=== block 1 ===
Figure 1. Clock wiring as the flow saved it (block 1).
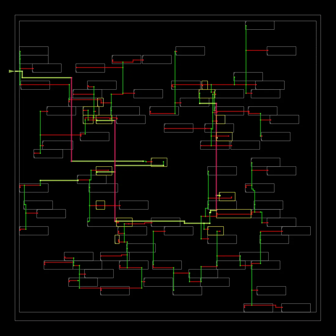
[src/rtl/icache_fill_unit.sv]
// icache_fill_unit
//   Instruction-cache refill engine. It accepts one miss at a time and issues
//   a line-aligned read to memory. The 16 returned beats are written into the
//   icache data store one word at a time. The tag and the valid bit are
//   committed only together with the final beat, so a partially filled line
//   is never seen as valid.
//
//   Ports
//     clk, rst            : clock, asynchronous active-high reset
//     miss_*              : miss request from the icache management unit
//     abort               : cancel the current fill (flush / redirect)
//     mem_req_*           : line read request to the memory side
//     mem_resp_*          : returned beats, in order, no back-pressure
//     ic_*                : word / tag write port of the icache array
//     busy, fill_done     : status; fill_done pulses once per committed line
//
//   state | meaning
//   IDLE  | waiting for a miss, miss_ready high
//   REQ   | line read request presented to memory
//   FILL  | writing returned beats into the data store
//   DRAIN | fill aborted, swallowing the remaining beats without writing
//   DONE  | last beat and tag written, fill_done pulses on exit
module icache_fill_unit #(
  parameter int LINE_BYTES = 64,
  parameter int WORD_BYTES = 4,
  parameter int TAG_W      = 24
) (
  input  logic             clk,
  input  logic             rst,
  input  logic             miss_valid,
  output logic             miss_ready,
  input  logic [31:0]      miss_va,
  input  logic [TAG_W-1:0] miss_ptag,
  input  logic             abort,
  output logic             mem_req_valid,
  input  logic             mem_req_ready,
  output logic [31:0]      mem_req_addr,
  input  logic             mem_resp_valid,
  input  logic [31:0]      mem_resp_data,
  output logic             ic_write_enable,
  output logic [31:0]      ic_va,
  output logic [31:0]      ic_write_data,
  output logic             ic_valid_data,
  output logic             ic_dirty_data,
  output logic             ic_tag_write_enable,
  output logic [TAG_W-1:0] ic_physical_tag,
  output logic             busy,
  output logic             fill_done
);

  localparam int         BEATS     = LINE_BYTES / WORD_BYTES;
  localparam logic [3:0] LAST_BEAT = 4'(BEATS - 1);

  typedef enum logic [2:0] {
    IDLE  = 3'd0,
    REQ   = 3'd1,
    FILL  = 3'd2,
    DRAIN = 3'd3,
    DONE  = 3'd4
  } state_t;

  state_t           state_q;
  logic [3:0]       beat_q;
  logic [1:0]       idx_q;
  logic             miss_ready_q;
  logic             mem_req_valid_q;
  logic [31:0]      mem_req_addr_q;
  logic             ic_write_enable_q;
  logic [31:0]      ic_va_q;
  logic [31:0]      ic_write_data_q;
  logic             ic_valid_data_q;
  logic             ic_tag_write_enable_q;
  logic [TAG_W-1:0] ic_physical_tag_q;
  logic             busy_q;
  logic             fill_done_q;

  // Only the index bits of the virtual address matter here.
  logic unused_va_bits;
  assign unused_va_bits = ^{miss_va[31:8], miss_va[5:0]};

  always_ff @(posedge clk or posedge rst) begin
    if (rst) begin
      state_q               <= IDLE;
      beat_q                <= '0;
      idx_q                 <= '0;
      miss_ready_q          <= 1'b1;
      mem_req_valid_q       <= 1'b0;
      mem_req_addr_q        <= '0;
      ic_write_enable_q     <= 1'b0;
      ic_va_q               <= '0;
      ic_write_data_q       <= '0;
      ic_valid_data_q       <= 1'b0;
      ic_tag_write_enable_q <= 1'b0;
      ic_physical_tag_q     <= '0;
      busy_q                <= 1'b0;
      fill_done_q           <= 1'b0;
    end else begin
      // Strobes are single-cycle unless re-asserted below.
      ic_write_enable_q     <= 1'b0;
      ic_valid_data_q       <= 1'b0;
      ic_tag_write_enable_q <= 1'b0;
      fill_done_q           <= 1'b0;

      case (state_q)
        IDLE: begin
          if (miss_valid) begin
            idx_q             <= miss_va[7:6];
            ic_physical_tag_q <= miss_ptag;
            mem_req_addr_q    <= {miss_ptag, miss_va[7:6], 6'b0};
            mem_req_valid_q   <= 1'b1;
            miss_ready_q      <= 1'b0;
            busy_q            <= 1'b1;
            state_q           <= REQ;
          end
        end

        REQ: begin
          // A handshake in the abort cycle still counts as issued, so the
          // returning beats have to be drained.
          if (mem_req_ready) begin
            mem_req_valid_q <= 1'b0;
            beat_q          <= '0;
            state_q         <= abort ? DRAIN : FILL;
          end else if (abort) begin
            mem_req_valid_q <= 1'b0;
            miss_ready_q    <= 1'b1;
            busy_q          <= 1'b0;
            state_q         <= IDLE;
          end
        end

        FILL: begin
          if (abort) begin
            // A beat coinciding with abort is consumed but not written.
            if (mem_resp_valid && beat_q == LAST_BEAT) begin
              beat_q       <= '0;
              miss_ready_q <= 1'b1;
              busy_q       <= 1'b0;
              state_q      <= IDLE;
            end else begin
              if (mem_resp_valid) beat_q <= beat_q + 4'd1;
              state_q <= DRAIN;
            end
          end else if (mem_resp_valid) begin
            ic_write_enable_q <= 1'b1;
            ic_write_data_q   <= mem_resp_data;
            ic_va_q           <= {24'b0, idx_q, beat_q, 2'b00};
            if (beat_q == LAST_BEAT) begin
              ic_valid_data_q       <= 1'b1;
              ic_tag_write_enable_q <= 1'b1;
              beat_q                <= '0;
              state_q               <= DONE;
            end else begin
              beat_q <= beat_q + 4'd1;
            end
          end
        end

        DRAIN: begin
          if (mem_resp_valid) begin
            if (beat_q == LAST_BEAT) begin
              beat_q       <= '0;
              miss_ready_q <= 1'b1;
              busy_q       <= 1'b0;
              state_q      <= IDLE;
            end else begin
              beat_q <= beat_q + 4'd1;
            end
          end
        end

        DONE: begin
          fill_done_q  <= 1'b1;
          miss_ready_q <= 1'b1;
          busy_q       <= 1'b0;
          state_q      <= IDLE;
        end

        default: begin
          state_q      <= IDLE;
          miss_ready_q <= 1'b1;
          busy_q       <= 1'b0;
        end
      endcase
    end
  end

  assign miss_ready          = miss_ready_q;
  assign mem_req_valid       = mem_req_valid_q;
  assign mem_req_addr        = mem_req_addr_q;
  assign ic_write_enable     = ic_write_enable_q;
  assign ic_va               = ic_va_q;
  assign ic_write_data       = ic_write_data_q;
  assign ic_valid_data       = ic_valid_data_q;
  assign ic_dirty_data       = 1'b0;
  assign ic_tag_write_enable = ic_tag_write_enable_q;
  assign ic_physical_tag     = ic_physical_tag_q;
  assign busy                = busy_q;
  assign fill_done           = fill_done_q;

endmodule

[config.mk]
export PLATFORM = sky130hd
export DESIGN_NAME = icache_fill_unit
export DESIGN_NICKNAME = d
export VERILOG_FILES = /design/src/rtl/icache_fill_unit.sv
export SDC_FILE = /design/constraint.sdc
export NUM_CORES = 1
export LEC_CHECK = 0
export CORE_UTILIZATION = 40
export DETAILED_ROUTE_END_ITERATION = 8
export GPL_TIMING_DRIVEN = 0
export PLACE_DENSITY = 0.82
export SLEW_MARGIN = 0
export SYNTH_ARGS = -nofsm -noshare
export SYNTH_HDL_FRONTEND = slang
export SYNTH_SLANG_ARGS = --single-unit
export TNS_END_PERCENT = 50
[constraint.sdc]
create_clock -name clk -period 4.55 [get_ports clk]
set_input_delay 0.91 -clock clk [delete_from_list [all_inputs] [get_ports clk]]
set_output_delay 0.91 -clock clk [all_outputs]
set_load 0.03 [all_outputs]
==> run summary <==
Implementation results.

Buffers outside the clock tree occupy a little under two fifths of the routed design's cell area. Ranked by instance count, the synthesized netlist is headed by sky130_fd_sc_hd__dfrtp_1, sky130_fd_sc_hd__buf_4, sky130_fd_sc_hd__mux2_4. The count of clock-net buffers in the final layout is 10. The final-layout fill cell count is 686. The startpoint type of the worst setup path is a flip-flop. Combinational cells account for 59.9% of the total power.

The count of distinct cell types in the synthesized netlist is 37. By instance count after routing, the leading logic cell types are sky130_fd_sc_hd__clkdlybuf4s50_1, sky130_fd_sc_hd__dfrtp_1, sky130_fd_sc_hd__buf_4, sky130_fd_sc_hd__mux2_4, sky130_fd_sc_hd__conb_1. The flow measured a signed area growth from synthesis to layout of 56.7%. The sequential cell area is 1930 µm². The run finished with clean final reports. The maximum net fanout on the critical path is 2. The CTS tree is built. The number of input and output port buffers inserted is 158. Cells with a size suffix above 1 make up 32.9% of the layout.

The net load switching power is ~1.8 mW. In this build the clock could be raised as far as 0.410 GHz. Global routing consumed, over all layers together, 17.4% of the routing resources.

Once placement finished, the instance area stood at 5480 µm². Per the detailed-route log, wirelength across all metal layers totals 7990 µm. For the worst setup path, the data arrival time is 1.53 ns.

Per the layout area report, the combinational gate area comes to between 1000 and 1500 µm². The total setup violations reported at the end of the flow is 0. Per the repair_timing log after CTS, setup buffers inserted total 0.

The power consumed by combinational cells is between 2 and 3 mW. The routing usage on met3 is 4.75%. After layout, the worst setup slack is 2.11 ns. The via total after detailed routing is 2475.

The endpoint of the worst hold path is ic_write_data[26]$_DFFE_PP0P_. The synthesis report lists the most area-consuming cells as sky130_fd_sc_hd__dfrtp_1, sky130_fd_sc_hd__mux2_4, sky130_fd_sc_hd__buf_4.
Notes on Figure 1 above:
power in the clock group: 0.504 mW
Setup Skew: 0.0109 ns
TritonCTS buffer count: 9
Flop Count: 77


=== block 2 ===
Figure 2. Cells colored by class (block 2).
Bar = 50 µm. Fill, decap, tap and diode cells in gray.
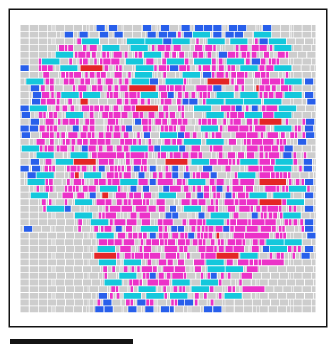
Figure 3. Clock wiring as the flow saved it (block 2).
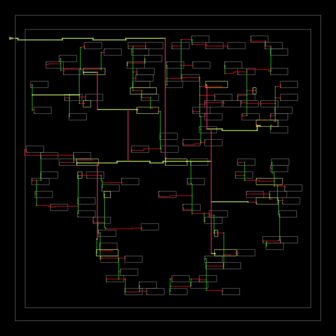
Figure 4. Cells by drive strength (block 2).
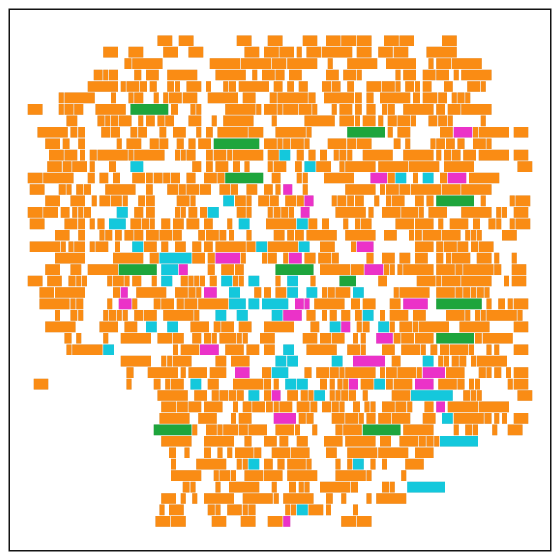
### src/rtl/sata_din_pump_if.sv
// Word-stream and ping-pong FIFO write-side signals of the SATA data pump.
// master is the pump; slave is the source/FIFO side that faces it.
interface sata_din_pump_if;
  logic [31:0] s_data;
  logic        s_valid;
  logic        s_ready;
  logic [31:0] user_din;
  logic        user_din_stb;
  logic [1:0]  user_din_ready;
  logic [1:0]  user_din_activate;
  logic [23:0] user_din_size;

  modport master (
    input  s_data, s_valid, user_din_ready, user_din_size,
    output s_ready, user_din, user_din_stb, user_din_activate
  );

  modport slave (
    output s_data, s_valid, user_din_ready, user_din_size,
    input  s_ready, user_din, user_din_stb, user_din_activate
  );
endinterface

### src/rtl/sata_din_pump.sv
// Feeds sector_count*WORDS_PER_SECTOR words from a valid/ready source into the
// SATA stack's ping-pong write FIFO, one activated half at a time.
module sata_din_pump #(
  parameter int WORDS_PER_SECTOR = 128,
  parameter int COUNT_W          = 24
) (
  input  logic               clk,
  input  logic               rst,
  input  logic               start,
  input  logic               abort,
  input  logic [15:0]        sector_count,
  sata_din_pump_if.master    bus,
  output logic               busy,
  output logic               done,
  output logic               aborted,
  output logic [COUNT_W-1:0] words_sent
);
  localparam int SHIFT = $clog2(WORDS_PER_SECTOR);

  typedef enum logic [2:0] {
    ST_IDLE, ST_ACQUIRE, ST_FILL, ST_RELEASE, ST_DONE
  } state_t;

  state_t             state_r, state_n;
  logic [1:0]         activate_r, activate_n;
  logic [23:0]        buf_size_r, buf_size_n;
  logic [23:0]        buf_cnt_r, buf_cnt_n;
  logic [COUNT_W-1:0] remaining_r, remaining_n;
  logic [COUNT_W-1:0] words_sent_r, words_sent_n;
  logic               aborted_r, aborted_n;
  logic               busy_r, busy_n;
  logic               done_r, done_n;
  logic [COUNT_W-1:0] load_s;
  logic               s_ready_s;
  logic               accept_s;

  // Word count for the new transfer; a zero sector count stands for 65536 sectors.
  always_comb begin
    if (sector_count == 16'd0) begin
      load_s = COUNT_W'(32'h0001_0000) << SHIFT;
    end else begin
      load_s = COUNT_W'(sector_count) << SHIFT;
    end
  end

  // Zero-latency pass-through from the source into the FIFO.
  always_comb begin
    s_ready_s = (state_r == ST_FILL) && (buf_cnt_r < buf_size_r) &&
                (remaining_r != {COUNT_W{1'b0}});
    accept_s  = bus.s_valid && s_ready_s;
  end

  assign bus.s_ready           = s_ready_s;
  assign bus.user_din          = bus.s_data;
  assign bus.user_din_stb      = accept_s;
  assign bus.user_din_activate = activate_r;
  assign busy                  = busy_r;
  assign done                  = done_r;
  assign aborted               = aborted_r;
  assign words_sent            = words_sent_r;

  // Next-state and next-register logic of the transfer FSM.
  always_comb begin
    state_n      = state_r;
    activate_n   = activate_r;
    buf_size_n   = buf_size_r;
    buf_cnt_n    = buf_cnt_r;
    remaining_n  = remaining_r;
    words_sent_n = words_sent_r;
    aborted_n    = aborted_r;
    busy_n       = busy_r;
    done_n       = 1'b0;
    case (state_r)
      ST_IDLE: begin
        if (start) begin
          state_n      = ST_ACQUIRE;
          busy_n       = 1'b1;
          remaining_n  = load_s;
          words_sent_n = {COUNT_W{1'b0}};
          aborted_n    = 1'b0;
        end else begin
          busy_n = 1'b0;
        end
      end
      ST_ACQUIRE: begin
        busy_n = 1'b1;
        if (abort) begin
          state_n     = ST_RELEASE;
          remaining_n = {COUNT_W{1'b0}};
          aborted_n   = 1'b1;
        end else if ((bus.user_din_ready != 2'b00) && (activate_r == 2'b00)) begin
          activate_n = bus.user_din_ready[0] ? 2'b01 : 2'b10;
          buf_size_n = bus.user_din_size;
          buf_cnt_n  = 24'd0;
          state_n    = ST_FILL;
        end else begin
          state_n = ST_ACQUIRE;
        end
      end
      ST_FILL: begin
        busy_n = 1'b1;
        if (accept_s) begin
          buf_cnt_n    = buf_cnt_r + 24'd1;
          remaining_n  = remaining_r - COUNT_W'(1);
          words_sent_n = words_sent_r + COUNT_W'(1);
        end else begin
          buf_cnt_n = buf_cnt_r;
        end
        // A word taken alongside abort is still counted above.
        if (abort) begin
          state_n     = ST_RELEASE;
          activate_n  = 2'b00;
          remaining_n = {COUNT_W{1'b0}};
          aborted_n   = 1'b1;
        end else if ((buf_cnt_n >= buf_size_r) || (remaining_n == {COUNT_W{1'b0}})) begin
          state_n    = ST_RELEASE;
          activate_n = 2'b00;
        end else begin
          state_n = ST_FILL;
        end
      end
      ST_RELEASE: begin
        activate_n = 2'b00;
        if (remaining_r != {COUNT_W{1'b0}}) begin
          state_n = ST_ACQUIRE;
          busy_n  = 1'b1;
        end else begin
          state_n = ST_DONE;
          busy_n  = 1'b0;
          done_n  = 1'b1;
        end
      end
      ST_DONE: begin
        busy_n  = 1'b0;
        state_n = ST_IDLE;
      end
      default: begin
        state_n    = ST_IDLE;
        activate_n = 2'b00;
        busy_n     = 1'b0;
      end
    endcase
  end

  // State and datapath registers.
  always_ff @(posedge clk) begin
    if (rst) begin
      state_r      <= ST_IDLE;
      activate_r   <= 2'b00;
      buf_size_r   <= 24'd0;
      buf_cnt_r    <= 24'd0;
      remaining_r  <= {COUNT_W{1'b0}};
      words_sent_r <= {COUNT_W{1'b0}};
      aborted_r    <= 1'b0;
      busy_r       <= 1'b0;
      done_r       <= 1'b0;
    end else begin
      state_r      <= state_n;
      activate_r   <= activate_n;
      buf_size_r   <= buf_size_n;
      buf_cnt_r    <= buf_cnt_n;
      remaining_r  <= remaining_n;
      words_sent_r <= words_sent_n;
      aborted_r    <= aborted_n;
      busy_r       <= busy_n;
      done_r       <= done_n;
    end
  end
endmodule
### src/flat_wrapper.sv
// flat-port wrapper written by rule: the top's interface ports become plain ports
module sata_din_pump_flat 
#(
  parameter int WORDS_PER_SECTOR = 128,
  parameter int COUNT_W          = 24
)
  (clk, rst, start, abort, sector_count, busy, done, aborted, words_sent, bus_s_data, bus_s_valid, bus_user_din_ready, bus_user_din_size, bus_s_ready, bus_user_din, bus_user_din_stb, bus_user_din_activate);
  sata_din_pump_if bus_i ();
  input  logic clk;
  input  logic rst;
  input  logic start;
  input  logic abort;
  input  logic [15:0] sector_count;
  output logic busy;
  output logic done;
  output logic aborted;
  output logic [COUNT_W-1:0] words_sent;
  input wire logic [$bits(bus_i.s_data)-1:0] bus_s_data;
  input wire logic [$bits(bus_i.s_valid)-1:0] bus_s_valid;
  input wire logic [$bits(bus_i.user_din_ready)-1:0] bus_user_din_ready;
  input wire logic [$bits(bus_i.user_din_size)-1:0] bus_user_din_size;
  output wire logic [$bits(bus_i.s_ready)-1:0] bus_s_ready;
  output wire logic [$bits(bus_i.user_din)-1:0] bus_user_din;
  output wire logic [$bits(bus_i.user_din_stb)-1:0] bus_user_din_stb;
  output wire logic [$bits(bus_i.user_din_activate)-1:0] bus_user_din_activate;
  assign bus_i.s_data = bus_s_data;
  assign bus_i.s_valid = bus_s_valid;
  assign bus_i.user_din_ready = bus_user_din_ready;
  assign bus_i.user_din_size = bus_user_din_size;
  assign bus_s_ready = bus_i.s_ready;
  assign bus_user_din = bus_i.user_din;
  assign bus_user_din_stb = bus_i.user_din_stb;
  assign bus_user_din_activate = bus_i.user_din_activate;
  sata_din_pump #(.WORDS_PER_SECTOR(WORDS_PER_SECTOR), .COUNT_W(COUNT_W)) u_core (.clk(clk), .rst(rst), .start(start), .abort(abort), .sector_count(sector_count), .bus(bus_i), .busy(busy), .done(done), .aborted(aborted), .words_sent(words_sent));
endmodule
### config.mk
export PLATFORM = sky130hd
export DESIGN_NAME = sata_din_pump_flat
export DESIGN_NICKNAME = d
export VERILOG_FILES = /design/src/rtl/sata_din_pump_if.sv /design/src/rtl/sata_din_pump.sv /design/src/flat_wrapper.sv
export SDC_FILE = /design/constraint.sdc
export NUM_CORES = 1
export LEC_CHECK = 0
export CORE_MARGIN = 4
export CORE_UTILIZATION = 47
export CTS_CLUSTER_SIZE = 40
export DETAILED_ROUTE_END_ITERATION = 7
export PLACE_DENSITY = 0.73
export SLEW_MARGIN = 20
export SYNTH_ARGS = -nofsm -noshare
export SYNTH_HDL_FRONTEND = slang
export SYNTH_SLANG_ARGS = --single-unit
### constraint.sdc
create_clock -name clk -period 4.7 [get_ports clk]
set_clock_uncertainty 0.2 [all_clocks]
set_input_delay 0.47 -clock clk [delete_from_list [all_inputs] [get_ports clk]]
set_output_delay 0.47 -clock clk [all_outputs]
set_load 0.02 [all_outputs]
==> run summary <==
Implementation results.

The flow ran to the end, and the final reports show no timing, DRC or antenna violations. The tool flagged a number of max-cap violations equal to 0. For this run, combinational gates with multiple inputs come to roughly 670. The detailed router used layers up to and including met5. The sequential cell area share is 25.5%. The power consumed by combinational cells is roughly 0.58 mW. The power consumption is 2.33 mW. The global-route total usage across every layer is a little over a fifth. The launch point of the critical path was reported as u_core.buf_cnt_r[7]$_SDFFE_PP0P_.

The number of cells traversed by the worst hold path is 2. Summing all flip-flop and latch instances after layout gives approximately 2100 µm². The parity-gate share of the synthesized area counting xor and xnor cells is between 6 and 7%.

The library cell used as clock root buffer is sky130_fd_sc_hd__clkbuf_16. In the synthesized netlist the async set-or-reset flop fraction comes to 0%. After detailed placement, the design holds a cell count of roughly 1100. The end-of-flow timing check tallies setup violations at 0. For this block, the via count after detailed routing is 6475.

The post-route worst setup slack is 0.226 ns. The setup check on the worst reg-to-reg path leaves a slack of 0.23 ns. The launching point of the worst reg2reg path is u_core.buf_cnt_r[7]$_SDFFE_PP0P_. After synthesis, the design contains 885 cells according to Yosys.
Notes on Figure 2 above:
blue -> remaining buffers and delay cells  # cells 122, share of their area 14%
magenta -> remaining logic cells  # cells 705, share of their area 56%
cyan -> sequential cells  # cells 104, share of their area 26%
red -> clock drivers and dummy loads  # cells 16, share of their area 4.0%

Notes on Figure 3 above:
power in the clock group: 0.803 mW
total clock sinks: 104
clock latency on the worst-skew pair: 0.36 ns
Flop Count: 104

Notes on Figure 4 above:
green -> x6 and larger  # cells 12
magenta -> x2  # cells 30
cyan -> x3 and x4  # cells 55
orange -> x1 and smaller  # cells 850


=== block 3 ===
Figure 5. Signal wires on met2 (block 3).
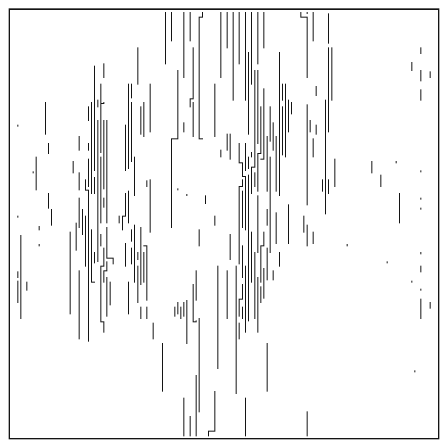
Figure 6. Gate families picked out (block 3).
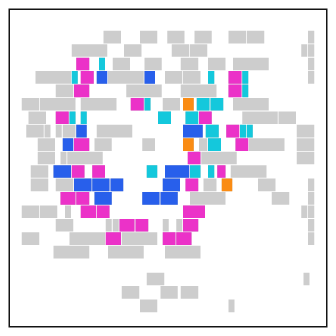
Figure 7. Clock wiring as the flow saved it (block 3).
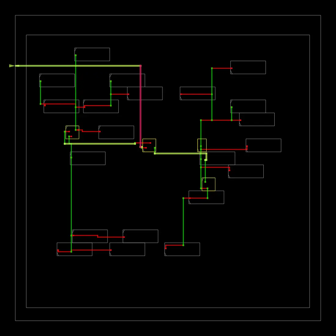
===== config.mk =====
export PLATFORM = sky130hd
export DESIGN_NAME = axi_transmit
export DESIGN_NICKNAME = d
export VERILOG_FILES = /design/src/rtl/mem_layout_pkg.sv /design/src/rtl/axi_transmit.sv
export SDC_FILE = /design/constraint.sdc
export NUM_CORES = 1
export LEC_CHECK = 0
export CAP_MARGIN = 20
export CORE_MARGIN = 2
export CORE_UTILIZATION = 30
export CTS_BUF_LIST = sky130_fd_sc_hd__clkbuf_4
export DETAILED_ROUTE_END_ITERATION = 16
export GPL_ROUTABILITY_DRIVEN = 0
export PLACE_DENSITY = 0.65
export SETUP_SLACK_MARGIN = 0.4
export SLEW_MARGIN = 20
export SYNTH_ARGS = -nofsm -noshare
export SYNTH_HDL_FRONTEND = slang
export SYNTH_SLANG_ARGS = --single-unit

===== constraint.sdc =====
create_clock -name clk -period 3.75 [get_ports clk]
set_input_delay 0.375 -clock clk [delete_from_list [all_inputs] [get_ports clk]]
set_output_delay 0.375 -clock clk [all_outputs]
set_load 0.05 [all_outputs]

===== src/rtl/mem_layout_pkg.sv =====
// Memory layout constants and ID/address conversions shared by the link transmitter and receiver.
// Also holds the transmitter state type so monitors can decode it.
package mem_layout_pkg;

  localparam logic [31:0] MEM_BASE_ADDR  = 32'h4000_0000;
  localparam int unsigned ID_STRIDE_LOG2 = 2;
  localparam logic [15:0] ABS_ID_CEILING = 16'd255;
  localparam logic [31:0] ABS_ADDR_CEILING =
    MEM_BASE_ADDR + (32'(ABS_ID_CEILING) << ID_STRIDE_LOG2);

  typedef enum logic {IDLE, SEND} tx_state_t;

  function automatic logic [31:0] ID2ADDR(input logic [31:0] id);
    return MEM_BASE_ADDR + (id << ID_STRIDE_LOG2);
  endfunction

  // Addresses outside the mapped window clamp to the nearest valid ID.
  function automatic logic [15:0] ADDR2ID(input logic [31:0] addr);
    if (addr < MEM_BASE_ADDR)
      return '0;
    else if (addr >= ABS_ADDR_CEILING)
      return ABS_ID_CEILING;
    else
      return 16'((addr - MEM_BASE_ADDR) >> ID_STRIDE_LOG2);
  endfunction

endpackage


===== src/rtl/axi_transmit.sv =====
// Serialises one DATA_WIDTH word (or memory ID mapped to its address) into BUS_WIDTH packets, LSB beat first.
// Optional AXI_TX_DROP_CNT_EN adds a saturating counter of words dropped while busy.
module axi_transmit
  import mem_layout_pkg::*;
#(
  parameter int unsigned BUS_WIDTH  = 32,
  parameter int unsigned DATA_WIDTH = 16
) (
  input  logic                  clk,
  input  logic                  rst_n,
  input  logic                  is_addr,
  input  logic [DATA_WIDTH-1:0] data,
  input  logic                  valid_data,
  output logic [BUS_WIDTH-1:0]  packet,
  output logic                  valid_pack,
  input  logic                  pack_ready,
  output logic                  busy
`ifdef AXI_TX_DROP_CNT_EN
  ,
  output logic [15:0]           drop_cnt
`endif
);

  localparam int unsigned PW     = (BUS_WIDTH > DATA_WIDTH) ? BUS_WIDTH : DATA_WIDTH;
  localparam int unsigned NBEATS = (PW + BUS_WIDTH - 1) / BUS_WIDTH;
  localparam int unsigned PLW    = NBEATS * BUS_WIDTH;
  localparam int unsigned BCW    = $clog2(NBEATS) + 1;
  localparam int unsigned IW     = (DATA_WIDTH > 32) ? DATA_WIDTH : 32;

  tx_state_t        state;
  logic [PLW-1:0]   payload;
  logic [PLW-1:0]   payload_d;
  logic [BCW-1:0]   beat;
  logic [BCW-1:0]   beat_nxt;
  logic [IW-1:0]    id_wide;
  logic [31:0]      addr;

  // Out-of-range IDs map to the ceiling address, matching the receiver's clamp.
  always_comb begin
    id_wide   = IW'(data);
    addr      = (id_wide > IW'(ABS_ID_CEILING)) ? ID2ADDR(32'(ABS_ID_CEILING))
                                                : ID2ADDR(32'(id_wide));
    payload_d = is_addr ? PLW'(PW'(addr)) : PLW'(data);
    beat_nxt  = beat + 1'b1;
  end

  always_ff @(posedge clk) begin
    if (!rst_n) begin
      state      <= IDLE;
      payload    <= '0;
      packet     <= '0;
      valid_pack <= 1'b0;
      busy       <= 1'b0;
      beat       <= '0;
    end else begin
      case (state)
        IDLE: begin
          if (valid_data) begin
            payload    <= payload_d;
            packet     <= payload_d[BUS_WIDTH-1:0];
            beat       <= '0;
            valid_pack <= 1'b1;
            busy       <= 1'b1;
            state      <= SEND;
          end
        end
        SEND: begin
          if (pack_ready) begin
            if (beat == BCW'(NBEATS - 1)) begin
              valid_pack <= 1'b0;
              busy       <= 1'b0;
              state      <= IDLE;
            end else begin
              beat   <= beat_nxt;
              packet <= payload[beat_nxt*BUS_WIDTH +: BUS_WIDTH];
            end
          end
        end
        default: state <= IDLE;
      endcase
    end
  end

`ifdef AXI_TX_DROP_CNT_EN
  always_ff @(posedge clk) begin
    if (!rst_n)
      drop_cnt <= '0;
    else if (valid_data && busy && (drop_cnt != '1))
      drop_cnt <= drop_cnt + 16'd1;
  end
`endif

endmodule


==> run summary <==
Implementation results.

The area of the core is 3390 µm². Per the CTS log, the maximum H-tree level is 1. The cell-mix breakdown from Yosys lists the adder-cell area share as 0%. Before antenna repair, the detailed router went through 4 iterations. The slew of the pin with the lowest slew margin is 0.648 ns. The flow ran to the end, and the final reports show no timing, DRC or antenna violations.

For reference, the critical path cell chain is clkdlybuf4s50_1 > and2b_1 > and4_4 > a21oi_2. The required time of the critical path is ~4.0 ns. In the post-route report, total wirelength is listed as 2380 µm. The kind of cell with the highest combined delay along the critical path is simple AND/OR/NAND/NOR gates. Sorting the synthesized cells by how often they occur yields sky130_fd_sc_hd__dfxtp_1, sky130_fd_sc_hd__buf_4, sky130_fd_sc_hd__nand2_1. The largest net degree at the start of global routing is 22. In the layout the commonest cells are sky130_fd_sc_hd__clkdlybuf4s50_1, sky130_fd_sc_hd__dfxtp_1, sky130_fd_sc_hd__conb_1, sky130_fd_sc_hd__nand2_1.

The insertion delay of the later-clocked pin in the worst-skew pair is between 0.3 and 0.4 ns. The total number of warnings across the stage logs is 26. After technology mapping, the gate count stands at 115. The net load switching power is 0.191 mW.

In this run, the synthesized area fraction spent on xor and xnor cells is recorded as 0%. Looking at the critical path, the highest net fanout was 17.
About Figure 5:
longest straight run = 22.6 µm
share of all routed wire = 48%
nets with wire on the layer = 147

About Figure 6:
blue -> and/or cells  # cells 14
magenta -> aoi and oai cells  # cells 27
cyan -> nand cells  # cells 19
orange -> nor cells  # cells 3

About Figure 7:
TritonCTS buffer count: 3
total clock sinks: 21


=== block 4 ===
Figure 8. Gate families picked out (block 4).
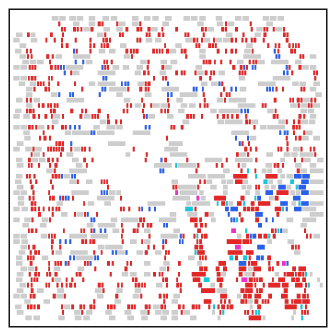
<file path="src/rtl/rr_arb_mux.sv">
// rtl/rr_arb_mux.sv - N-channel round-robin arbitrating mux with a registered output beat.
// Define RR_ARB_MUX_FIXED_PRIO_EN for fixed lowest-index-wins priority instead of round-robin.
module rr_arb_mux #(
  parameter  int NCH   = 8,
  parameter  int WIDTH = 32,
  localparam int SELW  = $clog2(NCH)
) (
  input  logic                 i_clk,
  input  logic                 i_rst_n,
  input  logic [NCH-1:0]       i_req_valid,
  input  logic [NCH*WIDTH-1:0] i_req_data,
  output logic [NCH-1:0]       o_req_ready,
  output logic                 o_out_valid,
  output logic [WIDTH-1:0]     o_out_data,
  output logic [SELW-1:0]      o_out_sel,
  input  logic                 i_out_ready
);

  logic             r_out_valid;
  logic [WIDTH-1:0] r_out_data;
  logic [SELW-1:0]  r_out_sel;
`ifndef RR_ARB_MUX_FIXED_PRIO_EN
  logic [SELW-1:0]  r_last;
`endif

  logic             w_load_en;
  logic             w_any;
  logic             w_xfer;
  logic [SELW-1:0]  w_grant_idx;
  logic [NCH-1:0]   w_grant;
  logic [WIDTH-1:0] w_sel_data;

  assign w_load_en = !r_out_valid || i_out_ready;

  always_comb begin
    logic [SELW-1:0] w_idx;
    w_any       = 1'b0;
    w_grant_idx = '0;
    w_grant     = '0;
    w_idx       = '0;
`ifdef RR_ARB_MUX_FIXED_PRIO_EN
    for (int k = NCH - 1; k >= 0; k--) begin
      if (i_req_valid[k]) begin
        w_any       = 1'b1;
        w_grant_idx = SELW'(k);
      end
    end
`else
    // Search starts one past the last accepted channel and wraps at NCH.
    for (int k = 0; k < NCH; k++) begin
      w_idx = SELW'((int'(r_last) + 1 + k) % NCH);
      if (!w_any && i_req_valid[w_idx]) begin
        w_any       = 1'b1;
        w_grant_idx = w_idx;
      end
    end
`endif
    if (w_any) w_grant[w_grant_idx] = 1'b1;
  end

  assign w_xfer     = w_any && w_load_en;
  assign w_sel_data = i_req_data[w_grant_idx*WIDTH +: WIDTH];

  // Reset gating keeps every ready low while the block is held in reset.
  assign o_req_ready = w_grant & {NCH{w_load_en}} & {NCH{i_rst_n}};

  always_ff @(posedge i_clk or negedge i_rst_n) begin
    if (!i_rst_n) begin
      r_out_valid <= 1'b0;
      r_out_data  <= '0;
      r_out_sel   <= '0;
`ifndef RR_ARB_MUX_FIXED_PRIO_EN
      r_last      <= SELW'(NCH - 1);
`endif
    end else begin
      if (w_xfer) begin
        r_out_valid <= 1'b1;
        r_out_data  <= w_sel_data;
        r_out_sel   <= w_grant_idx;
`ifndef RR_ARB_MUX_FIXED_PRIO_EN
        r_last      <= w_grant_idx;
`endif
      end else if (i_out_ready) begin
        r_out_valid <= 1'b0;
      end
    end
  end

  assign o_out_valid = r_out_valid;
  assign o_out_data  = r_out_data;
  assign o_out_sel   = r_out_sel;

endmodule

</file>
<file path="config.mk">
export PLATFORM = sky130hd
export DESIGN_NAME = rr_arb_mux
export DESIGN_NICKNAME = d
export VERILOG_FILES = /design/src/rtl/rr_arb_mux.sv
export SDC_FILE = /design/constraint.sdc
export NUM_CORES = 1
export LEC_CHECK = 0
export ABC_AREA = 1
export CAP_MARGIN = 20
export CELL_PAD_IN_SITES_DETAIL_PLACEMENT = 0
export CELL_PAD_IN_SITES_GLOBAL_PLACEMENT = 1
export CORE_UTILIZATION = 21
export DETAILED_ROUTE_END_ITERATION = 6
export GPL_TIMING_DRIVEN = 1
export PLACE_DENSITY_LB_ADDON = 0.1
export SYNTH_ARGS = -nofsm -noshare
export SYNTH_HDL_FRONTEND = slang
export SYNTH_SLANG_ARGS = --single-unit
</file>
<file path="constraint.sdc">
create_clock -name i_clk -period 4.12 [get_ports i_clk]
set_input_delay 1.236 -clock i_clk [delete_from_list [all_inputs] [get_ports i_clk]]
set_output_delay 1.236 -clock i_clk [all_outputs]
set_load 0.05 [all_outputs]
</file>
==> run summary <==
Implementation results.

The run finished, with violations left. The final reports fail on setup timing. The layout report lists the multi-input gate area as 4080 µm². The flip-flop and latch count after synthesis is 39. The area of the core is ~24000 µm². The final timing report counts setup violations totalling 8. For this run, the share of the core covered by cells in the final layout is 39.2%. After detailed routing, the wire length on met1 is 11200 µm. In the global route stage, met3 resource usage came out at 5.47%. The number of input and output port buffers inserted is roughly 310. The floorplan has around 56 rows. Checking max transition, the worst relative margin is about half. The post-route worst setup slack is -0.105 ns. The number of standard cells reported by yosys is 997.

Hold analysis lists the worst path endpoint as o_out_sel[1]$_DFFE_PN0P_. The sequential cell area is 980 µm². The average wire per cell in the routed design is approximately 16 µm. The most common cell in the netlist is sky130_fd_sc_hd__nand2_1. The highest attainable clock frequency is 0.237 GHz. Per the gpl log, the routability congestion estimate is 0.897. Per the final report, max-transition violations number 0.

The post-CTS setup repair buffer count is 9.
About Figure 8:
magenta -> aoi and oai cells  # cells 6
red -> nand cells  # cells 732, where all over the die
cyan -> inv cells  # cells 30
blue -> nor cells  # cells 126


=== block 5 ===
Figure 9. Cells colored by class (block 5).
Bar = 20 µm. Fill, decap, tap and diode cells in gray.
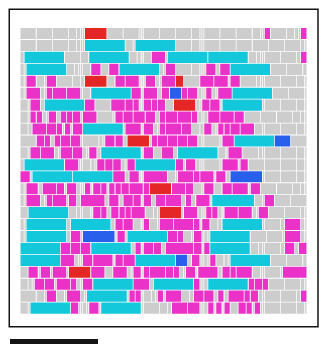
===== src/rtl/wdt_a_if.sv =====
// CPU memory-bus view of the watchdog: address, write data/strobes and the
// read data this peripheral ORs onto MDBin.
interface wdt_a_if;
  logic [15:0] MAB;
  logic [15:0] MDBwr;
  logic        MW;
  logic        BW;
  logic [15:0] MDBrd;

  modport master (output MAB, output MDBwr, output MW, output BW, input MDBrd);
  modport slave  (input MAB, input MDBwr, input MW, input BW, output MDBrd);
endinterface


===== src/rtl/wdt_a.sv =====
// Watchdog / interval timer at WDTCTL: password-protected control register,
// 32-bit MCLK counter, PUC request on expiry or violation, IFG in interval mode.
module wdt_a #(
  parameter logic [15:0] ADDR    = 16'h015C,
  parameter logic [15:0] RST_VAL = 16'h6904
) (
  input  logic      MCLK,
  input  logic      reset,
  wdt_a_if.slave    bus,
  output logic      PUC,
  output logic      IRQ,
  input  logic      IACK
);

  localparam logic [7:0] PASSWORD = 8'h5A;
  localparam logic [7:0] RD_HIGH  = RST_VAL[15:8];
  localparam int TC_LOG2 [8] = '{31, 27, 23, 19, 15, 13, 9, 6};

  logic [7:0]  ctl_reg, ctl_next;
  logic [31:0] cnt_reg, cnt_next;
  logic        ifg_reg, ifg_next;
  logic        puc_reg, puc_next;

  logic [31:0] term_tbl [8];
  logic [31:0] term;
  logic        hold, tmsel;
  logic [2:0]  is_sel;
  logic        sel, wr, valid_wr, viol, wr_clr, wr_hold, expire;

  // Terminal value N-1 for each IS setting
  for (genvar gi = 0; gi < 8; gi++) begin : g_term
    assign term_tbl[gi] = (32'd1 << TC_LOG2[gi]) - 32'd1;
  end

  assign hold   = ctl_reg[7];
  assign tmsel  = ctl_reg[4];
  assign is_sel = ctl_reg[2:0];
  assign term   = term_tbl[is_sel];

  assign sel      = (bus.MAB[15:1] == ADDR[15:1]);
  assign wr       = sel & bus.MW;
  assign valid_wr = wr & ~bus.BW & (bus.MDBwr[15:8] == PASSWORD);
  assign viol     = wr & ~valid_wr;
  assign wr_clr   = valid_wr & bus.MDBwr[3];
  assign wr_hold  = valid_wr & bus.MDBwr[7];

  // A clearing or freezing write in the terminal cycle cancels that expiry
  assign expire = ~hold & (cnt_reg == term) & ~wr_clr & ~wr_hold;

  always_comb begin
    ctl_next = ctl_reg;
    cnt_next = cnt_reg;
    ifg_next = ifg_reg;
    puc_next = 1'b0;

    if (valid_wr)
      ctl_next = {bus.MDBwr[7:4], 1'b0, bus.MDBwr[2:0]};

    if (expire)
      cnt_next = 32'd0;
    else if (~hold)
      cnt_next = cnt_reg + 32'd1;
    if (wr_clr)
      cnt_next = 32'd0;

    // Set has priority over acknowledge
    ifg_next = (expire & tmsel) | (ifg_reg & ~IACK);

    // The pulse is never stretched by sources arriving while it is high
    puc_next = ~puc_reg & (viol | (expire & ~tmsel));

    // Self-applied power-up clear; IFG deliberately survives it
    if (puc_reg) begin
      ctl_next = RST_VAL[7:0];
      cnt_next = 32'd0;
    end
  end

  always_ff @(posedge MCLK or negedge reset) begin
    if (!reset) begin
      ctl_reg <= RST_VAL[7:0];
      cnt_reg <= 32'd0;
      ifg_reg <= 1'b0;
      puc_reg <= 1'b0;
    end else begin
      ctl_reg <= ctl_next;
      cnt_reg <= cnt_next;
      ifg_reg <= ifg_next;
      puc_reg <= puc_next;
    end
  end

  assign PUC = puc_reg;
  assign IRQ = ifg_reg;

  // Zero-latency read path for the CPU's same-cycle MDBin sampling
  always_comb begin
    bus.MDBrd = 16'h0000;
    if (sel) begin
      if (!bus.BW)
        bus.MDBrd = {RD_HIGH, ctl_reg};
      else if (bus.MAB[0])
        bus.MDBrd = {8'h00, RD_HIGH};
      else
        bus.MDBrd = {8'h00, ctl_reg};
    end
  end

endmodule


===== src/flat_wrapper.sv =====
// flat-port wrapper written by rule: the top's interface ports become plain ports
module wdt_a_flat 
#(
  parameter logic [15:0] ADDR    = 16'h015C,
  parameter logic [15:0] RST_VAL = 16'h6904
)
  (MCLK, reset, PUC, IRQ, IACK, bus_MAB, bus_MDBwr, bus_MW, bus_BW, bus_MDBrd);
  wdt_a_if bus_i ();
  input  logic MCLK;
  input  logic reset;
  output logic PUC;
  output logic IRQ;
  input  logic IACK;
  input wire logic [$bits(bus_i.MAB)-1:0] bus_MAB;
  input wire logic [$bits(bus_i.MDBwr)-1:0] bus_MDBwr;
  input wire logic [$bits(bus_i.MW)-1:0] bus_MW;
  input wire logic [$bits(bus_i.BW)-1:0] bus_BW;
  output wire logic [$bits(bus_i.MDBrd)-1:0] bus_MDBrd;
  assign bus_i.MAB = bus_MAB;
  assign bus_i.MDBwr = bus_MDBwr;
  assign bus_i.MW = bus_MW;
  assign bus_i.BW = bus_BW;
  assign bus_MDBrd = bus_i.MDBrd;
  wdt_a #(.ADDR(ADDR), .RST_VAL(RST_VAL)) u_core (.MCLK(MCLK), .reset(reset), .bus(bus_i), .PUC(PUC), .IRQ(IRQ), .IACK(IACK));
endmodule

===== config.mk =====
export PLATFORM = sky130hd
export DESIGN_NAME = wdt_a_flat
export DESIGN_NICKNAME = d
export VERILOG_FILES = /design/src/rtl/wdt_a_if.sv /design/src/rtl/wdt_a.sv /design/src/flat_wrapper.sv
export SDC_FILE = /design/constraint.sdc
export NUM_CORES = 1
export LEC_CHECK = 0
export CORE_AREA = 2 2 68 70
export DETAILED_ROUTE_END_ITERATION = 6
export DIE_AREA = 0 0 70 72
export DONT_BUFFER_PORTS = 1
export PLACE_DENSITY = 0.84
export SLEW_MARGIN = 20
export SYNTH_ARGS = -nofsm -noshare
export SYNTH_HDL_FRONTEND = slang
export SYNTH_SLANG_ARGS = --single-unit

===== constraint.sdc =====
create_clock -name MCLK -period 3.1 [get_ports MCLK]
set_input_delay 0.31 -clock MCLK [delete_from_list [all_inputs] [get_ports MCLK]]
set_output_delay 0.31 -clock MCLK [all_outputs]
set_load 0.01 [all_outputs]

==> run summary <==
Implementation results.

The run finished with clean final reports. In the final report, the number of pins over their slew limit comes to 0. The count of antenna diodes in the layout is 0.

The cell-mix breakdown from Yosys lists the adder-cell area share as less than 1%. After Yosys synthesis, and, or, nand and nor cells account for around 33% of the synthesized area. Adding up every negative setup slack in the final design gives 0 ns. The net count of the finished layout is 326.

The first routing iteration left 124 violations. The switching share of power is 25.0%. IR analysis of the VDD net gives a maximum drop of around 0.35 mV. The inverter count is 10. Looking at the area split, the leading class of cells is combinational gates. The main combinational cell family by area after synthesis is simple AND/OR/NAND/NOR gates. Note that the worst hold path type here is in -> reg. The post-cts gate resize count is 0.
About Figure 9:
blue -> remaining buffers and delay cells  # cells 5, share of their area 2.4%
cyan -> sequential cells  # cells 41, share of their area 38%
magenta -> remaining logic cells  # cells 235, share of their area 55%
red -> clock drivers and dummy loads  # cells 8, share of their area 3.8%


=== block 6 ===
File: src/rtl/canvas_pkg.sv
// canvas_pkg: shared constants, color codes, state type and command struct for
// the framebuffer writers that feed pixelStore.
//   CANVAS_DIM  canvas width/height in pixels (coordinates 0..CANVAS_DIM-1)
//   COORD_W     coordinate width, matches pixelStore wx/wy
//   COLOR_W     color code width
//   RAD_W       brush radius width
package canvas_pkg;
   localparam int CANVAS_DIM = 128;
   localparam int COORD_W    = 8;
   localparam int COLOR_W    = 3;
   localparam int RAD_W      = 3;

   localparam logic [COORD_W-1:0] COORD_MAX = COORD_W'(CANVAS_DIM - 1);

   // Color codes shared with pixelStore; erase is the background color.
   localparam logic [COLOR_W-1:0] COL_ERASE = 3'd0;
   localparam logic [COLOR_W-1:0] COL_RED   = 3'd1;
   localparam logic [COLOR_W-1:0] COL_GREEN = 3'd2;
   localparam logic [COLOR_W-1:0] COL_BLUE  = 3'd3;
   localparam logic [COLOR_W-1:0] COL_WHITE = 3'd7;

   typedef enum logic [1:0] {IDLE, STAMP, CLEAR} stamp_state_t;

   typedef struct packed {
      logic               clear;
      logic [COORD_W-1:0] x;
      logic [COORD_W-1:0] y;
      logic [COLOR_W-1:0] color;
      logic [RAD_W-1:0]   radius;
   } stamp_cmd_t;
endpackage

File: src/rtl/brush_span_clip.sv
// brush_span_clip: combinational clip of one axis of a square brush.
//   c      in   centre coordinate (unsigned)
//   r      in   brush half-width
//   lo,hi  out  clipped span [max(c-r,0), min(c+r,CANVAS_DIM-1)]
//   empty  out  span lies entirely off-canvas (lo > hi)
module brush_span_clip
   import canvas_pkg::*;
(
   input  logic [COORD_W-1:0] c,
   input  logic [RAD_W-1:0]   r,
   output logic [COORD_W-1:0] lo,
   output logic [COORD_W-1:0] hi,
   output logic               empty
);
   // Two extra bits: one so c+r cannot overflow, one for the sign of c-r.
   localparam int SW = COORD_W + 2;
   localparam logic signed [SW-1:0] MAX_S = SW'(CANVAS_DIM - 1);

   logic signed [SW-1:0] cs, rs, lo_raw, hi_raw, lo_s, hi_s;

   always_comb begin
      cs     = signed'({2'b00, c});
      rs     = signed'({{(SW-RAD_W){1'b0}}, r});
      lo_raw = cs - rs;
      hi_raw = cs + rs;
      lo_s   = (lo_raw < 0) ? '0 : lo_raw;
      hi_s   = (hi_raw > MAX_S) ? MAX_S : hi_raw;
      empty  = lo_s > hi_s;
      lo     = lo_s[COORD_W-1:0];
      hi     = hi_s[COORD_W-1:0];
   end
endmodule

File: src/rtl/brush_stamper.sv
// brush_stamper: expands stamp/clear commands into a one-pixel-per-cycle
// write stream for pixelStore.
//   clk, reset              clock, async active-high reset
//   cmd_valid/cmd_ready     command handshake (ready only in IDLE)
//   cmd_clear               1 = clear whole canvas to erase
//   cmd_x/y/color/radius    stamp centre, color and half-width
//   brush, wx, wy, newColor registered write strobe, coordinates, color
//   busy                    ~cmd_ready
module brush_stamper
   import canvas_pkg::*;
(
   input  logic               clk,
   input  logic               reset,
   input  logic               cmd_valid,
   output logic               cmd_ready,
   input  logic               cmd_clear,
   input  logic [COORD_W-1:0] cmd_x,
   input  logic [COORD_W-1:0] cmd_y,
   input  logic [COLOR_W-1:0] cmd_color,
   input  logic [RAD_W-1:0]   cmd_radius,
   output logic               brush,
   output logic [COORD_W-1:0] wx,
   output logic [COORD_W-1:0] wy,
   output logic [COLOR_W-1:0] newColor,
   output logic               busy
);
   stamp_state_t state;
   stamp_cmd_t   cmd;

   // Axis 0 = x, axis 1 = y.
   logic [1:0][COORD_W-1:0] ax_c, ax_lo, ax_hi;
   logic [1:0]              ax_empty;

   // Captured scan window; ylo is only needed at accept, so it is not kept.
   logic [COORD_W-1:0] xlo, xhi, yhi;
   logic               at_xhi, at_end;

   assign cmd     = '{clear: cmd_clear, x: cmd_x, y: cmd_y, color: cmd_color, radius: cmd_radius};
   assign ax_c[0] = cmd.x;
   assign ax_c[1] = cmd.y;

   for (genvar a = 0; a < 2; a++) begin : g_axis
      brush_span_clip u_clip (
         .c     (ax_c[a]),
         .r     (cmd.radius),
         .lo    (ax_lo[a]),
         .hi    (ax_hi[a]),
         .empty (ax_empty[a])
      );
   end

   assign cmd_ready = (state == IDLE);
   assign busy      = ~cmd_ready;
   assign at_xhi    = (wx == xhi);
   assign at_end    = at_xhi && (wy == yhi);

   // wx/wy are both the output registers and the scan counters: the pixel
   // being presented is the scan position.
   always_ff @(posedge clk or posedge reset) begin
      if (reset) begin
         state    <= IDLE;
         brush    <= 1'b0;
         wx       <= '0;
         wy       <= '0;
         newColor <= COL_ERASE;
         xlo      <= '0;
         xhi      <= '0;
         yhi      <= '0;
      end else begin
         case (state)
            IDLE: begin
               if (cmd_valid) begin
                  if (cmd.clear) begin
                     state    <= CLEAR;
                     xlo      <= '0;
                     xhi      <= COORD_MAX;
                     yhi      <= COORD_MAX;
                     wx       <= '0;
                     wy       <= '0;
                     newColor <= COL_ERASE;
                     brush    <= 1'b1;
                  end else begin
                     state <= STAMP;
                     xlo   <= ax_lo[0];
                     xhi   <= ax_hi[0];
                     yhi   <= ax_hi[1];
                     // A null stamp spends one busy cycle with brush low and
                     // leaves the write outputs untouched.
                     if (!(|ax_empty)) begin
                        wx       <= ax_lo[0];
                        wy       <= ax_lo[1];
                        newColor <= cmd.color;
                        brush    <= 1'b1;
                     end
                  end
               end
            end
            STAMP, CLEAR: begin
               if (!brush || at_end) begin
                  brush <= 1'b0;
                  state <= IDLE;
               end else if (at_xhi) begin
                  wx <= xlo;
                  wy <= wy + 1'b1;
               end else begin
                  wx <= wx + 1'b1;
               end
            end
            default: begin
               brush <= 1'b0;
               state <= IDLE;
            end
         endcase
      end
   end
endmodule

File: config.mk
export PLATFORM = sky130hd
export DESIGN_NAME = brush_stamper
export DESIGN_NICKNAME = d
export VERILOG_FILES = /design/src/rtl/canvas_pkg.sv /design/src/rtl/brush_span_clip.sv /design/src/rtl/brush_stamper.sv
export SDC_FILE = /design/constraint.sdc
export NUM_CORES = 1
export LEC_CHECK = 0
export CAP_MARGIN = 20
export CORE_UTILIZATION = 35
export CTS_CLUSTER_DIAMETER = 80
export DETAILED_ROUTE_END_ITERATION = 8
export PLACE_DENSITY = 0.57
export SYNTH_ARGS = -nofsm -noshare
export SYNTH_HDL_FRONTEND = slang
export SYNTH_HIERARCHICAL = 1
export SYNTH_SLANG_ARGS = --single-unit
File: constraint.sdc
create_clock -name clk -period 2.5 [get_ports clk]
set_input_delay 0.5 -clock clk [delete_from_list [all_inputs] [get_ports clk]]
set_output_delay 0.5 -clock clk [all_outputs]
set_load 0.01 [all_outputs]
==> run summary <==
Implementation results.

The critical register-to-register path endpoint is wy[3]$_DFFE_PP0P_. For this run, the final setup violation count is recorded as 20. The analysis attributes to net switching a power of approximately 2.4 mW. The final-layout setup total negative slack is -19.54 ns. The fraction of met2 tracks used by global routing is 32.7%. In the floorplan report the effective utilization is 36.0%.

Detailed-route iteration 0 reported a violation count of 160. By count the netlist is led by sky130_fd_sc_hd__nand2_1, sky130_fd_sc_hd__dfrtp_1, sky130_fd_sc_hd__o21ai_0. The number of multi-input combinational cells in the layout is 411. The flow ran to the end, but the final reports show violations. Across all setup checks in the final design, the least slack found is -1.09 ns. The combinational share of cell area is 52.4%. The sequential cell area share is 17.7%.

The flow reported a cell area power density of between 800 and 900 nW/µm². The number of antenna violations at the first check in global routing is 0. The final antenna diode tally reported by the flow is 0.

The number of flops mapped to enable cells by yosys is 0. Per the run summary, max-cap violations total 0. The horizontal die dimension is 113 µm. The combinational cell fraction of total power is 60.8%. The layout cell share with drive strength beyond 1 is roughly two fifths. The non-clock buffering overhead in the final layout is 22.7%. The number of global-route vias before repair came to roughly 4200. The clock reaches the later pin of the worst-skew pair after 0.30 ns. The final reports fail on setup timing.
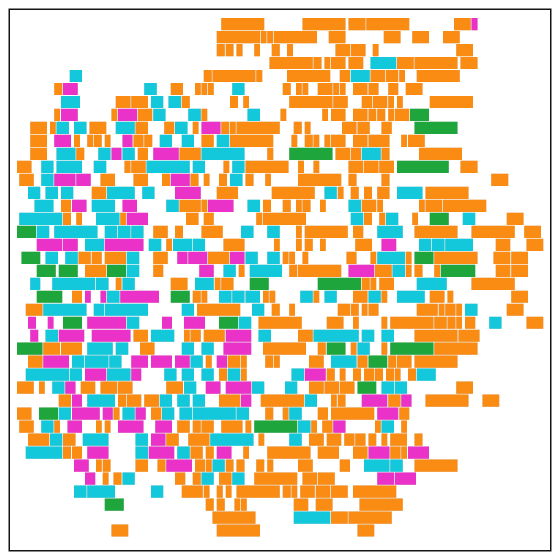
Figure 10: block 6, cells by drive strength.
cyan -> x3 and x4  # cells 160
orange -> x1 and smaller  # cells 407
magenta -> x2  # cells 73
green -> x6 and larger  # cells 26

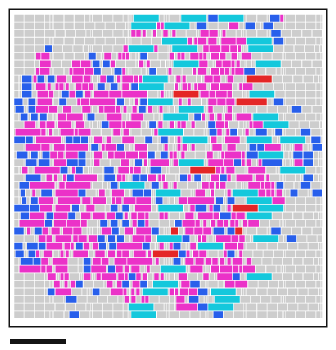
Figure 11: block 6, cells colored by class.
Bar = 20 µm. Fill, decap, tap and diode cells in gray.
blue -> remaining buffers and delay cells  # cells 172, share of their area 23%
magenta -> remaining logic cells  # cells 440, share of their area 56%
cyan -> sequential cells  # cells 46, share of their area 18%
red -> clock drivers and dummy loads  # cells 8, share of their area 2.7%

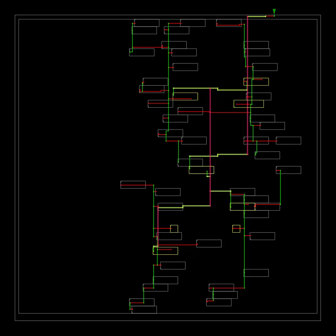
Figure 12: block 6, clock wiring as the flow saved it.
total clock sinks: 46
TritonCTS buffer count: 5
Flop Count: 46
clock buffer count: 5


=== block 7 ===
Figure 13. Cells colored by class (block 7).
Bar = 50 µm. Fill, decap, tap and diode cells in gray.
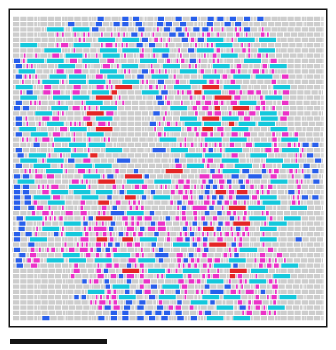
Figure 14. Clock wiring as the flow saved it (block 7).
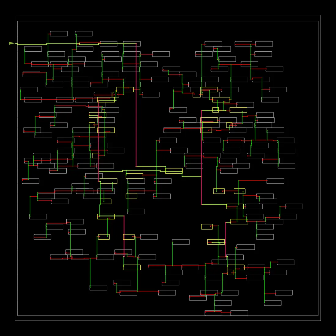
===== src/rtl/spi_flash_pkg.sv =====
// Shared definitions for the SPI flash arbiter: flash opcodes, address
// width, FSM state encoding and the word byte-order helper.
package spi_flash_pkg;

   localparam int ADDR_W = 24;

   localparam logic [7:0] CMD_FAST_RD = 8'h0B;
   localparam logic [7:0] CMD_RLS_DPD = 8'hAB;

   typedef enum logic [3:0] {
      WAKE,
      WAKE_WAIT,
      IDLE,
      ARB,
      CMD,
      ADDR,
      DUMMY,
      DATA,
      DONE
   } state_t;

   // Flash bytes arrive MSB-first, first byte ends up in [31:24] of the
   // shift register; requesters want the first byte in [7:0].
   function automatic logic [31:0] byte_swap(input logic [31:0] w);
      return {w[7:0], w[15:8], w[23:16], w[31:24]};
   endfunction

endpackage


===== src/rtl/spi_flash_shifter.sv =====
// SPI mode-3 bit engine. A load pulse starts a left-aligned field of
// nbits (1..32) bits: SCK falls and MOSI updates on the first clk of each
// bit, SCK rises and MISO is sampled on the second. field_end marks the
// cycle after the last rising edge; loading again in that cycle keeps
// SCK running without a gap.
module spi_flash_shifter (
   input  logic        clk,
   input  logic        resetn,
   input  logic        load,
   input  logic        stop,
   input  logic [31:0] field,
   input  logic [5:0]  nbits,
   input  logic        miso,
   output logic        sck,
   output logic        mosi,
   output logic        active,
   output logic        field_end,
   output logic [31:0] rx
);

   logic        phase;
   logic [5:0]  left;
   logic [31:0] tx;

   assign field_end = active && !phase && (left == 6'd0);

   // Bit sequencing: fall/shift-out on phase 0, rise/sample on phase 1.
   always_ff @(posedge clk or negedge resetn) begin
      if (!resetn) begin
         sck    <= 1'b1;
         mosi   <= 1'b1;
         active <= 1'b0;
         phase  <= 1'b0;
         left   <= 6'd0;
         tx     <= 32'd0;
         rx     <= 32'd0;
      end else if (stop) begin
         sck    <= 1'b1;
         mosi   <= 1'b1;
         active <= 1'b0;
         phase  <= 1'b0;
         left   <= 6'd0;
      end else if (load) begin
         sck    <= 1'b0;
         mosi   <= field[31];
         tx     <= {field[30:0], 1'b0};
         left   <= nbits - 6'd1;
         phase  <= 1'b1;
         active <= 1'b1;
      end else if (active) begin
         if (phase) begin
            sck   <= 1'b1;
            rx    <= {rx[30:0], miso};
            phase <= 1'b0;
         end else if (left != 6'd0) begin
            sck   <= 1'b0;
            mosi  <= tx[31];
            tx    <= {tx[30:0], 1'b0};
            left  <= left - 6'd1;
            phase <= 1'b1;
         end else begin
            active <= 1'b0;
            mosi   <= 1'b1;
         end
      end
   end

endmodule


===== src/rtl/spi_flash_arbiter.sv =====
// Shares one SPI flash between NREQ read requesters. After reset the flash
// is woken from deep power-down (0xAB + WAKE_CYCLES with CSS high), then
// each granted request becomes one fast read (0x0B, 24-bit address,
// DUMMY_BITS dummy, len 32-bit words).
// Build option: SPI_FLASH_ARB_FIXED_PRIO_EN selects fixed priority (lowest
// index wins) instead of the default round-robin.
//
// state     | meaning
// WAKE      | shifting out 0xAB, CSS low
// WAKE_WAIT | CSS high, wake timer counting down
// IDLE      | waiting for any request
// ARB       | pick winner, latch its address and length
// CMD       | shifting out 0x0B
// ADDR      | shifting out the 24-bit start address
// DUMMY     | dummy bits, MOSI high
// DATA      | shifting in 32-bit words
// DONE      | o_done pulse, grant released
module spi_flash_arbiter
   import spi_flash_pkg::*;
#(
   parameter int NREQ        = 2,
   parameter int DUMMY_BITS  = 8,
   parameter int WAKE_CYCLES = 1000,
   parameter int LEN_W       = 16
) (
   input  logic                  clk,
   input  logic                  resetn,
   input  logic [NREQ-1:0]       i_req,
   input  logic [24*NREQ-1:0]    i_addr,
   input  logic [LEN_W*NREQ-1:0] i_len,
   output logic [NREQ-1:0]       o_gnt,
   output logic [NREQ-1:0]       o_valid,
   output logic [31:0]           o_data,
   output logic [NREQ-1:0]       o_done,
   output logic                  o_ready,
   output logic                  SPI_CSS,
   output logic                  SPI_CLK,
   output logic                  SPI_MOSI,
   input  logic                  SPI_MISO
);

   localparam int SW = (NREQ > 1) ? $clog2(NREQ) : 1;
   localparam int TW = $clog2(WAKE_CYCLES + 1);

   state_t              state, state_next;
   logic                sh_load, sh_stop, sh_active, sh_end;
   logic [31:0]         sh_field, sh_rx;
   logic [5:0]          sh_nbits;
   logic                css_low, css_high, word_end, grant_now;
   logic                finish, abort, timer_load, ready_set;
   logic [TW-1:0]       timer;
   logic [LEN_W-1:0]    cnt;
   logic [ADDR_W-1:0]   addr_q;
   logic [SW-1:0]       win;
   logic [LEN_W-1:0]    win_len;
   logic                granted;

   assign win_len = i_len[win*LEN_W +: LEN_W];
   assign granted = |(i_req & o_gnt);

   spi_flash_shifter u_shifter (
      .clk       (clk),
      .resetn    (resetn),
      .load      (sh_load),
      .stop      (sh_stop),
      .field     (sh_field),
      .nbits     (sh_nbits),
      .miso      (SPI_MISO),
      .sck       (SPI_CLK),
      .mosi      (SPI_MOSI),
      .active    (sh_active),
      .field_end (sh_end),
      .rx        (sh_rx)
   );

`ifdef SPI_FLASH_ARB_FIXED_PRIO_EN
   // Winner: lowest-index active request.
   always_comb begin
      win = '0;
      for (int i = NREQ - 1; i >= 0; i--) begin
         if (i_req[i]) win = SW'(i);
      end
   end
`else
   logic [SW-1:0]   ptr;
   logic [SW-1:0]   sel;
   logic [NREQ-1:0] req_rot;

   // Winner: first active request at or after the round-robin pointer.
   always_comb begin
      req_rot = NREQ'({i_req, i_req} >> ptr);
      win     = '0;
      for (int i = NREQ - 1; i >= 0; i--) begin
         if (req_rot[i]) win = SW'((int'(ptr) + i) % NREQ);
      end
   end

   // Pointer moves past the served requester on completion or abort.
   always_ff @(posedge clk or negedge resetn) begin
      if (!resetn) begin
         ptr <= '0;
         sel <= '0;
      end else begin
         if (grant_now) sel <= win;
         if (finish || abort) ptr <= (sel == SW'(NREQ - 1)) ? '0 : sel + 1'b1;
      end
   end
`endif

   // State register.
   always_ff @(posedge clk or negedge resetn) begin
      if (!resetn) state <= WAKE;
      else         state <= state_next;
   end

   // Next state and per-cycle control strobes.
   always_comb begin
      state_next = state;
      sh_load    = 1'b0;
      sh_stop    = 1'b0;
      sh_field   = '1;
      sh_nbits   = 6'd32;
      css_low    = 1'b0;
      css_high   = 1'b0;
      word_end   = 1'b0;
      grant_now  = 1'b0;
      finish     = 1'b0;
      abort      = 1'b0;
      timer_load = 1'b0;
      ready_set  = 1'b0;
      case (state)
         WAKE: begin
            if (!sh_active) begin
               sh_load  = 1'b1;
               sh_field = {CMD_RLS_DPD, 24'h0};
               sh_nbits = 6'd8;
               css_low  = 1'b1;
            end else if (sh_end) begin
               css_high   = 1'b1;
               timer_load = 1'b1;
               state_next = WAKE_WAIT;
            end
         end
         WAKE_WAIT: begin
            if (timer == '0) begin
               ready_set  = 1'b1;
               state_next = IDLE;
            end
         end
         IDLE: begin
            if (|i_req) state_next = ARB;
         end
         ARB: begin
            if (|i_req) begin
               grant_now  = 1'b1;
               state_next = (win_len == '0) ? DONE : CMD;
            end else begin
               state_next = IDLE;
            end
         end
         CMD, ADDR, DUMMY, DATA: begin
            if (!granted) begin
               abort      = 1'b1;
               sh_stop    = 1'b1;
               css_high   = 1'b1;
               state_next = IDLE;
            end else begin
               case (state)
                  CMD: begin
                     if (!sh_active) begin
                        sh_load  = 1'b1;
                        sh_field = {CMD_FAST_RD, 24'h0};
                        sh_nbits = 6'd8;
                        css_low  = 1'b1;
                     end else if (sh_end) begin
                        sh_load    = 1'b1;
                        sh_field   = {addr_q, 8'h0};
                        sh_nbits   = 6'(ADDR_W);
                        state_next = ADDR;
                     end
                  end
                  ADDR: begin
                     if (sh_end) begin
                        sh_load    = 1'b1;
                        sh_nbits   = 6'(DUMMY_BITS);
                        state_next = DUMMY;
                     end
                  end
                  DUMMY: begin
                     if (sh_end) begin
                        sh_load    = 1'b1;
                        state_next = DATA;
                     end
                  end
                  default: begin
                     if (sh_end) begin
                        word_end = 1'b1;
                        if (cnt == LEN_W'(1)) begin
                           css_high   = 1'b1;
                           state_next = DONE;
                        end else begin
                           sh_load = 1'b1;
                        end
                     end
                  end
               endcase
            end
         end
         DONE: begin
            finish     = 1'b1;
            state_next = IDLE;
         end
         default: state_next = WAKE;
      endcase
   end

   // Chip select, grant, word delivery, timers and request latches.
   always_ff @(posedge clk or negedge resetn) begin
      if (!resetn) begin
         SPI_CSS <= 1'b1;
         o_gnt   <= '0;
         o_valid <= '0;
         o_done  <= '0;
         o_data  <= 32'd0;
         o_ready <= 1'b0;
         timer   <= '0;
         cnt     <= '0;
         addr_q  <= '0;
      end else begin
         o_valid <= '0;
         o_done  <= '0;
         if (css_low)       SPI_CSS <= 1'b0;
         else if (css_high) SPI_CSS <= 1'b1;
         if (ready_set) o_ready <= 1'b1;
         if (timer_load)                           timer <= TW'(WAKE_CYCLES - 1);
         else if (state == WAKE_WAIT && timer != '0) timer <= timer - 1'b1;
         if (grant_now) begin
            o_gnt  <= NREQ'(1) << win;
            addr_q <= i_addr[win*ADDR_W +: ADDR_W];
            cnt    <= win_len;
         end
         if (word_end) begin
            o_valid <= o_gnt;
            o_data  <= byte_swap(sh_rx);
            cnt     <= cnt - 1'b1;
         end
         if (finish) begin
            o_done <= o_gnt;
            o_gnt  <= '0;
         end
         if (abort) o_gnt <= '0;
      end
   end

endmodule


===== config.mk =====
export PLATFORM = sky130hd
export DESIGN_NAME = spi_flash_arbiter
export DESIGN_NICKNAME = d
export VERILOG_FILES = /design/src/rtl/spi_flash_pkg.sv /design/src/rtl/spi_flash_shifter.sv /design/src/rtl/spi_flash_arbiter.sv
export SDC_FILE = /design/constraint.sdc
export NUM_CORES = 1
export LEC_CHECK = 0
export CELL_PAD_IN_SITES_DETAIL_PLACEMENT = 1
export CELL_PAD_IN_SITES_GLOBAL_PLACEMENT = 2
export CORE_UTILIZATION = 30
export DETAILED_ROUTE_END_ITERATION = 8
export PLACE_DENSITY = 0.76
export SYNTH_ARGS = -nofsm -noshare
export SYNTH_HDL_FRONTEND = slang
export SYNTH_SLANG_ARGS = --single-unit

===== constraint.sdc =====
create_clock -name clk -period 2.5 [get_ports clk]
set_input_delay 0.5 -clock clk [delete_from_list [all_inputs] [get_ports clk]]
set_output_delay 0.5 -clock clk [all_outputs]
set_load 0.02 [all_outputs]

==> run summary <==
Implementation results.

The run finished, with violations left. The final reports fail on hold timing, setup timing. In this run the top signal layer used is met4.

The final tally of hold violations is 1. Of the total power, registers draw 38.4%. Across all hold checks on the routed design, the worst slack comes to -0.00219 ns. The chip occupies 26800 µm². The post-route worst setup slack is -0.00783 ns. The final report lists the setup-violating endpoint count as 1. Leaving out filler cells and counting taps, the final layout contains 1336. The power consumed by combinational cells is 4.09 mW. The CTS tree is built. Looking at the clock tree report, the root buffer type is sky130_fd_sc_hd__clkbuf_16. The power consumption is 11.0 mW. Checking hold timing, the worst path is listed with class in -> async. TritonRoute reported its final design rule violation total as 0. The post-route met1 wirelength is 10800 µm.
Notes on Figure 13 above:
blue -> remaining buffers and delay cells  # cells 212, share of their area 19%
cyan -> sequential cells  # cells 169, share of their area 41%
magenta -> remaining logic cells  # cells 592, share of their area 34%
red -> clock drivers and dummy loads  # cells 32, share of their area 6.0%

Notes on Figure 14 above:
clock buffer count: 17
clock latency on the worst-skew pair: 0.44 ns


=== block 8 ===
==> config.mk <==
export PLATFORM = sky130hd
export DESIGN_NAME = cmd_line_sequencer
export DESIGN_NICKNAME = d
export VERILOG_FILES = /design/src/rtl/cmd_line_sequencer_pkg.sv /design/src/rtl/cmd_line_sequencer_crc7.sv /design/src/rtl/cmd_line_sequencer.sv
export SDC_FILE = /design/constraint.sdc
export NUM_CORES = 1
export LEC_CHECK = 0
export ABC_AREA = 1
export CORE_MARGIN = 2
export CORE_UTILIZATION = 43
export CTS_BUF_LIST = sky130_fd_sc_hd__clkbuf_2
export DETAILED_ROUTE_END_ITERATION = 16
export GPL_ROUTABILITY_DRIVEN = 0
export PLACE_DENSITY = 0.83
export REMOVE_ABC_BUFFERS = 1
export SLEW_MARGIN = 20
export SYNTH_ARGS = -nofsm -noshare
export SYNTH_HDL_FRONTEND = slang
export SYNTH_HIERARCHICAL = 1
export SYNTH_SLANG_ARGS = --single-unit
==> constraint.sdc <==
create_clock -name iClock_SD -period 4.6 [get_ports iClock_SD]
set_input_delay 0.69 -clock iClock_SD [delete_from_list [all_inputs] [get_ports iClock_SD]]
set_output_delay 0.69 -clock iClock_SD [all_outputs]
set_load 0.03 [all_outputs]
==> src/rtl/cmd_line_sequencer_pkg.sv <==
// Shared CMD-path definitions: frame geometry, start/dir/end bit values, CRC7 polynomial and sequencer states.
package cmd_line_sequencer_pkg;

  localparam int           CMD_FRAME_BITS = 48;
  localparam logic         CMD_START_BIT  = 1'b0;
  localparam logic         CMD_DIR_CARD   = 1'b0;
  localparam logic         CMD_END_BIT    = 1'b1;
  localparam logic [6:0]   CRC7_POLY      = 7'h09;

  typedef enum logic [2:0] {
    IDLE      = 3'd0,
    LOAD      = 3'd1,
    SEND      = 3'd2,
    WAIT_RESP = 3'd3,
    RECEIVE   = 3'd4,
    CHECK     = 3'd5,
    DONE      = 3'd6
  } seqState_t;

endpackage

==> src/rtl/cmd_line_sequencer_crc7.sv <==
// cmd_crc7: serial CRC7 (x^7+x^3+1) LFSR, one bit per enabled clock, MSB-first data.
module cmd_crc7
  import cmd_line_sequencer_pkg::*;
(
  input  logic       iClock_SD,
  input  logic       iReset,
  input  logic       iClear,
  input  logic       iEnable,
  input  logic       iBit,
  output logic [6:0] oCrc
);

  logic fb;
  assign fb = iBit ^ oCrc[6];

  always_ff @(posedge iClock_SD or posedge iReset) begin
    if (iReset)       oCrc <= '0;
    else if (iClear)  oCrc <= '0;
    else if (iEnable) oCrc <= {oCrc[5:0], 1'b0} ^ ({7{fb}} & CRC7_POLY);
  end

endmodule

==> src/rtl/cmd_line_sequencer.sv <==
// Sequences one SD CMD-line transaction (send, optional response capture and check).
// Define CMD_CRC7_EN to add the serial CRC7 check of the captured response.
module cmd_line_sequencer
  import cmd_line_sequencer_pkg::*;
#(
  parameter int FRAME_BITS = CMD_FRAME_BITS,
  parameter int NCR_MAX    = 64,
  parameter int CNT_W      = 7
)(
  input  logic                  iClock_SD,
  input  logic                  iReset,
  input  logic                  iStart,
  input  logic [FRAME_BITS-1:0] iCommand,
  input  logic                  iExpect_response,
  input  logic                  iCmd_line,
  output logic                  oPs_reset,
  output logic                  oPs_enable,
  output logic [FRAME_BITS-1:0] oPs_parallel,
  input  logic                  iPs_complete,
  output logic                  oSp_reset,
  output logic                  oSp_enable,
  input  logic                  iSp_complete,
  input  logic [FRAME_BITS-1:0] iSp_parallel,
  output logic                  oBusy,
  output logic                  oDone,
  output logic [FRAME_BITS-1:0] oResponse,
  output logic                  oTimeout,
  output logic                  oFrame_error,
  output logic                  oCrc_error
);

  seqState_t        state, stateNext;
  logic [CNT_W-1:0] cnt;
  logic             expectResp;
  logic             accept, cntClr, cntInc, setTimeout, capResp;

`ifdef CMD_CRC7_EN
  localparam int CRC_BITS = FRAME_BITS - 8;
  localparam int IDX_W    = $clog2(FRAME_BITS);
  logic [6:0]       crcVal;
  logic [IDX_W-1:0] crcIdx;
  logic             crcEn, crcClr, crcBit, crcFin;
`endif

  always_ff @(posedge iClock_SD or posedge iReset) begin
    if (iReset) state <= IDLE;
    else        state <= stateNext;
  end

  always_comb begin
    stateNext  = state;
    accept     = 1'b0;
    cntClr     = 1'b0;
    cntInc     = 1'b0;
    setTimeout = 1'b0;
    capResp    = 1'b0;
    case (state)
      IDLE: if (iStart) begin
        accept    = 1'b1;
        stateNext = LOAD;
      end
      LOAD: stateNext = SEND;
      SEND: if (iPs_complete) begin
        cntClr    = 1'b1;
        stateNext = expectResp ? WAIT_RESP : DONE;
      end
      // A start bit seen on the last count takes priority over the timeout.
      WAIT_RESP: begin
        if (!iCmd_line) stateNext = RECEIVE;
        else if (cnt == CNT_W'(NCR_MAX - 1)) begin
          setTimeout = 1'b1;
          stateNext  = DONE;
        end else cntInc = 1'b1;
      end
      RECEIVE: if (iSp_complete) begin
        capResp   = 1'b1;
        cntClr    = 1'b1;
        stateNext = CHECK;
      end
`ifdef CMD_CRC7_EN
      CHECK: begin
        if (cnt == CNT_W'(CRC_BITS)) stateNext = DONE;
        else cntInc = 1'b1;
      end
`else
      CHECK: stateNext = DONE;
`endif
      DONE:    stateNext = IDLE;
      default: stateNext = IDLE;
    endcase
  end

  // Converter controls are decoded straight from state so reset forces them immediately.
  assign oPs_reset  = !(state == LOAD || state == SEND);
  assign oPs_enable = (state == SEND);
  assign oSp_reset  = !(state == WAIT_RESP || state == RECEIVE);
  assign oSp_enable = (state == RECEIVE) || (state == WAIT_RESP && !iCmd_line);
  assign oBusy      = (state != IDLE);
  assign oDone      = (state == DONE);

  always_ff @(posedge iClock_SD or posedge iReset) begin
    if (iReset) begin
      cnt          <= '0;
      expectResp   <= 1'b0;
      oPs_parallel <= '0;
      oResponse    <= '0;
      oTimeout     <= 1'b0;
      oFrame_error <= 1'b0;
    end else begin
      if (cntClr)                cnt <= '0;
      else if (cntInc && cnt != '1) cnt <= cnt + 1'b1;
      if (accept) begin
        expectResp   <= iExpect_response;
        oPs_parallel <= iCommand;
        oResponse    <= '0;
        oTimeout     <= 1'b0;
        oFrame_error <= 1'b0;
      end
      if (setTimeout) oTimeout <= 1'b1;
      if (capResp) begin
        oResponse    <= iSp_parallel;
        oFrame_error <= (iSp_parallel[FRAME_BITS-1] != CMD_START_BIT) ||
                        (iSp_parallel[FRAME_BITS-2] != CMD_DIR_CARD)  ||
                        (iSp_parallel[0]            != CMD_END_BIT);
      end
    end
  end

`ifdef CMD_CRC7_EN
  // Walk oResponse[47:8] MSB first using the shared counter as bit index.
  assign crcIdx = IDX_W'(FRAME_BITS - 1) - IDX_W'(cnt);
  assign crcBit = oResponse[crcIdx];
  assign crcEn  = (state == CHECK) && (cnt != CNT_W'(CRC_BITS));
  assign crcClr = (state != CHECK);
  assign crcFin = (state == CHECK) && (cnt == CNT_W'(CRC_BITS));

  cmd_crc7 uCrc (
    .iClock_SD (iClock_SD),
    .iReset    (iReset),
    .iClear    (crcClr),
    .iEnable   (crcEn),
    .iBit      (crcBit),
    .oCrc      (crcVal)
  );

  always_ff @(posedge iClock_SD or posedge iReset) begin
    if (iReset)                               oCrc_error <= 1'b0;
    else if (accept)                          oCrc_error <= 1'b0;
    else if (crcFin && crcVal != oResponse[7:1]) oCrc_error <= 1'b1;
  end
`else
  assign oCrc_error = 1'b0;
`endif

endmodule

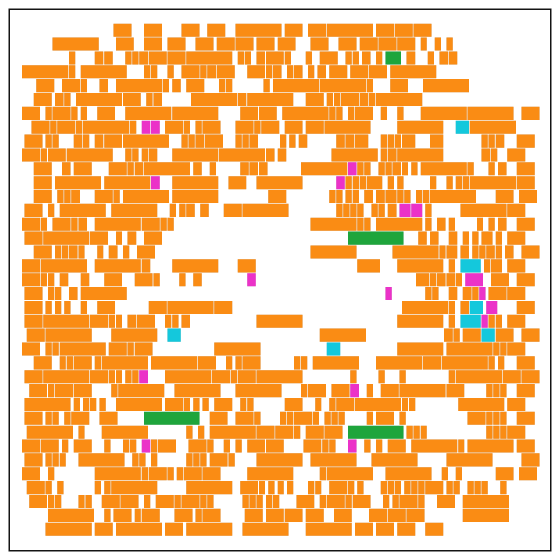
Figure 15: block 8, cells by drive strength.
green -> x6 and larger  # cells 4
cyan -> x3 and x4  # cells 7
orange -> x1 and smaller  # cells 694
magenta -> x2  # cells 17

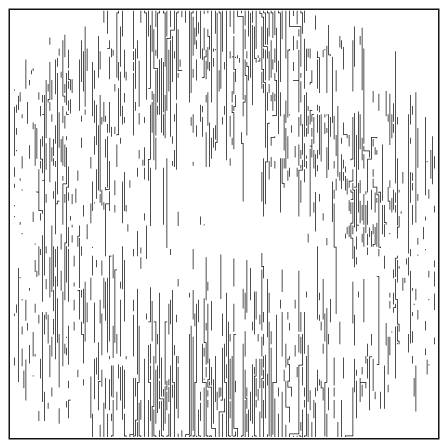
Figure 16: block 8, signal wires on met2.
longest straight run = 44.5 µm
nets with wire on the layer = 648

==> run summary <==
Implementation results.

The die outline height is 106 µm. The fraction of met2 tracks used by global routing is roughly 37%. The final layout contains routed wiring with a total length of 12000 µm. The run finished with clean final reports.

Before CTS, the worst setup slack after placement is slightly below 2 ns. The combined buffer and inverter count along the critical path is 2. The post-synth design cell area is 4470 µm². The ratio of total power to cell area is 634 nW/µm².

The number of nets in the layout is 821. According to the timing report, the arrival time at the worst endpoint equals 2.13 ns. In this run the maximum-capacitance check reported violations numbering 0.

Per the detail_route report, the via count comes to slightly above 4000. The number of global-route vias before repair was 3918. After layout, the worst path uses 61.4% of the clock period. The flow reports power dissipated in sequential cells as 1.52 mW.

The post-route worst setup slack is 1.78 ns. A synthesized cell averages 8.58 µm². The class of the tightest hold or removal check is reg -> reg. Yosys mapped a number of flops with a built-in enable equal to 0. In the layout the commonest cells are sky130_fd_sc_hd__nand2_1, sky130_fd_sc_hd__clkdlybuf4s50_1, sky130_fd_sc_hd__dfrtp_1, sky130_fd_sc_hd__nand3_1, sky130_fd_sc_hd__inv_1. Warnings reported by Yosys during synthesis add up to 6.

Per the CTS log, the buffer count on the longest clock path is 2. The top cell type's share of synthesized area is 61.0%. The global routing usage on met1 is 26.2%.

The main combinational cell family by area after synthesis is simple AND/OR/NAND/NOR gates. The worst hold-check slack is 0.504 ns. The static power due to leakage is between 3 and 4 nW.

=== block 9 ===
Figure 17. Signal wires on met2 (block 9).
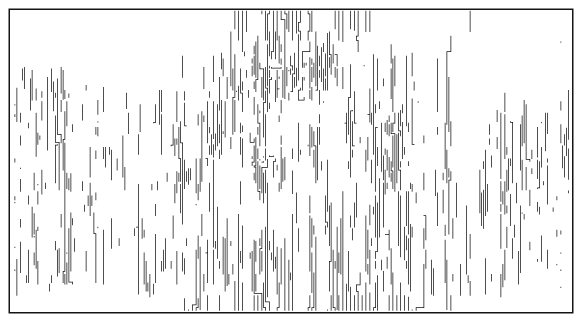
Figure 18. Cells colored by class (block 9).
Bar = 50 µm. Fill, decap, tap and diode cells in gray.
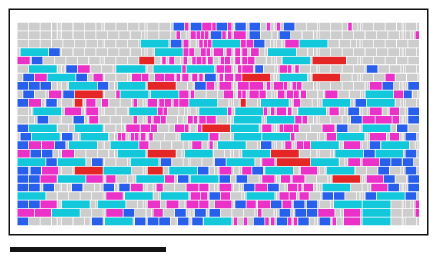
**src/rtl/gray_sobel_bist_ctrl.sv**
```systemverilog
// BIST sequencer: clears the SA, seeds the LFSR, runs one frame and checks the signature.
// Optional macro BIST_ERR_CAPTURE_EN keeps the failing signature on err_sig_o.
module gray_sobel_bist_ctrl #(
  parameter int MAX_PIXEL_BITS = 24,
  parameter int FRAME_PIXELS   = 256,
  parameter int TIMEOUT_CYCLES = 4096
) (
  input  logic                      clk_i,
  input  logic                      nreset_i,
  input  logic                      start_i,
  input  logic                      abort_i,
  input  logic [MAX_PIXEL_BITS-1:0] seed_i,
  input  logic [MAX_PIXEL_BITS-1:0] golden_i,
  output logic                      lfsr_cfg_o,
  output logic                      lfsr_cfg_rdy_o,
  output logic [MAX_PIXEL_BITS-1:0] lfsr_cfg_data_o,
  input  logic                      lfsr_cfg_done_i,
  output logic                      lfsr_en_o,
  input  logic                      px_rdy_i,
  output logic                      sa_en_o,
  output logic                      sa_clear_o,
  input  logic [MAX_PIXEL_BITS-1:0] sa_signature_i,
  output logic                      busy_o,
  output logic                      done_o,
  output logic                      pass_o,
  output logic                      timeout_o,
  output logic [MAX_PIXEL_BITS-1:0] err_sig_o
);

  localparam int PIX_W = $clog2(FRAME_PIXELS + 1);
  localparam int WD_W  = $clog2(TIMEOUT_CYCLES);
  localparam logic [PIX_W-1:0] PIX_LAST = PIX_W'(FRAME_PIXELS - 1);
  localparam logic [WD_W-1:0]  WD_LAST  = WD_W'(TIMEOUT_CYCLES - 1);

  typedef enum logic [2:0] {
    S_IDLE, S_CLEAR, S_SEED, S_WAIT_SEED, S_RUN, S_DRAIN, S_CHECK, S_DONE
  } state_t;

  state_t                    r_state, w_next;
  logic                      r_start_q;
  logic [PIX_W-1:0]          r_pix_cnt;
  logic [WD_W-1:0]           r_wd_cnt;
  logic [MAX_PIXEL_BITS-1:0] r_seed, r_golden;
  logic                      r_done, r_pass, r_timeout;
  logic                      w_start_edge, w_launch, w_timeout, w_wd_on;

  assign w_start_edge = start_i & ~r_start_q;
  assign w_wd_on      = (r_state == S_WAIT_SEED) || (r_state == S_RUN);

  // Progress (cfg_done or a pixel) takes priority over a watchdog expiry in the same cycle.
  always_comb begin
    w_next    = r_state;
    w_launch  = 1'b0;
    w_timeout = 1'b0;
    if (abort_i) begin
      w_next = S_IDLE;
    end else begin
      case (r_state)
        S_IDLE, S_DONE: if (w_start_edge) begin
          w_next   = S_CLEAR;
          w_launch = 1'b1;
        end
        S_CLEAR: w_next = S_SEED;
        S_SEED:  w_next = S_WAIT_SEED;
        S_WAIT_SEED: begin
          if (lfsr_cfg_done_i) w_next = S_RUN;
          else if (r_wd_cnt == WD_LAST) begin
            w_next    = S_DONE;
            w_timeout = 1'b1;
          end
        end
        S_RUN: begin
          if (px_rdy_i) begin
            if (r_pix_cnt == PIX_LAST) w_next = S_DRAIN;
          end else if (r_wd_cnt == WD_LAST) begin
            w_next    = S_DONE;
            w_timeout = 1'b1;
          end
        end
        S_DRAIN: w_next = S_CHECK;
        S_CHECK: w_next = S_DONE;
        default: w_next = S_IDLE;
      endcase
    end
  end

  // start_q resets high so a start level held through reset is not seen as an edge.
  always_ff @(posedge clk_i or negedge nreset_i) begin
    if (!nreset_i) begin
      r_state   <= S_IDLE;
      r_start_q <= 1'b1;
      r_pix_cnt <= '0;
      r_wd_cnt  <= '0;
      r_seed    <= '0;
      r_golden  <= '0;
      r_done    <= 1'b0;
      r_pass    <= 1'b0;
      r_timeout <= 1'b0;
    end else begin
      r_state   <= w_next;
      r_start_q <= start_i;
      r_done    <= (w_next == S_DONE) && (r_state != S_DONE);

      if (abort_i || w_launch)              r_pix_cnt <= '0;
      else if (r_state == S_RUN && px_rdy_i) r_pix_cnt <= r_pix_cnt + 1'b1;

      if ((w_next != r_state) || !w_wd_on || (r_state == S_RUN && px_rdy_i))
        r_wd_cnt <= '0;
      else
        r_wd_cnt <= r_wd_cnt + 1'b1;

      if (w_launch) begin
        r_seed   <= seed_i;
        r_golden <= golden_i;
      end

      if (abort_i || w_launch) begin
        r_pass    <= 1'b0;
        r_timeout <= 1'b0;
      end else if (w_timeout) begin
        r_pass    <= 1'b0;
        r_timeout <= 1'b1;
      end else if (r_state == S_CHECK) begin
        r_pass    <= (sa_signature_i == r_golden);
      end
    end
  end

`ifdef BIST_ERR_CAPTURE_EN
  logic [MAX_PIXEL_BITS-1:0] r_err_sig;

  always_ff @(posedge clk_i or negedge nreset_i) begin
    if (!nreset_i)                                     r_err_sig <= '0;
    else if (abort_i || w_launch)                      r_err_sig <= '0;
    else if (r_state == S_CHECK && sa_signature_i != r_golden) r_err_sig <= sa_signature_i;
  end

  assign err_sig_o = r_err_sig;
`else
  assign err_sig_o = '0;
`endif

  assign lfsr_cfg_o      = (r_state == S_SEED) || (r_state == S_WAIT_SEED);
  assign lfsr_cfg_rdy_o  = (r_state == S_SEED);
  assign lfsr_cfg_data_o = r_seed;
  assign lfsr_en_o       = (r_state == S_RUN);
  assign sa_en_o         = (r_state == S_RUN) || (r_state == S_DRAIN);
  assign sa_clear_o      = (r_state == S_CLEAR);
  assign busy_o          = (r_state != S_IDLE) && (r_state != S_DONE);
  assign done_o          = r_done;
  assign pass_o          = r_pass;
  assign timeout_o       = r_timeout;

endmodule
```
**config.mk**
```make
export PLATFORM = sky130hd
export DESIGN_NAME = gray_sobel_bist_ctrl
export DESIGN_NICKNAME = d
export VERILOG_FILES = /design/src/rtl/gray_sobel_bist_ctrl.sv
export SDC_FILE = /design/constraint.sdc
export NUM_CORES = 1
export LEC_CHECK = 0
export CAP_MARGIN = 10
export CORE_AREA = 2 2 132 70
export CTS_CLUSTER_DIAMETER = 200
export DETAILED_ROUTE_END_ITERATION = 12
export DIE_AREA = 0 0 134 72
export PLACE_DENSITY = 0.89
export SKIP_LAST_GASP = 1
export SYNTH_ARGS = -nofsm -noshare
export SYNTH_HDL_FRONTEND = slang
export SYNTH_SLANG_ARGS = --single-unit
```
**constraint.sdc**
```tcl
create_clock -name clk_i -period 2.7 [get_ports clk_i]
set_clock_uncertainty 0.05 [all_clocks]
set_input_delay 0.27 -clock clk_i [delete_from_list [all_inputs] [get_ports clk_i]]
set_output_delay 0.27 -clock clk_i [all_outputs]
set_load 0.01 [all_outputs]
```
==> run summary <==
Implementation results.

The area growth from synthesis to layout is 37.7%. The flow ran to the end, and the final reports show no timing, DRC or antenna violations. The worst setup path endpoint is lfsr_cfg_data_o[22]$_DFFE_PN0P_.

Leaving out the clock tree, the finished layout contains a buffer count of about 110. In the final layout, flip-flops and latches take up 37.1% of the cell area. The first global-routing pass estimated about 13000 µm of wire.

STA classifies the critical path endpoint as a flip-flop. In the final report, the number of hold violations comes to 0. The number of warnings reported in the stage logs is 26. In the placement report, post-DP HPWL is listed as roughly 5900 µm.

The count of placed standard cells including taps is between 500 and 600. For this run, combinational gates with multiple inputs come to 213. The most crowded layer after global routing is met2. The total setup violations reported at the end of the flow is 0. The flip-flop and latch count after synthesis is 76. Once the clock tree was built, the resizer swapped 0 gates to a different size. Per the detail_route report, the via count comes to 2598.

The length of routed met3 wiring is 716 µm. For this design the ratio of total power to cell area is 782 nW/µm². The worst-case vdd ir drop is roughly 0.47 mV.

The leading area contributor after synthesis is sky130_fd_sc_hd__dfrtp_1. The die outline height is around 70 µm. The count of unresolved DRC violations after routing is 0.

The routability congestion estimate is between 0.7 and 0.8. Headroom to the max-slew limit came out at approximately 37%. The top flip-flop cell by instance count after synthesis is sky130_fd_sc_hd__dfrtp_1. The clock network power reported by the tool is 1.30 mW. The buffer depth of the longest clock path is 2. The largest net degree at the start of global routing is 77.
About Figure 17:
main direction = vertical
longest straight run = 30.6 µm
nets with wire on the layer = 447
wire length on this layer = 3640 µm

About Figure 18:
magenta -> remaining logic cells  # cells 220, share of their area 33%
cyan -> sequential cells  # cells 76, share of their area 38%
blue -> remaining buffers and delay cells  # cells 111, share of their area 22%
red -> clock drivers and dummy loads  # cells 15, share of their area 6.5%


=== block 10 ===
===== config.mk =====
export PLATFORM = sky130hd
export DESIGN_NAME = ir_seq_flat
export DESIGN_NICKNAME = d
export VERILOG_FILES = /design/src/rtl/ir_seq_if.sv /design/src/rtl/ir_seq.sv /design/src/flat_wrapper.sv
export SDC_FILE = /design/constraint.sdc
export NUM_CORES = 1
export LEC_CHECK = 0
export CORE_MARGIN = 10
export CORE_UTILIZATION = 40
export CTS_CLUSTER_SIZE = 10
export DETAILED_ROUTE_END_ITERATION = 7
export PLACE_DENSITY = 0.69
export SETUP_SLACK_MARGIN = 0.4
export SLEW_MARGIN = 5
export SYNTH_ARGS = -nofsm -noshare
export SYNTH_HDL_FRONTEND = slang
export SYNTH_SLANG_ARGS = --single-unit

===== constraint.sdc =====
create_clock -name clk -period 5.29 [get_ports clk]
set_input_delay 1.058 -clock clk [delete_from_list [all_inputs] [get_ports clk]]
set_output_delay 1.058 -clock clk [all_outputs]
set_load 0.01 [all_outputs]

===== src/rtl/ir_seq_if.sv =====
// Downstream operation-issue bus of the IR sequencer: valid/ready handshake
// carrying a 4-bit opcode and a 24-bit operand.
interface ir_seq_if;
  logic        op_valid;
  logic [3:0]  op_code;
  logic [23:0] op_arg;
  logic        op_ready;

  modport master (output op_valid, op_code, op_arg, input op_ready);
  modport slave  (input op_valid, op_code, op_arg, output op_ready);
endinterface


===== src/rtl/ir_seq.sv =====
// IR sequencer: fetches 32-bit instruction words from a 32-entry register file
// and executes NOP/EXEC/WAIT/JMP/LOOP/END, issuing EXEC ops over a handshake bus.
module ir_seq #(
  parameter int START_PC = 0,
  parameter int WAIT_W   = 16
) (
  input  logic        clk,
  input  logic        rst,
  input  logic        start,
  input  logic        abort,
  output logic [7:0]  pc_sel,
  input  logic [31:0] pcdata,
  ir_seq_if.master    op,
  output logic        busy,
  output logic        done,
  output logic        err
);

  typedef enum logic [2:0] {
    S_IDLE,
    S_FETCH,
    S_DECODE,
    S_ISSUE,
    S_WAIT,
    S_DONE
  } state_t;

  typedef enum logic [3:0] {
    C_NOP  = 4'h0,
    C_EXEC = 4'h1,
    C_WAIT = 4'h2,
    C_JMP  = 4'h3,
    C_LOOP = 4'h4,
    C_END  = 4'hF
  } cls_t;

  localparam logic [4:0] START_PC5 = START_PC[4:0];

  state_t            state;
  logic [4:0]        pc;
  logic [31:0]       instr;
  logic [WAIT_W-1:0] wait_cnt;
  logic [7:0]        loop_cnt;
  logic              loop_act;
  logic              err_q;
  logic              op_valid_q;

  // Instruction field views
  logic [3:0]        cls;
  logic [4:0]        target;
  logic [7:0]        loop_count;
  logic [WAIT_W-1:0] wait_arg;
  logic              loop_exit;
  logic              advance;

  assign cls        = instr[31:28];
  assign target     = instr[4:0];
  assign loop_count = instr[15:8];
  assign wait_arg   = instr[WAIT_W-1:0];

  // A LOOP falls through once its repeat count is exhausted (or was zero).
  assign loop_exit = loop_act ? (loop_cnt <= 8'd1) : (loop_count == 8'd0);

  // advance: this cycle needs pc <= pc+1 (which may overflow at pc = 31).
  always_comb begin
    // NOTE: default first so no path leaves advance unassigned (no latch).
    advance = 1'b0;
    case (state)
      S_DECODE: begin
        case (cls)
          C_NOP:   advance = 1'b1;
          C_WAIT:  advance = (wait_arg == '0);
          C_LOOP:  advance = loop_exit;
          default: advance = 1'b0;
        endcase
      end
      S_ISSUE: advance = op_valid_q && op.op_ready;
      S_WAIT:  advance = (wait_cnt == WAIT_W'(1));
      default: advance = 1'b0;
    endcase
  end

  // NOTE: sequential state uses non-blocking assignments only.
  always_ff @(posedge clk) begin
    if (rst) begin
      state      <= S_IDLE;
      pc         <= START_PC5;
      instr      <= '0;
      wait_cnt   <= '0;
      loop_cnt   <= '0;
      loop_act   <= 1'b0;
      err_q      <= 1'b0;
      op_valid_q <= 1'b0;
    end else if (abort) begin
      state      <= S_IDLE;
      op_valid_q <= 1'b0;
      loop_act   <= 1'b0;
    end else begin
      case (state)
        S_IDLE: begin
          if (start) begin
            pc       <= START_PC5;
            err_q    <= 1'b0;
            loop_act <= 1'b0;
            state    <= S_FETCH;
          end
        end
        S_FETCH: begin
          instr <= pcdata;
          state <= S_DECODE;
        end
        S_DECODE: begin
          case (cls)
            C_NOP: ;
            C_EXEC: begin
              op_valid_q <= 1'b1;
              state      <= S_ISSUE;
            end
            C_WAIT: begin
              if (wait_arg != '0) begin
                wait_cnt <= wait_arg;
                state    <= S_WAIT;
              end
            end
            C_JMP: begin
              pc    <= target;
              state <= S_FETCH;
            end
            C_LOOP: begin
              if (loop_act) begin
                if (!loop_exit) begin
                  loop_cnt <= loop_cnt - 8'd1;
                  pc       <= target;
                  state    <= S_FETCH;
                end else begin
                  loop_act <= 1'b0;
                end
              end else begin
                loop_cnt <= loop_count;
                if (!loop_exit) begin
                  loop_act <= 1'b1;
                  pc       <= target;
                  state    <= S_FETCH;
                end
              end
            end
            C_END:   state <= S_DONE;
            default: begin
              err_q <= 1'b1;
              state <= S_DONE;
            end
          endcase
        end
        S_ISSUE: begin
          if (advance) op_valid_q <= 1'b0;
        end
        S_WAIT:  wait_cnt <= wait_cnt - WAIT_W'(1);
        S_DONE:  state <= S_IDLE;
        default: state <= S_IDLE;
      endcase

      // NOTE: placed last so its state/pc assignments win over the case above.
      if (advance) begin
        if (pc == 5'd31) begin
          err_q <= 1'b1;
          state <= S_DONE;
        end else begin
          pc    <= pc + 5'd1;
          state <= S_FETCH;
        end
      end
    end
  end

  assign pc_sel      = {3'b000, pc};
  assign op.op_valid = op_valid_q;
  assign op.op_code  = instr[27:24];
  assign op.op_arg   = instr[23:0];
  assign busy        = (state != S_IDLE);
  assign done        = (state == S_DONE);
  assign err         = err_q;

endmodule


===== src/flat_wrapper.sv =====
// flat-port wrapper written by rule: the top's interface ports become plain ports
module ir_seq_flat 
#(
  parameter int START_PC = 0,
  parameter int WAIT_W   = 16
)
  (clk, rst, start, abort, pc_sel, pcdata, busy, done, err, op_op_valid, op_op_code, op_op_arg, op_op_ready);
  ir_seq_if op_i ();
  input  logic clk;
  input  logic rst;
  input  logic start;
  input  logic abort;
  output logic [7:0] pc_sel;
  input  logic [31:0] pcdata;
  output logic busy;
  output logic done;
  output logic err;
  output wire logic [$bits(op_i.op_valid)-1:0] op_op_valid;
  output wire logic [$bits(op_i.op_code)-1:0] op_op_code;
  output wire logic [$bits(op_i.op_arg)-1:0] op_op_arg;
  input wire logic [$bits(op_i.op_ready)-1:0] op_op_ready;
  assign op_op_valid = op_i.op_valid;
  assign op_op_code = op_i.op_code;
  assign op_op_arg = op_i.op_arg;
  assign op_i.op_ready = op_op_ready;
  ir_seq #(.START_PC(START_PC), .WAIT_W(WAIT_W)) u_core (.clk(clk), .rst(rst), .start(start), .abort(abort), .pc_sel(pc_sel), .pcdata(pcdata), .op(op_i), .busy(busy), .done(done), .err(err));
endmodule

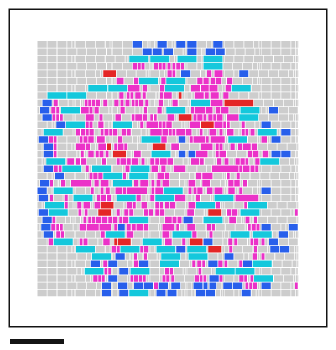
Figure 19: block 10, cells colored by class.
Bar = 20 µm. Fill, decap, tap and diode cells in gray.
cyan -> sequential cells  # cells 67, share of their area 30%
magenta -> remaining logic cells  # cells 373, share of their area 48%
red -> clock drivers and dummy loads  # cells 15, share of their area 4.4%
blue -> remaining buffers and delay cells  # cells 78, share of their area 17%

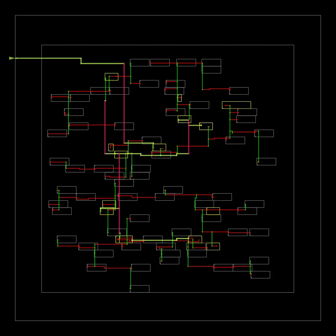
Figure 20: block 10, clock wiring as the flow saved it.
clock latency on the worst-skew pair: 0.34 ns
Flop Count: 67

==> run summary <==
Implementation results.

After routing the design area is 4560 µm². The longest incremental delay of any stage on the critical path is reported as 0.92 ns. After layout the signal buffers, clock cells excluded, come to 16.7% of cell area. The final tally of hold violations is 0. The post-synthesis adder-cell area fraction is 1.97%. The first global-routing pass estimated 16900 µm of wire. The most common cell in the netlist is sky130_fd_sc_hd__nand2_1.

The length of the first detailed-routing pass in iterations is 5. Buffers added to address setup during post-CTS repair amount to 0. The final layout reports a setup TNS of 0 ns.

In the Yosys stats the netlist draws on 57 distinct library cells. The number of flops mapped to enable cells by yosys is 0. The final layout contains routed wiring with a total length of about 10000 µm. According to the cell report, the number of logic gates is 360. The routability congestion estimate is 0.868. The sequential cell area share is 29.4%. The worst slew slack as a fraction of its limit is 35.8%. The flow ran to the end, and the final reports show no timing, DRC or antenna violations. The ratio of routed vias to standard cells is 5.46. Overall power consumption after layout is estimated at 1.06 mW.

The core region is 9240 µm². The average wire per cell in the routed design is 15.6 µm. The proportion of synthesized flip-flops having asynchronous set or reset is 0%.

The slew of the pin with the lowest slew margin is 0.958 ns. The H-tree depth reported by CTS is 3. The highest metal layer carrying signal wires in the routed design is met4. The layout cell share with drive strength beyond 1 is 7.32%. The global-route total usage across every layer is around 14%. The worst-case IR drop observed on VDD is 0.113 mV.

The net load switching power is around 0.26 mW.

=== block 11 ===
## src/rtl/sap_pkg.sv

```systemverilog
// sap_pkg: shared constants for the SAP-1 controller-sequencer.
// Opcodes, control-word bit positions, one-hot T-states and the
// micro-op words that the decoder ROM emits.
package sap_pkg;

  typedef logic [3:0]  opcode_t;
  typedef logic [5:0]  tstate_t;
  typedef logic [11:0] con_t;

  // Opcodes (upper nibble of the instruction register)
  localparam opcode_t OP_LDA = 4'b0000;
  localparam opcode_t OP_ADD = 4'b0001;
  localparam opcode_t OP_SUB = 4'b0010;
  localparam opcode_t OP_OUT = 4'b1110;
  localparam opcode_t OP_HLT = 4'b1111;

  // Control-word bit indices, MSB first; *_N bits are active-low
  localparam int CON_CP   = 11;
  localparam int CON_EP   = 10;
  localparam int CON_LM_N = 9;
  localparam int CON_CE_N = 8;
  localparam int CON_LI_N = 7;
  localparam int CON_EI_N = 6;
  localparam int CON_LA_N = 5;
  localparam int CON_EA   = 4;
  localparam int CON_SU   = 3;
  localparam int CON_EU   = 2;
  localparam int CON_LB_N = 1;
  localparam int CON_LO_N = 0;

  // One-hot T-states as produced by the ring counter
  localparam tstate_t T1 = 6'b100000;
  localparam tstate_t T2 = 6'b010000;
  localparam tstate_t T3 = 6'b001000;
  localparam tstate_t T4 = 6'b000100;
  localparam tstate_t T5 = 6'b000010;
  localparam tstate_t T6 = 6'b000001;

  // Single-bit masks used to compose the micro-op words below
  localparam con_t B_CP   = con_t'(1) << CON_CP;
  localparam con_t B_EP   = con_t'(1) << CON_EP;
  localparam con_t B_LM_N = con_t'(1) << CON_LM_N;
  localparam con_t B_CE_N = con_t'(1) << CON_CE_N;
  localparam con_t B_LI_N = con_t'(1) << CON_LI_N;
  localparam con_t B_EI_N = con_t'(1) << CON_EI_N;
  localparam con_t B_LA_N = con_t'(1) << CON_LA_N;
  localparam con_t B_EA   = con_t'(1) << CON_EA;
  localparam con_t B_SU   = con_t'(1) << CON_SU;
  localparam con_t B_EU   = con_t'(1) << CON_EU;
  localparam con_t B_LB_N = con_t'(1) << CON_LB_N;
  localparam con_t B_LO_N = con_t'(1) << CON_LO_N;

  // Everything inactive: active-low strobes high, active-high strobes low (0x3E3)
  localparam con_t NOP_CON = B_LM_N | B_CE_N | B_LI_N | B_EI_N | B_LA_N | B_LB_N | B_LO_N;

  // Fetch: PC -> MAR, increment PC, RAM -> IR
  localparam con_t FETCH_T1 = (NOP_CON | B_EP) & ~B_LM_N;           // 0x5E3
  localparam con_t FETCH_T2 =  NOP_CON | B_CP;                      // 0xBE3
  localparam con_t FETCH_T3 =  NOP_CON & ~(B_CE_N | B_LI_N);        // 0x263

  // Execute words
  localparam con_t LDA_T4 = NOP_CON & ~(B_LM_N | B_EI_N);           // 0x1A3 IR addr -> MAR
  localparam con_t LDA_T5 = NOP_CON & ~(B_CE_N | B_LA_N);           // 0x2C3 RAM -> A
  localparam con_t ADD_T5 = NOP_CON & ~(B_CE_N | B_LB_N);           // 0x2E1 RAM -> B
  localparam con_t ADD_T6 = (NOP_CON | B_EU) & ~B_LA_N;             // 0x3C7 A+B -> A
  localparam con_t SUB_T6 = (NOP_CON | B_EU | B_SU) & ~B_LA_N;      // 0x3CF A-B -> A
  localparam con_t OUT_T4 = (NOP_CON | B_EA) & ~B_LO_N;             // 0x3F2 A -> OUT

  // True when exactly one bit of the T-state vector is set
  function automatic logic is_one_hot(tstate_t t);
    return (t != '0) && ((t & (t - tstate_t'(1))) == '0);
  endfunction

endpackage

```

## src/rtl/sap_con_decode.sv

```systemverilog
// sap_con_decode: combinational micro-op ROM mapping (T-state, latched
// opcode) to the 12-bit control word. Non-one-hot T-states and unknown
// opcodes decode to the inactive word.
module sap_con_decode
  import sap_pkg::*;
(
  input  logic [5:0]  t_i,
  input  logic [3:0]  op_i,
  output logic [11:0] con_o
);

  // ROM lookup: fetch words are opcode-independent, execute words use op_i
  always_comb begin
    // NOTE: default assignment first so every path drives con_o and no latch is inferred.
    con_o = NOP_CON;
    case (t_i)
      T1: con_o = FETCH_T1;
      T2: con_o = FETCH_T2;
      T3: con_o = FETCH_T3;
      T4: begin
        case (op_i)
          OP_LDA, OP_ADD, OP_SUB: con_o = LDA_T4;
          OP_OUT:                 con_o = OUT_T4;
          default:                con_o = NOP_CON;
        endcase
      end
      T5: begin
        case (op_i)
          OP_LDA:         con_o = LDA_T5;
          OP_ADD, OP_SUB: con_o = ADD_T5;
          default:        con_o = NOP_CON;
        endcase
      end
      T6: begin
        case (op_i)
          OP_ADD:  con_o = ADD_T6;
          OP_SUB:  con_o = SUB_T6;
          default: con_o = NOP_CON;
        endcase
      end
      default: con_o = NOP_CON;
    endcase
  end

endmodule

```

## src/rtl/sap_controller.sv

```systemverilog
// sap_controller: SAP-1 controller-sequencer. Latches the opcode at T3,
// sets sticky halt/fault flags, and muxes the decoded control word with
// the inactive word under reset, fault or halt. State changes on the
// falling clock edge, matching the ring counter.
// Optional: define SAP_INSTR_CNT_EN to add the saturating 8-bit
// completed-instruction counter on port icount.
module sap_controller
  import sap_pkg::*;
(
  input  logic        clk,
  input  logic        res,
  input  logic [5:0]  t,
  input  logic [3:0]  opcode,
  output logic [11:0] con,
  output logic        hlt,
  output logic        fault
`ifdef SAP_INSTR_CNT_EN
  ,
  output logic [7:0]  icount
`endif
);

  opcode_t op_q, op_d;
  logic    hlt_q, hlt_d;
  logic    fault_q, fault_d;
  con_t    dec_con;

  sap_con_decode u_decode (
    .t_i   (t),
    .op_i  (op_q),
    .con_o (dec_con)
  );

  // Next-state: opcode latch and halt at T3, fault on any non-one-hot T vector
  always_comb begin
    op_d    = op_q;
    hlt_d   = hlt_q;
    fault_d = fault_q;
    if (t == T3) begin
      op_d = opcode;
      if (opcode == OP_HLT) hlt_d = 1'b1;
    end
    if (!is_one_hot(t)) fault_d = 1'b1;
  end

  // State registers, falling-edge clocked with asynchronous active-low clear
  always_ff @(negedge clk or negedge res) begin
    if (!res) begin
      op_q    <= OP_LDA;
      hlt_q   <= 1'b0;
      fault_q <= 1'b0;
    end else begin
      // NOTE: non-blocking assignments so every register samples pre-edge values.
      op_q    <= op_d;
      hlt_q   <= hlt_d;
      fault_q <= fault_d;
    end
  end

  // Output override: reset > fault > halt > decoded word
  always_comb begin
    con = dec_con;
    if (!res)         con = NOP_CON;
    else if (fault_q) con = NOP_CON;
    else if (hlt_q)   con = NOP_CON;
  end

  assign hlt   = hlt_q;
  assign fault = fault_q;

`ifdef SAP_INSTR_CNT_EN
  logic [7:0] icount_q, icount_d;

  // Count instructions reaching T6 while running; saturate at 255
  always_comb begin
    icount_d = icount_q;
    if ((t == T6) && !hlt_q && !fault_q && (icount_q != 8'hFF))
      icount_d = icount_q + 8'd1;
  end

  // Counter register
  always_ff @(negedge clk or negedge res) begin
    if (!res) icount_q <= 8'd0;
    else      icount_q <= icount_d;
  end

  assign icount = icount_q;
`endif

endmodule

```

## config.mk

```make
export PLATFORM = sky130hd
export DESIGN_NAME = sap_controller
export DESIGN_NICKNAME = d
export VERILOG_FILES = /design/src/rtl/sap_pkg.sv /design/src/rtl/sap_con_decode.sv /design/src/rtl/sap_controller.sv
export SDC_FILE = /design/constraint.sdc
export NUM_CORES = 1
export LEC_CHECK = 0
export ABC_AREA = 1
export CORE_MARGIN = 2
export CORE_UTILIZATION = 41
export CTS_CLUSTER_DIAMETER = 80
export DETAILED_ROUTE_END_ITERATION = 10
export GPL_TIMING_DRIVEN = 1
export PLACE_DENSITY = 0.82
export SLEW_MARGIN = 20
export SYNTH_ARGS = -nofsm -noshare
export SYNTH_HDL_FRONTEND = slang
export SYNTH_HIERARCHICAL = 1
export SYNTH_SLANG_ARGS = --single-unit
export TNS_END_PERCENT = 5
```

## constraint.sdc

```tcl
create_clock -name clk -period 1.7 [get_ports clk]
set_clock_uncertainty 0.2 [all_clocks]
set_input_delay 0.425 -clock clk [delete_from_list [all_inputs] [get_ports clk]]
set_output_delay 0.425 -clock clk [all_outputs]
set_load 0.005 [all_outputs]
```

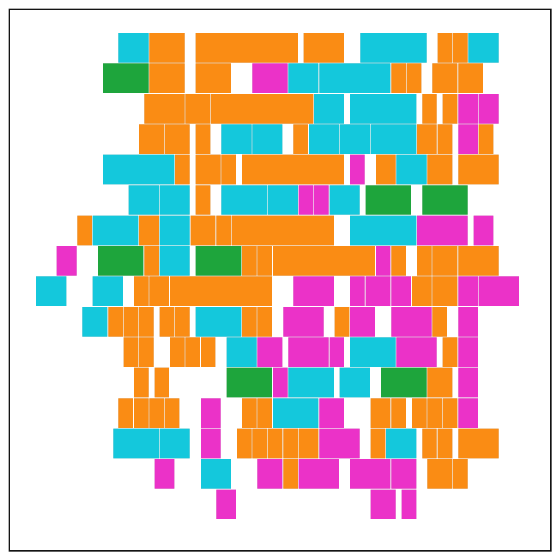
Figure 21: block 11, cells by drive strength.
cyan -> x3 and x4  # cells 36
orange -> x1 and smaller  # cells 90
green -> x6 and larger  # cells 7
magenta -> x2  # cells 41

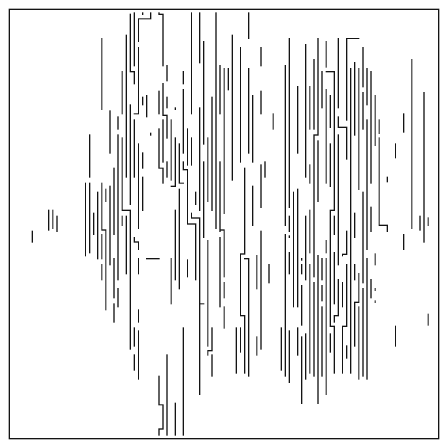
Figure 22: block 11, signal wires on met2.
nets with wire on the layer = 154
wire length on this layer = 1320 µm
share of all routed wire = 56%
main direction = vertical
longest straight run = 34.3 µm

==> run summary <==
Implementation results.

The run finished, with violations left. The checks that failed: setup timing. The final-layout fill cell count is 146. The number of antenna violations at the first check in global routing came to 0.

Overall routing resource usage recorded by global route was about a fifth. The gate-level netlist out of Yosys references 21 unique cell types. Leaving out fill and tap cells, the most frequent cell in the layout is sky130_fd_sc_hd__nand2_1. met2 track demand over resource after global routing is 40.0%. The worst setup path endpoint is con[9]. The mux share of post-synthesis cell area is 0%.

The buffer depth of the longest clock path is 2. The post-route worst setup slack is -1.37 ns. Per the detail_route log, met2 wirelength is about 1300 µm. The power report lists the combinational group at approximately 0.32 mW. The sequential group share of total power is between 20 and 30%.

Across the VDD grid, the largest voltage drop is 0.310 mV. The cell type group with the largest total delay on the critical path is simple AND/OR/NAND/NOR gates. Summing over every cut layer, the via total after detailed routing is 941. The top layer reached by signal wires is met4. The total setup violations reported at the end of the flow is 20. The detailed router reported a total wirelength of 2370 µm. Counting stages on the worst path, the most repeated cell is sky130_fd_sc_hd__nor2_2.

The number of violations of the max-capacitance limit is 0. For reference, the top cells by area after synthesis are sky130_fd_sc_hd__dfrtn_1, sky130_fd_sc_hd__nand3_2, sky130_fd_sc_hd__nand2_1. STA classifies the critical path startpoint as a flip-flop. The critical path endpoint category is an output port.

=== block 12 ===
Figure 23. Cells by drive strength (block 12).
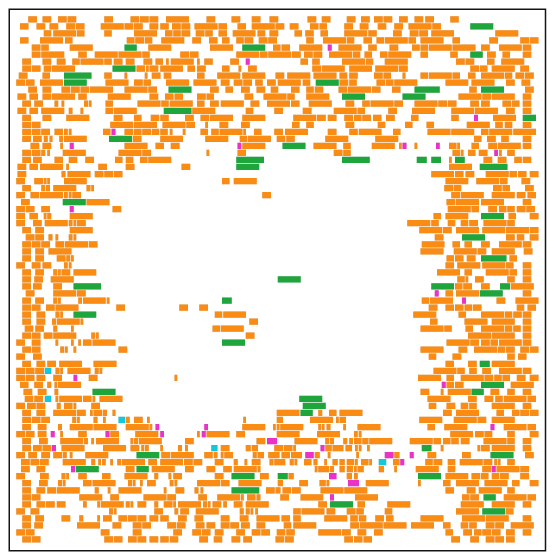
Figure 24. Signal wires on met2 (block 12).
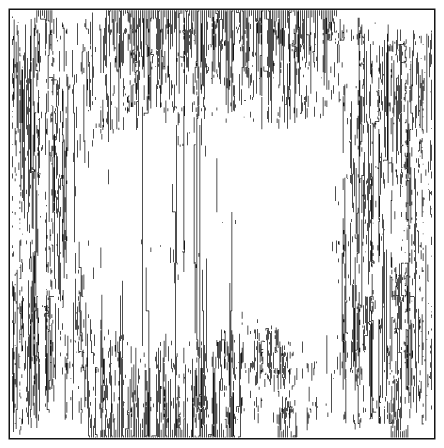
Figure 25. Cells colored by class (block 12).
Bar = 50 µm. Fill, decap, tap and diode cells in gray.
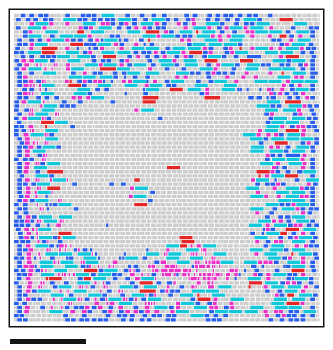
File: src/rtl/memarbiter_if.sv
// Bundle of requester-side and memory-side signals for the two-port memory arbiter.
// The arbiter uses the master view; the environment (CPU ports + memory) uses the slave view.
interface memarbiter_if #(
    parameter int WORDSIZE = 64
);
    logic                ireq;
    logic [WORDSIZE-1:0] iaddr;
    logic [WORDSIZE-1:0] irdata;
    logic                idone;

    logic                dreq;
    logic                dwe;
    logic [WORDSIZE-1:0] daddr;
    logic [WORDSIZE-1:0] dwdata;
    logic [WORDSIZE-1:0] drdata;
    logic                ddone;

    logic                err;

    logic                mreq;
    logic                mwe;
    logic [WORDSIZE-1:0] maddr;
    logic [WORDSIZE-1:0] mwdata;
    logic [WORDSIZE-1:0] mrdata;
    logic                mack;

    modport master (
        input  ireq, iaddr, dreq, dwe, daddr, dwdata, mrdata, mack,
        output irdata, idone, drdata, ddone, err, mreq, mwe, maddr, mwdata
    );

    modport slave (
        output ireq, iaddr, dreq, dwe, daddr, dwdata, mrdata, mack,
        input  irdata, idone, drdata, ddone, err, mreq, mwe, maddr, mwdata
    );
endinterface

File: src/rtl/memarbiter.sv
// Round-robin arbiter sharing one single-port memory between an instruction-fetch
// port and a data port, with a per-access acknowledge timeout.
//
// state | meaning
// IDLE  | waiting for a request, arbitrates ties round-robin
// IBUSY | fetch access on the memory bus, waiting for mack
// DBUSY | data access on the memory bus, waiting for mack
// DONE  | one-cycle completion pulse to the granted side
module memarbiter #(
    parameter int WORDSIZE = 64,
    parameter int TIMEOUT  = 15
) (
    input logic          clk,
    input logic          rst,
    memarbiter_if.master bus
);
    typedef enum logic [1:0] {IDLE, IBUSY, DBUSY, DONE} state_t;

    localparam logic [7:0] CNT_LAST = 8'(TIMEOUT - 1);

    state_t              state_q, state_d;
    logic                last_d_q, last_d_d;
    logic                sel_d_q, sel_d_d;
    logic                err_q, err_d;
    logic [7:0]          cnt_q, cnt_d;
    logic                mwe_q, mwe_d;
    logic [WORDSIZE-1:0] maddr_q, maddr_d;
    logic [WORDSIZE-1:0] mwdata_q, mwdata_d;
    logic [WORDSIZE-1:0] irdata_q, irdata_d;
    logic [WORDSIZE-1:0] drdata_q, drdata_d;

    always_ff @(posedge clk or negedge rst) begin
        if (!rst) begin
            state_q  <= IDLE;
            last_d_q <= 1'b0;
            sel_d_q  <= 1'b0;
            err_q    <= 1'b0;
            cnt_q    <= '0;
            mwe_q    <= 1'b0;
            maddr_q  <= '0;
            mwdata_q <= '0;
            irdata_q <= '0;
            drdata_q <= '0;
        end else begin
            state_q  <= state_d;
            last_d_q <= last_d_d;
            sel_d_q  <= sel_d_d;
            err_q    <= err_d;
            cnt_q    <= cnt_d;
            mwe_q    <= mwe_d;
            maddr_q  <= maddr_d;
            mwdata_q <= mwdata_d;
            irdata_q <= irdata_d;
            drdata_q <= drdata_d;
        end
    end

    always_comb begin
        state_d  = state_q;
        last_d_d = last_d_q;
        sel_d_d  = sel_d_q;
        err_d    = err_q;
        cnt_d    = cnt_q;
        mwe_d    = mwe_q;
        maddr_d  = maddr_q;
        mwdata_d = mwdata_q;
        irdata_d = irdata_q;
        drdata_d = drdata_q;

        case (state_q)
            IDLE: begin
                // Data wins unless a fetch is also pending and data had the last grant.
                if (bus.dreq && (!bus.ireq || !last_d_q)) begin
                    state_d  = DBUSY;
                    sel_d_d  = 1'b1;
                    err_d    = 1'b0;
                    cnt_d    = '0;
                    mwe_d    = bus.dwe;
                    maddr_d  = bus.daddr;
                    mwdata_d = bus.dwdata;
                end else if (bus.ireq) begin
                    state_d  = IBUSY;
                    sel_d_d  = 1'b0;
                    err_d    = 1'b0;
                    cnt_d    = '0;
                    mwe_d    = 1'b0;
                    maddr_d  = bus.iaddr;
                    mwdata_d = '0;
                end
            end
            IBUSY, DBUSY: begin
                if (bus.mack) begin
                    state_d = DONE;
                    if (sel_d_q) drdata_d = bus.mrdata;
                    else         irdata_d = bus.mrdata;
                end else begin
                    cnt_d = cnt_q + 8'd1;
                    if (cnt_q == CNT_LAST) begin
                        state_d = DONE;
                        err_d   = 1'b1;
                        if (sel_d_q) drdata_d = '0;
                        else         irdata_d = '0;
                    end
                end
            end
            DONE: begin
                state_d  = IDLE;
                last_d_d = sel_d_q;
            end
            default: state_d = IDLE;
        endcase
    end

    assign bus.mreq   = (state_q == IBUSY) || (state_q == DBUSY);
    assign bus.mwe    = mwe_q;
    assign bus.maddr  = maddr_q;
    assign bus.mwdata = mwdata_q;
    assign bus.irdata = irdata_q;
    assign bus.drdata = drdata_q;
    assign bus.idone  = (state_q == DONE) && !sel_d_q;
    assign bus.ddone  = (state_q == DONE) && sel_d_q;
    assign bus.err    = (state_q == DONE) && err_q;
endmodule

File: src/flat_wrapper.sv
// flat-port wrapper written by rule: the top's interface ports become plain ports
module memarbiter_flat 
#(
    parameter int WORDSIZE = 64,
    parameter int TIMEOUT  = 15
)
  (clk, rst, bus_ireq, bus_iaddr, bus_dreq, bus_dwe, bus_daddr, bus_dwdata, bus_mrdata, bus_mack, bus_irdata, bus_idone, bus_drdata, bus_ddone, bus_err, bus_mreq, bus_mwe, bus_maddr, bus_mwdata);
  memarbiter_if #(.WORDSIZE(WORDSIZE)) bus_i ();
  input logic clk;
  input logic rst;
  input wire logic [$bits(bus_i.ireq)-1:0] bus_ireq;
  input wire logic [$bits(bus_i.iaddr)-1:0] bus_iaddr;
  input wire logic [$bits(bus_i.dreq)-1:0] bus_dreq;
  input wire logic [$bits(bus_i.dwe)-1:0] bus_dwe;
  input wire logic [$bits(bus_i.daddr)-1:0] bus_daddr;
  input wire logic [$bits(bus_i.dwdata)-1:0] bus_dwdata;
  input wire logic [$bits(bus_i.mrdata)-1:0] bus_mrdata;
  input wire logic [$bits(bus_i.mack)-1:0] bus_mack;
  output wire logic [$bits(bus_i.irdata)-1:0] bus_irdata;
  output wire logic [$bits(bus_i.idone)-1:0] bus_idone;
  output wire logic [$bits(bus_i.drdata)-1:0] bus_drdata;
  output wire logic [$bits(bus_i.ddone)-1:0] bus_ddone;
  output wire logic [$bits(bus_i.err)-1:0] bus_err;
  output wire logic [$bits(bus_i.mreq)-1:0] bus_mreq;
  output wire logic [$bits(bus_i.mwe)-1:0] bus_mwe;
  output wire logic [$bits(bus_i.maddr)-1:0] bus_maddr;
  output wire logic [$bits(bus_i.mwdata)-1:0] bus_mwdata;
  assign bus_i.ireq = bus_ireq;
  assign bus_i.iaddr = bus_iaddr;
  assign bus_i.dreq = bus_dreq;
  assign bus_i.dwe = bus_dwe;
  assign bus_i.daddr = bus_daddr;
  assign bus_i.dwdata = bus_dwdata;
  assign bus_i.mrdata = bus_mrdata;
  assign bus_i.mack = bus_mack;
  assign bus_irdata = bus_i.irdata;
  assign bus_idone = bus_i.idone;
  assign bus_drdata = bus_i.drdata;
  assign bus_ddone = bus_i.ddone;
  assign bus_err = bus_i.err;
  assign bus_mreq = bus_i.mreq;
  assign bus_mwe = bus_i.mwe;
  assign bus_maddr = bus_i.maddr;
  assign bus_mwdata = bus_i.mwdata;
  memarbiter #(.WORDSIZE(WORDSIZE), .TIMEOUT(TIMEOUT)) u_core (.clk(clk), .rst(rst), .bus(bus_i));
endmodule
File: config.mk
export PLATFORM = sky130hd
export DESIGN_NAME = memarbiter_flat
export DESIGN_NICKNAME = d
export VERILOG_FILES = /design/src/rtl/memarbiter_if.sv /design/src/rtl/memarbiter.sv /design/src/flat_wrapper.sv
export SDC_FILE = /design/constraint.sdc
export NUM_CORES = 1
export LEC_CHECK = 0
export CAP_MARGIN = 0
export CORE_AREA = 2 2 205 207
export DETAILED_ROUTE_END_ITERATION = 10
export DIE_AREA = 0 0 207 209
export GPL_TIMING_DRIVEN = 0
export PLACE_DENSITY = 0.6
export SLEW_MARGIN = 10
export SYNTH_ARGS = -nofsm -noshare
export SYNTH_HDL_FRONTEND = slang
export SYNTH_SLANG_ARGS = --single-unit
File: constraint.sdc
create_clock -name clk -period 5.9 [get_ports clk]
set_clock_uncertainty 0.15 [all_clocks]
set_input_delay 1.18 -clock clk [delete_from_list [all_inputs] [get_ports clk]]
set_output_delay 1.18 -clock clk [all_outputs]
set_load 0.01 [all_outputs]
==> run summary <==
Implementation results.

The non-clock buffering overhead in the final layout is 32.0%. The area of the core is 41300 µm². Per the slew report, the remaining headroom to the max-slew limit stands at 51.8%. By instance count after routing, the leading logic cell types are sky130_fd_sc_hd__clkdlybuf4s50_1, sky130_fd_sc_hd__dfrtp_1, sky130_fd_sc_hd__a22o_1, sky130_fd_sc_hd__nand2_1. In the power breakdown, the biggest contributor is combinational cells. The insertion delay of the later-clocked pin in the worst-skew pair is roughly 0.56 ns.

The die footprint is around 43000 µm². Per the synth log, the flip-flop and latch total comes to between 200 and 300. The utilization after layout is 42.5%. The detailed router reports a met3 wire length of roughly 3000 µm. In the final report, the number of endpoints failing setup comes to 0.

The initial cell density of the core is 25.4%. According to the floorplan report, the die width is 207 µm. The sequential cells in the finished layout cover a total of about 6800 µm². The flow ran to the end, and the final reports show no timing, DRC or antenna violations. The clock network is responsible for 22.3% of the overall power.
About Figure 23:
cyan -> x3 and x4  # cells 5
green -> x6 and larger  # cells 55
orange -> x1 and smaller  # cells 1281
magenta -> x2  # cells 33

About Figure 24:
share of all routed wire = 50%
wire length on this layer = 19700 µm
nets with wire on the layer = 1437
main direction = vertical

About Figure 25:
magenta -> remaining logic cells  # cells 458, share of their area 20%
blue -> remaining buffers and delay cells  # cells 589, share of their area 33%
red -> clock drivers and dummy loads  # cells 57, share of their area 6.7%
cyan -> sequential cells  # cells 270, share of their area 40%


=== block 13 ===
Figure 26. Cells by drive strength (block 13).
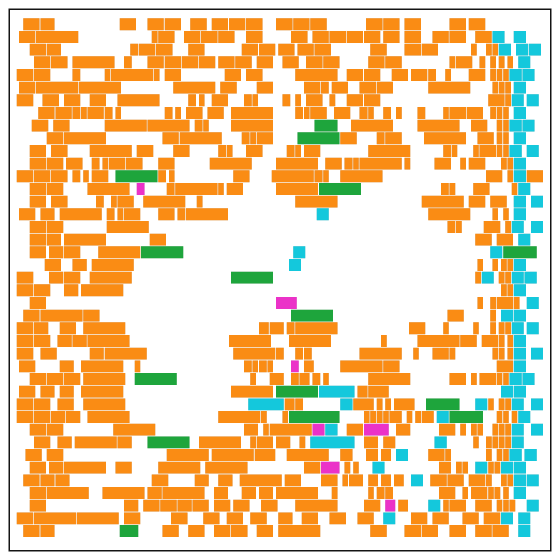
Figure 27. Signal wires on met2 (block 13).
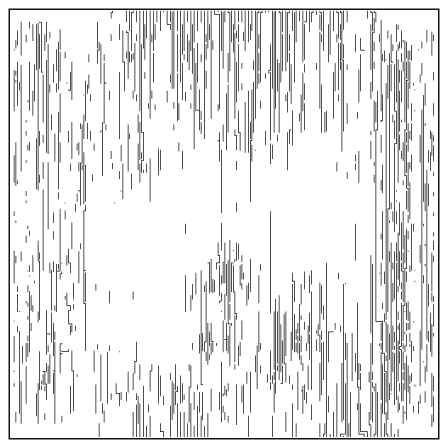
## src/rtl/cpu_types_pkg.sv

```systemverilog
// Shared CPU-side memory types: RAM port status, arbiter FSM state and grant owner.
// Pure type definitions; no timing or flow-control behaviour of its own.
package cpu_types_pkg;
  typedef logic [31:0] word_t;

  typedef enum logic [1:0] {
    FREE   = 2'b00,
    BUSY   = 2'b01,
    ACCESS = 2'b10,
    ERROR  = 2'b11
  } ramstate_t;

  typedef enum logic [1:0] {
    IDLE = 2'b00,
    IGNT = 2'b01,
    DGNT = 2'b10,
    ERR  = 2'b11
  } arb_state_t;

  typedef enum logic {
    GNT_I = 1'b0,
    GNT_D = 1'b1
  } gnt_t;
endpackage

```

## src/rtl/mem_timeout_ctr.sv

```systemverilog
// Watchdog counter for one granted RAM access; expire is combinational at count TIMEOUT-1.
// Counts only while enabled, clear has priority; no backpressure.
module mem_timeout_ctr #(
  parameter int TIMEOUT = 256
) (
  input  logic CLK,
  input  logic nRST,
  input  logic clear,
  input  logic en,
  output logic expire
);
  localparam int CW = (TIMEOUT > 2) ? $clog2(TIMEOUT) : 1;

  logic [CW-1:0] count_q, count_d;

  always_comb begin
    count_d = count_q;
    if (clear)   count_d = '0;
    else if (en) count_d = count_q + CW'(1);
  end

  always_ff @(posedge CLK or negedge nRST) begin
    if (!nRST) count_q <= '0;
    else       count_q <= count_d;
  end

  assign expire = en && (count_q == CW'(TIMEOUT - 1));
endmodule

```

## src/rtl/mem_arbiter_ctrl.sv

```systemverilog
// Round-robin icache/dcache arbiter onto one RAM port; RAM driven 1 cycle after request.
// Requester stalls (wait high) until ACCESS, RAM ERROR or watchdog expiry completes the grant.
module mem_arbiter_ctrl
  import cpu_types_pkg::*;
#(
  parameter int    TIMEOUT  = 256,
  parameter word_t ERR_WORD = 32'hBAD1BAD1
) (
  input  logic      CLK,
  input  logic      nRST,
  input  logic      iREN,
  input  word_t     iaddr,
  output logic      iwait,
  output word_t     iload,
  input  logic      dREN,
  input  logic      dWEN,
  input  word_t     daddr,
  input  word_t     dstore,
  output logic      dwait,
  output word_t     dload,
  output logic      memREN,
  output logic      memWEN,
  output word_t     memaddr,
  output word_t     memstore,
  input  ramstate_t ramstate,
  input  word_t     ramload,
  output logic      bus_error
);
  arb_state_t state_q, state_d;
  gnt_t       last_gnt_q, last_gnt_d;
  logic       memren_q, memren_d, memwen_q, memwen_d;
  word_t      memaddr_q, memaddr_d, memstore_q, memstore_d;
  logic       bus_error_q, bus_error_d;

  logic i_pend, d_pend, granted, expire, ram_done, err_hit;
  logic i_act, d_act;

  assign i_pend   = iREN;
  assign d_pend   = dREN || dWEN;
  assign granted  = (state_q == IGNT) || (state_q == DGNT);
  assign ram_done = (ramstate == ACCESS);
  assign err_hit  = !ram_done && ((ramstate == ERROR) || expire);
  // A grant whose requester has gone away is an abort, never a completion.
  assign i_act    = (state_q == IGNT) && i_pend;
  assign d_act    = (state_q == DGNT) && d_pend;

  mem_timeout_ctr #(.TIMEOUT(TIMEOUT)) u_timeout (
    .CLK    (CLK),
    .nRST   (nRST),
    .clear  (!granted),
    .en     (granted),
    .expire (expire)
  );

  always_comb begin
    state_d     = state_q;
    last_gnt_d  = last_gnt_q;
    memren_d    = memren_q;
    memwen_d    = memwen_q;
    memaddr_d   = memaddr_q;
    memstore_d  = memstore_q;
    bus_error_d = 1'b0;
    case (state_q)
      IDLE: begin
        memren_d = 1'b0;
        memwen_d = 1'b0;
        if (d_pend && (!i_pend || last_gnt_q == GNT_I)) begin
          state_d    = DGNT;
          memaddr_d  = daddr;
          memstore_d = dstore;
          memwen_d   = dWEN;
          memren_d   = dREN && !dWEN;
        end else if (i_pend) begin
          state_d    = IGNT;
          memaddr_d  = iaddr;
          memstore_d = '0;
          memren_d   = 1'b1;
        end
      end
      IGNT, DGNT: begin
        if (!(i_act || d_act)) begin
          state_d  = IDLE;
          memren_d = 1'b0;
          memwen_d = 1'b0;
        end else if (ram_done || err_hit) begin
          state_d     = ram_done ? IDLE : ERR;
          bus_error_d = err_hit;
          last_gnt_d  = (state_q == IGNT) ? GNT_I : GNT_D;
          memren_d    = 1'b0;
          memwen_d    = 1'b0;
        end
      end
      ERR:     state_d = IDLE;
      default: state_d = IDLE;
    endcase
  end

  always_ff @(posedge CLK or negedge nRST) begin
    if (!nRST) begin
      state_q     <= IDLE;
      last_gnt_q  <= GNT_I;
      memren_q    <= 1'b0;
      memwen_q    <= 1'b0;
      memaddr_q   <= '0;
      memstore_q  <= '0;
      bus_error_q <= 1'b0;
    end else begin
      state_q     <= state_d;
      last_gnt_q  <= last_gnt_d;
      memren_q    <= memren_d;
      memwen_q    <= memwen_d;
      memaddr_q   <= memaddr_d;
      memstore_q  <= memstore_d;
      bus_error_q <= bus_error_d;
    end
  end

  always_comb begin
    iwait = i_pend;
    dwait = d_pend;
    iload = '0;
    dload = '0;
    if (i_act && (ram_done || err_hit)) begin
      iwait = 1'b0;
      iload = ram_done ? ramload : ERR_WORD;
    end
    if (d_act && (ram_done || err_hit)) begin
      dwait = 1'b0;
      dload = ram_done ? ramload : ERR_WORD;
    end
  end

  assign memREN    = memren_q;
  assign memWEN    = memwen_q;
  assign memaddr   = memaddr_q;
  assign memstore  = memstore_q;
  assign bus_error = bus_error_q;

  a_no_rd_wr: assert property (@(posedge CLK) disable iff (!nRST) !(dREN && dWEN))
    else $error("dREN and dWEN asserted together");
endmodule
```

## config.mk

```make
export PLATFORM = sky130hd
export DESIGN_NAME = mem_arbiter_ctrl
export DESIGN_NICKNAME = d
export VERILOG_FILES = /design/src/rtl/cpu_types_pkg.sv /design/src/rtl/mem_timeout_ctr.sv /design/src/rtl/mem_arbiter_ctrl.sv
export SDC_FILE = /design/constraint.sdc
export NUM_CORES = 1
export LEC_CHECK = 0
export CORE_UTILIZATION = 30
export DETAILED_ROUTE_END_ITERATION = 12
export HOLD_SLACK_MARGIN = 0.05
export PLACE_DENSITY = 0.7
export SLEW_MARGIN = 25
export SYNTH_ARGS = -nofsm -noshare
export SYNTH_HDL_FRONTEND = slang
export SYNTH_HIERARCHICAL = 1
export SYNTH_SLANG_ARGS = --single-unit
export TNS_END_PERCENT = 50
```

## constraint.sdc

```tcl
create_clock -name CLK -period 3.72 [get_ports CLK]
set_clock_uncertainty 0.05 [all_clocks]
set_input_delay 0.93 -clock CLK [delete_from_list [all_inputs] [get_ports CLK]]
set_output_delay 0.93 -clock CLK [all_outputs]
set_load 0.03 [all_outputs]
```

==> run summary <==
Implementation results.

The combined buffer and inverter count along the critical path is 4. The total setup violations reported at the end of the flow is 0. The number of antenna violations at the first check in global routing was 0. The highest-power group is combinational cells. Summed over all instances, the cell type with the most area after synthesis is sky130_fd_sc_hd__dfrtp_1. In the synthesized netlist, the dominant kind of combinational cell is simple AND/OR/NAND/NOR gates. After Yosys synthesis, XOR and XNOR cells account for 0.899% of the synthesized area. The run finished with clean final reports. In this run the tightest slew margin relative to its limit is 54.3%.

The routing usage on met3 is approximately 5.5%. The library cells used most frequently in the layout, excluding fill and tap cells, are sky130_fd_sc_hd__clkdlybuf4s50_1, sky130_fd_sc_hd__nor2_1, sky130_fd_sc_hd__dfrtp_1, sky130_fd_sc_hd__buf_4, sky130_fd_sc_hd__nand2_1. The biggest area consumer among cell classes is non-clock buffers.

In this run the most critical hold path is launched from memaddr[17]$_DFFE_PN0P_. The number of standard cells reported by yosys is between 400 and 500. The mux share of post-synthesis cell area is 9.03%.
About Figure 26:
magenta -> x2  # cells 7
cyan -> x3 and x4  # cells 79
orange -> x1 and smaller  # cells 571
green -> x6 and larger  # cells 15

About Figure 27:
wire length on this layer = 6270 µm
longest straight run = 64.9 µm


=== block 14 ===
## config.mk

```make
export PLATFORM = sky130hd
export DESIGN_NAME = jk_updown_counter_flat
export DESIGN_NICKNAME = d
export VERILOG_FILES = /design/src/rtl/jk_updown_counter_pkg.sv /design/src/rtl/jk_updown_counter_if.sv /design/src/rtl/jk_updown_counter_cell.sv /design/src/rtl/jk_updown_counter.sv /design/src/flat_wrapper.sv
export SDC_FILE = /design/constraint.sdc
export NUM_CORES = 1
export LEC_CHECK = 0
export ABC_AREA = 1
export CAP_MARGIN = 10
export CORE_AREA = 5 5 48 50
export DETAILED_ROUTE_END_ITERATION = 12
export DIE_AREA = 0 0 53 55
export GPL_TIMING_DRIVEN = 0
export HOLD_SLACK_MARGIN = 0.15
export PLACE_DENSITY_LB_ADDON = 0.12
export SLEW_MARGIN = 5
export SYNTH_ARGS = -nofsm -noshare
export SYNTH_HDL_FRONTEND = slang
export SYNTH_SLANG_ARGS = --single-unit
```

## constraint.sdc

```tcl
create_clock -name clk -period 2.2 [get_ports clk]
set_input_delay 0.33 -clock clk [delete_from_list [all_inputs] [get_ports clk]]
set_output_delay 0.33 -clock clk [all_outputs]
set_load 0.01 [all_outputs]
```

## src/rtl/jk_updown_counter_pkg.sv

```systemverilog
// Shared JK definitions: cell command encoding and the excitation helper.
// Used by jk_updown_counter and jk_cell.
package jk_pkg;

    typedef enum logic [1:0] {
        HOLD = 2'b00,
        CLR  = 2'b01,
        SET  = 2'b10,
        TGL  = 2'b11
    } jk_cmd_t;

    // {J,K} needed to move one cell from q_bit to next_bit
    function automatic jk_cmd_t jk_excite(input logic q_bit,
                                          input logic next_bit);
        return jk_cmd_t'({next_bit & ~q_bit, ~next_bit & q_bit});
    endfunction

endpackage

```

## src/rtl/jk_updown_counter_if.sv

```systemverilog
// Control/status bundle of the JK up/down counter.
// master drives en/up/load/load_val; slave returns q/tc/j_out/k_out.
interface jk_updown_counter_if #(
    parameter int WIDTH = 4
);
    logic             en;
    logic             up;
    logic             load;
    logic [WIDTH-1:0] load_val;
    logic [WIDTH-1:0] q;
    logic             tc;
    logic [WIDTH-1:0] j_out;
    logic [WIDTH-1:0] k_out;

    modport master (
        output en, up, load, load_val,
        input  q, tc, j_out, k_out
    );

    modport slave (
        input  en, up, load, load_val,
        output q, tc, j_out, k_out
    );
endinterface

```

## src/rtl/jk_updown_counter_cell.sv

```systemverilog
// One-bit JK flip-flop, async active-high clear.
// {J,K}: 00 hold, 01 clear, 10 set, 11 toggle.
module jk_cell
    import jk_pkg::*;
(
    input  logic clk,
    input  logic rst,
    input  logic j,
    input  logic k,
    output logic q
);

    logic q_q;

    // JK state update on the rising edge
    always_ff @(posedge clk or posedge rst) begin
        if (rst) begin
            q_q <= 1'b0;
        end else begin
            unique case (jk_cmd_t'({j, k}))
                HOLD: q_q <= q_q;
                CLR:  q_q <= 1'b0;
                SET:  q_q <= 1'b1;
                TGL:  q_q <= ~q_q;
            endcase
        end
    end

    assign q = q_q;

endmodule

```

## src/rtl/jk_updown_counter.sv

```systemverilog
// Modulo-MODULUS up/down counter built on a bank of JK cells.
// Define JK_UPDOWN_COUNTER_SATURATE_EN to saturate instead of wrap.
module jk_updown_counter
    import jk_pkg::*;
#(
    parameter int WIDTH   = 4,
    parameter int MODULUS = 10
) (
    input logic                 clk,
    input logic                 rst,
    jk_updown_counter_if.slave  bus
);

    generate
        if (MODULUS < 2 || MODULUS > (1 << WIDTH)) begin : g_bad_mod
            $error("jk_updown_counter: MODULUS out of range 2..2**WIDTH");
        end
    endgenerate

`ifdef JK_UPDOWN_COUNTER_SATURATE_EN
    localparam logic WRAP = 1'b0;
`else
    localparam logic WRAP = 1'b1;
`endif

    localparam logic [WIDTH:0] MOD_X = (WIDTH+1)'(MODULUS);
    localparam logic [WIDTH:0] MAX_X = (WIDTH+1)'(MODULUS - 1);

    logic [WIDTH-1:0] q_q;
    logic [WIDTH-1:0] next_d;
    logic [WIDTH:0]   q_x;
    logic [WIDTH:0]   lv_x;
    logic [WIDTH:0]   nxt_x;
    logic [WIDTH-1:0] j_d;
    logic [WIDTH-1:0] k_d;
    logic             tc;
    logic             unused_msb;

    // One extra bit keeps +1 and compares exact at MODULUS = 2**WIDTH
    assign q_x  = {1'b0, q_q};
    assign lv_x = {1'b0, bus.load_val};

    // Next-state select: load, then count up, then count down, else hold
    always_comb begin
        nxt_x = q_x;
        unique case (1'b1)
            bus.load: begin
                nxt_x = (lv_x >= MOD_X) ? MAX_X : lv_x;
            end
            (!bus.load && bus.en && bus.up): begin
                if (q_x == MAX_X) nxt_x = WRAP ? '0 : q_x;
                else              nxt_x = q_x + 1'b1;
            end
            (!bus.load && bus.en && !bus.up): begin
                if (q_x == '0) nxt_x = WRAP ? MAX_X : q_x;
                else           nxt_x = q_x - 1'b1;
            end
            default: ;
        endcase
    end

    // Next value always lies below MODULUS, so the top bit is zero
    assign next_d     = nxt_x[WIDTH-1:0];
    assign unused_msb = nxt_x[WIDTH];

    // Per-bit J/K excitation from current and next state
    always_comb begin
        jk_cmd_t cmd;
        cmd = HOLD;
        j_d = '0;
        k_d = '0;
        for (int i = 0; i < WIDTH; i++) begin
            cmd    = jk_excite(q_q[i], next_d[i]);
            j_d[i] = cmd[1];
            k_d[i] = cmd[0];
        end
    end

    generate
        for (genvar i = 0; i < WIDTH; i++) begin : g_cell
            jk_cell u_cell (
                .clk (clk),
                .rst (rst),
                .j   (j_d[i]),
                .k   (k_d[i]),
                .q   (q_q[i])
            );
        end
    endgenerate

    // Terminal count: the cycle before a wrap (or a saturating hold)
    assign tc = bus.en & ~bus.load &
                ((bus.up & (q_x == MAX_X)) | (~bus.up & (q_x == '0)));

    assign bus.q     = q_q;
    assign bus.tc    = tc;
    assign bus.j_out = j_d;
    assign bus.k_out = k_d;

endmodule

```

## src/flat_wrapper.sv

```systemverilog
// flat-port wrapper written by rule: the top's interface ports become plain ports
module jk_updown_counter_flat import jk_pkg::*;
#(
    parameter int WIDTH   = 4,
    parameter int MODULUS = 10
)
  (clk, rst, bus_en, bus_up, bus_load, bus_load_val, bus_q, bus_tc, bus_j_out, bus_k_out);
  jk_updown_counter_if #(.WIDTH(WIDTH)) bus_i ();
  input logic clk;
  input logic rst;
  input wire logic [$bits(bus_i.en)-1:0] bus_en;
  input wire logic [$bits(bus_i.up)-1:0] bus_up;
  input wire logic [$bits(bus_i.load)-1:0] bus_load;
  input wire logic [$bits(bus_i.load_val)-1:0] bus_load_val;
  output wire logic [$bits(bus_i.q)-1:0] bus_q;
  output wire logic [$bits(bus_i.tc)-1:0] bus_tc;
  output wire logic [$bits(bus_i.j_out)-1:0] bus_j_out;
  output wire logic [$bits(bus_i.k_out)-1:0] bus_k_out;
  assign bus_i.en = bus_en;
  assign bus_i.up = bus_up;
  assign bus_i.load = bus_load;
  assign bus_i.load_val = bus_load_val;
  assign bus_q = bus_i.q;
  assign bus_tc = bus_i.tc;
  assign bus_j_out = bus_i.j_out;
  assign bus_k_out = bus_i.k_out;
  jk_updown_counter #(.WIDTH(WIDTH), .MODULUS(MODULUS)) u_core (.clk(clk), .rst(rst), .bus(bus_i));
endmodule
```

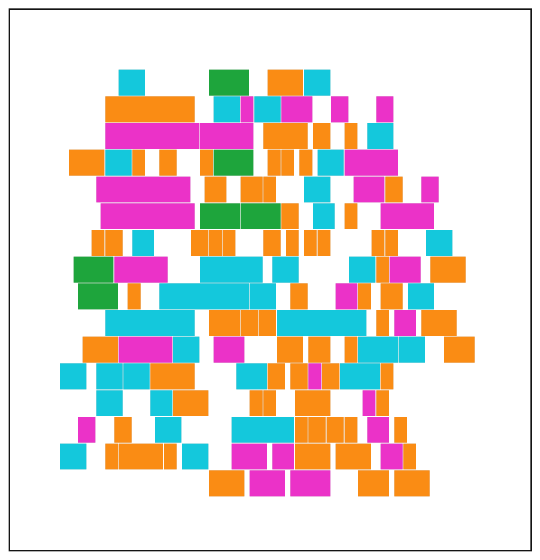
Figure 28: block 14, cells by drive strength.
cyan -> x3 and x4  # cells 33
magenta -> x2  # cells 27
green -> x6 and larger  # cells 6
orange -> x1 and smaller  # cells 70

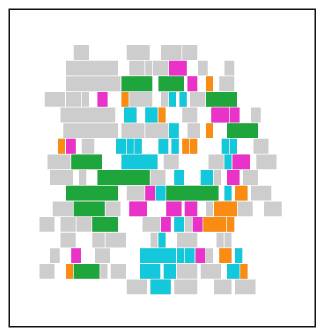
Figure 29: block 14, gate families picked out.
green -> fa/ha/maj cells  # cells 11
cyan -> nand cells  # cells 28
magenta -> aoi and oai cells  # cells 16
orange -> nor cells  # cells 14

==> run summary <==
Implementation results.

By count the netlist is led by sky130_fd_sc_hd__nand2_1, sky130_fd_sc_hd__nor2_1, sky130_fd_sc_hd__buf_4, sky130_fd_sc_hd__inv_1, sky130_fd_sc_hd__ha_1. By area the synthesized netlist is led by sky130_fd_sc_hd__ha_1, sky130_fd_sc_hd__dfrtp_1, sky130_fd_sc_hd__buf_4. From synthesis to final layout, the design area changed by 66.8%. The congestion estimate from routability-driven global placement came to 0.772.

In the final run the clock tree shows a worst skew of 0.00380 ns. The flow ran to the end, and the final reports show no timing, DRC or antenna violations. Max-cap violations in this run came to 0.

The cell repeated most along the worst path is sky130_fd_sc_hd__nand3_1. In this run, the clock network consumes under 10% of the power. After layout, the buffer instance count without clock buffers stands at 43.

The post-placement cell area is 926 µm². The worst-case IR drop observed on VDD is 0.698 mV. The horizontal die dimension is 53 µm.

The switching share of power is 44.1%. The post-synthesis adder-cell area fraction is 20.2%.

=== block 15 ===
Figure 30. Clock wiring as the flow saved it (block 15).
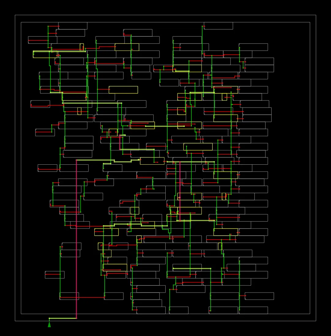
Figure 31. Signal wires on met2 (block 15).
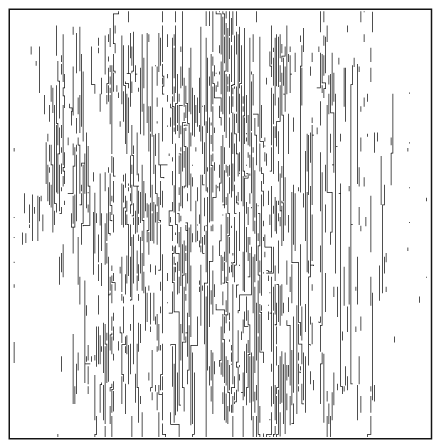
===== src/rtl/microop_tracer_pkg.sv =====
// microop_tracer_pkg: shared control-word bit positions, record field widths and collector states.
// Entry widths are given for both builds: plain (ENTRY_W) and with TRACER_STAMP_EN (ENTRY_W_STAMP).
package microop_tracer_pkg;
    localparam int XDST_PC  = 0;
    localparam int XDST_A   = 1;
    localparam int XDST_B   = 2;
    localparam int XDST_C   = 3;
    localparam int XDST_MA  = 4;
    localparam int XDST_WD  = 5;
    localparam int XDST_I   = 6;
    localparam int XDST_T   = 7;
    localparam int XDST_R   = 8;
    localparam int XDST_FLG = 9;
    localparam logic [2:0] XSRC_PC = 3'd0;
    localparam logic [7:0] OP_HALT = 8'hFF;
    localparam int PC_W    = 8;
    localparam int OP_W    = 8;
    localparam int STEPS_W = 4;
    localparam int DST_W   = 10;
    localparam int STAMP_W = 16;
    localparam int ENTRY_W       = PC_W + OP_W + STEPS_W + DST_W + 1;
    localparam int ENTRY_W_STAMP = ENTRY_W + STAMP_W;
    typedef enum logic {IDLE, COLLECT} state_t;
endpackage


===== src/rtl/microop_tracer_fifo.sv =====
// trace_fifo: first-word-fall-through record FIFO.
// Ports: clock, reset (sync, active-high); push/din write; pop consumes the head;
// dout is the head entry (zero while empty); full, empty, level (occupancy 0..DEPTH).
// A push while full is accepted only if a pop happens in the same cycle.
module trace_fifo #(
    parameter int W     = 31,
    parameter int DEPTH = 4
) (
    input  logic         clock,
    input  logic         reset,
    input  logic         push,
    input  logic         pop,
    input  logic [W-1:0] din,
    output logic [W-1:0] dout,
    output logic         full,
    output logic         empty,
    output logic [4:0]   level
);
    localparam int AW = $clog2(DEPTH);
    logic [W-1:0] mem [DEPTH];
    logic [AW-1:0] rd_ptr, wr_ptr;
    logic wr, rd;
    assign full  = level == 5'(DEPTH);
    assign empty = level == 5'd0;
    assign rd    = pop && !empty;
    assign wr    = push && (!full || rd);
    assign dout  = empty ? '0 : mem[rd_ptr];
    always_ff @(posedge clock) begin
        if (reset) begin
            rd_ptr <= '0;
            wr_ptr <= '0;
            level  <= '0;
        end else begin
            if (wr) begin
                mem[wr_ptr] <= din;
                wr_ptr      <= wr_ptr + AW'(1);
            end
            if (rd) rd_ptr <= rd_ptr + AW'(1);
            level <= level + 5'(wr) - 5'(rd);
        end
    end
endmodule


===== src/rtl/microop_tracer.sv =====
// microop_tracer: passive decoder of controller micro-steps into per-instruction trace records.
// Ports: clock, reset (sync, active-high); xsrc/xdst/we/end_sq/pause_cc/bus observe the control word;
// rec_valid/rec_ready drain the record FIFO whose head is rec_pc/rec_op/rec_steps/rec_dst/rec_we
// (plus rec_stamp when TRACER_STAMP_EN is defined); level, sticky overflow and sticky halted report status.
module microop_tracer
    import microop_tracer_pkg::*;
#(
    parameter int DEPTH = 4
) (
    input  logic        clock,
    input  logic        reset,
    input  logic [2:0]  xsrc,
    input  logic [9:0]  xdst,
    input  logic        we,
    input  logic        end_sq,
    input  logic        pause_cc,
    input  logic [7:0]  bus,
    output logic        rec_valid,
    input  logic        rec_ready,
    output logic [7:0]  rec_pc,
    output logic [7:0]  rec_op,
    output logic [3:0]  rec_steps,
    output logic [9:0]  rec_dst,
    output logic        rec_we,
`ifdef TRACER_STAMP_EN
    output logic [15:0] rec_stamp,
`endif
    output logic [4:0]  level,
    output logic        overflow,
    output logic        halted
);
`ifdef TRACER_STAMP_EN
    localparam int EW = ENTRY_W_STAMP;
`else
    localparam int EW = ENTRY_W;
`endif
    state_t state, state_n;
    logic [7:0] cur_pc, cur_op, op_n;
    logic       op_seen, we_acc, we_n;
    logic [3:0] steps, steps_n;
    logic [9:0] dst_acc, dst_n;
    logic       fetch_start, restart, halt_now, push, pop, full, empty;
    logic [EW-1:0] din, dout;
    assign fetch_start = xsrc == XSRC_PC && xdst[XDST_MA];
    // A fetch-start without end_sq while collecting abandons the partial record.
    assign restart  = fetch_start && (state == IDLE || !end_sq);
    assign op_n     = xdst[XDST_I] && !op_seen ? bus : cur_op;
    assign steps_n  = steps == 4'd15 ? steps : steps + 4'd1;
    assign dst_n    = dst_acc | xdst;
    assign we_n     = we_acc | we;
    assign halt_now = state == COLLECT && !halted && !restart && xdst[XDST_I] && !op_seen && bus == OP_HALT;
    assign push     = state == COLLECT && !halted && !halt_now && !restart && end_sq;
    assign pop      = rec_valid && rec_ready;
    assign rec_valid = !empty;
    always_comb begin
        state_n = state;
        if (state == IDLE && fetch_start) state_n = COLLECT;
        else if (push) state_n = IDLE;
    end
    always_ff @(posedge clock) begin
        if (reset) begin
            state    <= IDLE;
            cur_pc   <= '0;
            cur_op   <= '0;
            op_seen  <= 1'b0;
            steps    <= '0;
            dst_acc  <= '0;
            we_acc   <= 1'b0;
            halted   <= 1'b0;
            overflow <= 1'b0;
        end else begin
            state    <= state_n;
            halted   <= halted | halt_now;
            overflow <= overflow | (push && full && !pop);
            if (!halted) begin
                if (restart) begin
                    cur_pc  <= bus;
                    cur_op  <= '0;
                    op_seen <= 1'b0;
                    steps   <= 4'd1;
                    dst_acc <= xdst;
                    we_acc  <= we;
                end else if (state == COLLECT) begin
                    cur_op  <= op_n;
                    op_seen <= op_seen | xdst[XDST_I];
                    steps   <= steps_n;
                    dst_acc <= dst_n;
                    we_acc  <= we_n;
                end
            end
        end
    end
`ifdef TRACER_STAMP_EN
    logic [15:0] stamp;
    always_ff @(posedge clock) stamp <= reset ? '0 : pause_cc ? stamp : stamp + 16'd1;
    assign din = {cur_pc, op_n, steps_n, dst_n, we_n, stamp};
    assign {rec_pc, rec_op, rec_steps, rec_dst, rec_we, rec_stamp} = dout;
`else
    logic unused_pause;
    assign unused_pause = pause_cc;
    assign din = {cur_pc, op_n, steps_n, dst_n, we_n};
    assign {rec_pc, rec_op, rec_steps, rec_dst, rec_we} = dout;
`endif
    trace_fifo #(.W(EW), .DEPTH(DEPTH)) u_fifo (
        .clock(clock),
        .reset(reset),
        .push(push),
        .pop(pop),
        .din(din),
        .dout(dout),
        .full(full),
        .empty(empty),
        .level(level)
    );
endmodule


===== config.mk =====
export PLATFORM = sky130hd
export DESIGN_NAME = microop_tracer
export DESIGN_NICKNAME = d
export VERILOG_FILES = /design/src/rtl/microop_tracer_pkg.sv /design/src/rtl/microop_tracer_fifo.sv /design/src/rtl/microop_tracer.sv
export SDC_FILE = /design/constraint.sdc
export NUM_CORES = 1
export LEC_CHECK = 0
export CAP_MARGIN = 15
export CORE_AREA = 2 2 113 115
export CTS_CLUSTER_DIAMETER = 150
export DETAILED_ROUTE_END_ITERATION = 7
export DIE_AREA = 0 0 115 117
export MAX_ROUTING_LAYER = met4
export PLACE_DENSITY = 0.83
export SLEW_MARGIN = 20
export SYNTH_ARGS = -nofsm -noshare
export SYNTH_HDL_FRONTEND = slang
export SYNTH_SLANG_ARGS = --single-unit
export TNS_END_PERCENT = 10

===== constraint.sdc =====
create_clock -name clock -period 3.5 [get_ports clock]
set_clock_uncertainty 0.2 [all_clocks]
set_input_delay 0.7 -clock clock [delete_from_list [all_inputs] [get_ports clock]]
set_output_delay 0.7 -clock clock [all_outputs]
set_load 0.03 [all_outputs]

==> run summary <==
Implementation results.

The flip-flop and latch count after synthesis is 170. The number of buffers inserted for hold repair after clock tree synthesis is 0. The sequential group share of total power is around 38%. The power consumed by combinational cells is 1.89 mW. The timing report attributes the biggest portion of critical-path delay to buffers and inverters.

After synthesis, the design contains 433 cells according to Yosys. The static power due to leakage is 2.88 nW. The critical register-to-register path endpoint is u_fifo.level[4]$_SDFF_PP0_. In the CTS report, the clock slew at the register clock pins of the worst setup and hold paths is listed as 0.06 ns.

The number of global-route vias before repair is around 4200. The count of distinct cell types in the synthesized netlist is 49. The first element of the critical path is u_fifo.level[2]$_SDFF_PP0_. In this run the power density over the cells is 718 nW/µm².

The flow ran to the end, and the final reports show no timing, DRC or antenna violations. The register with the most flip-flops is u_fifo.mem. The slowest stage of the critical path is the sky130_fd_sc_hd__clkdlybuf4s50_1 cell.

In this run the tightest slew margin relative to its limit is 60.2%. Cells with a size suffix above 1 make up 22.0% of the layout. The post-synthesis adder-cell area fraction is under 10%. Before any placement, the netlist area is recorded as 6890 µm². The length of routed met3 wiring is 701 µm. By area, the class that comes first in the final layout consists of flip-flops and latches.
About Figure 30:
total clock sinks: 170
clock buffer count: 20
clock latency on the worst-skew pair: 0.41 ns
power in the clock group: 1.86 mW

About Figure 31:
nets with wire on the layer = 496
main direction = vertical
share of all routed wire = 54%
wire length on this layer = 7440 µm


=== block 16 ===
Figure 32. Gate families picked out (block 16).
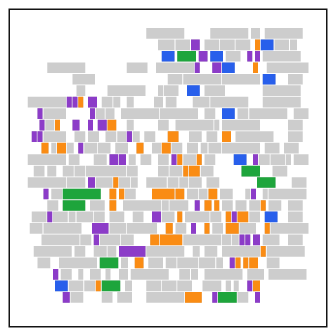
Figure 33. Clock wiring as the flow saved it (block 16).
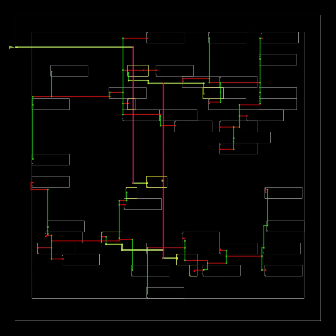
**config.mk**
```make
export PLATFORM = sky130hd
export DESIGN_NAME = bird_launch_ctrl
export DESIGN_NICKNAME = d
export VERILOG_FILES = /design/src/rtl/bird_launch_ctrl.sv
export SDC_FILE = /design/constraint.sdc
export NUM_CORES = 1
export LEC_CHECK = 0
export CAP_MARGIN = 40
export CORE_MARGIN = 4
export CORE_UTILIZATION = 49
export CTS_CLUSTER_DIAMETER = 40
export DETAILED_ROUTE_END_ITERATION = 6
export HOLD_SLACK_MARGIN = 0.06
export PLACE_DENSITY = 0.74
export SLEW_MARGIN = 20
export SYNTH_ARGS = -nofsm -noshare
export SYNTH_HDL_FRONTEND = slang
export SYNTH_SLANG_ARGS = --single-unit
export TNS_END_PERCENT = 5
```
**constraint.sdc**
```tcl
create_clock -name clk -period 2.2 [get_ports clk]
set_clock_uncertainty 0.15 [all_clocks]
set_input_delay 0.33 -clock clk [delete_from_list [all_inputs] [get_ports clk]]
set_output_delay 0.33 -clock clk [all_outputs]
set_load 0.03 [all_outputs]
```
**src/rtl/bird_launch_ctrl.sv**
```systemverilog
// Bird launch sequencer: arms on newGame, requests a launch on a fire edge,
// tracks the flight, runs a frame-based cooldown and decides win/lose.
//
// state     | meaning
// ----------+------------------------------------------------------------
// IDLE      | after reset, everything parked until newGame
// ARMED     | waiting for a fire edge
// REQUEST   | showBird raised, waiting for launch acknowledge or timeout
// IN_FLIGHT | bird in the air, waiting for it to land or the watchdog
// COOLDOWN  | frame countdown before the next shot / round verdict
// WIN       | all pigs destroyed, held until newGame
// LOSE      | out of birds with pigs left, held until newGame

module bird_launch_ctrl #(
    parameter int NUM_BIRDS          = 5,
    parameter int NUM_PIGS           = 3,
    parameter int COOLDOWN_FRAMES    = 30,
    parameter int REQ_TIMEOUT_FRAMES = 60,
    parameter int MAX_FLIGHT_FRAMES  = 255
) (
    input  logic       clk,
    input  logic       resetN,
    input  logic       startOfFrame,
    input  logic       newGame,
    input  logic       fireKey,
    input  logic       shootBirdPulse,
    input  logic       displayBird,
    input  logic       pigHitPulse,
    output logic       showBird,
    output logic [2:0] birdsLeft,
    output logic [2:0] pigsLeft,
    output logic [7:0] launchCount,
    output logic       armed,
    output logic       gameOver,
    output logic       levelWin,
    output logic       flightAbort,
    output logic [2:0] stateCode
);

    localparam logic [2:0] IDLE      = 3'd0;
    localparam logic [2:0] ARMED     = 3'd1;
    localparam logic [2:0] REQUEST   = 3'd2;
    localparam logic [2:0] IN_FLIGHT = 3'd3;
    localparam logic [2:0] COOLDOWN  = 3'd4;
    localparam logic [2:0] WIN       = 3'd5;
    localparam logic [2:0] LOSE      = 3'd6;

    // One frame counter serves both the request timeout and the flight watchdog.
    localparam int FRAME_MAX = (REQ_TIMEOUT_FRAMES > MAX_FLIGHT_FRAMES) ?
                               REQ_TIMEOUT_FRAMES : MAX_FLIGHT_FRAMES;
    localparam int FW = (FRAME_MAX < 2) ? 1 : $clog2(FRAME_MAX + 1);
    localparam int CW = (COOLDOWN_FRAMES < 2) ? 1 : $clog2(COOLDOWN_FRAMES + 1);

    localparam logic [FW:0]   REQ_LIM    = (FW + 1)'(REQ_TIMEOUT_FRAMES);
    localparam logic [FW:0]   FLIGHT_LIM = (FW + 1)'(MAX_FLIGHT_FRAMES);
    localparam logic [CW-1:0] CD_LOAD    = CW'(COOLDOWN_FRAMES);

    logic [2:0]    state, state_nxt;
    logic          fire_key_d;
    logic          fire_edge;
    logic [FW-1:0] frame_cnt, frame_nxt;
    logic [FW:0]   frame_inc;
    logic [CW-1:0] cd_cnt, cd_nxt;
    logic          seen_high, seen_nxt;
    logic [2:0]    birds_nxt, pigs_nxt;
    logic [7:0]    launch_nxt;
    logic          abort_nxt;
    logic          pig_window;

    assign fire_edge  = fireKey & ~fire_key_d;
    // Extra bit so a reached limit is visible before the counter would wrap.
    assign frame_inc  = {1'b0, frame_cnt} + (FW + 1)'(startOfFrame);
    assign pig_window = (state == REQUEST) || (state == IN_FLIGHT) || (state == COOLDOWN);
    assign stateCode  = state;

    // Next-state, counter and score computation; newGame overrides everything.
    always_comb begin
        state_nxt  = state;
        frame_nxt  = frame_cnt;
        cd_nxt     = cd_cnt;
        seen_nxt   = seen_high;
        birds_nxt  = birdsLeft;
        pigs_nxt   = pigsLeft;
        launch_nxt = launchCount;
        abort_nxt  = 1'b0;

        if (pigHitPulse && pig_window && (pigsLeft != 3'd0))
            pigs_nxt = pigsLeft - 3'd1;

        if (newGame) begin
            state_nxt = ARMED;
            birds_nxt = 3'(NUM_BIRDS);
            pigs_nxt  = 3'(NUM_PIGS);
            frame_nxt = '0;
            cd_nxt    = '0;
            seen_nxt  = 1'b0;
        end else begin
            case (state)
                IDLE: ;
                ARMED: begin
                    if (fire_edge && (birdsLeft != 3'd0)) begin
                        state_nxt = REQUEST;
                        frame_nxt = '0;
                    end
                end
                REQUEST: begin
                    // A late acknowledge still beats the timeout on the same edge.
                    if (shootBirdPulse) begin
                        state_nxt  = IN_FLIGHT;
                        birds_nxt  = birdsLeft - 3'd1;
                        launch_nxt = launchCount + 8'd1;
                        frame_nxt  = '0;
                        seen_nxt   = 1'b0;
                    end else if (frame_inc >= REQ_LIM) begin
                        state_nxt = ARMED;
                        frame_nxt = '0;
                    end else begin
                        frame_nxt = frame_inc[FW-1:0];
                    end
                end
                IN_FLIGHT: begin
                    if (displayBird)
                        seen_nxt = 1'b1;
                    if (seen_high && !displayBird) begin
                        state_nxt = COOLDOWN;
                        cd_nxt    = CD_LOAD;
                        frame_nxt = '0;
                        seen_nxt  = 1'b0;
                    end else if (frame_inc >= FLIGHT_LIM) begin
                        state_nxt = COOLDOWN;
                        cd_nxt    = CD_LOAD;
                        frame_nxt = '0;
                        seen_nxt  = 1'b0;
                        abort_nxt = 1'b1;
                    end else begin
                        frame_nxt = frame_inc[FW-1:0];
                    end
                end
                COOLDOWN: begin
                    if (cd_cnt == '0) begin
                        if (pigsLeft == 3'd0)
                            state_nxt = WIN;
                        else if (birdsLeft == 3'd0)
                            state_nxt = LOSE;
                        else
                            state_nxt = ARMED;
                    end else if (startOfFrame) begin
                        cd_nxt = cd_cnt - CW'(1);
                    end
                end
                WIN, LOSE: ;
                default: state_nxt = IDLE;
            endcase
        end
    end

    // State, counters and all outputs registered; reset parks everything at zero.
    always_ff @(posedge clk or negedge resetN) begin
        if (!resetN) begin
            state       <= IDLE;
            fire_key_d  <= 1'b0;
            frame_cnt   <= '0;
            cd_cnt      <= '0;
            seen_high   <= 1'b0;
            showBird    <= 1'b0;
            birdsLeft   <= 3'd0;
            pigsLeft    <= 3'd0;
            launchCount <= 8'd0;
            armed       <= 1'b0;
            gameOver    <= 1'b0;
            levelWin    <= 1'b0;
            flightAbort <= 1'b0;
        end else begin
            state       <= state_nxt;
            fire_key_d  <= fireKey;
            frame_cnt   <= frame_nxt;
            cd_cnt      <= cd_nxt;
            seen_high   <= seen_nxt;
            showBird    <= (state_nxt == REQUEST);
            birdsLeft   <= birds_nxt;
            pigsLeft    <= pigs_nxt;
            launchCount <= launch_nxt;
            armed       <= (state_nxt == ARMED);
            gameOver    <= (state_nxt == LOSE);
            levelWin    <= (state_nxt == WIN);
            flightAbort <= abort_nxt;
        end
    end

endmodule

```
==> run summary <==
Implementation results.

The depth of the worst register-to-register path is 8. Setup total negative slack on the finished layout was measured at -0.838 ns. The beginning of the worst hold path is launchCount[7]$_DFFE_PN0P_. The critical path endpoint has a required time of 2.22 ns. The synthesis report gives the async set-or-reset register share as 100%.

The class occupying the most area after layout is reported as combinational gates. Endpoints with negative setup slack in the final report add up to 16. The average instance area after synthesis is 9.29 µm². The final reports fail on setup timing.

The placement report lists the number of port buffers as 29. The post-route worst setup slack is -0.104 ns. The area of the multi-input gates is 1310 µm². The post-route met1 wirelength is around 2400 µm. The run finished, with violations left. The critical path is of the reg -> reg type. The registers reported with the highest flop counts are frame_cnt: 8 flops, launchCount: 8 flops, cd_cnt: 5 flops.
## Picture notes: Figure 32
orange -> nor cells  # cells 42
blue -> xor and xnor cells  # cells 10
green -> fa/ha/maj cells  # cells 8
purple -> nand cells  # cells 43, where all over the die

## Picture notes: Figure 33
power in the clock group: 0.467 mW
total clock sinks: 37
clock latency on the worst-skew pair: 0.29 ns
clock buffer count: 5
TritonCTS buffer count: 5


=== block 17 ===
Figure 34. Cells colored by class (block 17).
Bar = 20 µm. Fill, decap, tap and diode cells in gray.
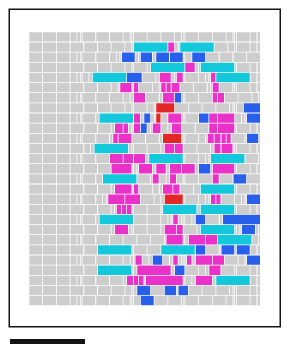
Figure 35. Cells by drive strength (block 17).
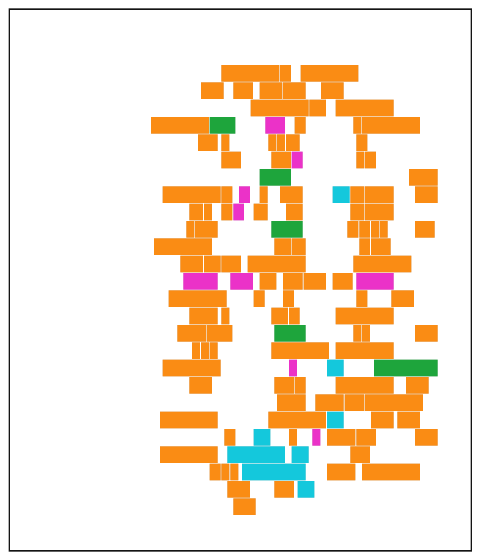
Figure 36. Signal wires on met2 (block 17).
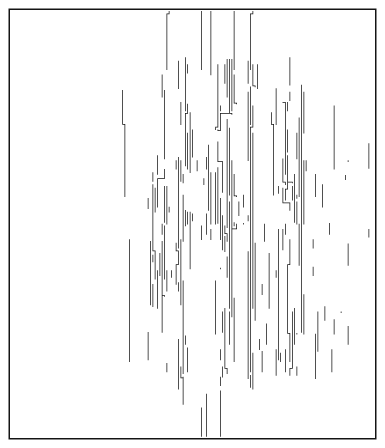
$ cat src/rtl/gate_bist_pkg.sv
// Shared types and constants for the 2-input gate self-test sequencer.
package gate_bist_pkg;

    // Sequencer states; the encoding is also visible on the debug state port.
    typedef enum logic [2:0] {
        ST_IDLE   = 3'd0,
        ST_APPLY  = 3'd1,
        ST_SETTLE = 3'd2,
        ST_SAMPLE = 3'd3,
        ST_DONE   = 3'd4
    } state_t;

    // Truth tables indexed by {b,a}; bit0 is a=0,b=0.
    localparam logic [3:0] TT_AND  = 4'b1000;
    localparam logic [3:0] TT_OR   = 4'b1110;
    localparam logic [3:0] TT_XOR  = 4'b0110;
    localparam logic [3:0] TT_NAND = 4'b0111;
    localparam logic [3:0] TT_NOR  = 4'b0001;
    localparam logic [3:0] TT_XNOR = 4'b1001;

endpackage

$ cat src/rtl/gate_bist_timer.sv
// Loadable down-counter with a zero flag, used to time the settle window.
module gate_bist_timer #(
    parameter int CNT_W = 4
) (
    input  logic             i_clk,
    input  logic             i_rst_n,
    input  logic             i_load,
    input  logic [CNT_W-1:0] i_load_val,
    input  logic             i_dec,
    output logic             o_zero
);

    logic [CNT_W-1:0] r_count;

    // Load has priority; decrement stops at zero so the count never wraps.
    always_ff @(posedge i_clk or negedge i_rst_n) begin
        if (!i_rst_n) begin
            r_count <= '0;
        end else if (i_load) begin
            r_count <= i_load_val;
        end else if (i_dec && (r_count != '0)) begin
            r_count <= r_count - 1'b1;
        end
    end

    assign o_zero = (r_count == '0);

endmodule

$ cat src/rtl/gate_bist2.sv
// Self-test sequencer for a 2-input primitive: walks {b,a} through 00,01,10,11,
// waits SETTLE cycles per vector, samples s and compares it with TRUTH.
//
// Handshake: i_start is a single-cycle request honoured only in IDLE or DONE;
// while o_busy is high it is ignored. o_done stays high until the next
// accepted start or reset, and o_pass/o_fail_vec/o_fail_count are only
// meaningful while o_done is high.
module gate_bist2
    import gate_bist_pkg::*;
#(
    parameter logic [3:0] TRUTH  = TT_OR,
    parameter int         SETTLE = 2,
    parameter int         CNT_W  = 4
) (
    input  logic       i_clk,
    input  logic       i_rst_n,
    input  logic       i_start,
    output logic       o_a,
    output logic       o_b,
    input  logic       i_s,
    output logic       o_busy,
    output logic       o_done,
    output logic       o_pass,
    output logic [3:0] o_fail_vec,
    output logic [2:0] o_fail_count,
    output logic [2:0] o_state
);

    // Counter reload value: SETTLE-1 means the SETTLE state lasts SETTLE cycles.
    localparam logic [CNT_W-1:0] LP_SETTLE_M1 = CNT_W'(SETTLE - 1);

    state_t     r_state;
    logic [1:0] r_vec;
    logic       r_a;
    logic       r_b;
    logic       r_busy;
    logic       r_done;
    logic       r_pass;
    logic [3:0] r_fail_vec;
    logic [2:0] r_fail_count;

    logic       w_timer_load;
    logic       w_timer_dec;
    logic       w_timer_zero;
    logic       w_mismatch;
    logic [2:0] w_fail_count_next;

    assign w_timer_load      = (r_state == ST_APPLY);
    assign w_timer_dec       = (r_state == ST_SETTLE);
    assign w_mismatch        = (i_s != TRUTH[r_vec]);
    assign w_fail_count_next = r_fail_count + {2'b00, w_mismatch};

    gate_bist_timer #(
        .CNT_W (CNT_W)
    ) u_timer (
        .i_clk      (i_clk),
        .i_rst_n    (i_rst_n),
        .i_load     (w_timer_load),
        .i_load_val (LP_SETTLE_M1),
        .i_dec      (w_timer_dec),
        .o_zero     (w_timer_zero)
    );

    // Sequencer FSM with all outputs registered.
    always_ff @(posedge i_clk or negedge i_rst_n) begin
        if (!i_rst_n) begin
            r_state      <= ST_IDLE;
            r_vec        <= 2'd0;
            r_a          <= 1'b0;
            r_b          <= 1'b0;
            r_busy       <= 1'b0;
            r_done       <= 1'b0;
            r_pass       <= 1'b0;
            r_fail_vec   <= 4'd0;
            r_fail_count <= 3'd0;
        end else begin
            case (r_state)
                ST_IDLE, ST_DONE: begin
                    if (i_start) begin
                        r_state      <= ST_APPLY;
                        r_vec        <= 2'd0;
                        r_busy       <= 1'b1;
                        r_done       <= 1'b0;
                        r_pass       <= 1'b0;
                        r_fail_vec   <= 4'd0;
                        r_fail_count <= 3'd0;
                    end
                end
                ST_APPLY: begin
                    r_a     <= r_vec[0];
                    r_b     <= r_vec[1];
                    r_state <= ST_SETTLE;
                end
                ST_SETTLE: begin
                    if (w_timer_zero) begin
                        r_state <= ST_SAMPLE;
                    end
                end
                ST_SAMPLE: begin
                    if (w_mismatch) begin
                        r_fail_vec[r_vec] <= 1'b1;
                    end
                    r_fail_count <= w_fail_count_next;
                    if (r_vec == 2'd3) begin
                        r_state <= ST_DONE;
                        r_busy  <= 1'b0;
                        r_done  <= 1'b1;
                        r_pass  <= (w_fail_count_next == 3'd0);
                    end else begin
                        r_vec   <= r_vec + 2'd1;
                        r_state <= ST_APPLY;
                    end
                end
                default: begin
                    r_state <= ST_IDLE;
                end
            endcase
        end
    end

    assign o_a          = r_a;
    assign o_b          = r_b;
    assign o_busy       = r_busy;
    assign o_done       = r_done;
    assign o_pass       = r_pass;
    assign o_fail_vec   = r_fail_vec;
    assign o_fail_count = r_fail_count;
    assign o_state      = r_state;

endmodule

$ cat config.mk
export PLATFORM = sky130hd
export DESIGN_NAME = gate_bist2
export DESIGN_NICKNAME = d
export VERILOG_FILES = /design/src/rtl/gate_bist_pkg.sv /design/src/rtl/gate_bist_timer.sv /design/src/rtl/gate_bist2.sv
export SDC_FILE = /design/constraint.sdc
export NUM_CORES = 1
export LEC_CHECK = 0
export ABC_CLOCK_PERIOD_IN_PS = 1700
export CAP_MARGIN = 25
export CORE_ASPECT_RATIO = 1.2
export CORE_MARGIN = 5
export CORE_UTILIZATION = 24
export CTS_BUF_LIST = sky130_fd_sc_hd__clkbuf_8
export CTS_CLUSTER_SIZE = 24
export DETAILED_ROUTE_END_ITERATION = 7
export GPL_TIMING_DRIVEN = 0
export PLACE_DENSITY = 0.48
export SYNTH_ARGS = -nofsm -noshare
export SYNTH_HDL_FRONTEND = slang
export SYNTH_SLANG_ARGS = --single-unit
$ cat constraint.sdc
create_clock -name i_clk -period 1.7 [get_ports i_clk]
set_clock_uncertainty 0.05 [all_clocks]
set_input_delay 0.34 -clock i_clk [delete_from_list [all_inputs] [get_ports i_clk]]
set_output_delay 0.34 -clock i_clk [all_outputs]
set_load 0.02 [all_outputs]
==> run summary <==
Implementation results.

The floorplan step defined a die boundary enclosing 6130 µm². After routing, the total negative slack on setup checks comes to -0.00974 ns. The post-route worst setup slack is -0.00974 ns. Looking at the clock tree report, the maximum root-to-sink buffer count equals 2.

The tool warning count for the run is 34. The count of antenna diodes in the layout is 0. From synthesis to final layout, the design area changed by 35.1%. The flow ran to the end, but the final reports show violations. Global routing used around 8.7% of the available tracks across all layers. The tightest min-delay check is of the in -> async type. The pin closest to its max-slew limit shows a slew of 0.329 ns. Of the total power, combinational logic draws approximately 58%. The clock sink count is 21. The checks that failed: setup timing.

The maximum cell stage delay along the critical path is 0.36 ns. As logged by OpenROAD, the buffers inserted on ports number 18. The proportion of synthesized flip-flops having asynchronous set or reset is 100%.

Counting I/O delays and the setup requirement, the final critical path takes 1.71 ns. The leading area contributor after synthesis is sky130_fd_sc_hd__dfrtp_1. The last timing report of the flow puts the setup violation total at 1.

The sequential area share after synthesis is 47.0%. The count of placed standard cells including taps is roughly 180. The critical path endpoint category is a flip-flop. Yosys printed 0 warnings.
Notes on Figure 34 above:
magenta -> remaining logic cells  # cells 78, share of their area 41%
blue -> remaining buffers and delay cells  # cells 29, share of their area 19%
cyan -> sequential cells  # cells 21, share of their area 37%
red -> clock drivers and dummy loads  # cells 4, share of their area 3.1%

Notes on Figure 35 above:
magenta -> x2  # cells 9
green -> x6 and larger  # cells 5
orange -> x1 and smaller  # cells 110
cyan -> x3 and x4  # cells 8

Notes on Figure 36 above:
longest straight run = 49.0 µm
wire length on this layer = 1320 µm
nets with wire on the layer = 121
share of all routed wire = 53%
main direction = vertical


=== block 18 ===
## config.mk

```make
export PLATFORM = sky130hd
export DESIGN_NAME = usb_kbd_report_sched
export DESIGN_NICKNAME = d
export VERILOG_FILES = /design/src/rtl/usb_kbd_pkg.sv /design/src/rtl/usb_kbd_rr_arbiter.sv /design/src/rtl/usb_kbd_report_sched.sv
export SDC_FILE = /design/constraint.sdc
export NUM_CORES = 1
export LEC_CHECK = 0
export ABC_CLOCK_PERIOD_IN_PS = 4040
export CORE_MARGIN = 3
export CORE_UTILIZATION = 44
export CTS_CLUSTER_SIZE = 8
export DETAILED_ROUTE_END_ITERATION = 8
export MAX_ROUTING_LAYER = met4
export PLACE_DENSITY = 0.88
export SETUP_SLACK_MARGIN = 0.4
export SLEW_MARGIN = 10
export SYNTH_ARGS = -nofsm -noshare
export SYNTH_HDL_FRONTEND = slang
export SYNTH_SLANG_ARGS = --single-unit
```

## constraint.sdc

```tcl
create_clock -name clk -period 4.04 [get_ports clk]
set_input_delay 1.01 -clock clk [delete_from_list [all_inputs] [get_ports clk]]
set_output_delay 1.01 -clock clk [all_outputs]
set_load 0.02 [all_outputs]
```

## src/rtl/usb_kbd_pkg.sv

```systemverilog
// Shared types and constants for the EP81 boot-keyboard report scheduler.
package usb_kbd_pkg;

    typedef enum logic [2:0] {
        IDLE    = 3'd0,
        PRESS   = 3'd1,
        GAP1    = 3'd2,
        RELEASE = 3'd3,
        GAP2    = 3'd4
    } state_t;

    localparam int         REPORT_LEN = 8;
    localparam logic [2:0] MOD_BYTE   = 3'd0;
    localparam logic [2:0] KEY_BYTE   = 3'd2;

    typedef struct packed {
        logic [7:0] modifier;
        logic [7:0] keycode;
    } key_t;

    // Byte idx of an 8-byte boot press report: modifier, reserved, keycode, 5 empty slots.
    function automatic logic [7:0] press_byte(key_t k, logic [2:0] idx);
        logic [7:0] b;
        b = 8'h00;
        if (idx == MOD_BYTE) b = k.modifier;
        else if (idx == KEY_BYTE) b = k.keycode;
        return b;
    endfunction

endpackage

```

## src/rtl/usb_kbd_rr_arbiter.sv

```systemverilog
// Round-robin arbiter: grants the first requester at or after the pointer, wrapping.
module usb_kbd_rr_arbiter #(
    parameter int NREQ = 4
) (
    input  logic                    clk,
    input  logic                    rstn,
    input  logic [NREQ-1:0]         req,
    input  logic                    en,
    output logic [NREQ-1:0]         gnt,
    output logic [$clog2(NREQ)-1:0] gnt_idx,
    output logic                    gnt_any
);
    localparam int IW = $clog2(NREQ);

    logic [IW-1:0] ptr_q;

    always_comb begin
        int          j;
        logic [IW-1:0] k;
        gnt     = '0;
        gnt_idx = '0;
        gnt_any = 1'b0;
        j       = 0;
        k       = '0;
        for (int i = 0; i < NREQ; i++) begin
            j = int'(ptr_q) + i;
            if (j >= NREQ) j = j - NREQ;
            k = IW'(j);
            if (en && !gnt_any && req[k]) begin
                gnt_any = 1'b1;
                gnt[k]  = 1'b1;
                gnt_idx = k;
            end
        end
    end

    always_ff @(posedge clk or negedge rstn) begin
        if (!rstn) begin
            ptr_q <= '0;
        end else if (gnt_any) begin
            ptr_q <= (gnt_idx == IW'(NREQ - 1)) ? '0 : gnt_idx + 1'b1;
        end
    end

endmodule

```

## src/rtl/usb_kbd_report_sched.sv

```systemverilog
// Shares the EP81 boot-keyboard endpoint among NREQ key sources: press, gap, release, gap.
// Optional report counter output enabled by defining USB_KBD_REPORT_CNT_EN.
module usb_kbd_report_sched
    import usb_kbd_pkg::*;
#(
    parameter int NREQ       = 4,
    parameter int GAP_CYCLES = 60000
) (
    input  logic                    clk,
    input  logic                    rstn,
    input  logic                    link_up,
    input  logic [NREQ-1:0]         req_valid,
    input  logic [16*NREQ-1:0]      req_key,
    output logic [NREQ-1:0]         req_ready,
    output logic [7:0]              ep_data,
    output logic                    ep_valid,
    input  logic                    ep_ready,
    output logic                    busy,
    output logic [$clog2(NREQ)-1:0] grant_idx,
`ifdef USB_KBD_REPORT_CNT_EN
    output logic [15:0]             report_cnt,
`endif
    output state_t                  state_dbg
);
    localparam int            IW        = $clog2(NREQ);
    localparam int            GW        = $clog2(GAP_CYCLES + 1);
    localparam logic [GW-1:0] GAP_LAST  = GW'(GAP_CYCLES - 1);
    localparam logic [2:0]    BYTE_LAST = 3'(REPORT_LEN - 1);

    state_t        state_q, state_d;
    logic [2:0]    byte_q, byte_d;
    logic [GW-1:0] gap_q, gap_d;
    key_t          key_q, key_d;
    logic [IW-1:0] grant_idx_q, grant_idx_d;

    logic [NREQ-1:0] arb_gnt;
    logic [IW-1:0]   arb_idx;
    logic            arb_any;
    key_t            sel_key;

    usb_kbd_rr_arbiter #(.NREQ(NREQ)) u_arb (
        .clk     (clk),
        .rstn    (rstn),
        .req     (req_valid),
        .en      (link_up && (state_q == IDLE)),
        .gnt     (arb_gnt),
        .gnt_idx (arb_idx),
        .gnt_any (arb_any)
    );

    always_comb begin
        sel_key = '0;
        for (int i = 0; i < NREQ; i++) begin
            if (arb_gnt[i]) sel_key = key_t'(req_key[i*16 +: 16]);
        end
    end

    // Handshake: a byte moves on a cycle where ep_valid & ep_ready; ep_valid stays high and
    // ep_data stable for the whole report, and req_ready is a one-cycle accept in IDLE only.
    always_comb begin
        state_d     = state_q;
        byte_d      = byte_q;
        gap_d       = gap_q;
        key_d       = key_q;
        grant_idx_d = grant_idx_q;
        if (!link_up) begin
            state_d = IDLE;
            byte_d  = '0;
            gap_d   = '0;
            key_d   = '0;
        end else begin
            case (state_q)
                IDLE: begin
                    if (arb_any) begin
                        key_d       = sel_key;
                        grant_idx_d = arb_idx;
                        byte_d      = '0;
                        gap_d       = '0;
                        // An all-zero event is consumed without reports but still rate-limited.
                        state_d     = (sel_key == '0) ? GAP2 : PRESS;
                    end
                end
                PRESS, RELEASE: begin
                    if (ep_ready) begin
                        if (byte_q == BYTE_LAST) begin
                            byte_d  = '0;
                            state_d = (state_q == PRESS) ? GAP1 : GAP2;
                        end else begin
                            byte_d = byte_q + 3'd1;
                        end
                    end
                end
                GAP1, GAP2: begin
                    if (gap_q == GAP_LAST) begin
                        gap_d   = '0;
                        state_d = (state_q == GAP1) ? RELEASE : IDLE;
                    end else begin
                        gap_d = gap_q + 1'b1;
                    end
                end
                default: state_d = IDLE;
            endcase
        end
    end

    always_ff @(posedge clk or negedge rstn) begin
        if (!rstn) begin
            state_q     <= IDLE;
            byte_q      <= '0;
            gap_q       <= '0;
            key_q       <= '0;
            grant_idx_q <= '0;
        end else begin
            state_q     <= state_d;
            byte_q      <= byte_d;
            gap_q       <= gap_d;
            key_q       <= key_d;
            grant_idx_q <= grant_idx_d;
        end
    end

    assign ep_valid  = (state_q == PRESS) || (state_q == RELEASE);
    assign ep_data   = (state_q == PRESS) ? press_byte(key_q, byte_q) : 8'h00;
    assign busy      = (state_q != IDLE);
    assign req_ready = arb_gnt;
    assign grant_idx = grant_idx_q;
    assign state_dbg = state_q;

`ifdef USB_KBD_REPORT_CNT_EN
    logic [15:0] report_cnt_q;

    always_ff @(posedge clk or negedge rstn) begin
        if (!rstn) begin
            report_cnt_q <= '0;
        end else if ((state_q == PRESS) && ep_ready && (byte_q == BYTE_LAST)
                     && (report_cnt_q != 16'hFFFF)) begin
            report_cnt_q <= report_cnt_q + 16'd1;
        end
    end

    assign report_cnt = report_cnt_q;
`endif

endmodule

```

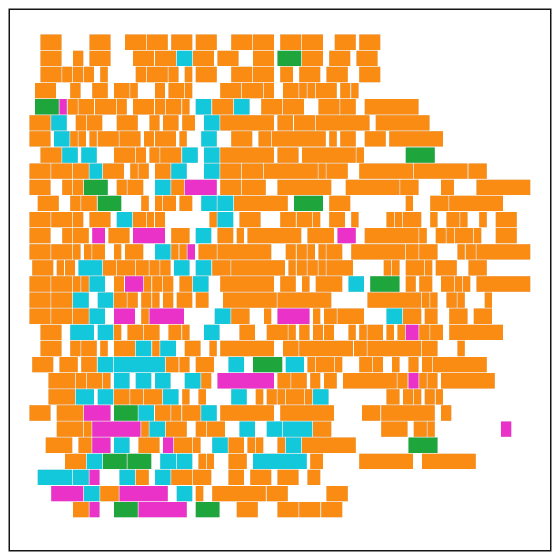
Figure 37: block 18, cells by drive strength.
green -> x6 and larger  # cells 14
magenta -> x2  # cells 23
orange -> x1 and smaller  # cells 411
cyan -> x3 and x4  # cells 69

==> run summary <==
Implementation results.

The flow ran to the end, and the final reports show no timing, DRC or antenna violations. The total setup violations reported at the end of the flow is 0. The flip-flop and latch count after synthesis is 42. The startpoint type of the worst setup path is an input port.

The largest registers in the layout are gap_q: 16 flops, key_q: 16 flops. The sequential cells in the finished layout cover a total of 1050 µm². The number of antenna violations at the first check in global routing was 0. For the completed layout, the total cell area is recorded as 4720 µm². The count of distinct cell types in the synthesized netlist is between 60 and 70. According to the floorplan report, the die width is 91.1 µm. For this design, the CTS-stage hold fixing added 0 buffers. The global-route total usage across every layer is 24.4%. Power spread over the standard cell area amounts to 571 nW/µm².

The fraction of met2 tracks used by global routing is just over 40%. The number of nets in the synthesized netlist is around 460. The critical path endpoint category is an output port.
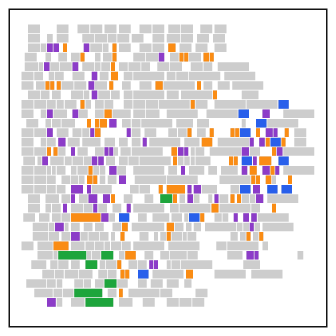
Figure 38: block 18, gate families picked out.
orange -> nor cells  # cells 74
purple -> nand cells  # cells 65
blue -> xor and xnor cells  # cells 13
green -> mux cells  # cells 7, where lower left


=== block 19 ===
Figure 39. Signal wires on met2 (block 19).
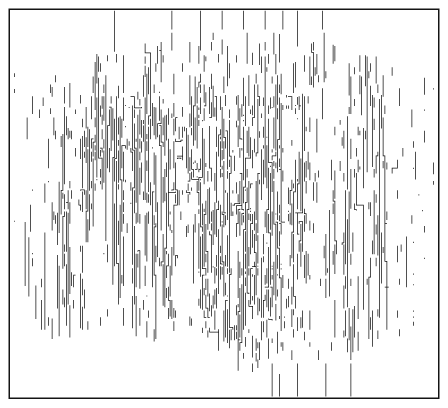
Figure 40. Cells colored by class (block 19).
Bar = 20 µm. Fill, decap, tap and diode cells in gray.
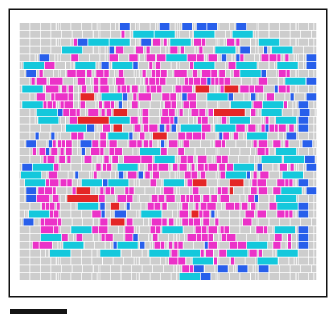
**config.mk**
```make
export PLATFORM = sky130hd
export DESIGN_NAME = ce_rate_meter_flat
export DESIGN_NICKNAME = d
export VERILOG_FILES = /design/src/rtl/ce_rate_meter_pkg.sv /design/src/rtl/ce_rate_meter_if.sv /design/src/rtl/ce_rate_meter_edge_sync.sv /design/src/rtl/ce_rate_meter.sv /design/src/flat_wrapper.sv
export SDC_FILE = /design/constraint.sdc
export NUM_CORES = 1
export LEC_CHECK = 0
export CAP_MARGIN = 25
export CORE_ASPECT_RATIO = 0.9
export CORE_MARGIN = 3
export CORE_UTILIZATION = 41
export CTS_CLUSTER_SIZE = 14
export DETAILED_ROUTE_END_ITERATION = 12
export GPL_TIMING_DRIVEN = 0
export HOLD_SLACK_MARGIN = 0.03
export PLACE_DENSITY = 0.62
export SLEW_MARGIN = 20
export SYNTH_ARGS = -nofsm -noshare
export SYNTH_HDL_FRONTEND = slang
export SYNTH_SLANG_ARGS = --single-unit
```
**constraint.sdc**
```tcl
create_clock -name clk -period 3.95 [get_ports clk]
set_input_delay 0.395 -clock clk [delete_from_list [all_inputs] [get_ports clk]]
set_output_delay 0.395 -clock clk [all_outputs]
set_load 0.02 [all_outputs]
```
**src/rtl/ce_rate_meter_pkg.sv**
```systemverilog
// ce_rate_meter_pkg: shared FSM state encoding and tick-counter sizing for the rate meter.
package ce_rate_meter_pkg;
    typedef enum logic [1:0] {
        IDLE  = 2'd0,
        ARM   = 2'd1,
        COUNT = 2'd2
    } state_t;

    function automatic int tick_width(input int n);
        return (n < 2) ? 1 : $clog2(n);
    endfunction
endpackage

```
**src/rtl/ce_rate_meter_if.sv**
```systemverilog
// ce_rate_meter_if: timebase/event inputs and the valid/ack result port of the rate meter.
interface ce_rate_meter_if #(parameter int COUNTER_WIDTH = 32);
    logic                     ce;
    logic                     enable;
    logic                     event_in;
    logic                     rate_ack;
    logic [COUNTER_WIDTH-1:0] rate;
    logic                     rate_valid;
    logic                     overflow;
    logic                     missed;

    modport master (output ce, enable, event_in, rate_ack,
                    input  rate, rate_valid, overflow, missed);
    modport slave  (input  ce, enable, event_in, rate_ack,
                    output rate, rate_valid, overflow, missed);
endinterface

```
**src/rtl/ce_rate_meter_edge_sync.sv**
```systemverilog
// event_edge_sync: synchronises an asynchronous input and emits a one-cycle rising-edge pulse.
module event_edge_sync #(
    parameter int SYNC_STAGES = 2
) (
    input  logic clk,
    input  logic rst,
    input  logic i_async,
    output logic o_edge
);
    logic [SYNC_STAGES-1:0] r_sync;
    logic                   r_sync_d;

    always_ff @(posedge clk) begin
        if (rst) begin
            r_sync   <= '0;
            r_sync_d <= 1'b0;
        end else begin
            r_sync   <= {r_sync[SYNC_STAGES-2:0], i_async};
            r_sync_d <= r_sync[SYNC_STAGES-1];
        end
    end

    assign o_edge = r_sync[SYNC_STAGES-1] & ~r_sync_d;
endmodule

```
**src/rtl/ce_rate_meter.sv**
```systemverilog
// ce_rate_meter: counts EVENT_IN rising edges over GATE_TICKS CE ticks and offers each
// window result through a valid/ack register with overflow and missed-result flags.
module ce_rate_meter
    import ce_rate_meter_pkg::*;
#(
    parameter int COUNTER_WIDTH = 32,
    parameter int GATE_TICKS    = 1,
    parameter int SYNC_STAGES   = 2
) (
    input  logic            clk,
    input  logic            rst,
    ce_rate_meter_if.slave  bus
);
    localparam int                       TW   = tick_width(GATE_TICKS);
    localparam logic [COUNTER_WIDTH-1:0] MAX  = '1;
    localparam logic [TW-1:0]            LAST = TW'(GATE_TICKS - 1);

    state_t                   r_state;
    logic [COUNTER_WIDTH-1:0] r_acc;
    logic [COUNTER_WIDTH-1:0] r_rate;
    logic [TW-1:0]            r_tick;
    logic                     r_sat;
    logic                     r_valid;
    logic                     r_ovf;
    logic                     r_missed;
    logic                     w_edge;
    logic                     w_full;
    logic                     w_close;
    logic                     w_ack;

    event_edge_sync #(.SYNC_STAGES(SYNC_STAGES)) u_sync (
        .clk     (clk),
        .rst     (rst),
        .i_async (bus.event_in),
        .o_edge  (w_edge)
    );

    assign w_full  = r_acc == MAX;
    assign w_close = bus.enable && r_state == COUNT && bus.ce && r_tick == LAST;
    assign w_ack   = bus.rate_ack && r_valid;

    always_ff @(posedge clk) begin
        if (rst) begin
            r_state  <= IDLE;
            r_acc    <= '0;
            r_rate   <= '0;
            r_tick   <= '0;
            r_sat    <= 1'b0;
            r_valid  <= 1'b0;
            r_ovf    <= 1'b0;
            r_missed <= 1'b0;
        end else begin
            if (!bus.enable)
                r_state <= IDLE;
            else case (r_state)
                IDLE: r_state <= ARM;
                ARM: if (bus.ce) begin
                    r_state <= COUNT;
                    r_acc   <= '0;
                    r_tick  <= '0;
                    r_sat   <= 1'b0;
                end
                COUNT: if (w_close) begin
                    r_acc  <= '0;
                    r_tick <= '0;
                    r_sat  <= 1'b0;
                end else begin
                    if (w_edge && w_full) r_sat <= 1'b1;
                    if (w_edge && !w_full) r_acc <= r_acc + COUNTER_WIDTH'(1);
                    if (bus.ce) r_tick <= r_tick + TW'(1);
                end
                default: r_state <= IDLE;
            endcase
            // the closing-cycle edge belongs to the window being latched
            if (w_close) begin
                r_rate <= r_acc + COUNTER_WIDTH'(w_edge && !w_full);
                r_ovf  <= r_sat || (w_edge && w_full);
            end
            if (w_close || w_ack) r_valid <= w_close;
            if (w_ack) r_missed <= 1'b0;
            else if (w_close && r_valid) r_missed <= 1'b1;
        end
    end

    assign bus.rate       = r_rate;
    assign bus.rate_valid = r_valid;
    assign bus.overflow   = r_ovf;
    assign bus.missed     = r_missed;
endmodule

```
**src/flat_wrapper.sv**
```systemverilog
// flat-port wrapper written by rule: the top's interface ports become plain ports
module ce_rate_meter_flat import ce_rate_meter_pkg::*;
#(
    parameter int COUNTER_WIDTH = 32,
    parameter int GATE_TICKS    = 1,
    parameter int SYNC_STAGES   = 2
)
  (clk, rst, bus_ce, bus_enable, bus_event_in, bus_rate_ack, bus_rate, bus_rate_valid, bus_overflow, bus_missed);
  ce_rate_meter_if #(.COUNTER_WIDTH(COUNTER_WIDTH)) bus_i ();
  input  logic clk;
  input  logic rst;
  input wire logic [$bits(bus_i.ce)-1:0] bus_ce;
  input wire logic [$bits(bus_i.enable)-1:0] bus_enable;
  input wire logic [$bits(bus_i.event_in)-1:0] bus_event_in;
  input wire logic [$bits(bus_i.rate_ack)-1:0] bus_rate_ack;
  output wire logic [$bits(bus_i.rate)-1:0] bus_rate;
  output wire logic [$bits(bus_i.rate_valid)-1:0] bus_rate_valid;
  output wire logic [$bits(bus_i.overflow)-1:0] bus_overflow;
  output wire logic [$bits(bus_i.missed)-1:0] bus_missed;
  assign bus_i.ce = bus_ce;
  assign bus_i.enable = bus_enable;
  assign bus_i.event_in = bus_event_in;
  assign bus_i.rate_ack = bus_rate_ack;
  assign bus_rate = bus_i.rate;
  assign bus_rate_valid = bus_i.rate_valid;
  assign bus_overflow = bus_i.overflow;
  assign bus_missed = bus_i.missed;
  ce_rate_meter #(.COUNTER_WIDTH(COUNTER_WIDTH), .GATE_TICKS(GATE_TICKS), .SYNC_STAGES(SYNC_STAGES)) u_core (.clk(clk), .rst(rst), .bus(bus_i));
endmodule
```
==> run summary <==
Implementation results.

The power drawn by the clock network is slightly above 0.7 mW. The number of flops mapped to enable cells by yosys is 0. Excluding fillers, the count of instances in the completed layout stands at 672. In the placement report, post-DP HPWL is listed as 8360 µm. The flow ran to the end, and the final reports show no timing, DRC or antenna violations. The routability congestion estimate is 0.925. The critical register-to-register path endpoint is u_core.bus.rate[22]$_SDFFE_PP0P_. The number of antenna violations at the first check in global routing is 0. The leading area contributor after synthesis is sky130_fd_sc_hd__dfxtp_1. The mux share of post-synthesis cell area is 1.25%.

The total setup violations reported at the end of the flow is 0. The most common cell in the netlist is sky130_fd_sc_hd__dfxtp_1. The worst-case reg-to-reg setup slack stands at around 0.34 ns. Per the TritonCTS log, the buffer count is 9. After detailed routing, the wire length on met1 is 5310 µm. The launching point of the worst reg2reg path is u_core.r_acc[1]$_SDFFE_PP0P_. Of all nets on the critical path, the largest fanout is 10.

Across all stage logs, warnings added up to 29. The synthesized design devotes to its leading area cell type 37.1% of total area. The CTS tree is built.
## Picture notes: Figure 39
share of all routed wire = 43%
nets with wire on the layer = 456
longest straight run = 56.1 µm
wire length on this layer = 4980 µm
main direction = vertical

## Picture notes: Figure 40
blue -> remaining buffers and delay cells  # cells 86, share of their area 13%
red -> clock drivers and dummy loads  # cells 16, share of their area 5.2%
magenta -> remaining logic cells  # cells 374, share of their area 50%
cyan -> sequential cells  # cells 74, share of their area 32%


=== block 20 ===
**src/rtl/result_sel_pkg.sv**
```systemverilog
// Shared types and helpers for the result selector pipeline: storage state
// encoding, the per-transfer item layout, flag computation and select width.
`define RESULT_SEL_ITEM_T(w) struct packed { logic [(w)-1:0] data; logic zero; logic neg; logic bad_sel; }

package result_sel_pkg;

  localparam int MAX_WIDTH = 1024;

  typedef enum logic [1:0] {
    ST_EMPTY,
    ST_ONE,
    ST_FULL
  } state_e;

  function automatic int sel_width(input int n);
    return (n <= 2) ? 1 : $clog2(n);
  endfunction

  // Callers zero-extend their value to MAX_WIDTH; returns {zero, neg}.
  function automatic logic [1:0] calc_flags(input logic [MAX_WIDTH-1:0] data,
                                            input int width);
    return {data == '0, data[width-1]};
  endfunction

endpackage

```
**src/rtl/mux2_1.sv**
```systemverilog
// Two-input WIDTH-bit multiplexer used as one node of the select tree.
module mux2_1 #(
  parameter int WIDTH = 64
) (
  input  logic [WIDTH-1:0] a,
  input  logic [WIDTH-1:0] b,
  input  logic             sel,
  output logic [WIDTH-1:0] y
);

  assign y = sel ? b : a;

endmodule

```
**src/rtl/muxn.sv**
```systemverilog
// Combinational N:1 selector built as a binary tree of mux2_1 nodes; selects
// at or above N produce zero and raise bad_sel.
module muxn
  import result_sel_pkg::*;
#(
  parameter int WIDTH = 64,
  parameter int N     = 5,
  parameter int SELW  = sel_width(N)
) (
  input  logic [N*WIDTH-1:0] in_data,
  input  logic [SELW-1:0]    sel,
  output logic [WIDTH-1:0]   out_data,
  output logic               bad_sel
);

  localparam int LEAVES = 2 ** SELW;

  // Level 0 is the root; level SELW holds the channels padded to a power of two.
  for (genvar d = 0; d <= SELW; d++) begin : g_lvl
    logic [WIDTH-1:0] node [2**d];
    if (d == SELW) begin : g_leaf
      for (genvar j = 0; j < LEAVES; j++) begin : g_in
        if (j < N) begin : g_used
          assign node[j] = in_data[j*WIDTH +: WIDTH];
        end else begin : g_pad
          assign node[j] = '0;
        end
      end
    end else begin : g_mux
      for (genvar j = 0; j < 2**d; j++) begin : g_m
        mux2_1 #(.WIDTH(WIDTH)) u_mux2 (
          .a   (g_lvl[d+1].node[2*j]),
          .b   (g_lvl[d+1].node[2*j+1]),
          .sel (sel[SELW-1-d]),
          .y   (node[j])
        );
      end
    end
  end

  assign bad_sel  = (int'(sel) >= N);
  assign out_data = bad_sel ? '0 : g_lvl[0].node[0];

endmodule

```
**src/rtl/result_sel_pipe.sv**
```systemverilog
// N-input result selector with flag generation, a registered output stage and
// a skid register so in_ready never depends combinationally on out_ready.
module result_sel_pipe
  import result_sel_pkg::*;
#(
  parameter int WIDTH = 64,
  parameter int N     = 5,
  parameter int SELW  = sel_width(N)
) (
  input  logic               clk,
  input  logic               reset_n,
  input  logic               in_valid,
  output logic               in_ready,
  input  logic [N*WIDTH-1:0] in_data,
  input  logic [SELW-1:0]    in_sel,
  output logic               out_valid,
  input  logic               out_ready,
  output logic [WIDTH-1:0]   out_data,
  output logic               out_zero,
  output logic               out_neg,
  output logic               out_bad_sel
);

  typedef `RESULT_SEL_ITEM_T(WIDTH) item_t;

  logic [WIDTH-1:0]     sel_data;
  logic                 sel_bad;
  logic [MAX_WIDTH-1:0] sel_ext;
  logic [1:0]           sel_flags;
  item_t                new_item;

  state_e state_q, state_d;
  item_t  o_q, o_d;
  item_t  s_q, s_d;
  logic   in_ready_q, in_ready_d;
  logic   accept, emit;

  muxn #(.WIDTH(WIDTH), .N(N), .SELW(SELW)) u_muxn (
    .in_data  (in_data),
    .sel      (in_sel),
    .out_data (sel_data),
    .bad_sel  (sel_bad)
  );

  always_comb begin
    sel_ext                = '0;
    sel_ext[WIDTH-1:0]     = sel_data;
    sel_flags              = calc_flags(sel_ext, WIDTH);
    new_item               = '{data: sel_data, zero: sel_flags[1],
                               neg: sel_flags[0], bad_sel: sel_bad};
  end

  // O always holds the oldest item; S only ever holds the second one.
  always_comb begin
    state_d = state_q;
    o_d     = o_q;
    s_d     = s_q;
    accept  = in_valid && in_ready_q;
    emit    = (state_q != ST_EMPTY) && out_ready;
    unique case (state_q)
      ST_EMPTY: begin
        if (accept) begin
          o_d     = new_item;
          state_d = ST_ONE;
        end
      end
      ST_ONE: begin
        if (accept && emit) begin
          o_d = new_item;
        end else if (accept) begin
          s_d     = new_item;
          state_d = ST_FULL;
        end else if (emit) begin
          state_d = ST_EMPTY;
        end
      end
      ST_FULL: begin
        if (emit) begin
          o_d     = s_q;
          state_d = ST_ONE;
        end
      end
      default: state_d = ST_EMPTY;
    endcase
    in_ready_d = (state_d != ST_FULL);
  end

  always_ff @(posedge clk or negedge reset_n) begin
    if (!reset_n) begin
      state_q    <= ST_EMPTY;
      o_q        <= '0;
      s_q        <= '0;
      in_ready_q <= 1'b1;
    end else begin
      state_q    <= state_d;
      o_q        <= o_d;
      s_q        <= s_d;
      in_ready_q <= in_ready_d;
    end
  end

  assign in_ready    = in_ready_q;
  assign out_valid   = (state_q != ST_EMPTY);
  assign out_data    = o_q.data;
  assign out_zero    = o_q.zero;
  assign out_neg     = o_q.neg;
  assign out_bad_sel = o_q.bad_sel;

endmodule

```
**config.mk**
```make
export PLATFORM = sky130hd
export DESIGN_NAME = result_sel_pipe
export DESIGN_NICKNAME = d
export VERILOG_FILES = /design/src/rtl/result_sel_pkg.sv /design/src/rtl/mux2_1.sv /design/src/rtl/muxn.sv /design/src/rtl/result_sel_pipe.sv
export SDC_FILE = /design/constraint.sdc
export NUM_CORES = 1
export LEC_CHECK = 0
export ABC_AREA = 1
export CAP_MARGIN = 40
export CORE_MARGIN = 3
export CORE_UTILIZATION = 40
export DETAILED_ROUTE_END_ITERATION = 6
export PLACE_DENSITY = 0.76
export SLEW_MARGIN = 20
export SYNTH_ARGS = -nofsm -noshare
export SYNTH_HDL_FRONTEND = slang
export SYNTH_SLANG_ARGS = --single-unit
```
**constraint.sdc**
```tcl
create_clock -name clk -period 1.89 [get_ports clk]
set_input_delay 0.189 -clock clk [delete_from_list [all_inputs] [get_ports clk]]
set_output_delay 0.189 -clock clk [all_outputs]
set_load 0.05 [all_outputs]
```
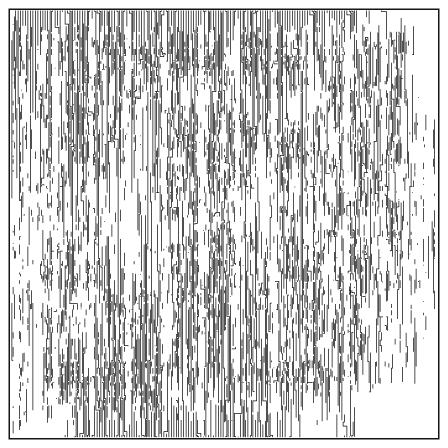
Figure 41: block 20, signal wires on met2.
main direction = vertical
share of all routed wire = 49%
wire length on this layer = 19900 µm
nets with wire on the layer = 1796

==> run summary <==
Implementation results.

Along the worst path, the maximum fanout reaches 3. The flow ran to the end, and the final reports show no timing, DRC or antenna violations. The parity-gate share of the synthesized area counting xor and xnor cells is 0%. In this run the standard cell core region covers 22800 µm². The tightest min-delay check is of the in -> async type. Sorting the synthesized cells by area gives the leading types as sky130_fd_sc_hd__dfrtp_1, sky130_fd_sc_hd__nand2_1, sky130_fd_sc_hd__nor2_1. Setup repair after global routing left no endpoint under its margin. The reg-to-reg setup timing slack is 0.22 ns.

The sequential group share of total power is ~29%. In this run the top signal layer used is met4. The worst setup path is launched from a flip-flop.

The combinational share of cell area is a little under a third. The number of global-route vias before repair is 11400. The layout contains a multi-input combinational cell count of around 1200. Overall routing resource usage recorded by global route was 31.7%. The combinational cell fraction of total power is 51.4%. The post-CTS setup repair buffer count is 0.

Measured along the y axis, the die boundary spans 159 µm. The number of buffers inserted for hold repair after clock tree synthesis is 1. Counting flops per register, the top entry is s_q. The post-route worst setup slack is 0.0275 ns. Per the CTS log, the maximum H-tree level is 4. Of all the cell area in the finished design, non-clock buffers hold 35.6%. The worst-case vdd ir drop is slightly below 1 mV.

=== block 21 ===
Figure 42. Cells colored by class (block 21).
Bar = 20 µm. Fill, decap, tap and diode cells in gray.
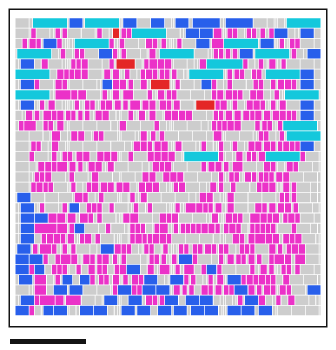
Figure 43. Clock wiring as the flow saved it (block 21).
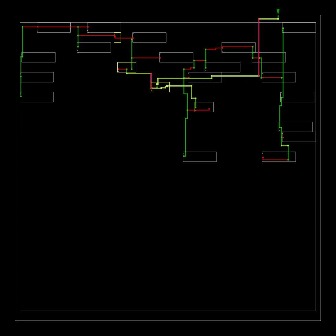
Figure 44. Gate families picked out (block 21).
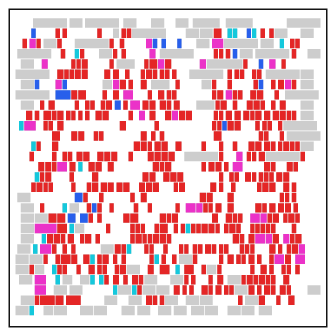
**config.mk**
```make
export PLATFORM = sky130hd
export DESIGN_NAME = shifter_arbiter
export DESIGN_NICKNAME = d
export VERILOG_FILES = /design/src/rtl/shifter_arbiter.sv
export SDC_FILE = /design/constraint.sdc
export NUM_CORES = 1
export LEC_CHECK = 0
export ABC_AREA = 1
export CORE_UTILIZATION = 45
export DETAILED_ROUTE_END_ITERATION = 10
export MAX_ROUTING_LAYER = met4
export PLACE_DENSITY_LB_ADDON = 0.25
export REMOVE_ABC_BUFFERS = 1
export SYNTH_ARGS = -nofsm -noshare
export SYNTH_HDL_FRONTEND = slang
export SYNTH_SLANG_ARGS = --single-unit
export TNS_END_PERCENT = 1
```
**constraint.sdc**
```tcl
create_clock -name clk -period 4.2 [get_ports clk]
set_clock_uncertainty 0.1 [all_clocks]
set_input_delay 0.84 -clock clk [delete_from_list [all_inputs] [get_ports clk]]
set_output_delay 0.84 -clock clk [all_outputs]
set_load 0.05 [all_outputs]
```
**src/rtl/shifter_arbiter.sv**
```systemverilog
// Two-port round-robin front end sharing one 16-bit barrel shifter, with a single
// registered, id-tagged response channel (valid/ready on every port).

module barrel_shifter #(
  parameter int W  = 16,
  parameter int SW = 4,
  parameter int OW = 2
) (
  input  logic [W-1:0]  operand,
  input  logic [SW-1:0] shamt,
  input  logic [OW-1:0] oper,
  output logic [W-1:0]  result
);

  logic [2*W-1:0] dbl_l;
  logic [2*W-1:0] dbl_r;

  // Rotations come from shifting the operand concatenated with itself.
  always_comb begin
    dbl_l = {operand, operand} << shamt;
    dbl_r = {operand, operand} >> shamt;
    if (oper[1]) result = oper[0] ? (operand >> shamt) : dbl_r[W-1:0];
    else         result = oper[0] ? (operand << shamt) : dbl_l[2*W-1:W];
  end

endmodule

module shifter_arbiter #(
  parameter int OPERAND_WIDTH  = 16,
  parameter int SHAMT_WIDTH    = 4,
  parameter int NUM_OPERATIONS = 2
) (
  input  logic                      clk,
  input  logic                      rst_n,
  input  logic                      req0_valid,
  output logic                      req0_ready,
  input  logic [OPERAND_WIDTH-1:0]  req0_in,
  input  logic [SHAMT_WIDTH-1:0]    req0_shamt,
  input  logic [NUM_OPERATIONS-1:0] req0_oper,
  input  logic                      req1_valid,
  output logic                      req1_ready,
  input  logic [OPERAND_WIDTH-1:0]  req1_in,
  input  logic [SHAMT_WIDTH-1:0]    req1_shamt,
  input  logic [NUM_OPERATIONS-1:0] req1_oper,
  output logic                      resp_valid,
  input  logic                      resp_ready,
  output logic                      resp_id,
  output logic [OPERAND_WIDTH-1:0]  resp_data
);

  logic                      last_grant;
  logic                      grant_valid;
  logic                      grant_id;
  logic                      can_accept;
  logic                      transfer;
  logic [OPERAND_WIDTH-1:0]  sel_in;
  logic [SHAMT_WIDTH-1:0]    sel_shamt;
  logic [NUM_OPERATIONS-1:0] sel_oper;
  logic [OPERAND_WIDTH-1:0]  shift_out;

  // Round-robin: on a tie the requester that did not win last time goes next.
  always_comb begin
    // NOTE: every always_comb output gets a default first so no path infers a latch.
    grant_valid = req0_valid | req1_valid;
    grant_id    = 1'b0;
    if (req0_valid && req1_valid) grant_id = ~last_grant;
    else if (req1_valid)          grant_id = 1'b1;
  end

  assign can_accept = !resp_valid || resp_ready;
  assign transfer   = grant_valid && can_accept;
  assign req0_ready = can_accept && grant_valid && !grant_id;
  assign req1_ready = can_accept && grant_valid &&  grant_id;

  assign sel_in    = grant_id ? req1_in    : req0_in;
  assign sel_shamt = grant_id ? req1_shamt : req0_shamt;
  assign sel_oper  = grant_id ? req1_oper  : req0_oper;

  barrel_shifter #(
    .W  (OPERAND_WIDTH),
    .SW (SHAMT_WIDTH),
    .OW (NUM_OPERATIONS)
  ) u_shifter (
    .operand (sel_in),
    .shamt   (sel_shamt),
    .oper    (sel_oper),
    .result  (shift_out)
  );

  // last_grant resets to 1 so requester 0 wins the first tie.
  always_ff @(posedge clk or negedge rst_n) begin
    if (!rst_n) begin
      resp_valid <= 1'b0;
      resp_id    <= 1'b0;
      resp_data  <= '0;
      last_grant <= 1'b1;
    end else if (transfer) begin
      // NOTE: sequential state uses non-blocking assignments so all registers update together.
      resp_valid <= 1'b1;
      resp_id    <= grant_id;
      resp_data  <= shift_out;
      last_grant <= grant_id;
    end else if (resp_ready) begin
      resp_valid <= 1'b0;
    end
  end

endmodule

```
==> run summary <==
Implementation results.

The number of flops mapped to enable cells by yosys is 0. Per the layout area report, the sequential fraction of cell area is 12.8%. As logged by OpenROAD, the buffers inserted on ports number around 70.

The length of the first detailed-routing pass in iterations is 5. The run finished with clean final reports. For this configuration, the core starts out at a cell density of 47.0%. The layout summary lists the proportion of cells stronger than drive strength 1 as 6.46%. The average instance area after synthesis is 5.25 µm².

The critical path endpoint category is a flip-flop. The worst hold path begins at last_grant$_DFFE_PN1P_. Measured on the finished design, the core utilization comes to 58.1%. The design received a total of 77 well taps at floorplan. Total global-route track usage over all layers is approximately a third. The cell repeated most along the worst path is sky130_fd_sc_hd__nand2_1. The top layer reached by signal wires is met4.

The flow reports that the clock network draws 9.8% of the design power. The synthesized design spends more area on one cell type than any other, namely sky130_fd_sc_hd__nand2_1. The startpoint type of the worst setup path is an input port.
About Figure 42:
blue -> remaining buffers and delay cells  # cells 77, share of their area 21%
cyan -> sequential cells  # cells 19, share of their area 13%
magenta -> remaining logic cells  # cells 519, share of their area 64%
red -> clock drivers and dummy loads  # cells 4, share of their area 1.3%

About Figure 43:
clock buffer count: 3
total clock sinks: 19

About Figure 44:
cyan -> inv cells  # cells 25, where all over the die
red -> nand cells  # cells 443, where all over the die
magenta -> aoi and oai cells  # cells 34, where all over the die
blue -> nor cells  # cells 17


=== block 22 ===
[config.mk]
export PLATFORM = sky130hd
export DESIGN_NAME = bank_machine_gen_flat
export DESIGN_NICKNAME = d
export VERILOG_FILES = /design/src/rtl/bank_machine_pkg.sv /design/src/rtl/bank_machine_gen_if.sv /design/src/rtl/bank_machine_gen_timer.sv /design/src/rtl/bank_machine_gen.sv /design/src/flat_wrapper.sv
export SDC_FILE = /design/constraint.sdc
export NUM_CORES = 1
export LEC_CHECK = 0
export CORE_MARGIN = 2
export CORE_UTILIZATION = 50
export DETAILED_ROUTE_END_ITERATION = 8
export PLACE_DENSITY = 0.7
export SYNTH_ARGS = -nofsm -noshare
export SYNTH_HDL_FRONTEND = slang
export SYNTH_SLANG_ARGS = --single-unit
[constraint.sdc]
create_clock -name sys_clk -period 7.4 [get_ports sys_clk]
set_input_delay 0.74 -clock sys_clk [delete_from_list [all_inputs] [get_ports sys_clk]]
set_output_delay 0.74 -clock sys_clk [all_outputs]
set_load 0.1 [all_outputs]
[src/rtl/bank_machine_pkg.sv]
// Shared types for the per-bank command scheduler.
//   bm_state_t : scheduler FSM states
//   CMD_*      : DRAM command encodings as {cas, ras, we}
package bank_machine_pkg;

  typedef enum logic [2:0] {
    IDLE,
    PRECHARGE,
    AUTOPRE,
    ACTIVATE,
    REFRESH,
    TRP,
    TRCD
  } bm_state_t;

  localparam logic [2:0] CMD_NOP = 3'b000;
  localparam logic [2:0] CMD_ACT = 3'b010;
  localparam logic [2:0] CMD_PRE = 3'b011;
  localparam logic [2:0] CMD_RD  = 3'b100;
  localparam logic [2:0] CMD_WR  = 3'b101;

endpackage

[src/rtl/bank_machine_gen_if.sv]
// Request / refresh / command bundle between the bank scheduler and its
// neighbours.
//   slave  : the bank machine (takes requests, issues commands)
//   master : the surrounding controller / bank multiplexer
interface bank_machine_gen_if #(
  parameter int ROW_W = 17,
  parameter int COL_W = 6,
  parameter int A_W   = 17,
  parameter int BA_W  = 3
);
  logic                   req_valid;
  logic                   req_ready;
  logic                   req_we;
  logic [ROW_W+COL_W-1:0] req_addr;
  logic                   req_lock;
  logic                   req_wdata_ready;
  logic                   req_rdata_valid;

  logic                   refresh_req;
  logic                   refresh_gnt;

  logic                   cmd_valid;
  logic                   cmd_ready;
  logic [A_W-1:0]         cmd_payload_a;
  logic [BA_W-1:0]        cmd_payload_ba;
  logic                   cmd_payload_cas;
  logic                   cmd_payload_ras;
  logic                   cmd_payload_we;
  logic                   cmd_payload_is_cmd;
  logic                   cmd_payload_is_read;
  logic                   cmd_payload_is_write;

  modport slave (
    input  req_valid, req_we, req_addr, refresh_req, cmd_ready,
    output req_ready, req_lock, req_wdata_ready, req_rdata_valid, refresh_gnt,
           cmd_valid, cmd_payload_a, cmd_payload_ba, cmd_payload_cas,
           cmd_payload_ras, cmd_payload_we, cmd_payload_is_cmd,
           cmd_payload_is_read, cmd_payload_is_write
  );

  modport master (
    output req_valid, req_we, req_addr, refresh_req, cmd_ready,
    input  req_ready, req_lock, req_wdata_ready, req_rdata_valid, refresh_gnt,
           cmd_valid, cmd_payload_a, cmd_payload_ba, cmd_payload_cas,
           cmd_payload_ras, cmd_payload_we, cmd_payload_is_cmd,
           cmd_payload_is_read, cmd_payload_is_write
  );
endinterface

[src/rtl/bank_machine_gen_timer.sv]
// bm_timer: DRAM timing-constraint countdown.
//   load  : restart the constraint with cfg cycles (0 treated as 1)
//   ready : low from the cycle after load until max(cfg,1) cycles after it
module bm_timer #(
  parameter int TMR_W = 8
) (
  input  logic             sys_clk,
  input  logic             sys_rst,
  input  logic             load,
  input  logic [TMR_W-1:0] cfg,
  output logic             ready
);
  logic [TMR_W-1:0] count;

  // NOTE: state uses non-blocking assignments so every register samples
  // pre-edge values; reset is synchronous, sampled on the clock edge.
  always_ff @(posedge sys_clk) begin
    if (sys_rst) begin
      count <= '0;
      ready <= 1'b1;
    end else if (load) begin
      count <= (cfg == '0) ? '0 : cfg - 1'b1;
      ready <= 1'b0;
    end else if (!ready) begin
      if (count == '0) ready <= 1'b1;
      else             count <= count - 1'b1;
    end
  end
endmodule

[src/rtl/bank_machine_gen.sv]
// bank_machine_gen: per-bank command scheduler.
// Buffers requests in a DEPTH-entry lookahead FIFO plus one output stage,
// tracks the open row, enforces tRC/tRAS/tRP/tRCD/tWTP and issues
// ACT/PRE/RD/WR with a refresh handshake.
// Ports:
//   sys_clk, sys_rst : clock, synchronous active-high reset
//   bus              : request / refresh / command bundle (slave side)
//   cfg_*            : timing constraints in cycles
// Optional: define BANK_MACHINE_STATS_EN to add stat_hits, stat_misses,
// stat_acts (32-bit saturating counters).
module bank_machine_gen
  import bank_machine_pkg::*;
#(
  parameter int BANK_ID    = 0,
  parameter int BA_W       = 3,
  parameter int ROW_W      = 17,
  parameter int COL_W      = 6,
  parameter int COL_SHIFT  = 4,
  parameter int A_W        = 17,
  parameter int AP_BIT     = 10,
  parameter int DEPTH      = 8,
  parameter int TMR_W      = 8,
  parameter int CLOSE_PAGE = 0
) (
  input  logic              sys_clk,
  input  logic              sys_rst,
  bank_machine_gen_if.slave bus,
  input  logic [TMR_W-1:0]  cfg_twtp,
  input  logic [TMR_W-1:0]  cfg_trc,
  input  logic [TMR_W-1:0]  cfg_tras,
  input  logic [TMR_W-1:0]  cfg_trp,
  input  logic [TMR_W-1:0]  cfg_trcd
`ifdef BANK_MACHINE_STATS_EN
  ,
  output logic [31:0]       stat_hits,
  output logic [31:0]       stat_misses,
  output logic [31:0]       stat_acts
`endif
);
  localparam int PTR_W = $clog2(DEPTH);
  localparam logic [PTR_W:0] FULL_LEVEL = (PTR_W+1)'(DEPTH);

  typedef struct packed {
    logic             we;
    logic [ROW_W-1:0] row;
    logic [COL_W-1:0] col;
  } req_t;

  // ---------------- lookahead FIFO + output stage ----------------
  req_t             mem [DEPTH];
  logic [PTR_W-1:0] wr_ptr, rd_ptr;
  logic [PTR_W:0]   level;
  req_t             head, out_q;
  logic             out_valid;
  logic             fifo_empty, push, pop, out_load, consumed;
  logic             wr_acc, rd_acc;

  assign fifo_empty    = (level == '0);
  assign bus.req_ready = (level != FULL_LEVEL);
  assign push          = bus.req_valid & bus.req_ready;
  assign consumed      = wr_acc | rd_acc;
  assign out_load      = ~out_valid | consumed;
  assign pop           = ~fifo_empty & out_load;
  assign head          = mem[rd_ptr];
  assign bus.req_lock  = ~fifo_empty | out_valid;

  always_ff @(posedge sys_clk) begin
    if (sys_rst) begin
      wr_ptr <= '0;
      rd_ptr <= '0;
      level  <= '0;
    end else begin
      if (push) wr_ptr <= wr_ptr + 1'b1;
      if (pop)  rd_ptr <= rd_ptr + 1'b1;
      case ({push, pop})
        2'b10:   level <= level + 1'b1;
        2'b01:   level <= level - 1'b1;
        default: ;
      endcase
    end
  end

  // NOTE: data storage is deliberately not reset; validity is carried by
  // level/out_valid, so stale contents are never observed.
  always_ff @(posedge sys_clk) begin
    if (push) mem[wr_ptr] <= {bus.req_we, bus.req_addr};
  end

  always_ff @(posedge sys_clk) begin
    if (sys_rst)       out_valid <= 1'b0;
    else if (out_load) out_valid <= ~fifo_empty;
  end

  always_ff @(posedge sys_clk) begin
    if (out_load) out_q <= head;
  end

  // ---------------- open row tracking ----------------
  bm_state_t        state, state_nxt;
  logic             row_opened;
  logic [ROW_W-1:0] open_row;
  logic             row_hit, auto_precharge;
  logic             act_acc, pre_acc;

  assign row_hit = (open_row == out_q.row);
  // Close the row early when the next queued request targets another row.
  assign auto_precharge = (CLOSE_PAGE != 0) ? 1'b1
                        : (~fifo_empty & (head.row != out_q.row));

  always_ff @(posedge sys_clk) begin
    if (sys_rst) begin
      row_opened <= 1'b0;
      open_row   <= '0;
    end else if (state == PRECHARGE || state == AUTOPRE || state == REFRESH) begin
      row_opened <= 1'b0;
    end else if (act_acc) begin
      row_opened <= 1'b1;
      open_row   <= out_q.row;
    end
  end

  // ---------------- timing constraints ----------------
  logic twtp_rdy, trc_rdy, tras_rdy, trp_rdy, trcd_rdy, ld_trp;

  assign ld_trp = pre_acc | (state == IDLE && state_nxt == AUTOPRE);

  bm_timer #(.TMR_W(TMR_W)) u_twtp (.sys_clk(sys_clk), .sys_rst(sys_rst), .load(wr_acc),  .cfg(cfg_twtp), .ready(twtp_rdy));
  bm_timer #(.TMR_W(TMR_W)) u_trc  (.sys_clk(sys_clk), .sys_rst(sys_rst), .load(act_acc), .cfg(cfg_trc),  .ready(trc_rdy));
  bm_timer #(.TMR_W(TMR_W)) u_tras (.sys_clk(sys_clk), .sys_rst(sys_rst), .load(act_acc), .cfg(cfg_tras), .ready(tras_rdy));
  bm_timer #(.TMR_W(TMR_W)) u_trp  (.sys_clk(sys_clk), .sys_rst(sys_rst), .load(ld_trp),  .cfg(cfg_trp),  .ready(trp_rdy));
  bm_timer #(.TMR_W(TMR_W)) u_trcd (.sys_clk(sys_clk), .sys_rst(sys_rst), .load(act_acc), .cfg(cfg_trcd), .ready(trcd_rdy));

  // ---------------- FSM ----------------
  always_ff @(posedge sys_clk) begin
    if (sys_rst) state <= IDLE;
    else         state <= state_nxt;
  end

  always_comb begin
    state_nxt = state;
    case (state)
      IDLE: begin
        if (bus.refresh_req)                          state_nxt = REFRESH;
        else if (out_valid) begin
          if (!row_opened)                            state_nxt = ACTIVATE;
          else if (!row_hit)                          state_nxt = PRECHARGE;
          else if (bus.cmd_ready && auto_precharge)   state_nxt = AUTOPRE;
        end
      end
      PRECHARGE: if (twtp_rdy && tras_rdy && bus.cmd_ready) state_nxt = TRP;
      AUTOPRE:   if (twtp_rdy && tras_rdy)                  state_nxt = TRP;
      ACTIVATE:  if (trc_rdy && bus.cmd_ready)              state_nxt = TRCD;
      TRP:       if (trp_rdy) state_nxt = out_valid ? ACTIVATE : IDLE;
      TRCD:      if (trcd_rdy)                              state_nxt = IDLE;
      REFRESH:   if (!bus.refresh_req)                      state_nxt = IDLE;
      default:                                              state_nxt = IDLE;
    endcase
  end

  logic sel_row;

  // NOTE: every signal gets a default before the case so no path leaves a
  // value unassigned, which would infer a latch.
  always_comb begin
    bus.cmd_valid            = 1'b0;
    bus.cmd_payload_cas      = 1'b0;
    bus.cmd_payload_ras      = 1'b0;
    bus.cmd_payload_we       = 1'b0;
    bus.cmd_payload_is_cmd   = 1'b0;
    bus.cmd_payload_is_read  = 1'b0;
    bus.cmd_payload_is_write = 1'b0;
    bus.refresh_gnt          = 1'b0;
    wr_acc                   = 1'b0;
    rd_acc                   = 1'b0;
    sel_row                  = 1'b0;
    case (state)
      IDLE: begin
        if (!bus.refresh_req && out_valid && row_opened && row_hit) begin
          bus.cmd_valid            = 1'b1;
          bus.cmd_payload_cas      = 1'b1;
          bus.cmd_payload_we       = out_q.we;
          bus.cmd_payload_is_write = out_q.we;
          bus.cmd_payload_is_read  = ~out_q.we;
          wr_acc                   = bus.cmd_ready & out_q.we;
          rd_acc                   = bus.cmd_ready & ~out_q.we;
        end
      end
      PRECHARGE: begin
        if (twtp_rdy && tras_rdy) begin
          bus.cmd_valid          = 1'b1;
          bus.cmd_payload_ras    = 1'b1;
          bus.cmd_payload_we     = 1'b1;
          bus.cmd_payload_is_cmd = 1'b1;
        end
      end
      ACTIVATE: begin
        if (trc_rdy) begin
          bus.cmd_valid          = 1'b1;
          bus.cmd_payload_ras    = 1'b1;
          bus.cmd_payload_is_cmd = 1'b1;
          sel_row                = 1'b1;
        end
      end
      REFRESH: begin
        bus.cmd_payload_is_cmd = 1'b1;
        // Gated by the request so the grant drops together with it.
        bus.refresh_gnt        = bus.refresh_req & twtp_rdy & trp_rdy;
      end
      default: ;
    endcase
  end

  assign act_acc             = (state == ACTIVATE) & trc_rdy & bus.cmd_ready;
  assign pre_acc             = (state == PRECHARGE) & twtp_rdy & tras_rdy & bus.cmd_ready;
  assign bus.req_wdata_ready = wr_acc;
  assign bus.req_rdata_valid = rd_acc;
  assign bus.cmd_payload_ba  = BA_W'(BANK_ID);

  always_comb begin
    bus.cmd_payload_a = '0;
    if (sel_row) begin
      bus.cmd_payload_a = A_W'(out_q.row);
    end else if (bus.cmd_payload_cas) begin
      bus.cmd_payload_a         = A_W'({out_q.col, {COL_SHIFT{1'b0}}});
      bus.cmd_payload_a[AP_BIT] = auto_precharge;
    end
  end

`ifdef BANK_MACHINE_STATS_EN
  // ---------------- statistics ----------------
  logic acted;  // an ACT was issued since the previous RD/WR

  always_ff @(posedge sys_clk) begin
    if (sys_rst) begin
      stat_hits   <= '0;
      stat_misses <= '0;
      stat_acts   <= '0;
      acted       <= 1'b0;
    end else begin
      if (act_acc) begin
        acted <= 1'b1;
        if (~&stat_acts) stat_acts <= stat_acts + 1'b1;
      end
      if (consumed) begin
        acted <= 1'b0;
        if (!acted && ~&stat_hits) stat_hits <= stat_hits + 1'b1;
      end
      if (state != PRECHARGE && state_nxt == PRECHARGE && ~&stat_misses)
        stat_misses <= stat_misses + 1'b1;
    end
  end
`endif

endmodule
[src/flat_wrapper.sv]
// flat-port wrapper written by rule: the top's interface ports become plain ports
module bank_machine_gen_flat import bank_machine_pkg::*;
#(
  parameter int BANK_ID    = 0,
  parameter int BA_W       = 3,
  parameter int ROW_W      = 17,
  parameter int COL_W      = 6,
  parameter int COL_SHIFT  = 4,
  parameter int A_W        = 17,
  parameter int AP_BIT     = 10,
  parameter int DEPTH      = 8,
  parameter int TMR_W      = 8,
  parameter int CLOSE_PAGE = 0
)
  (sys_clk, sys_rst, cfg_twtp, cfg_trc, cfg_tras, cfg_trp, cfg_trcd, bus_req_valid, bus_req_we, bus_req_addr, bus_refresh_req, bus_cmd_ready, bus_req_ready, bus_req_lock, bus_req_wdata_ready, bus_req_rdata_valid, bus_refresh_gnt, bus_cmd_valid, bus_cmd_payload_a, bus_cmd_payload_ba, bus_cmd_payload_cas, bus_cmd_payload_ras, bus_cmd_payload_we, bus_cmd_payload_is_cmd, bus_cmd_payload_is_read, bus_cmd_payload_is_write);
  bank_machine_gen_if #(.ROW_W(ROW_W), .COL_W(COL_W), .A_W(A_W), .BA_W(BA_W)) bus_i ();
  input  logic sys_clk;
  input  logic sys_rst;
  input  logic [TMR_W-1:0] cfg_twtp;
  input  logic [TMR_W-1:0] cfg_trc;
  input  logic [TMR_W-1:0] cfg_tras;
  input  logic [TMR_W-1:0] cfg_trp;
  input  logic [TMR_W-1:0] cfg_trcd;
  input wire logic [$bits(bus_i.req_valid)-1:0] bus_req_valid;
  input wire logic [$bits(bus_i.req_we)-1:0] bus_req_we;
  input wire logic [$bits(bus_i.req_addr)-1:0] bus_req_addr;
  input wire logic [$bits(bus_i.refresh_req)-1:0] bus_refresh_req;
  input wire logic [$bits(bus_i.cmd_ready)-1:0] bus_cmd_ready;
  output wire logic [$bits(bus_i.req_ready)-1:0] bus_req_ready;
  output wire logic [$bits(bus_i.req_lock)-1:0] bus_req_lock;
  output wire logic [$bits(bus_i.req_wdata_ready)-1:0] bus_req_wdata_ready;
  output wire logic [$bits(bus_i.req_rdata_valid)-1:0] bus_req_rdata_valid;
  output wire logic [$bits(bus_i.refresh_gnt)-1:0] bus_refresh_gnt;
  output wire logic [$bits(bus_i.cmd_valid)-1:0] bus_cmd_valid;
  output wire logic [$bits(bus_i.cmd_payload_a)-1:0] bus_cmd_payload_a;
  output wire logic [$bits(bus_i.cmd_payload_ba)-1:0] bus_cmd_payload_ba;
  output wire logic [$bits(bus_i.cmd_payload_cas)-1:0] bus_cmd_payload_cas;
  output wire logic [$bits(bus_i.cmd_payload_ras)-1:0] bus_cmd_payload_ras;
  output wire logic [$bits(bus_i.cmd_payload_we)-1:0] bus_cmd_payload_we;
  output wire logic [$bits(bus_i.cmd_payload_is_cmd)-1:0] bus_cmd_payload_is_cmd;
  output wire logic [$bits(bus_i.cmd_payload_is_read)-1:0] bus_cmd_payload_is_read;
  output wire logic [$bits(bus_i.cmd_payload_is_write)-1:0] bus_cmd_payload_is_write;
  assign bus_i.req_valid = bus_req_valid;
  assign bus_i.req_we = bus_req_we;
  assign bus_i.req_addr = bus_req_addr;
  assign bus_i.refresh_req = bus_refresh_req;
  assign bus_i.cmd_ready = bus_cmd_ready;
  assign bus_req_ready = bus_i.req_ready;
  assign bus_req_lock = bus_i.req_lock;
  assign bus_req_wdata_ready = bus_i.req_wdata_ready;
  assign bus_req_rdata_valid = bus_i.req_rdata_valid;
  assign bus_refresh_gnt = bus_i.refresh_gnt;
  assign bus_cmd_valid = bus_i.cmd_valid;
  assign bus_cmd_payload_a = bus_i.cmd_payload_a;
  assign bus_cmd_payload_ba = bus_i.cmd_payload_ba;
  assign bus_cmd_payload_cas = bus_i.cmd_payload_cas;
  assign bus_cmd_payload_ras = bus_i.cmd_payload_ras;
  assign bus_cmd_payload_we = bus_i.cmd_payload_we;
  assign bus_cmd_payload_is_cmd = bus_i.cmd_payload_is_cmd;
  assign bus_cmd_payload_is_read = bus_i.cmd_payload_is_read;
  assign bus_cmd_payload_is_write = bus_i.cmd_payload_is_write;
  bank_machine_gen #(.BANK_ID(BANK_ID), .BA_W(BA_W), .ROW_W(ROW_W), .COL_W(COL_W), .COL_SHIFT(COL_SHIFT), .A_W(A_W), .AP_BIT(AP_BIT), .DEPTH(DEPTH), .TMR_W(TMR_W), .CLOSE_PAGE(CLOSE_PAGE)) u_core (.sys_clk(sys_clk), .sys_rst(sys_rst), .bus(bus_i), .cfg_twtp(cfg_twtp), .cfg_trc(cfg_trc), .cfg_tras(cfg_tras), .cfg_trp(cfg_trp), .cfg_trcd(cfg_trcd));
endmodule
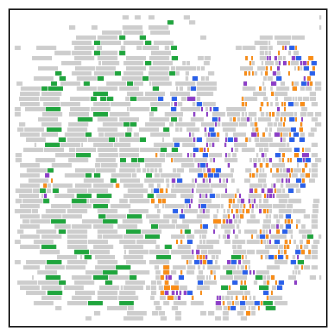
Figure 45: block 22, gate families picked out.
blue -> xor and xnor cells  # cells 72
orange -> nor cells  # cells 167
green -> mux cells  # cells 96
purple -> nand cells  # cells 117

==> run summary <==
Implementation results.

The startpoint type of the worst setup path is an input port. Yosys mapped a number of flops with a built-in enable equal to 216. After clock tree synthesis, the setup repair step added 0 buffers. The flow ran to the end, and the final reports show no timing, DRC or antenna violations.

For this run, the final setup violation count is recorded as 0. By instance count after routing, the leading logic cell types are sky130_fd_sc_hd__edfxtp_1, sky130_fd_sc_hd__clkdlybuf4s50_1, sky130_fd_sc_hd__nor2_1, sky130_fd_sc_hd__dfxtp_1, sky130_fd_sc_hd__nand2_1. The vertical die dimension reported for this design is 168 µm. The number of non-filler instances in the completed layout is 1536. The endpoint of the worst hold path is u_core.open_row[1]$_SDFFE_PP0P_. The number of cell rows is ~60. The mux share of post-synthesis cell area is about a tenth.

In this run, post-CTS hold repair placed 0 buffers. The power drawn by the clock network is between 1 and 1.5 mW. Summing all flip-flop and latch instances after layout gives 8090 µm². The count of sequential standard cells is around 300. The most common cell in the netlist is sky130_fd_sc_hd__edfxtp_1. The worst setup path endpoint is bus_req_wdata_ready.

For reference, XOR and XNOR gates occupy 4.66% of the area reported after synthesis. The number of logic gates is a little under 700. The launch point of the worst min-delay path is recorded as u_core.open_row[1]$_SDFFE_PP0P_. The timing report gives the biggest stage delay along the critical path as 1.16 ns. The post-route worst setup slack is 1.94 ns.

Per the power-grid run, VDD falls by no more than 0.223 mV. The analysis attributes to net switching a power of 1.43 mW. The count of distinct cell types in the synthesized netlist is 71.

=== block 23 ===
Figure 46. Gate families picked out (block 23).
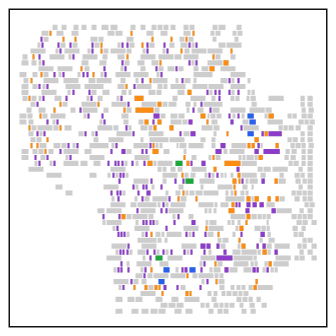
Figure 47. Signal wires on met2 (block 23).
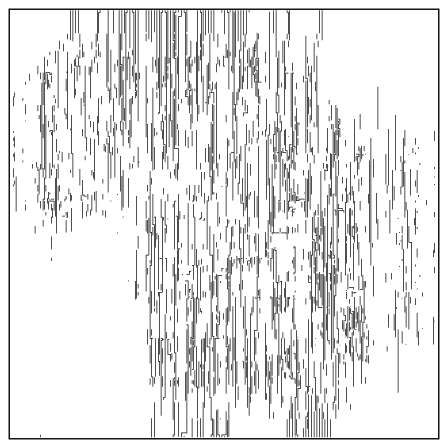
==> config.mk <==
export PLATFORM = sky130hd
export DESIGN_NAME = fetch_stage
export DESIGN_NICKNAME = d
export VERILOG_FILES = /design/src/rtl/fetch_stage.sv
export SDC_FILE = /design/constraint.sdc
export NUM_CORES = 1
export LEC_CHECK = 0
export CORE_MARGIN = 4
export CORE_UTILIZATION = 30
export DETAILED_ROUTE_END_ITERATION = 8
export PLACE_DENSITY = 0.58
export SYNTH_ARGS = -nofsm -noshare
export SYNTH_HDL_FRONTEND = slang
export SYNTH_SLANG_ARGS = --single-unit
==> constraint.sdc <==
create_clock -name clk -period 3.83 [get_ports clk]
set_clock_uncertainty 0.1 [all_clocks]
set_input_delay 0.9575 -clock clk [delete_from_list [all_inputs] [get_ports clk]]
set_output_delay 0.9575 -clock clk [all_outputs]
set_load 0.03 [all_outputs]
==> src/rtl/fetch_stage.sv <==
// Front-end fetch unit: keeps the PC, runs one I-cache read at a time and pushes
// {pc, instr} into the instruction queue, dropping fetches made stale by redirects.
module fetch_stage #(
  parameter logic [31:0] RESET_PC = 32'h1ECEB000
) (
  input  logic        clk,
  input  logic        rst,
  output logic [31:0] imem_addr,
  output logic [3:0]  imem_rmask,
  input  logic [31:0] imem_rdata,
  input  logic        imem_resp,
  output logic        write_en,
  output logic [63:0] write_data,
  input  logic        queue_full,
  input  logic        redirect_valid,
  input  logic [31:0] redirect_pc
);

  typedef enum logic [1:0] {
    S_REQ,
    S_HOLD,
    S_DISCARD
  } state_t;

  state_t      r_state, w_state_nxt;
  logic [31:0] r_pc, w_pc_nxt;
  logic [31:0] r_pc_next, w_pc_next_nxt;
  logic [31:0] r_buf, w_buf_nxt;
  logic [31:0] w_redir_pc;
  logic [31:0] w_pc_inc;

  assign w_redir_pc = {redirect_pc[31:2], 2'b00};
  assign w_pc_inc   = r_pc + 32'd4;

  always_ff @(posedge clk) begin
    if (rst) begin
      r_state   <= S_REQ;
      r_pc      <= RESET_PC;
      r_pc_next <= '0;
      r_buf     <= '0;
    end else begin
      r_state   <= w_state_nxt;
      r_pc      <= w_pc_nxt;
      r_pc_next <= w_pc_next_nxt;
      r_buf     <= w_buf_nxt;
    end
  end

  always_comb begin
    w_state_nxt   = r_state;
    w_pc_nxt      = r_pc;
    w_pc_next_nxt = r_pc_next;
    w_buf_nxt     = r_buf;
    imem_addr     = '0;
    imem_rmask    = '0;
    write_en      = 1'b0;
    write_data    = '0;
    unique case (r_state)
      S_REQ: begin
        imem_addr  = r_pc;
        imem_rmask = 4'hF;
        if (redirect_valid) begin
          // A response arriving with the redirect closes the read, so refetch at once.
          if (imem_resp) begin
            w_pc_nxt = w_redir_pc;
          end else begin
            w_pc_next_nxt = w_redir_pc;
            w_state_nxt   = S_DISCARD;
          end
        end else if (imem_resp) begin
          if (queue_full) begin
            w_buf_nxt   = imem_rdata;
            w_state_nxt = S_HOLD;
          end else begin
            write_en   = 1'b1;
            write_data = {r_pc, imem_rdata};
            w_pc_nxt   = w_pc_inc;
          end
        end
      end
      S_HOLD: begin
        imem_addr = r_pc;
        if (redirect_valid) begin
          w_pc_nxt    = w_redir_pc;
          w_state_nxt = S_REQ;
        end else if (!queue_full) begin
          write_en    = 1'b1;
          write_data  = {r_pc, r_buf};
          w_pc_nxt    = w_pc_inc;
          w_state_nxt = S_REQ;
        end
      end
      S_DISCARD: begin
        // Bus keeps the stale address until its response retires the read.
        imem_addr  = r_pc;
        imem_rmask = 4'hF;
        if (redirect_valid) w_pc_next_nxt = w_redir_pc;
        if (imem_resp) begin
          w_pc_nxt    = redirect_valid ? w_redir_pc : r_pc_next;
          w_state_nxt = S_REQ;
        end
      end
      default: w_state_nxt = S_REQ;
    endcase
    if (rst) begin
      imem_addr  = '0;
      imem_rmask = '0;
      write_en   = 1'b0;
      write_data = '0;
    end
  end

endmodule

==> run summary <==
Implementation results.

The flow ran to the end, and the final reports show no timing, DRC or antenna violations. The post-synth register bit count is 98. The buffer depth of the longest clock path is 2. The biggest area consumer among cell classes is combinational gates. The length of routed met3 wiring is 1130 µm. Per the final report, max-transition violations number 0. Per the detail_route log, the uppermost layer with routed signals is met4.

The cell-mix breakdown from Yosys lists the compound-gate area share as 23.6%. The reg-to-reg setup timing slack is 1.28 ns. After synthesis the cells add up to around 5700 µm². The number of input and output port buffers inserted is around 170. The average wire per cell in the routed design is 16.2 µm. The area of the core is 18300 µm².

The sequential cell area is 1960 µm². The cell that appears most often on the critical path is sky130_fd_sc_hd__nor2_2. The final global-route overflow total is 0.

For this run, the slowest stage of the critical path takes between 0.5 and 0.6 ns. The cell type group with the largest total delay on the critical path is buffers and inverters. The count of sequential standard cells is 98. The main combinational cell family by area after synthesis is simple AND/OR/NAND/NOR gates. The report counts max-capacitance violations totalling 0.
## Picture notes: Figure 46
purple -> nand cells  # cells 200
blue -> xor and xnor cells  # cells 6
green -> mux cells  # cells 3
orange -> nor cells  # cells 103, where all over the die

## Picture notes: Figure 47
main direction = vertical
share of all routed wire = 46%
nets with wire on the layer = 725
longest straight run = 49.3 µm
wire length on this layer = 8480 µm


=== block 24 ===
--- config.mk ---
export PLATFORM = sky130hd
export DESIGN_NAME = fetch_sequencer_flat
export DESIGN_NICKNAME = d
export VERILOG_FILES = /design/src/rtl/fetch_sequencer_if.sv /design/src/rtl/fetch_sequencer.sv /design/src/flat_wrapper.sv
export SDC_FILE = /design/constraint.sdc
export NUM_CORES = 1
export LEC_CHECK = 0
export CORE_MARGIN = 4
export CORE_UTILIZATION = 35
export DETAILED_ROUTE_END_ITERATION = 7
export PLACE_DENSITY_LB_ADDON = 0.25
export REMOVE_ABC_BUFFERS = 1
export SLEW_MARGIN = 20
export SYNTH_ARGS = -nofsm -noshare
export SYNTH_HDL_FRONTEND = slang
export SYNTH_SLANG_ARGS = --single-unit
--- constraint.sdc ---
create_clock -name clk -period 4.7 [get_ports clk]
set_input_delay 0.94 -clock clk [delete_from_list [all_inputs] [get_ports clk]]
set_output_delay 0.94 -clock clk [all_outputs]
set_load 0.005 [all_outputs]
--- src/rtl/fetch_sequencer_if.sv ---
// Fetch-side bus of the fetch sequencer: instruction memory port, decode
// handshake, control requests and status flags.
interface fetch_sequencer_if #(
  parameter int ADDR_W = 8
);
  logic              start;
  logic              halt_req;
  logic              branch_valid;
  logic [ADDR_W-1:0] branch_target;
  logic [ADDR_W-1:0] imem_addr;
  logic [7:0]        imem_instr;
  logic [7:0]        ir_out;
  logic [ADDR_W-1:0] pc_out;
  logic              ir_valid;
  logic              ir_ready;
  logic              busy;
  logic              done;
  logic              err;

  modport master (
    input  start, halt_req, branch_valid, branch_target, imem_instr, ir_ready,
    output imem_addr, ir_out, pc_out, ir_valid, busy, done, err
  );

  modport slave (
    output start, halt_req, branch_valid, branch_target, imem_instr, ir_ready,
    input  imem_addr, ir_out, pc_out, ir_valid, busy, done, err
  );
endinterface

--- src/rtl/fetch_sequencer.sv ---
// Program counter and instruction register in front of a combinational
// instruction memory, with stall, branch/flush, drain and halt handling.
module fetch_sequencer #(
  parameter int                  ADDR_W   = 8,
  parameter int                  PROG_LEN = 25,
  parameter logic [ADDR_W-1:0]   RESET_PC = '0
) (
  input logic                clk,
  input logic                rst_n,
  fetch_sequencer_if.master  bus
);

  typedef enum logic [1:0] {
    IDLE  = 2'd0,
    FETCH = 2'd1,
    DRAIN = 2'd2,
    HALT  = 2'd3
  } state_e;

  localparam logic [ADDR_W-1:0] LAST_PC  = ADDR_W'(PROG_LEN - 1);
  localparam logic [ADDR_W:0]   PROG_END = (ADDR_W+1)'(PROG_LEN);

  state_e            state_q, state_d;
  logic [ADDR_W-1:0] pc_q, pc_d;
  logic [7:0]        irOut_q, irOut_d;
  logic [ADDR_W-1:0] pcOut_q, pcOut_d;
  logic              irValid_q, irValid_d;
  logic              err_q, err_d;
  logic              launch_q, launch_d;

  logic slotFree;
  logic targetOk;

  assign slotFree = !irValid_q || bus.ir_ready;
  assign targetOk = {1'b0, bus.branch_target} < PROG_END;

  always_ff @(posedge clk) begin
    if (!rst_n) begin
      state_q   <= IDLE;
      pc_q      <= RESET_PC;
      irOut_q   <= '0;
      pcOut_q   <= '0;
      irValid_q <= 1'b0;
      err_q     <= 1'b0;
      launch_q  <= 1'b0;
    end else begin
      state_q   <= state_d;
      pc_q      <= pc_d;
      irOut_q   <= irOut_d;
      pcOut_q   <= pcOut_d;
      irValid_q <= irValid_d;
      err_q     <= err_d;
      launch_q  <= launch_d;
    end
  end

  // The first FETCH cycle after start only presents the start address, so the
  // first instruction lands two edges after start.
  always_comb begin
    state_d   = state_q;
    pc_d      = pc_q;
    irOut_d   = irOut_q;
    pcOut_d   = pcOut_q;
    irValid_d = irValid_q;
    err_d     = err_q;
    launch_d  = 1'b0;

    case (state_q)
      IDLE, HALT: begin
        if (bus.start) begin
          state_d  = FETCH;
          pc_d     = RESET_PC;
          err_d    = 1'b0;
          launch_d = 1'b1;
        end
      end

      FETCH: begin
        if (bus.halt_req) begin
          state_d = DRAIN;
          if (bus.ir_ready) irValid_d = 1'b0;
        end else if (bus.branch_valid) begin
          irValid_d = 1'b0;
          if (targetOk) begin
            pc_d = bus.branch_target;
          end else begin
            err_d   = 1'b1;
            state_d = HALT;
          end
        end else if (!launch_q && slotFree) begin
          irOut_d   = bus.imem_instr;
          pcOut_d   = pc_q;
          irValid_d = 1'b1;
          pc_d      = pc_q + ADDR_W'(1);
          if (pc_q == LAST_PC) state_d = DRAIN;
        end
      end

      DRAIN: begin
        if (slotFree) begin
          irValid_d = 1'b0;
          state_d   = HALT;
        end
      end

      default: state_d = IDLE;
    endcase
  end

  assign bus.imem_addr = pc_q;
  assign bus.ir_out    = irOut_q;
  assign bus.pc_out    = pcOut_q;
  assign bus.ir_valid  = irValid_q;
  assign bus.busy      = (state_q == FETCH) || (state_q == DRAIN);
  assign bus.done      = (state_q == HALT);
  assign bus.err       = err_q;

endmodule

--- src/flat_wrapper.sv ---
// flat-port wrapper written by rule: the top's interface ports become plain ports
module fetch_sequencer_flat 
#(
  parameter int                  ADDR_W   = 8,
  parameter int                  PROG_LEN = 25,
  parameter logic [ADDR_W-1:0]   RESET_PC = '0
)
  (clk, rst_n, bus_start, bus_halt_req, bus_branch_valid, bus_branch_target, bus_imem_instr, bus_ir_ready, bus_imem_addr, bus_ir_out, bus_pc_out, bus_ir_valid, bus_busy, bus_done, bus_err);
  fetch_sequencer_if #(.ADDR_W(ADDR_W)) bus_i ();
  input logic clk;
  input logic rst_n;
  input wire logic [$bits(bus_i.start)-1:0] bus_start;
  input wire logic [$bits(bus_i.halt_req)-1:0] bus_halt_req;
  input wire logic [$bits(bus_i.branch_valid)-1:0] bus_branch_valid;
  input wire logic [$bits(bus_i.branch_target)-1:0] bus_branch_target;
  input wire logic [$bits(bus_i.imem_instr)-1:0] bus_imem_instr;
  input wire logic [$bits(bus_i.ir_ready)-1:0] bus_ir_ready;
  output wire logic [$bits(bus_i.imem_addr)-1:0] bus_imem_addr;
  output wire logic [$bits(bus_i.ir_out)-1:0] bus_ir_out;
  output wire logic [$bits(bus_i.pc_out)-1:0] bus_pc_out;
  output wire logic [$bits(bus_i.ir_valid)-1:0] bus_ir_valid;
  output wire logic [$bits(bus_i.busy)-1:0] bus_busy;
  output wire logic [$bits(bus_i.done)-1:0] bus_done;
  output wire logic [$bits(bus_i.err)-1:0] bus_err;
  assign bus_i.start = bus_start;
  assign bus_i.halt_req = bus_halt_req;
  assign bus_i.branch_valid = bus_branch_valid;
  assign bus_i.branch_target = bus_branch_target;
  assign bus_i.imem_instr = bus_imem_instr;
  assign bus_i.ir_ready = bus_ir_ready;
  assign bus_imem_addr = bus_i.imem_addr;
  assign bus_ir_out = bus_i.ir_out;
  assign bus_pc_out = bus_i.pc_out;
  assign bus_ir_valid = bus_i.ir_valid;
  assign bus_busy = bus_i.busy;
  assign bus_done = bus_i.done;
  assign bus_err = bus_i.err;
  fetch_sequencer #(.ADDR_W(ADDR_W), .PROG_LEN(PROG_LEN), .RESET_PC(RESET_PC)) u_core (.clk(clk), .rst_n(rst_n), .bus(bus_i));
endmodule
==> run summary <==
Implementation results.

The beginning of the worst hold path is u_core.bus.ir_out[7]$_SDFFE_PN0P_. Across the VDD grid, the largest voltage drop is approximately 0.18 mV. Of the total synthesized cell area, the portion taken by XOR and XNOR cells is 1.69%. Hold analysis lists the worst path endpoint as u_core.bus.ir_out[7]$_SDFFE_PN0P_. The top layer reached by signal wires is met4. CTS reports a maximum clock tree buffer depth of 2.

A synthesized cell averages 9.09 µm². The synthesis run shows the most used standard cells to be sky130_fd_sc_hd__dfxtp_1, sky130_fd_sc_hd__mux2i_1, sky130_fd_sc_hd__nor2_1. The sequential cell area share is 26.8%. The sequential group share of total power is around a third. The number of nets in the layout is 245. Setup repair after global routing left no endpoint under its margin. The flow ran to the end, and the final reports show no timing, DRC or antenna violations. The count of sequential standard cells is 29. The number of non-filler instances in the completed layout is about 270. The most used flip-flop cell after synthesis is sky130_fd_sc_hd__dfxtp_1. The commonest non-fill, non-tap cell in the layout is sky130_fd_sc_hd__clkdlybuf4s50_1. Switching power as a fraction of the total was reported as 31.5%. The worst slew slack as a fraction of its limit is 36.2%. The count of yosys warnings during synthesis is 0.

The ratio of total power to cell area is approximately 400 nW/µm².
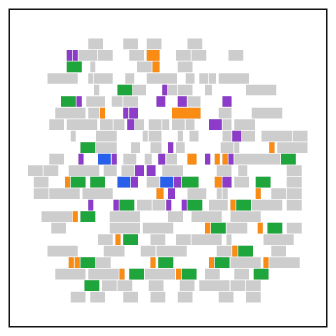
Figure 48: block 24, gate families picked out.
blue -> xor and xnor cells  # cells 3
green -> mux cells  # cells 24
purple -> nand cells  # cells 28
orange -> nor cells  # cells 25


=== block 25 ===
Figure 49. Cells colored by class (block 25).
Bar = 20 µm. Fill, decap, tap and diode cells in gray.
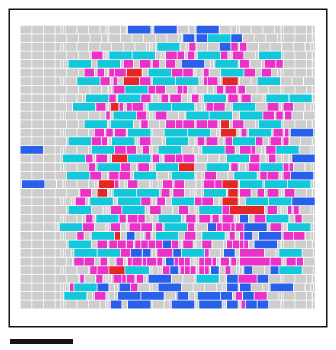
==> config.mk <==
export PLATFORM = sky130hd
export DESIGN_NAME = dds_loader
export DESIGN_NICKNAME = d
export VERILOG_FILES = /design/src/rtl/dds_pkg.sv /design/src/rtl/dds_regs.sv /design/src/rtl/dds_loader.sv
export SDC_FILE = /design/constraint.sdc
export NUM_CORES = 1
export LEC_CHECK = 0
export CAP_MARGIN = 15
export CORE_MARGIN = 3
export CORE_UTILIZATION = 40
export DETAILED_ROUTE_END_ITERATION = 12
export PLACE_DENSITY = 0.7
export RECOVER_POWER = 50
export SYNTH_ARGS = -nofsm -noshare
export SYNTH_HDL_FRONTEND = slang
export SYNTH_SLANG_ARGS = --single-unit
==> constraint.sdc <==
create_clock -name clk -period 2.34 [get_ports clk]
set_clock_uncertainty 0.2 [all_clocks]
set_input_delay 0.234 -clock clk [delete_from_list [all_inputs] [get_ports clk]]
set_output_delay 0.234 -clock clk [all_outputs]
set_load 0.05 [all_outputs]
==> src/rtl/dds_pkg.sv <==
// Shared definitions for the AD9833 loader: sequencer states, register
// window offsets, command word constants and the configuration record.
package dds_pkg;

  typedef enum logic [2:0] {
    ST_IDLE = 3'd0,
    ST_W0   = 3'd1,
    ST_W1   = 3'd2,
    ST_W2   = 3'd3,
    ST_W3   = 3'd4,
    ST_W4   = 3'd5
  } dds_state_e;

  localparam logic [2:0] OFS_FREQ0  = 3'd0;
  localparam logic [2:0] OFS_FREQ1  = 3'd1;
  localparam logic [2:0] OFS_FREQ2  = 3'd2;
  localparam logic [2:0] OFS_FREQ3  = 3'd3;
  localparam logic [2:0] OFS_PHASE0 = 3'd4;
  localparam logic [2:0] OFS_PHASE1 = 3'd5;
  localparam logic [2:0] OFS_CTRL   = 3'd6;
  localparam logic [2:0] OFS_GO     = 3'd7;

  localparam logic [15:0] WORD_CTRL_RESET = 16'h2100;
  localparam logic [15:0] WORD_CTRL_RUN   = 16'h2000;
  localparam logic [15:0] WORD_FREQ0_SEL  = 16'h4000;
  localparam logic [15:0] WORD_FREQ1_SEL  = 16'h8000;
  localparam logic [15:0] WORD_PHASE_SEL  = 16'hC000;

  typedef struct packed {
    logic [27:0] freq;
    logic [11:0] phase;
    logic        psel;
    logic        fsel;
  } dds_cfg_t;

endpackage

==> src/rtl/dds_regs.sv <==
// Port decode and register file for the 8-address DDS window; GO is a
// combinational pulse so the sequencer can start on the following cycle.
module dds_regs
  import dds_pkg::*;
#(
  parameter logic [7:0] BASE = 8'h00
) (
  input  logic       clk,
  input  logic       rst,
  input  logic [7:0] i_port_id,
  input  logic [7:0] i_out_port,
  input  logic       i_write_strobe,
  output dds_cfg_t   o_cfg,
  output logic       o_go
);

  logic [7:0] w_rel;
  logic [2:0] w_offset;
  logic       w_hit;
  dds_cfg_t   r_cfg;

  // Ports below BASE wrap to large values and fall outside the window.
  assign w_rel    = i_port_id - BASE;
  assign w_offset = w_rel[2:0];
  assign w_hit    = i_write_strobe && (w_rel < 8'd8);
  assign o_go     = w_hit && (w_offset == OFS_GO);
  assign o_cfg    = r_cfg;

  always_ff @(posedge clk) begin
    if (rst) begin
      r_cfg <= '0;
    end else if (w_hit) begin
      case (w_offset)
        OFS_FREQ0:  r_cfg.freq[7:0]   <= i_out_port;
        OFS_FREQ1:  r_cfg.freq[15:8]  <= i_out_port;
        OFS_FREQ2:  r_cfg.freq[23:16] <= i_out_port;
        OFS_FREQ3:  r_cfg.freq[27:24] <= i_out_port[3:0];
        OFS_PHASE0: r_cfg.phase[7:0]  <= i_out_port;
        OFS_PHASE1: r_cfg.phase[11:8] <= i_out_port[3:0];
        OFS_CTRL:   {r_cfg.psel, r_cfg.fsel} <= i_out_port[1:0];
        default:    r_cfg <= r_cfg;
      endcase
    end else begin
      r_cfg <= r_cfg;
    end
  end

endmodule

==> src/rtl/dds_loader.sv <==
// Sequences five AD9833 command words to a ready/valid serializer from a
// snapshot of the register file taken when each sequence starts.
module dds_loader
  import dds_pkg::*;
#(
  parameter logic [7:0] BASE = 8'h00
) (
  input  logic        clk,
  input  logic        rst,
  input  logic [7:0]  port_id,
  input  logic [7:0]  out_port,
  input  logic        write_strobe,
  output logic [15:0] word_data,
  output logic        word_valid,
  input  logic        word_ready,
  output logic        busy
);

  dds_cfg_t   w_cfg;
  logic       w_go;
  dds_state_e r_state;
  dds_state_e w_state_next;
  dds_cfg_t   r_shadow;
  logic       r_pending;
  logic       w_xfer;
  logic       w_restart;
  logic       w_start;
  logic [15:0] w_freq_sel;

  dds_regs #(.BASE(BASE)) u_regs (
    .clk           (clk),
    .rst           (rst),
    .i_port_id     (port_id),
    .i_out_port    (out_port),
    .i_write_strobe(write_strobe),
    .o_cfg         (w_cfg),
    .o_go          (w_go)
  );

  assign word_valid = (r_state != ST_IDLE);
  assign busy       = (r_state != ST_IDLE);
  assign w_xfer     = word_valid && word_ready;
  // A GO coinciding with the last transfer restarts just like a pending one.
  assign w_restart  = (r_state == ST_W4) && w_xfer && (r_pending || w_go);
  assign w_start    = ((r_state == ST_IDLE) && w_go) || w_restart;

  always_ff @(posedge clk) begin
    if (rst) begin
      r_state   <= ST_IDLE;
      r_shadow  <= '0;
      r_pending <= 1'b0;
    end else begin
      r_state <= w_state_next;
      if (w_start) begin
        r_shadow <= w_cfg;
      end else begin
        r_shadow <= r_shadow;
      end
      if (w_restart) begin
        r_pending <= 1'b0;
      end else if (w_go && (r_state != ST_IDLE)) begin
        r_pending <= 1'b1;
      end else begin
        r_pending <= r_pending;
      end
    end
  end

  always_comb begin
    w_state_next = r_state;
    case (r_state)
      ST_IDLE: if (w_go)   w_state_next = ST_W0; else w_state_next = ST_IDLE;
      ST_W0:   if (w_xfer) w_state_next = ST_W1; else w_state_next = ST_W0;
      ST_W1:   if (w_xfer) w_state_next = ST_W2; else w_state_next = ST_W1;
      ST_W2:   if (w_xfer) w_state_next = ST_W3; else w_state_next = ST_W2;
      ST_W3:   if (w_xfer) w_state_next = ST_W4; else w_state_next = ST_W3;
      ST_W4: begin
        if (w_restart)   w_state_next = ST_W0;
        else if (w_xfer) w_state_next = ST_IDLE;
        else             w_state_next = ST_W4;
      end
      default: w_state_next = ST_IDLE;
    endcase
  end

  assign w_freq_sel = r_shadow.fsel ? WORD_FREQ1_SEL : WORD_FREQ0_SEL;

  always_comb begin
    word_data = 16'h0000;
    case (r_state)
      ST_W0:   word_data = WORD_CTRL_RESET | {4'd0, r_shadow.fsel, r_shadow.psel, 10'd0};
      ST_W1:   word_data = w_freq_sel | {2'b00, r_shadow.freq[13:0]};
      ST_W2:   word_data = w_freq_sel | {2'b00, r_shadow.freq[27:14]};
      ST_W3:   word_data = WORD_PHASE_SEL | {2'b00, r_shadow.psel, 1'b0, r_shadow.phase};
      ST_W4:   word_data = WORD_CTRL_RUN | {4'd0, r_shadow.fsel, r_shadow.psel, 10'd0};
      default: word_data = 16'h0000;
    endcase
  end

endmodule
==> run summary <==
Implementation results.

The synthesized netlist occupies a cell area of 3540 µm². The sequential cell area share is between 30% and 40%. The clock sink count is 88.

The length of the first detailed-routing pass in iterations is 4. The number of standard cells reported by yosys is 337. The insertion delay of the later-clocked pin in the worst-skew pair is 0.35 ns.

The maximum net fanout on the critical path is 8. The worst hold path belongs to the class reg -> reg. The die outline height is 100 µm.

Per STA, the worst path is made up of buf_4 > nor2b_1 > a22oi_1 > o22ai_1 > buf_12. Yosys printed 0 warnings. In the final layout, excluding clock inverters the inverter count is 2.

The flow ran to the end, and the final reports show no timing, DRC or antenna violations. The maximum cell stage delay along the critical path is 0.48 ns. The top cell type's share of synthesized area is between 40% and 50%. The HPWL after detailed placement is 5380 µm. The portion of the layout cell area used by clock cells is 4.53%.
## Picture notes: Figure 49
cyan -> sequential cells  # cells 88, share of their area 40%
red -> clock drivers and dummy loads  # cells 16, share of their area 4.7%
magenta -> remaining logic cells  # cells 225, share of their area 39%
blue -> remaining buffers and delay cells  # cells 53, share of their area 16%


=== block 26 ===
**config.mk**
```make
export PLATFORM = sky130hd
export DESIGN_NAME = serdes_tx_link_ctrl
export DESIGN_NICKNAME = d
export VERILOG_FILES = /design/src/rtl/serdes_pkg.sv /design/src/rtl/serdes_rr_arbiter.sv /design/src/rtl/serdes_tx_link_ctrl.sv
export SDC_FILE = /design/constraint.sdc
export NUM_CORES = 1
export LEC_CHECK = 0
export ABC_CLOCK_PERIOD_IN_PS = 5900
export CAP_MARGIN = 20
export CORE_ASPECT_RATIO = 1.4
export CORE_MARGIN = 5
export CORE_UTILIZATION = 30
export DETAILED_ROUTE_END_ITERATION = 12
export GPL_TIMING_DRIVEN = 0
export SYNTH_ARGS = -nofsm -noshare
export SYNTH_HDL_FRONTEND = slang
export SYNTH_SLANG_ARGS = --single-unit
```
**constraint.sdc**
```tcl
create_clock -name i_Clk -period 5.9 [get_ports i_Clk]
set_input_delay 0.885 -clock i_Clk [delete_from_list [all_inputs] [get_ports i_Clk]]
set_output_delay 0.885 -clock i_Clk [all_outputs]
set_load 0.01 [all_outputs]
```
**src/rtl/serdes_pkg.sv**
```systemverilog
// serdes_pkg
//   Shared definitions for the 8b/10b link: the K-code byte values used
//   for commas and frame delimiters, and the link sequencer state enum.
//   Imported by the transmit link controller and the receive-side
//   aligner/decoder.
package serdes_pkg;

  localparam logic [7:0] K_COMMA = 8'hBC;  // K28.5, word-alignment comma
  localparam logic [7:0] K_SOF   = 8'hFB;  // K27.7, start of frame
  localparam logic [7:0] K_EOF   = 8'hFD;  // K29.7, end of frame

  typedef enum logic [2:0] {
    ST_TRAIN,
    ST_IDLE,
    ST_SOF,
    ST_DATA,
    ST_EOF
  } link_state_e;

endpackage

```
**src/rtl/serdes_rr_arbiter.sv**
```systemverilog
// serdes_rr_arbiter
//   Round-robin arbiter with a one-hot combinational grant. The search
//   starts at the index after the last granted one; the pointer only
//   advances when en is pulsed, so a grant can be evaluated every cycle
//   and committed once per frame.
// Ports:
//   clk, rst  clock and synchronous active-high reset
//   req       request vector
//   en        commit the current grant (advances the pointer)
//   grant     one-hot grant, zero when no request is pending
module serdes_rr_arbiter #(
  parameter int N_REQ = 2
) (
  input  logic             clk,
  input  logic             rst,
  input  logic [N_REQ-1:0] req,
  input  logic             en,
  output logic [N_REQ-1:0] grant
);

  localparam int IW = $clog2(N_REQ);

  logic [IW-1:0] ptr;
  logic [IW-1:0] idx;
  logic [IW-1:0] gidx;
  logic          found;

  // Walk N_REQ positions starting just after ptr; first requester wins.
  always_comb begin
    grant = '0;
    found = 1'b0;
    idx   = '0;
    for (int i = 1; i <= N_REQ; i++) begin
      idx = IW'((int'(ptr) + i) % N_REQ);
      if (!found && req[idx]) begin
        grant[idx] = 1'b1;
        found      = 1'b1;
      end
    end
  end

  always_comb begin
    gidx = '0;
    for (int i = 0; i < N_REQ; i++) begin
      if (grant[i]) gidx = IW'(i);
    end
  end

  // Pointer resets to the last index so requester 0 is served first.
  always_ff @(posedge clk) begin
    if (rst) begin
      ptr <= IW'(N_REQ - 1);
    end else if (en) begin
      ptr <= gidx;
    end
  end

endmodule

```
**src/rtl/serdes_tx_link_ctrl.sv**
```systemverilog
// serdes_tx_link_ctrl
//   Transmit link sequencer in front of the 8b/10b serializer. Emits one
//   symbol per clock: comma training after reset/retrain, idle commas,
//   and frames SOF / bytes / EOF taken round-robin from N_REQ requesters.
//   A comma is forced whenever ALIGN_PERIOD non-comma symbols have been
//   sent back to back; the interrupted symbol is simply delayed.
// Ports:
//   i_Clk, i_Rst   word clock, synchronous active-high reset
//   i_Retrain      pulse: abort any frame and restart training
//   i_Req_Valid/Data/Last  per-requester byte stream (byte r at [8r+7:8r])
//   o_Req_Ready    per-requester accept, at most one bit high
//   o_Grant        one-hot owner of the open frame, 0 otherwise
//   o_Data, o_K    registered symbol and control flag to the serializer
//   o_Train        registered, high while training commas are on o_Data
module serdes_tx_link_ctrl
  import serdes_pkg::*;
#(
  parameter int N_REQ        = 2,
  parameter int TRAIN_LEN    = 16,
  parameter int ALIGN_PERIOD = 64
) (
  input  logic               i_Clk,
  input  logic               i_Rst,
  input  logic               i_Retrain,
  input  logic [N_REQ-1:0]   i_Req_Valid,
  input  logic [8*N_REQ-1:0] i_Req_Data,
  input  logic [N_REQ-1:0]   i_Req_Last,
  output logic [N_REQ-1:0]   o_Req_Ready,
  output logic [N_REQ-1:0]   o_Grant,
  output logic [7:0]         o_Data,
  output logic               o_K,
  output logic               o_Train
);

  localparam int AW = $clog2(ALIGN_PERIOD + 1);
  localparam int TW = $clog2(TRAIN_LEN + 1);

  link_state_e      state, state_nx;
  logic [7:0]       data_p1, data_nx;
  logic             k_p1, k_nx;
  logic             train_p1, train_nx;
  logic [N_REQ-1:0] grant_p1, grant_nx, arb_grant;
  logic [AW-1:0]    align_cnt, align_nx;
  logic [TW-1:0]    train_cnt, train_cnt_nx;

  logic [7:0]       own_data;
  logic             own_valid, own_last;
  logic             forced, ready_any, xfer, start, arb_en, train_done;

  // Byte, valid and last of the current frame owner.
  always_comb begin
    own_data  = '0;
    own_valid = 1'b0;
    own_last  = 1'b0;
    for (int r = 0; r < N_REQ; r++) begin
      if (grant_p1[r]) begin
        own_data  = own_data | i_Req_Data[8*r +: 8];
        own_valid = own_valid | i_Req_Valid[r];
        own_last  = own_last | i_Req_Last[r];
      end
    end
  end

  // Forcing depends only on registered state so ready never looks at valid;
  // in DATA with no byte pending a comma would have gone out anyway.
  assign forced     = (align_cnt == AW'(ALIGN_PERIOD)) &&
                      (state == ST_SOF || state == ST_DATA || state == ST_EOF);
  assign ready_any  = (state == ST_SOF || state == ST_DATA) && !forced;
  assign xfer       = ready_any && own_valid;
  // align_cnt == 0 means a comma is on the line, guaranteeing the gap.
  assign start      = (state == ST_IDLE) && (align_cnt == '0) && (|i_Req_Valid);
  assign arb_en     = start && !i_Retrain;
  assign train_done = (train_cnt == TW'(TRAIN_LEN - 1));

  assign o_Req_Ready = ready_any ? grant_p1 : '0;

  serdes_rr_arbiter #(.N_REQ(N_REQ)) u_arb (
    .clk   (i_Clk),
    .rst   (i_Rst),
    .req   (i_Req_Valid),
    .en    (arb_en),
    .grant (arb_grant)
  );

  // State register
  always_ff @(posedge i_Clk) begin
    if (i_Rst) state <= ST_TRAIN;
    else       state <= state_nx;
  end

  // Next state
  always_comb begin
    state_nx = state;
    if (i_Retrain) begin
      state_nx = ST_TRAIN;
    end else begin
      case (state)
        ST_TRAIN: if (train_done) state_nx = ST_IDLE;
        ST_IDLE:  if (start) state_nx = ST_SOF;
        ST_SOF:   if (!forced) state_nx = (xfer && own_last) ? ST_EOF : ST_DATA;
        ST_DATA:  if (xfer && own_last) state_nx = ST_EOF;
        ST_EOF:   if (!forced) state_nx = ST_IDLE;
        default:  state_nx = ST_TRAIN;
      endcase
    end
  end

  // Next symbol and counters; default is a comma, which clears align_cnt.
  always_comb begin
    data_nx      = K_COMMA;
    k_nx         = 1'b1;
    train_nx     = 1'b0;
    grant_nx     = grant_p1;
    align_nx     = '0;
    train_cnt_nx = train_cnt;
    if (i_Retrain) begin
      train_nx     = 1'b1;
      grant_nx     = '0;
      train_cnt_nx = '0;
    end else begin
      case (state)
        ST_TRAIN: begin
          train_cnt_nx = train_cnt + TW'(1);
          train_nx     = !train_done;
        end
        ST_IDLE: begin
          if (start) begin
            data_nx  = K_SOF;
            grant_nx = arb_grant;
            align_nx = align_cnt + AW'(1);
          end
        end
        ST_SOF, ST_DATA: begin
          if (xfer) begin
            data_nx  = own_data;
            k_nx     = 1'b0;
            align_nx = align_cnt + AW'(1);
          end
        end
        ST_EOF: begin
          if (!forced) begin
            data_nx  = K_EOF;
            grant_nx = '0;
            align_nx = align_cnt + AW'(1);
          end
        end
        default: ;
      endcase
    end
  end

  // Output stage
  always_ff @(posedge i_Clk) begin
    if (i_Rst) begin
      data_p1   <= K_COMMA;
      k_p1      <= 1'b1;
      train_p1  <= 1'b1;
      grant_p1  <= '0;
      align_cnt <= '0;
      train_cnt <= '0;
    end else begin
      data_p1   <= data_nx;
      k_p1      <= k_nx;
      train_p1  <= train_nx;
      grant_p1  <= grant_nx;
      align_cnt <= align_nx;
      train_cnt <= train_cnt_nx;
    end
  end

  assign o_Data  = data_p1;
  assign o_K     = k_p1;
  assign o_Train = train_p1;
  assign o_Grant = grant_p1;

endmodule

```
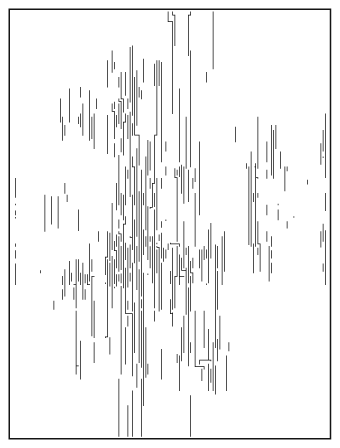
Figure 50: block 26, signal wires on met2.
longest straight run = 27.2 µm
nets with wire on the layer = 189
share of all routed wire = 51%

==> run summary <==
Implementation results.

The flow ran to the end, and the final reports show no timing, DRC or antenna violations. Walking the worst path, the cells encountered are inv_1 > ha_1 > or3b_4 > nor3_2 > nand2_1 > and3_1 > clkdlybuf4s50_1. The internal power of the cells is between 0.2 and 0.3 mW. The biggest slice of the area belongs to combinational gates.

The power report attributes to the sequential group a share of 52.2%. The beginning of the worst hold path is align_cnt[0]$_SDFF_PP0_. The required time of the critical path is 5.02 ns. For reference, simple AND, OR, NAND and NOR cells occupy 21.2% of the area reported after synthesis. The mux share of post-synthesis cell area is 3.09%. The area of the multi-input gates is 682 µm².

The initial utilization of the core area, before any placement, comes to 30.8%. In the post-synthesis netlist, the biggest area contributors are sky130_fd_sc_hd__dfxtp_1, sky130_fd_sc_hd__nor2_1, sky130_fd_sc_hd__nand2_1. Together, buffers and inverters on the worst path number 2. For flop-to-flop paths, the worst setup slack is 3.76 ns. Per the detail_route report, DRC violations left total 0. Routing resource usage on met2 recorded by global route was 23.0%.

For this run, global-route usage on met1 was measured as between 10% and 20%. The total wire length is 3290 µm. The launching point of the worst reg2reg path is align_cnt[0]$_SDFF_PP0_. The highest metal layer carrying signal wires in the routed design is met4. The layout has 3 clock buffers.

The end-of-flow timing check tallies setup violations at 0. The worst hold-check slack is ~0.48 ns.
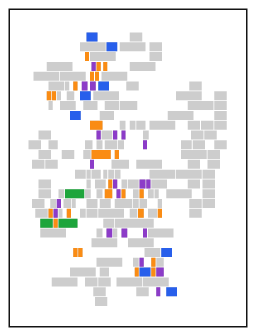
Figure 51: block 26, gate families picked out.
purple -> nand cells  # cells 20
green -> mux cells  # cells 3
orange -> nor cells  # cells 25
blue -> xor and xnor cells  # cells 8



==> screenshots <==
Signal wires on met2.
picture 1
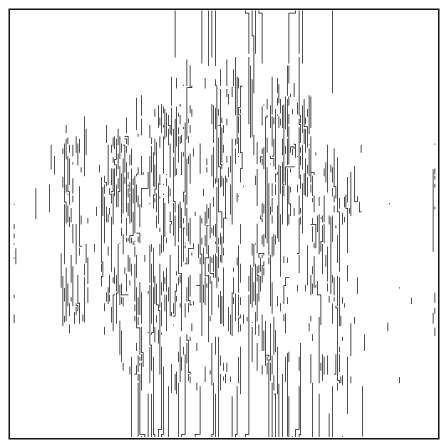
picture 2
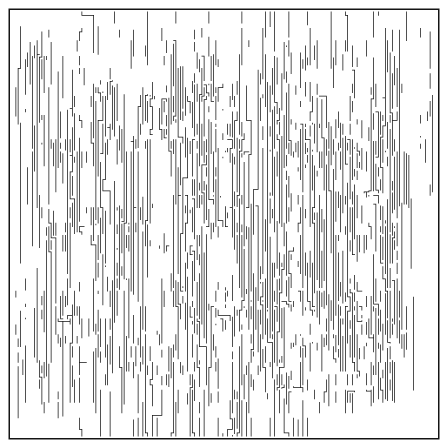
picture 3
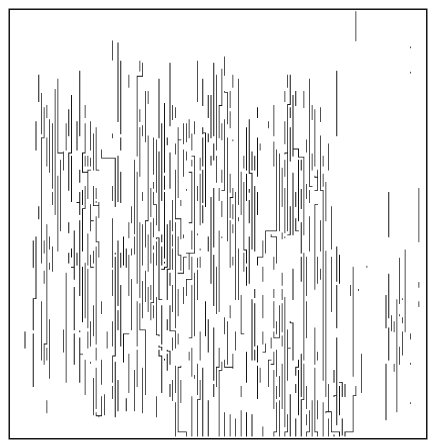
picture 4
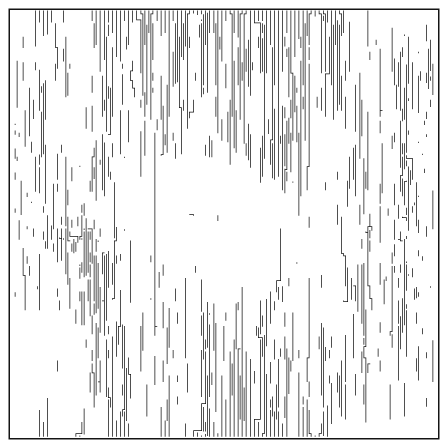
picture 5
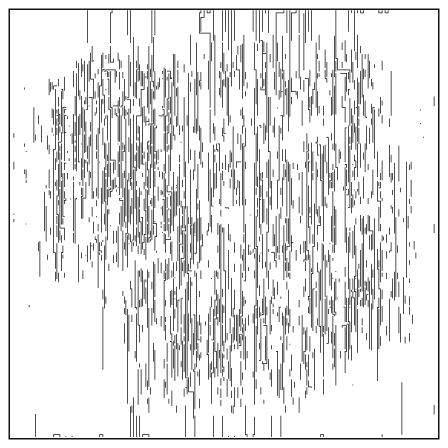
picture 6
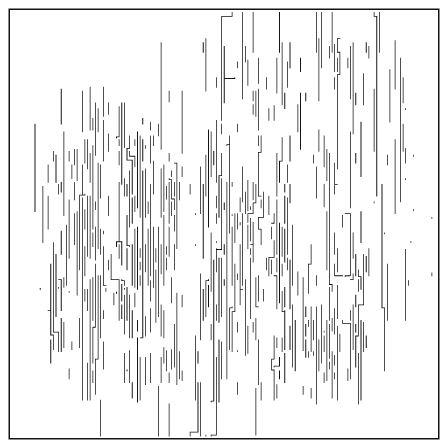
| from | picture |
|---|---|
| block 16 | picture 6 |
| block 1 | picture 4 |
| block 2 | picture 5 |
| block 10 | picture 1 |
| block 5 | picture 3 |
| block 21 | picture 2 |


==> notes/layouts.md <==
Pictures saved along the way, in no particular order.

Cells by drive strength.
Plate I
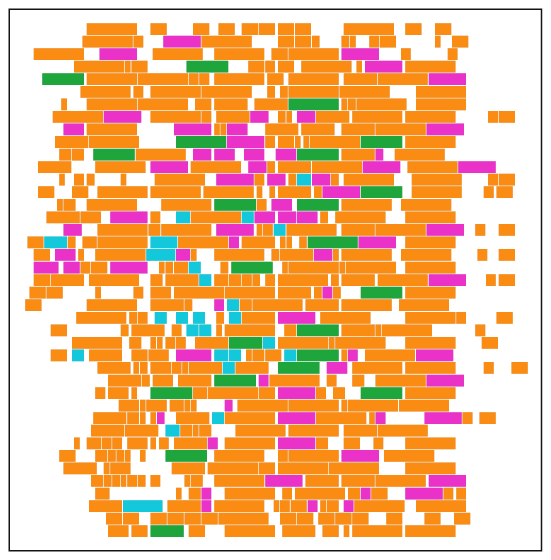
Plate II
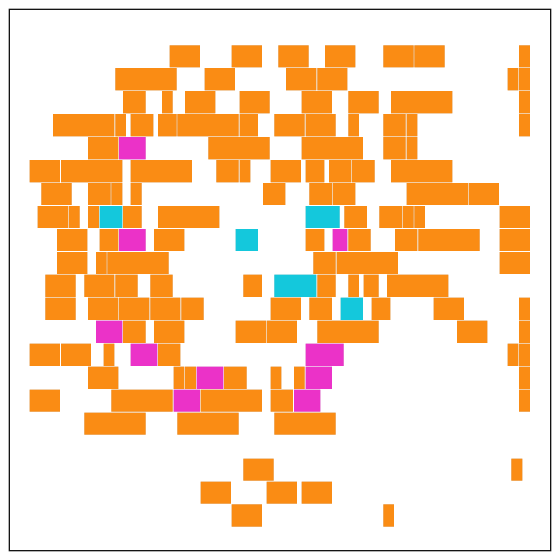
Plate III
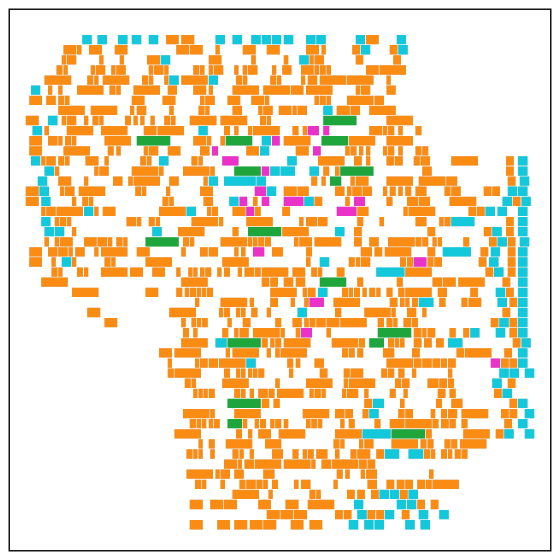
Plate IV
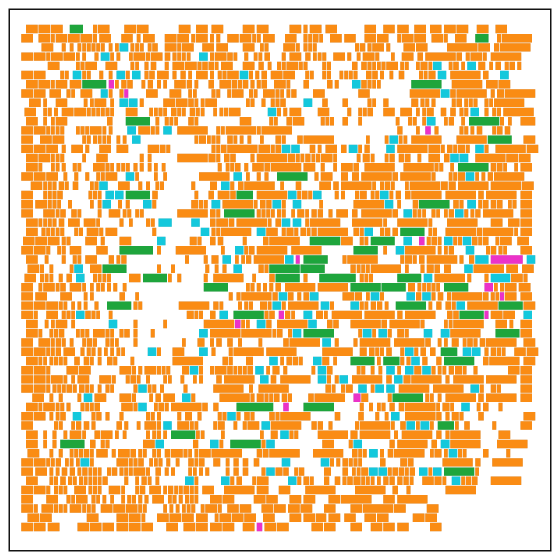
Plate V
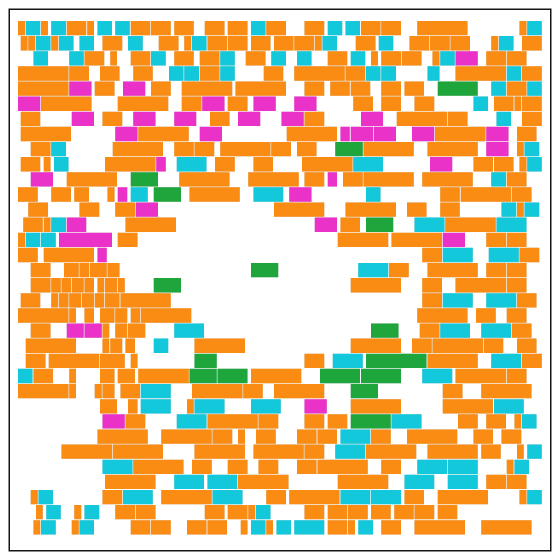
Plate VI
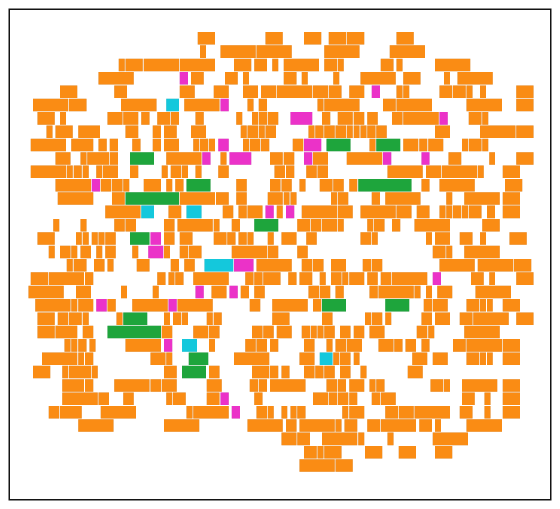
Block 23 is Plate III.
Block 3 is Plate II.
Block 19 is Plate VI.
Block 20 is Plate IV.
Block 1 is Plate V.
Block 15 is Plate I.

Power and IR drop assume default switching activity.
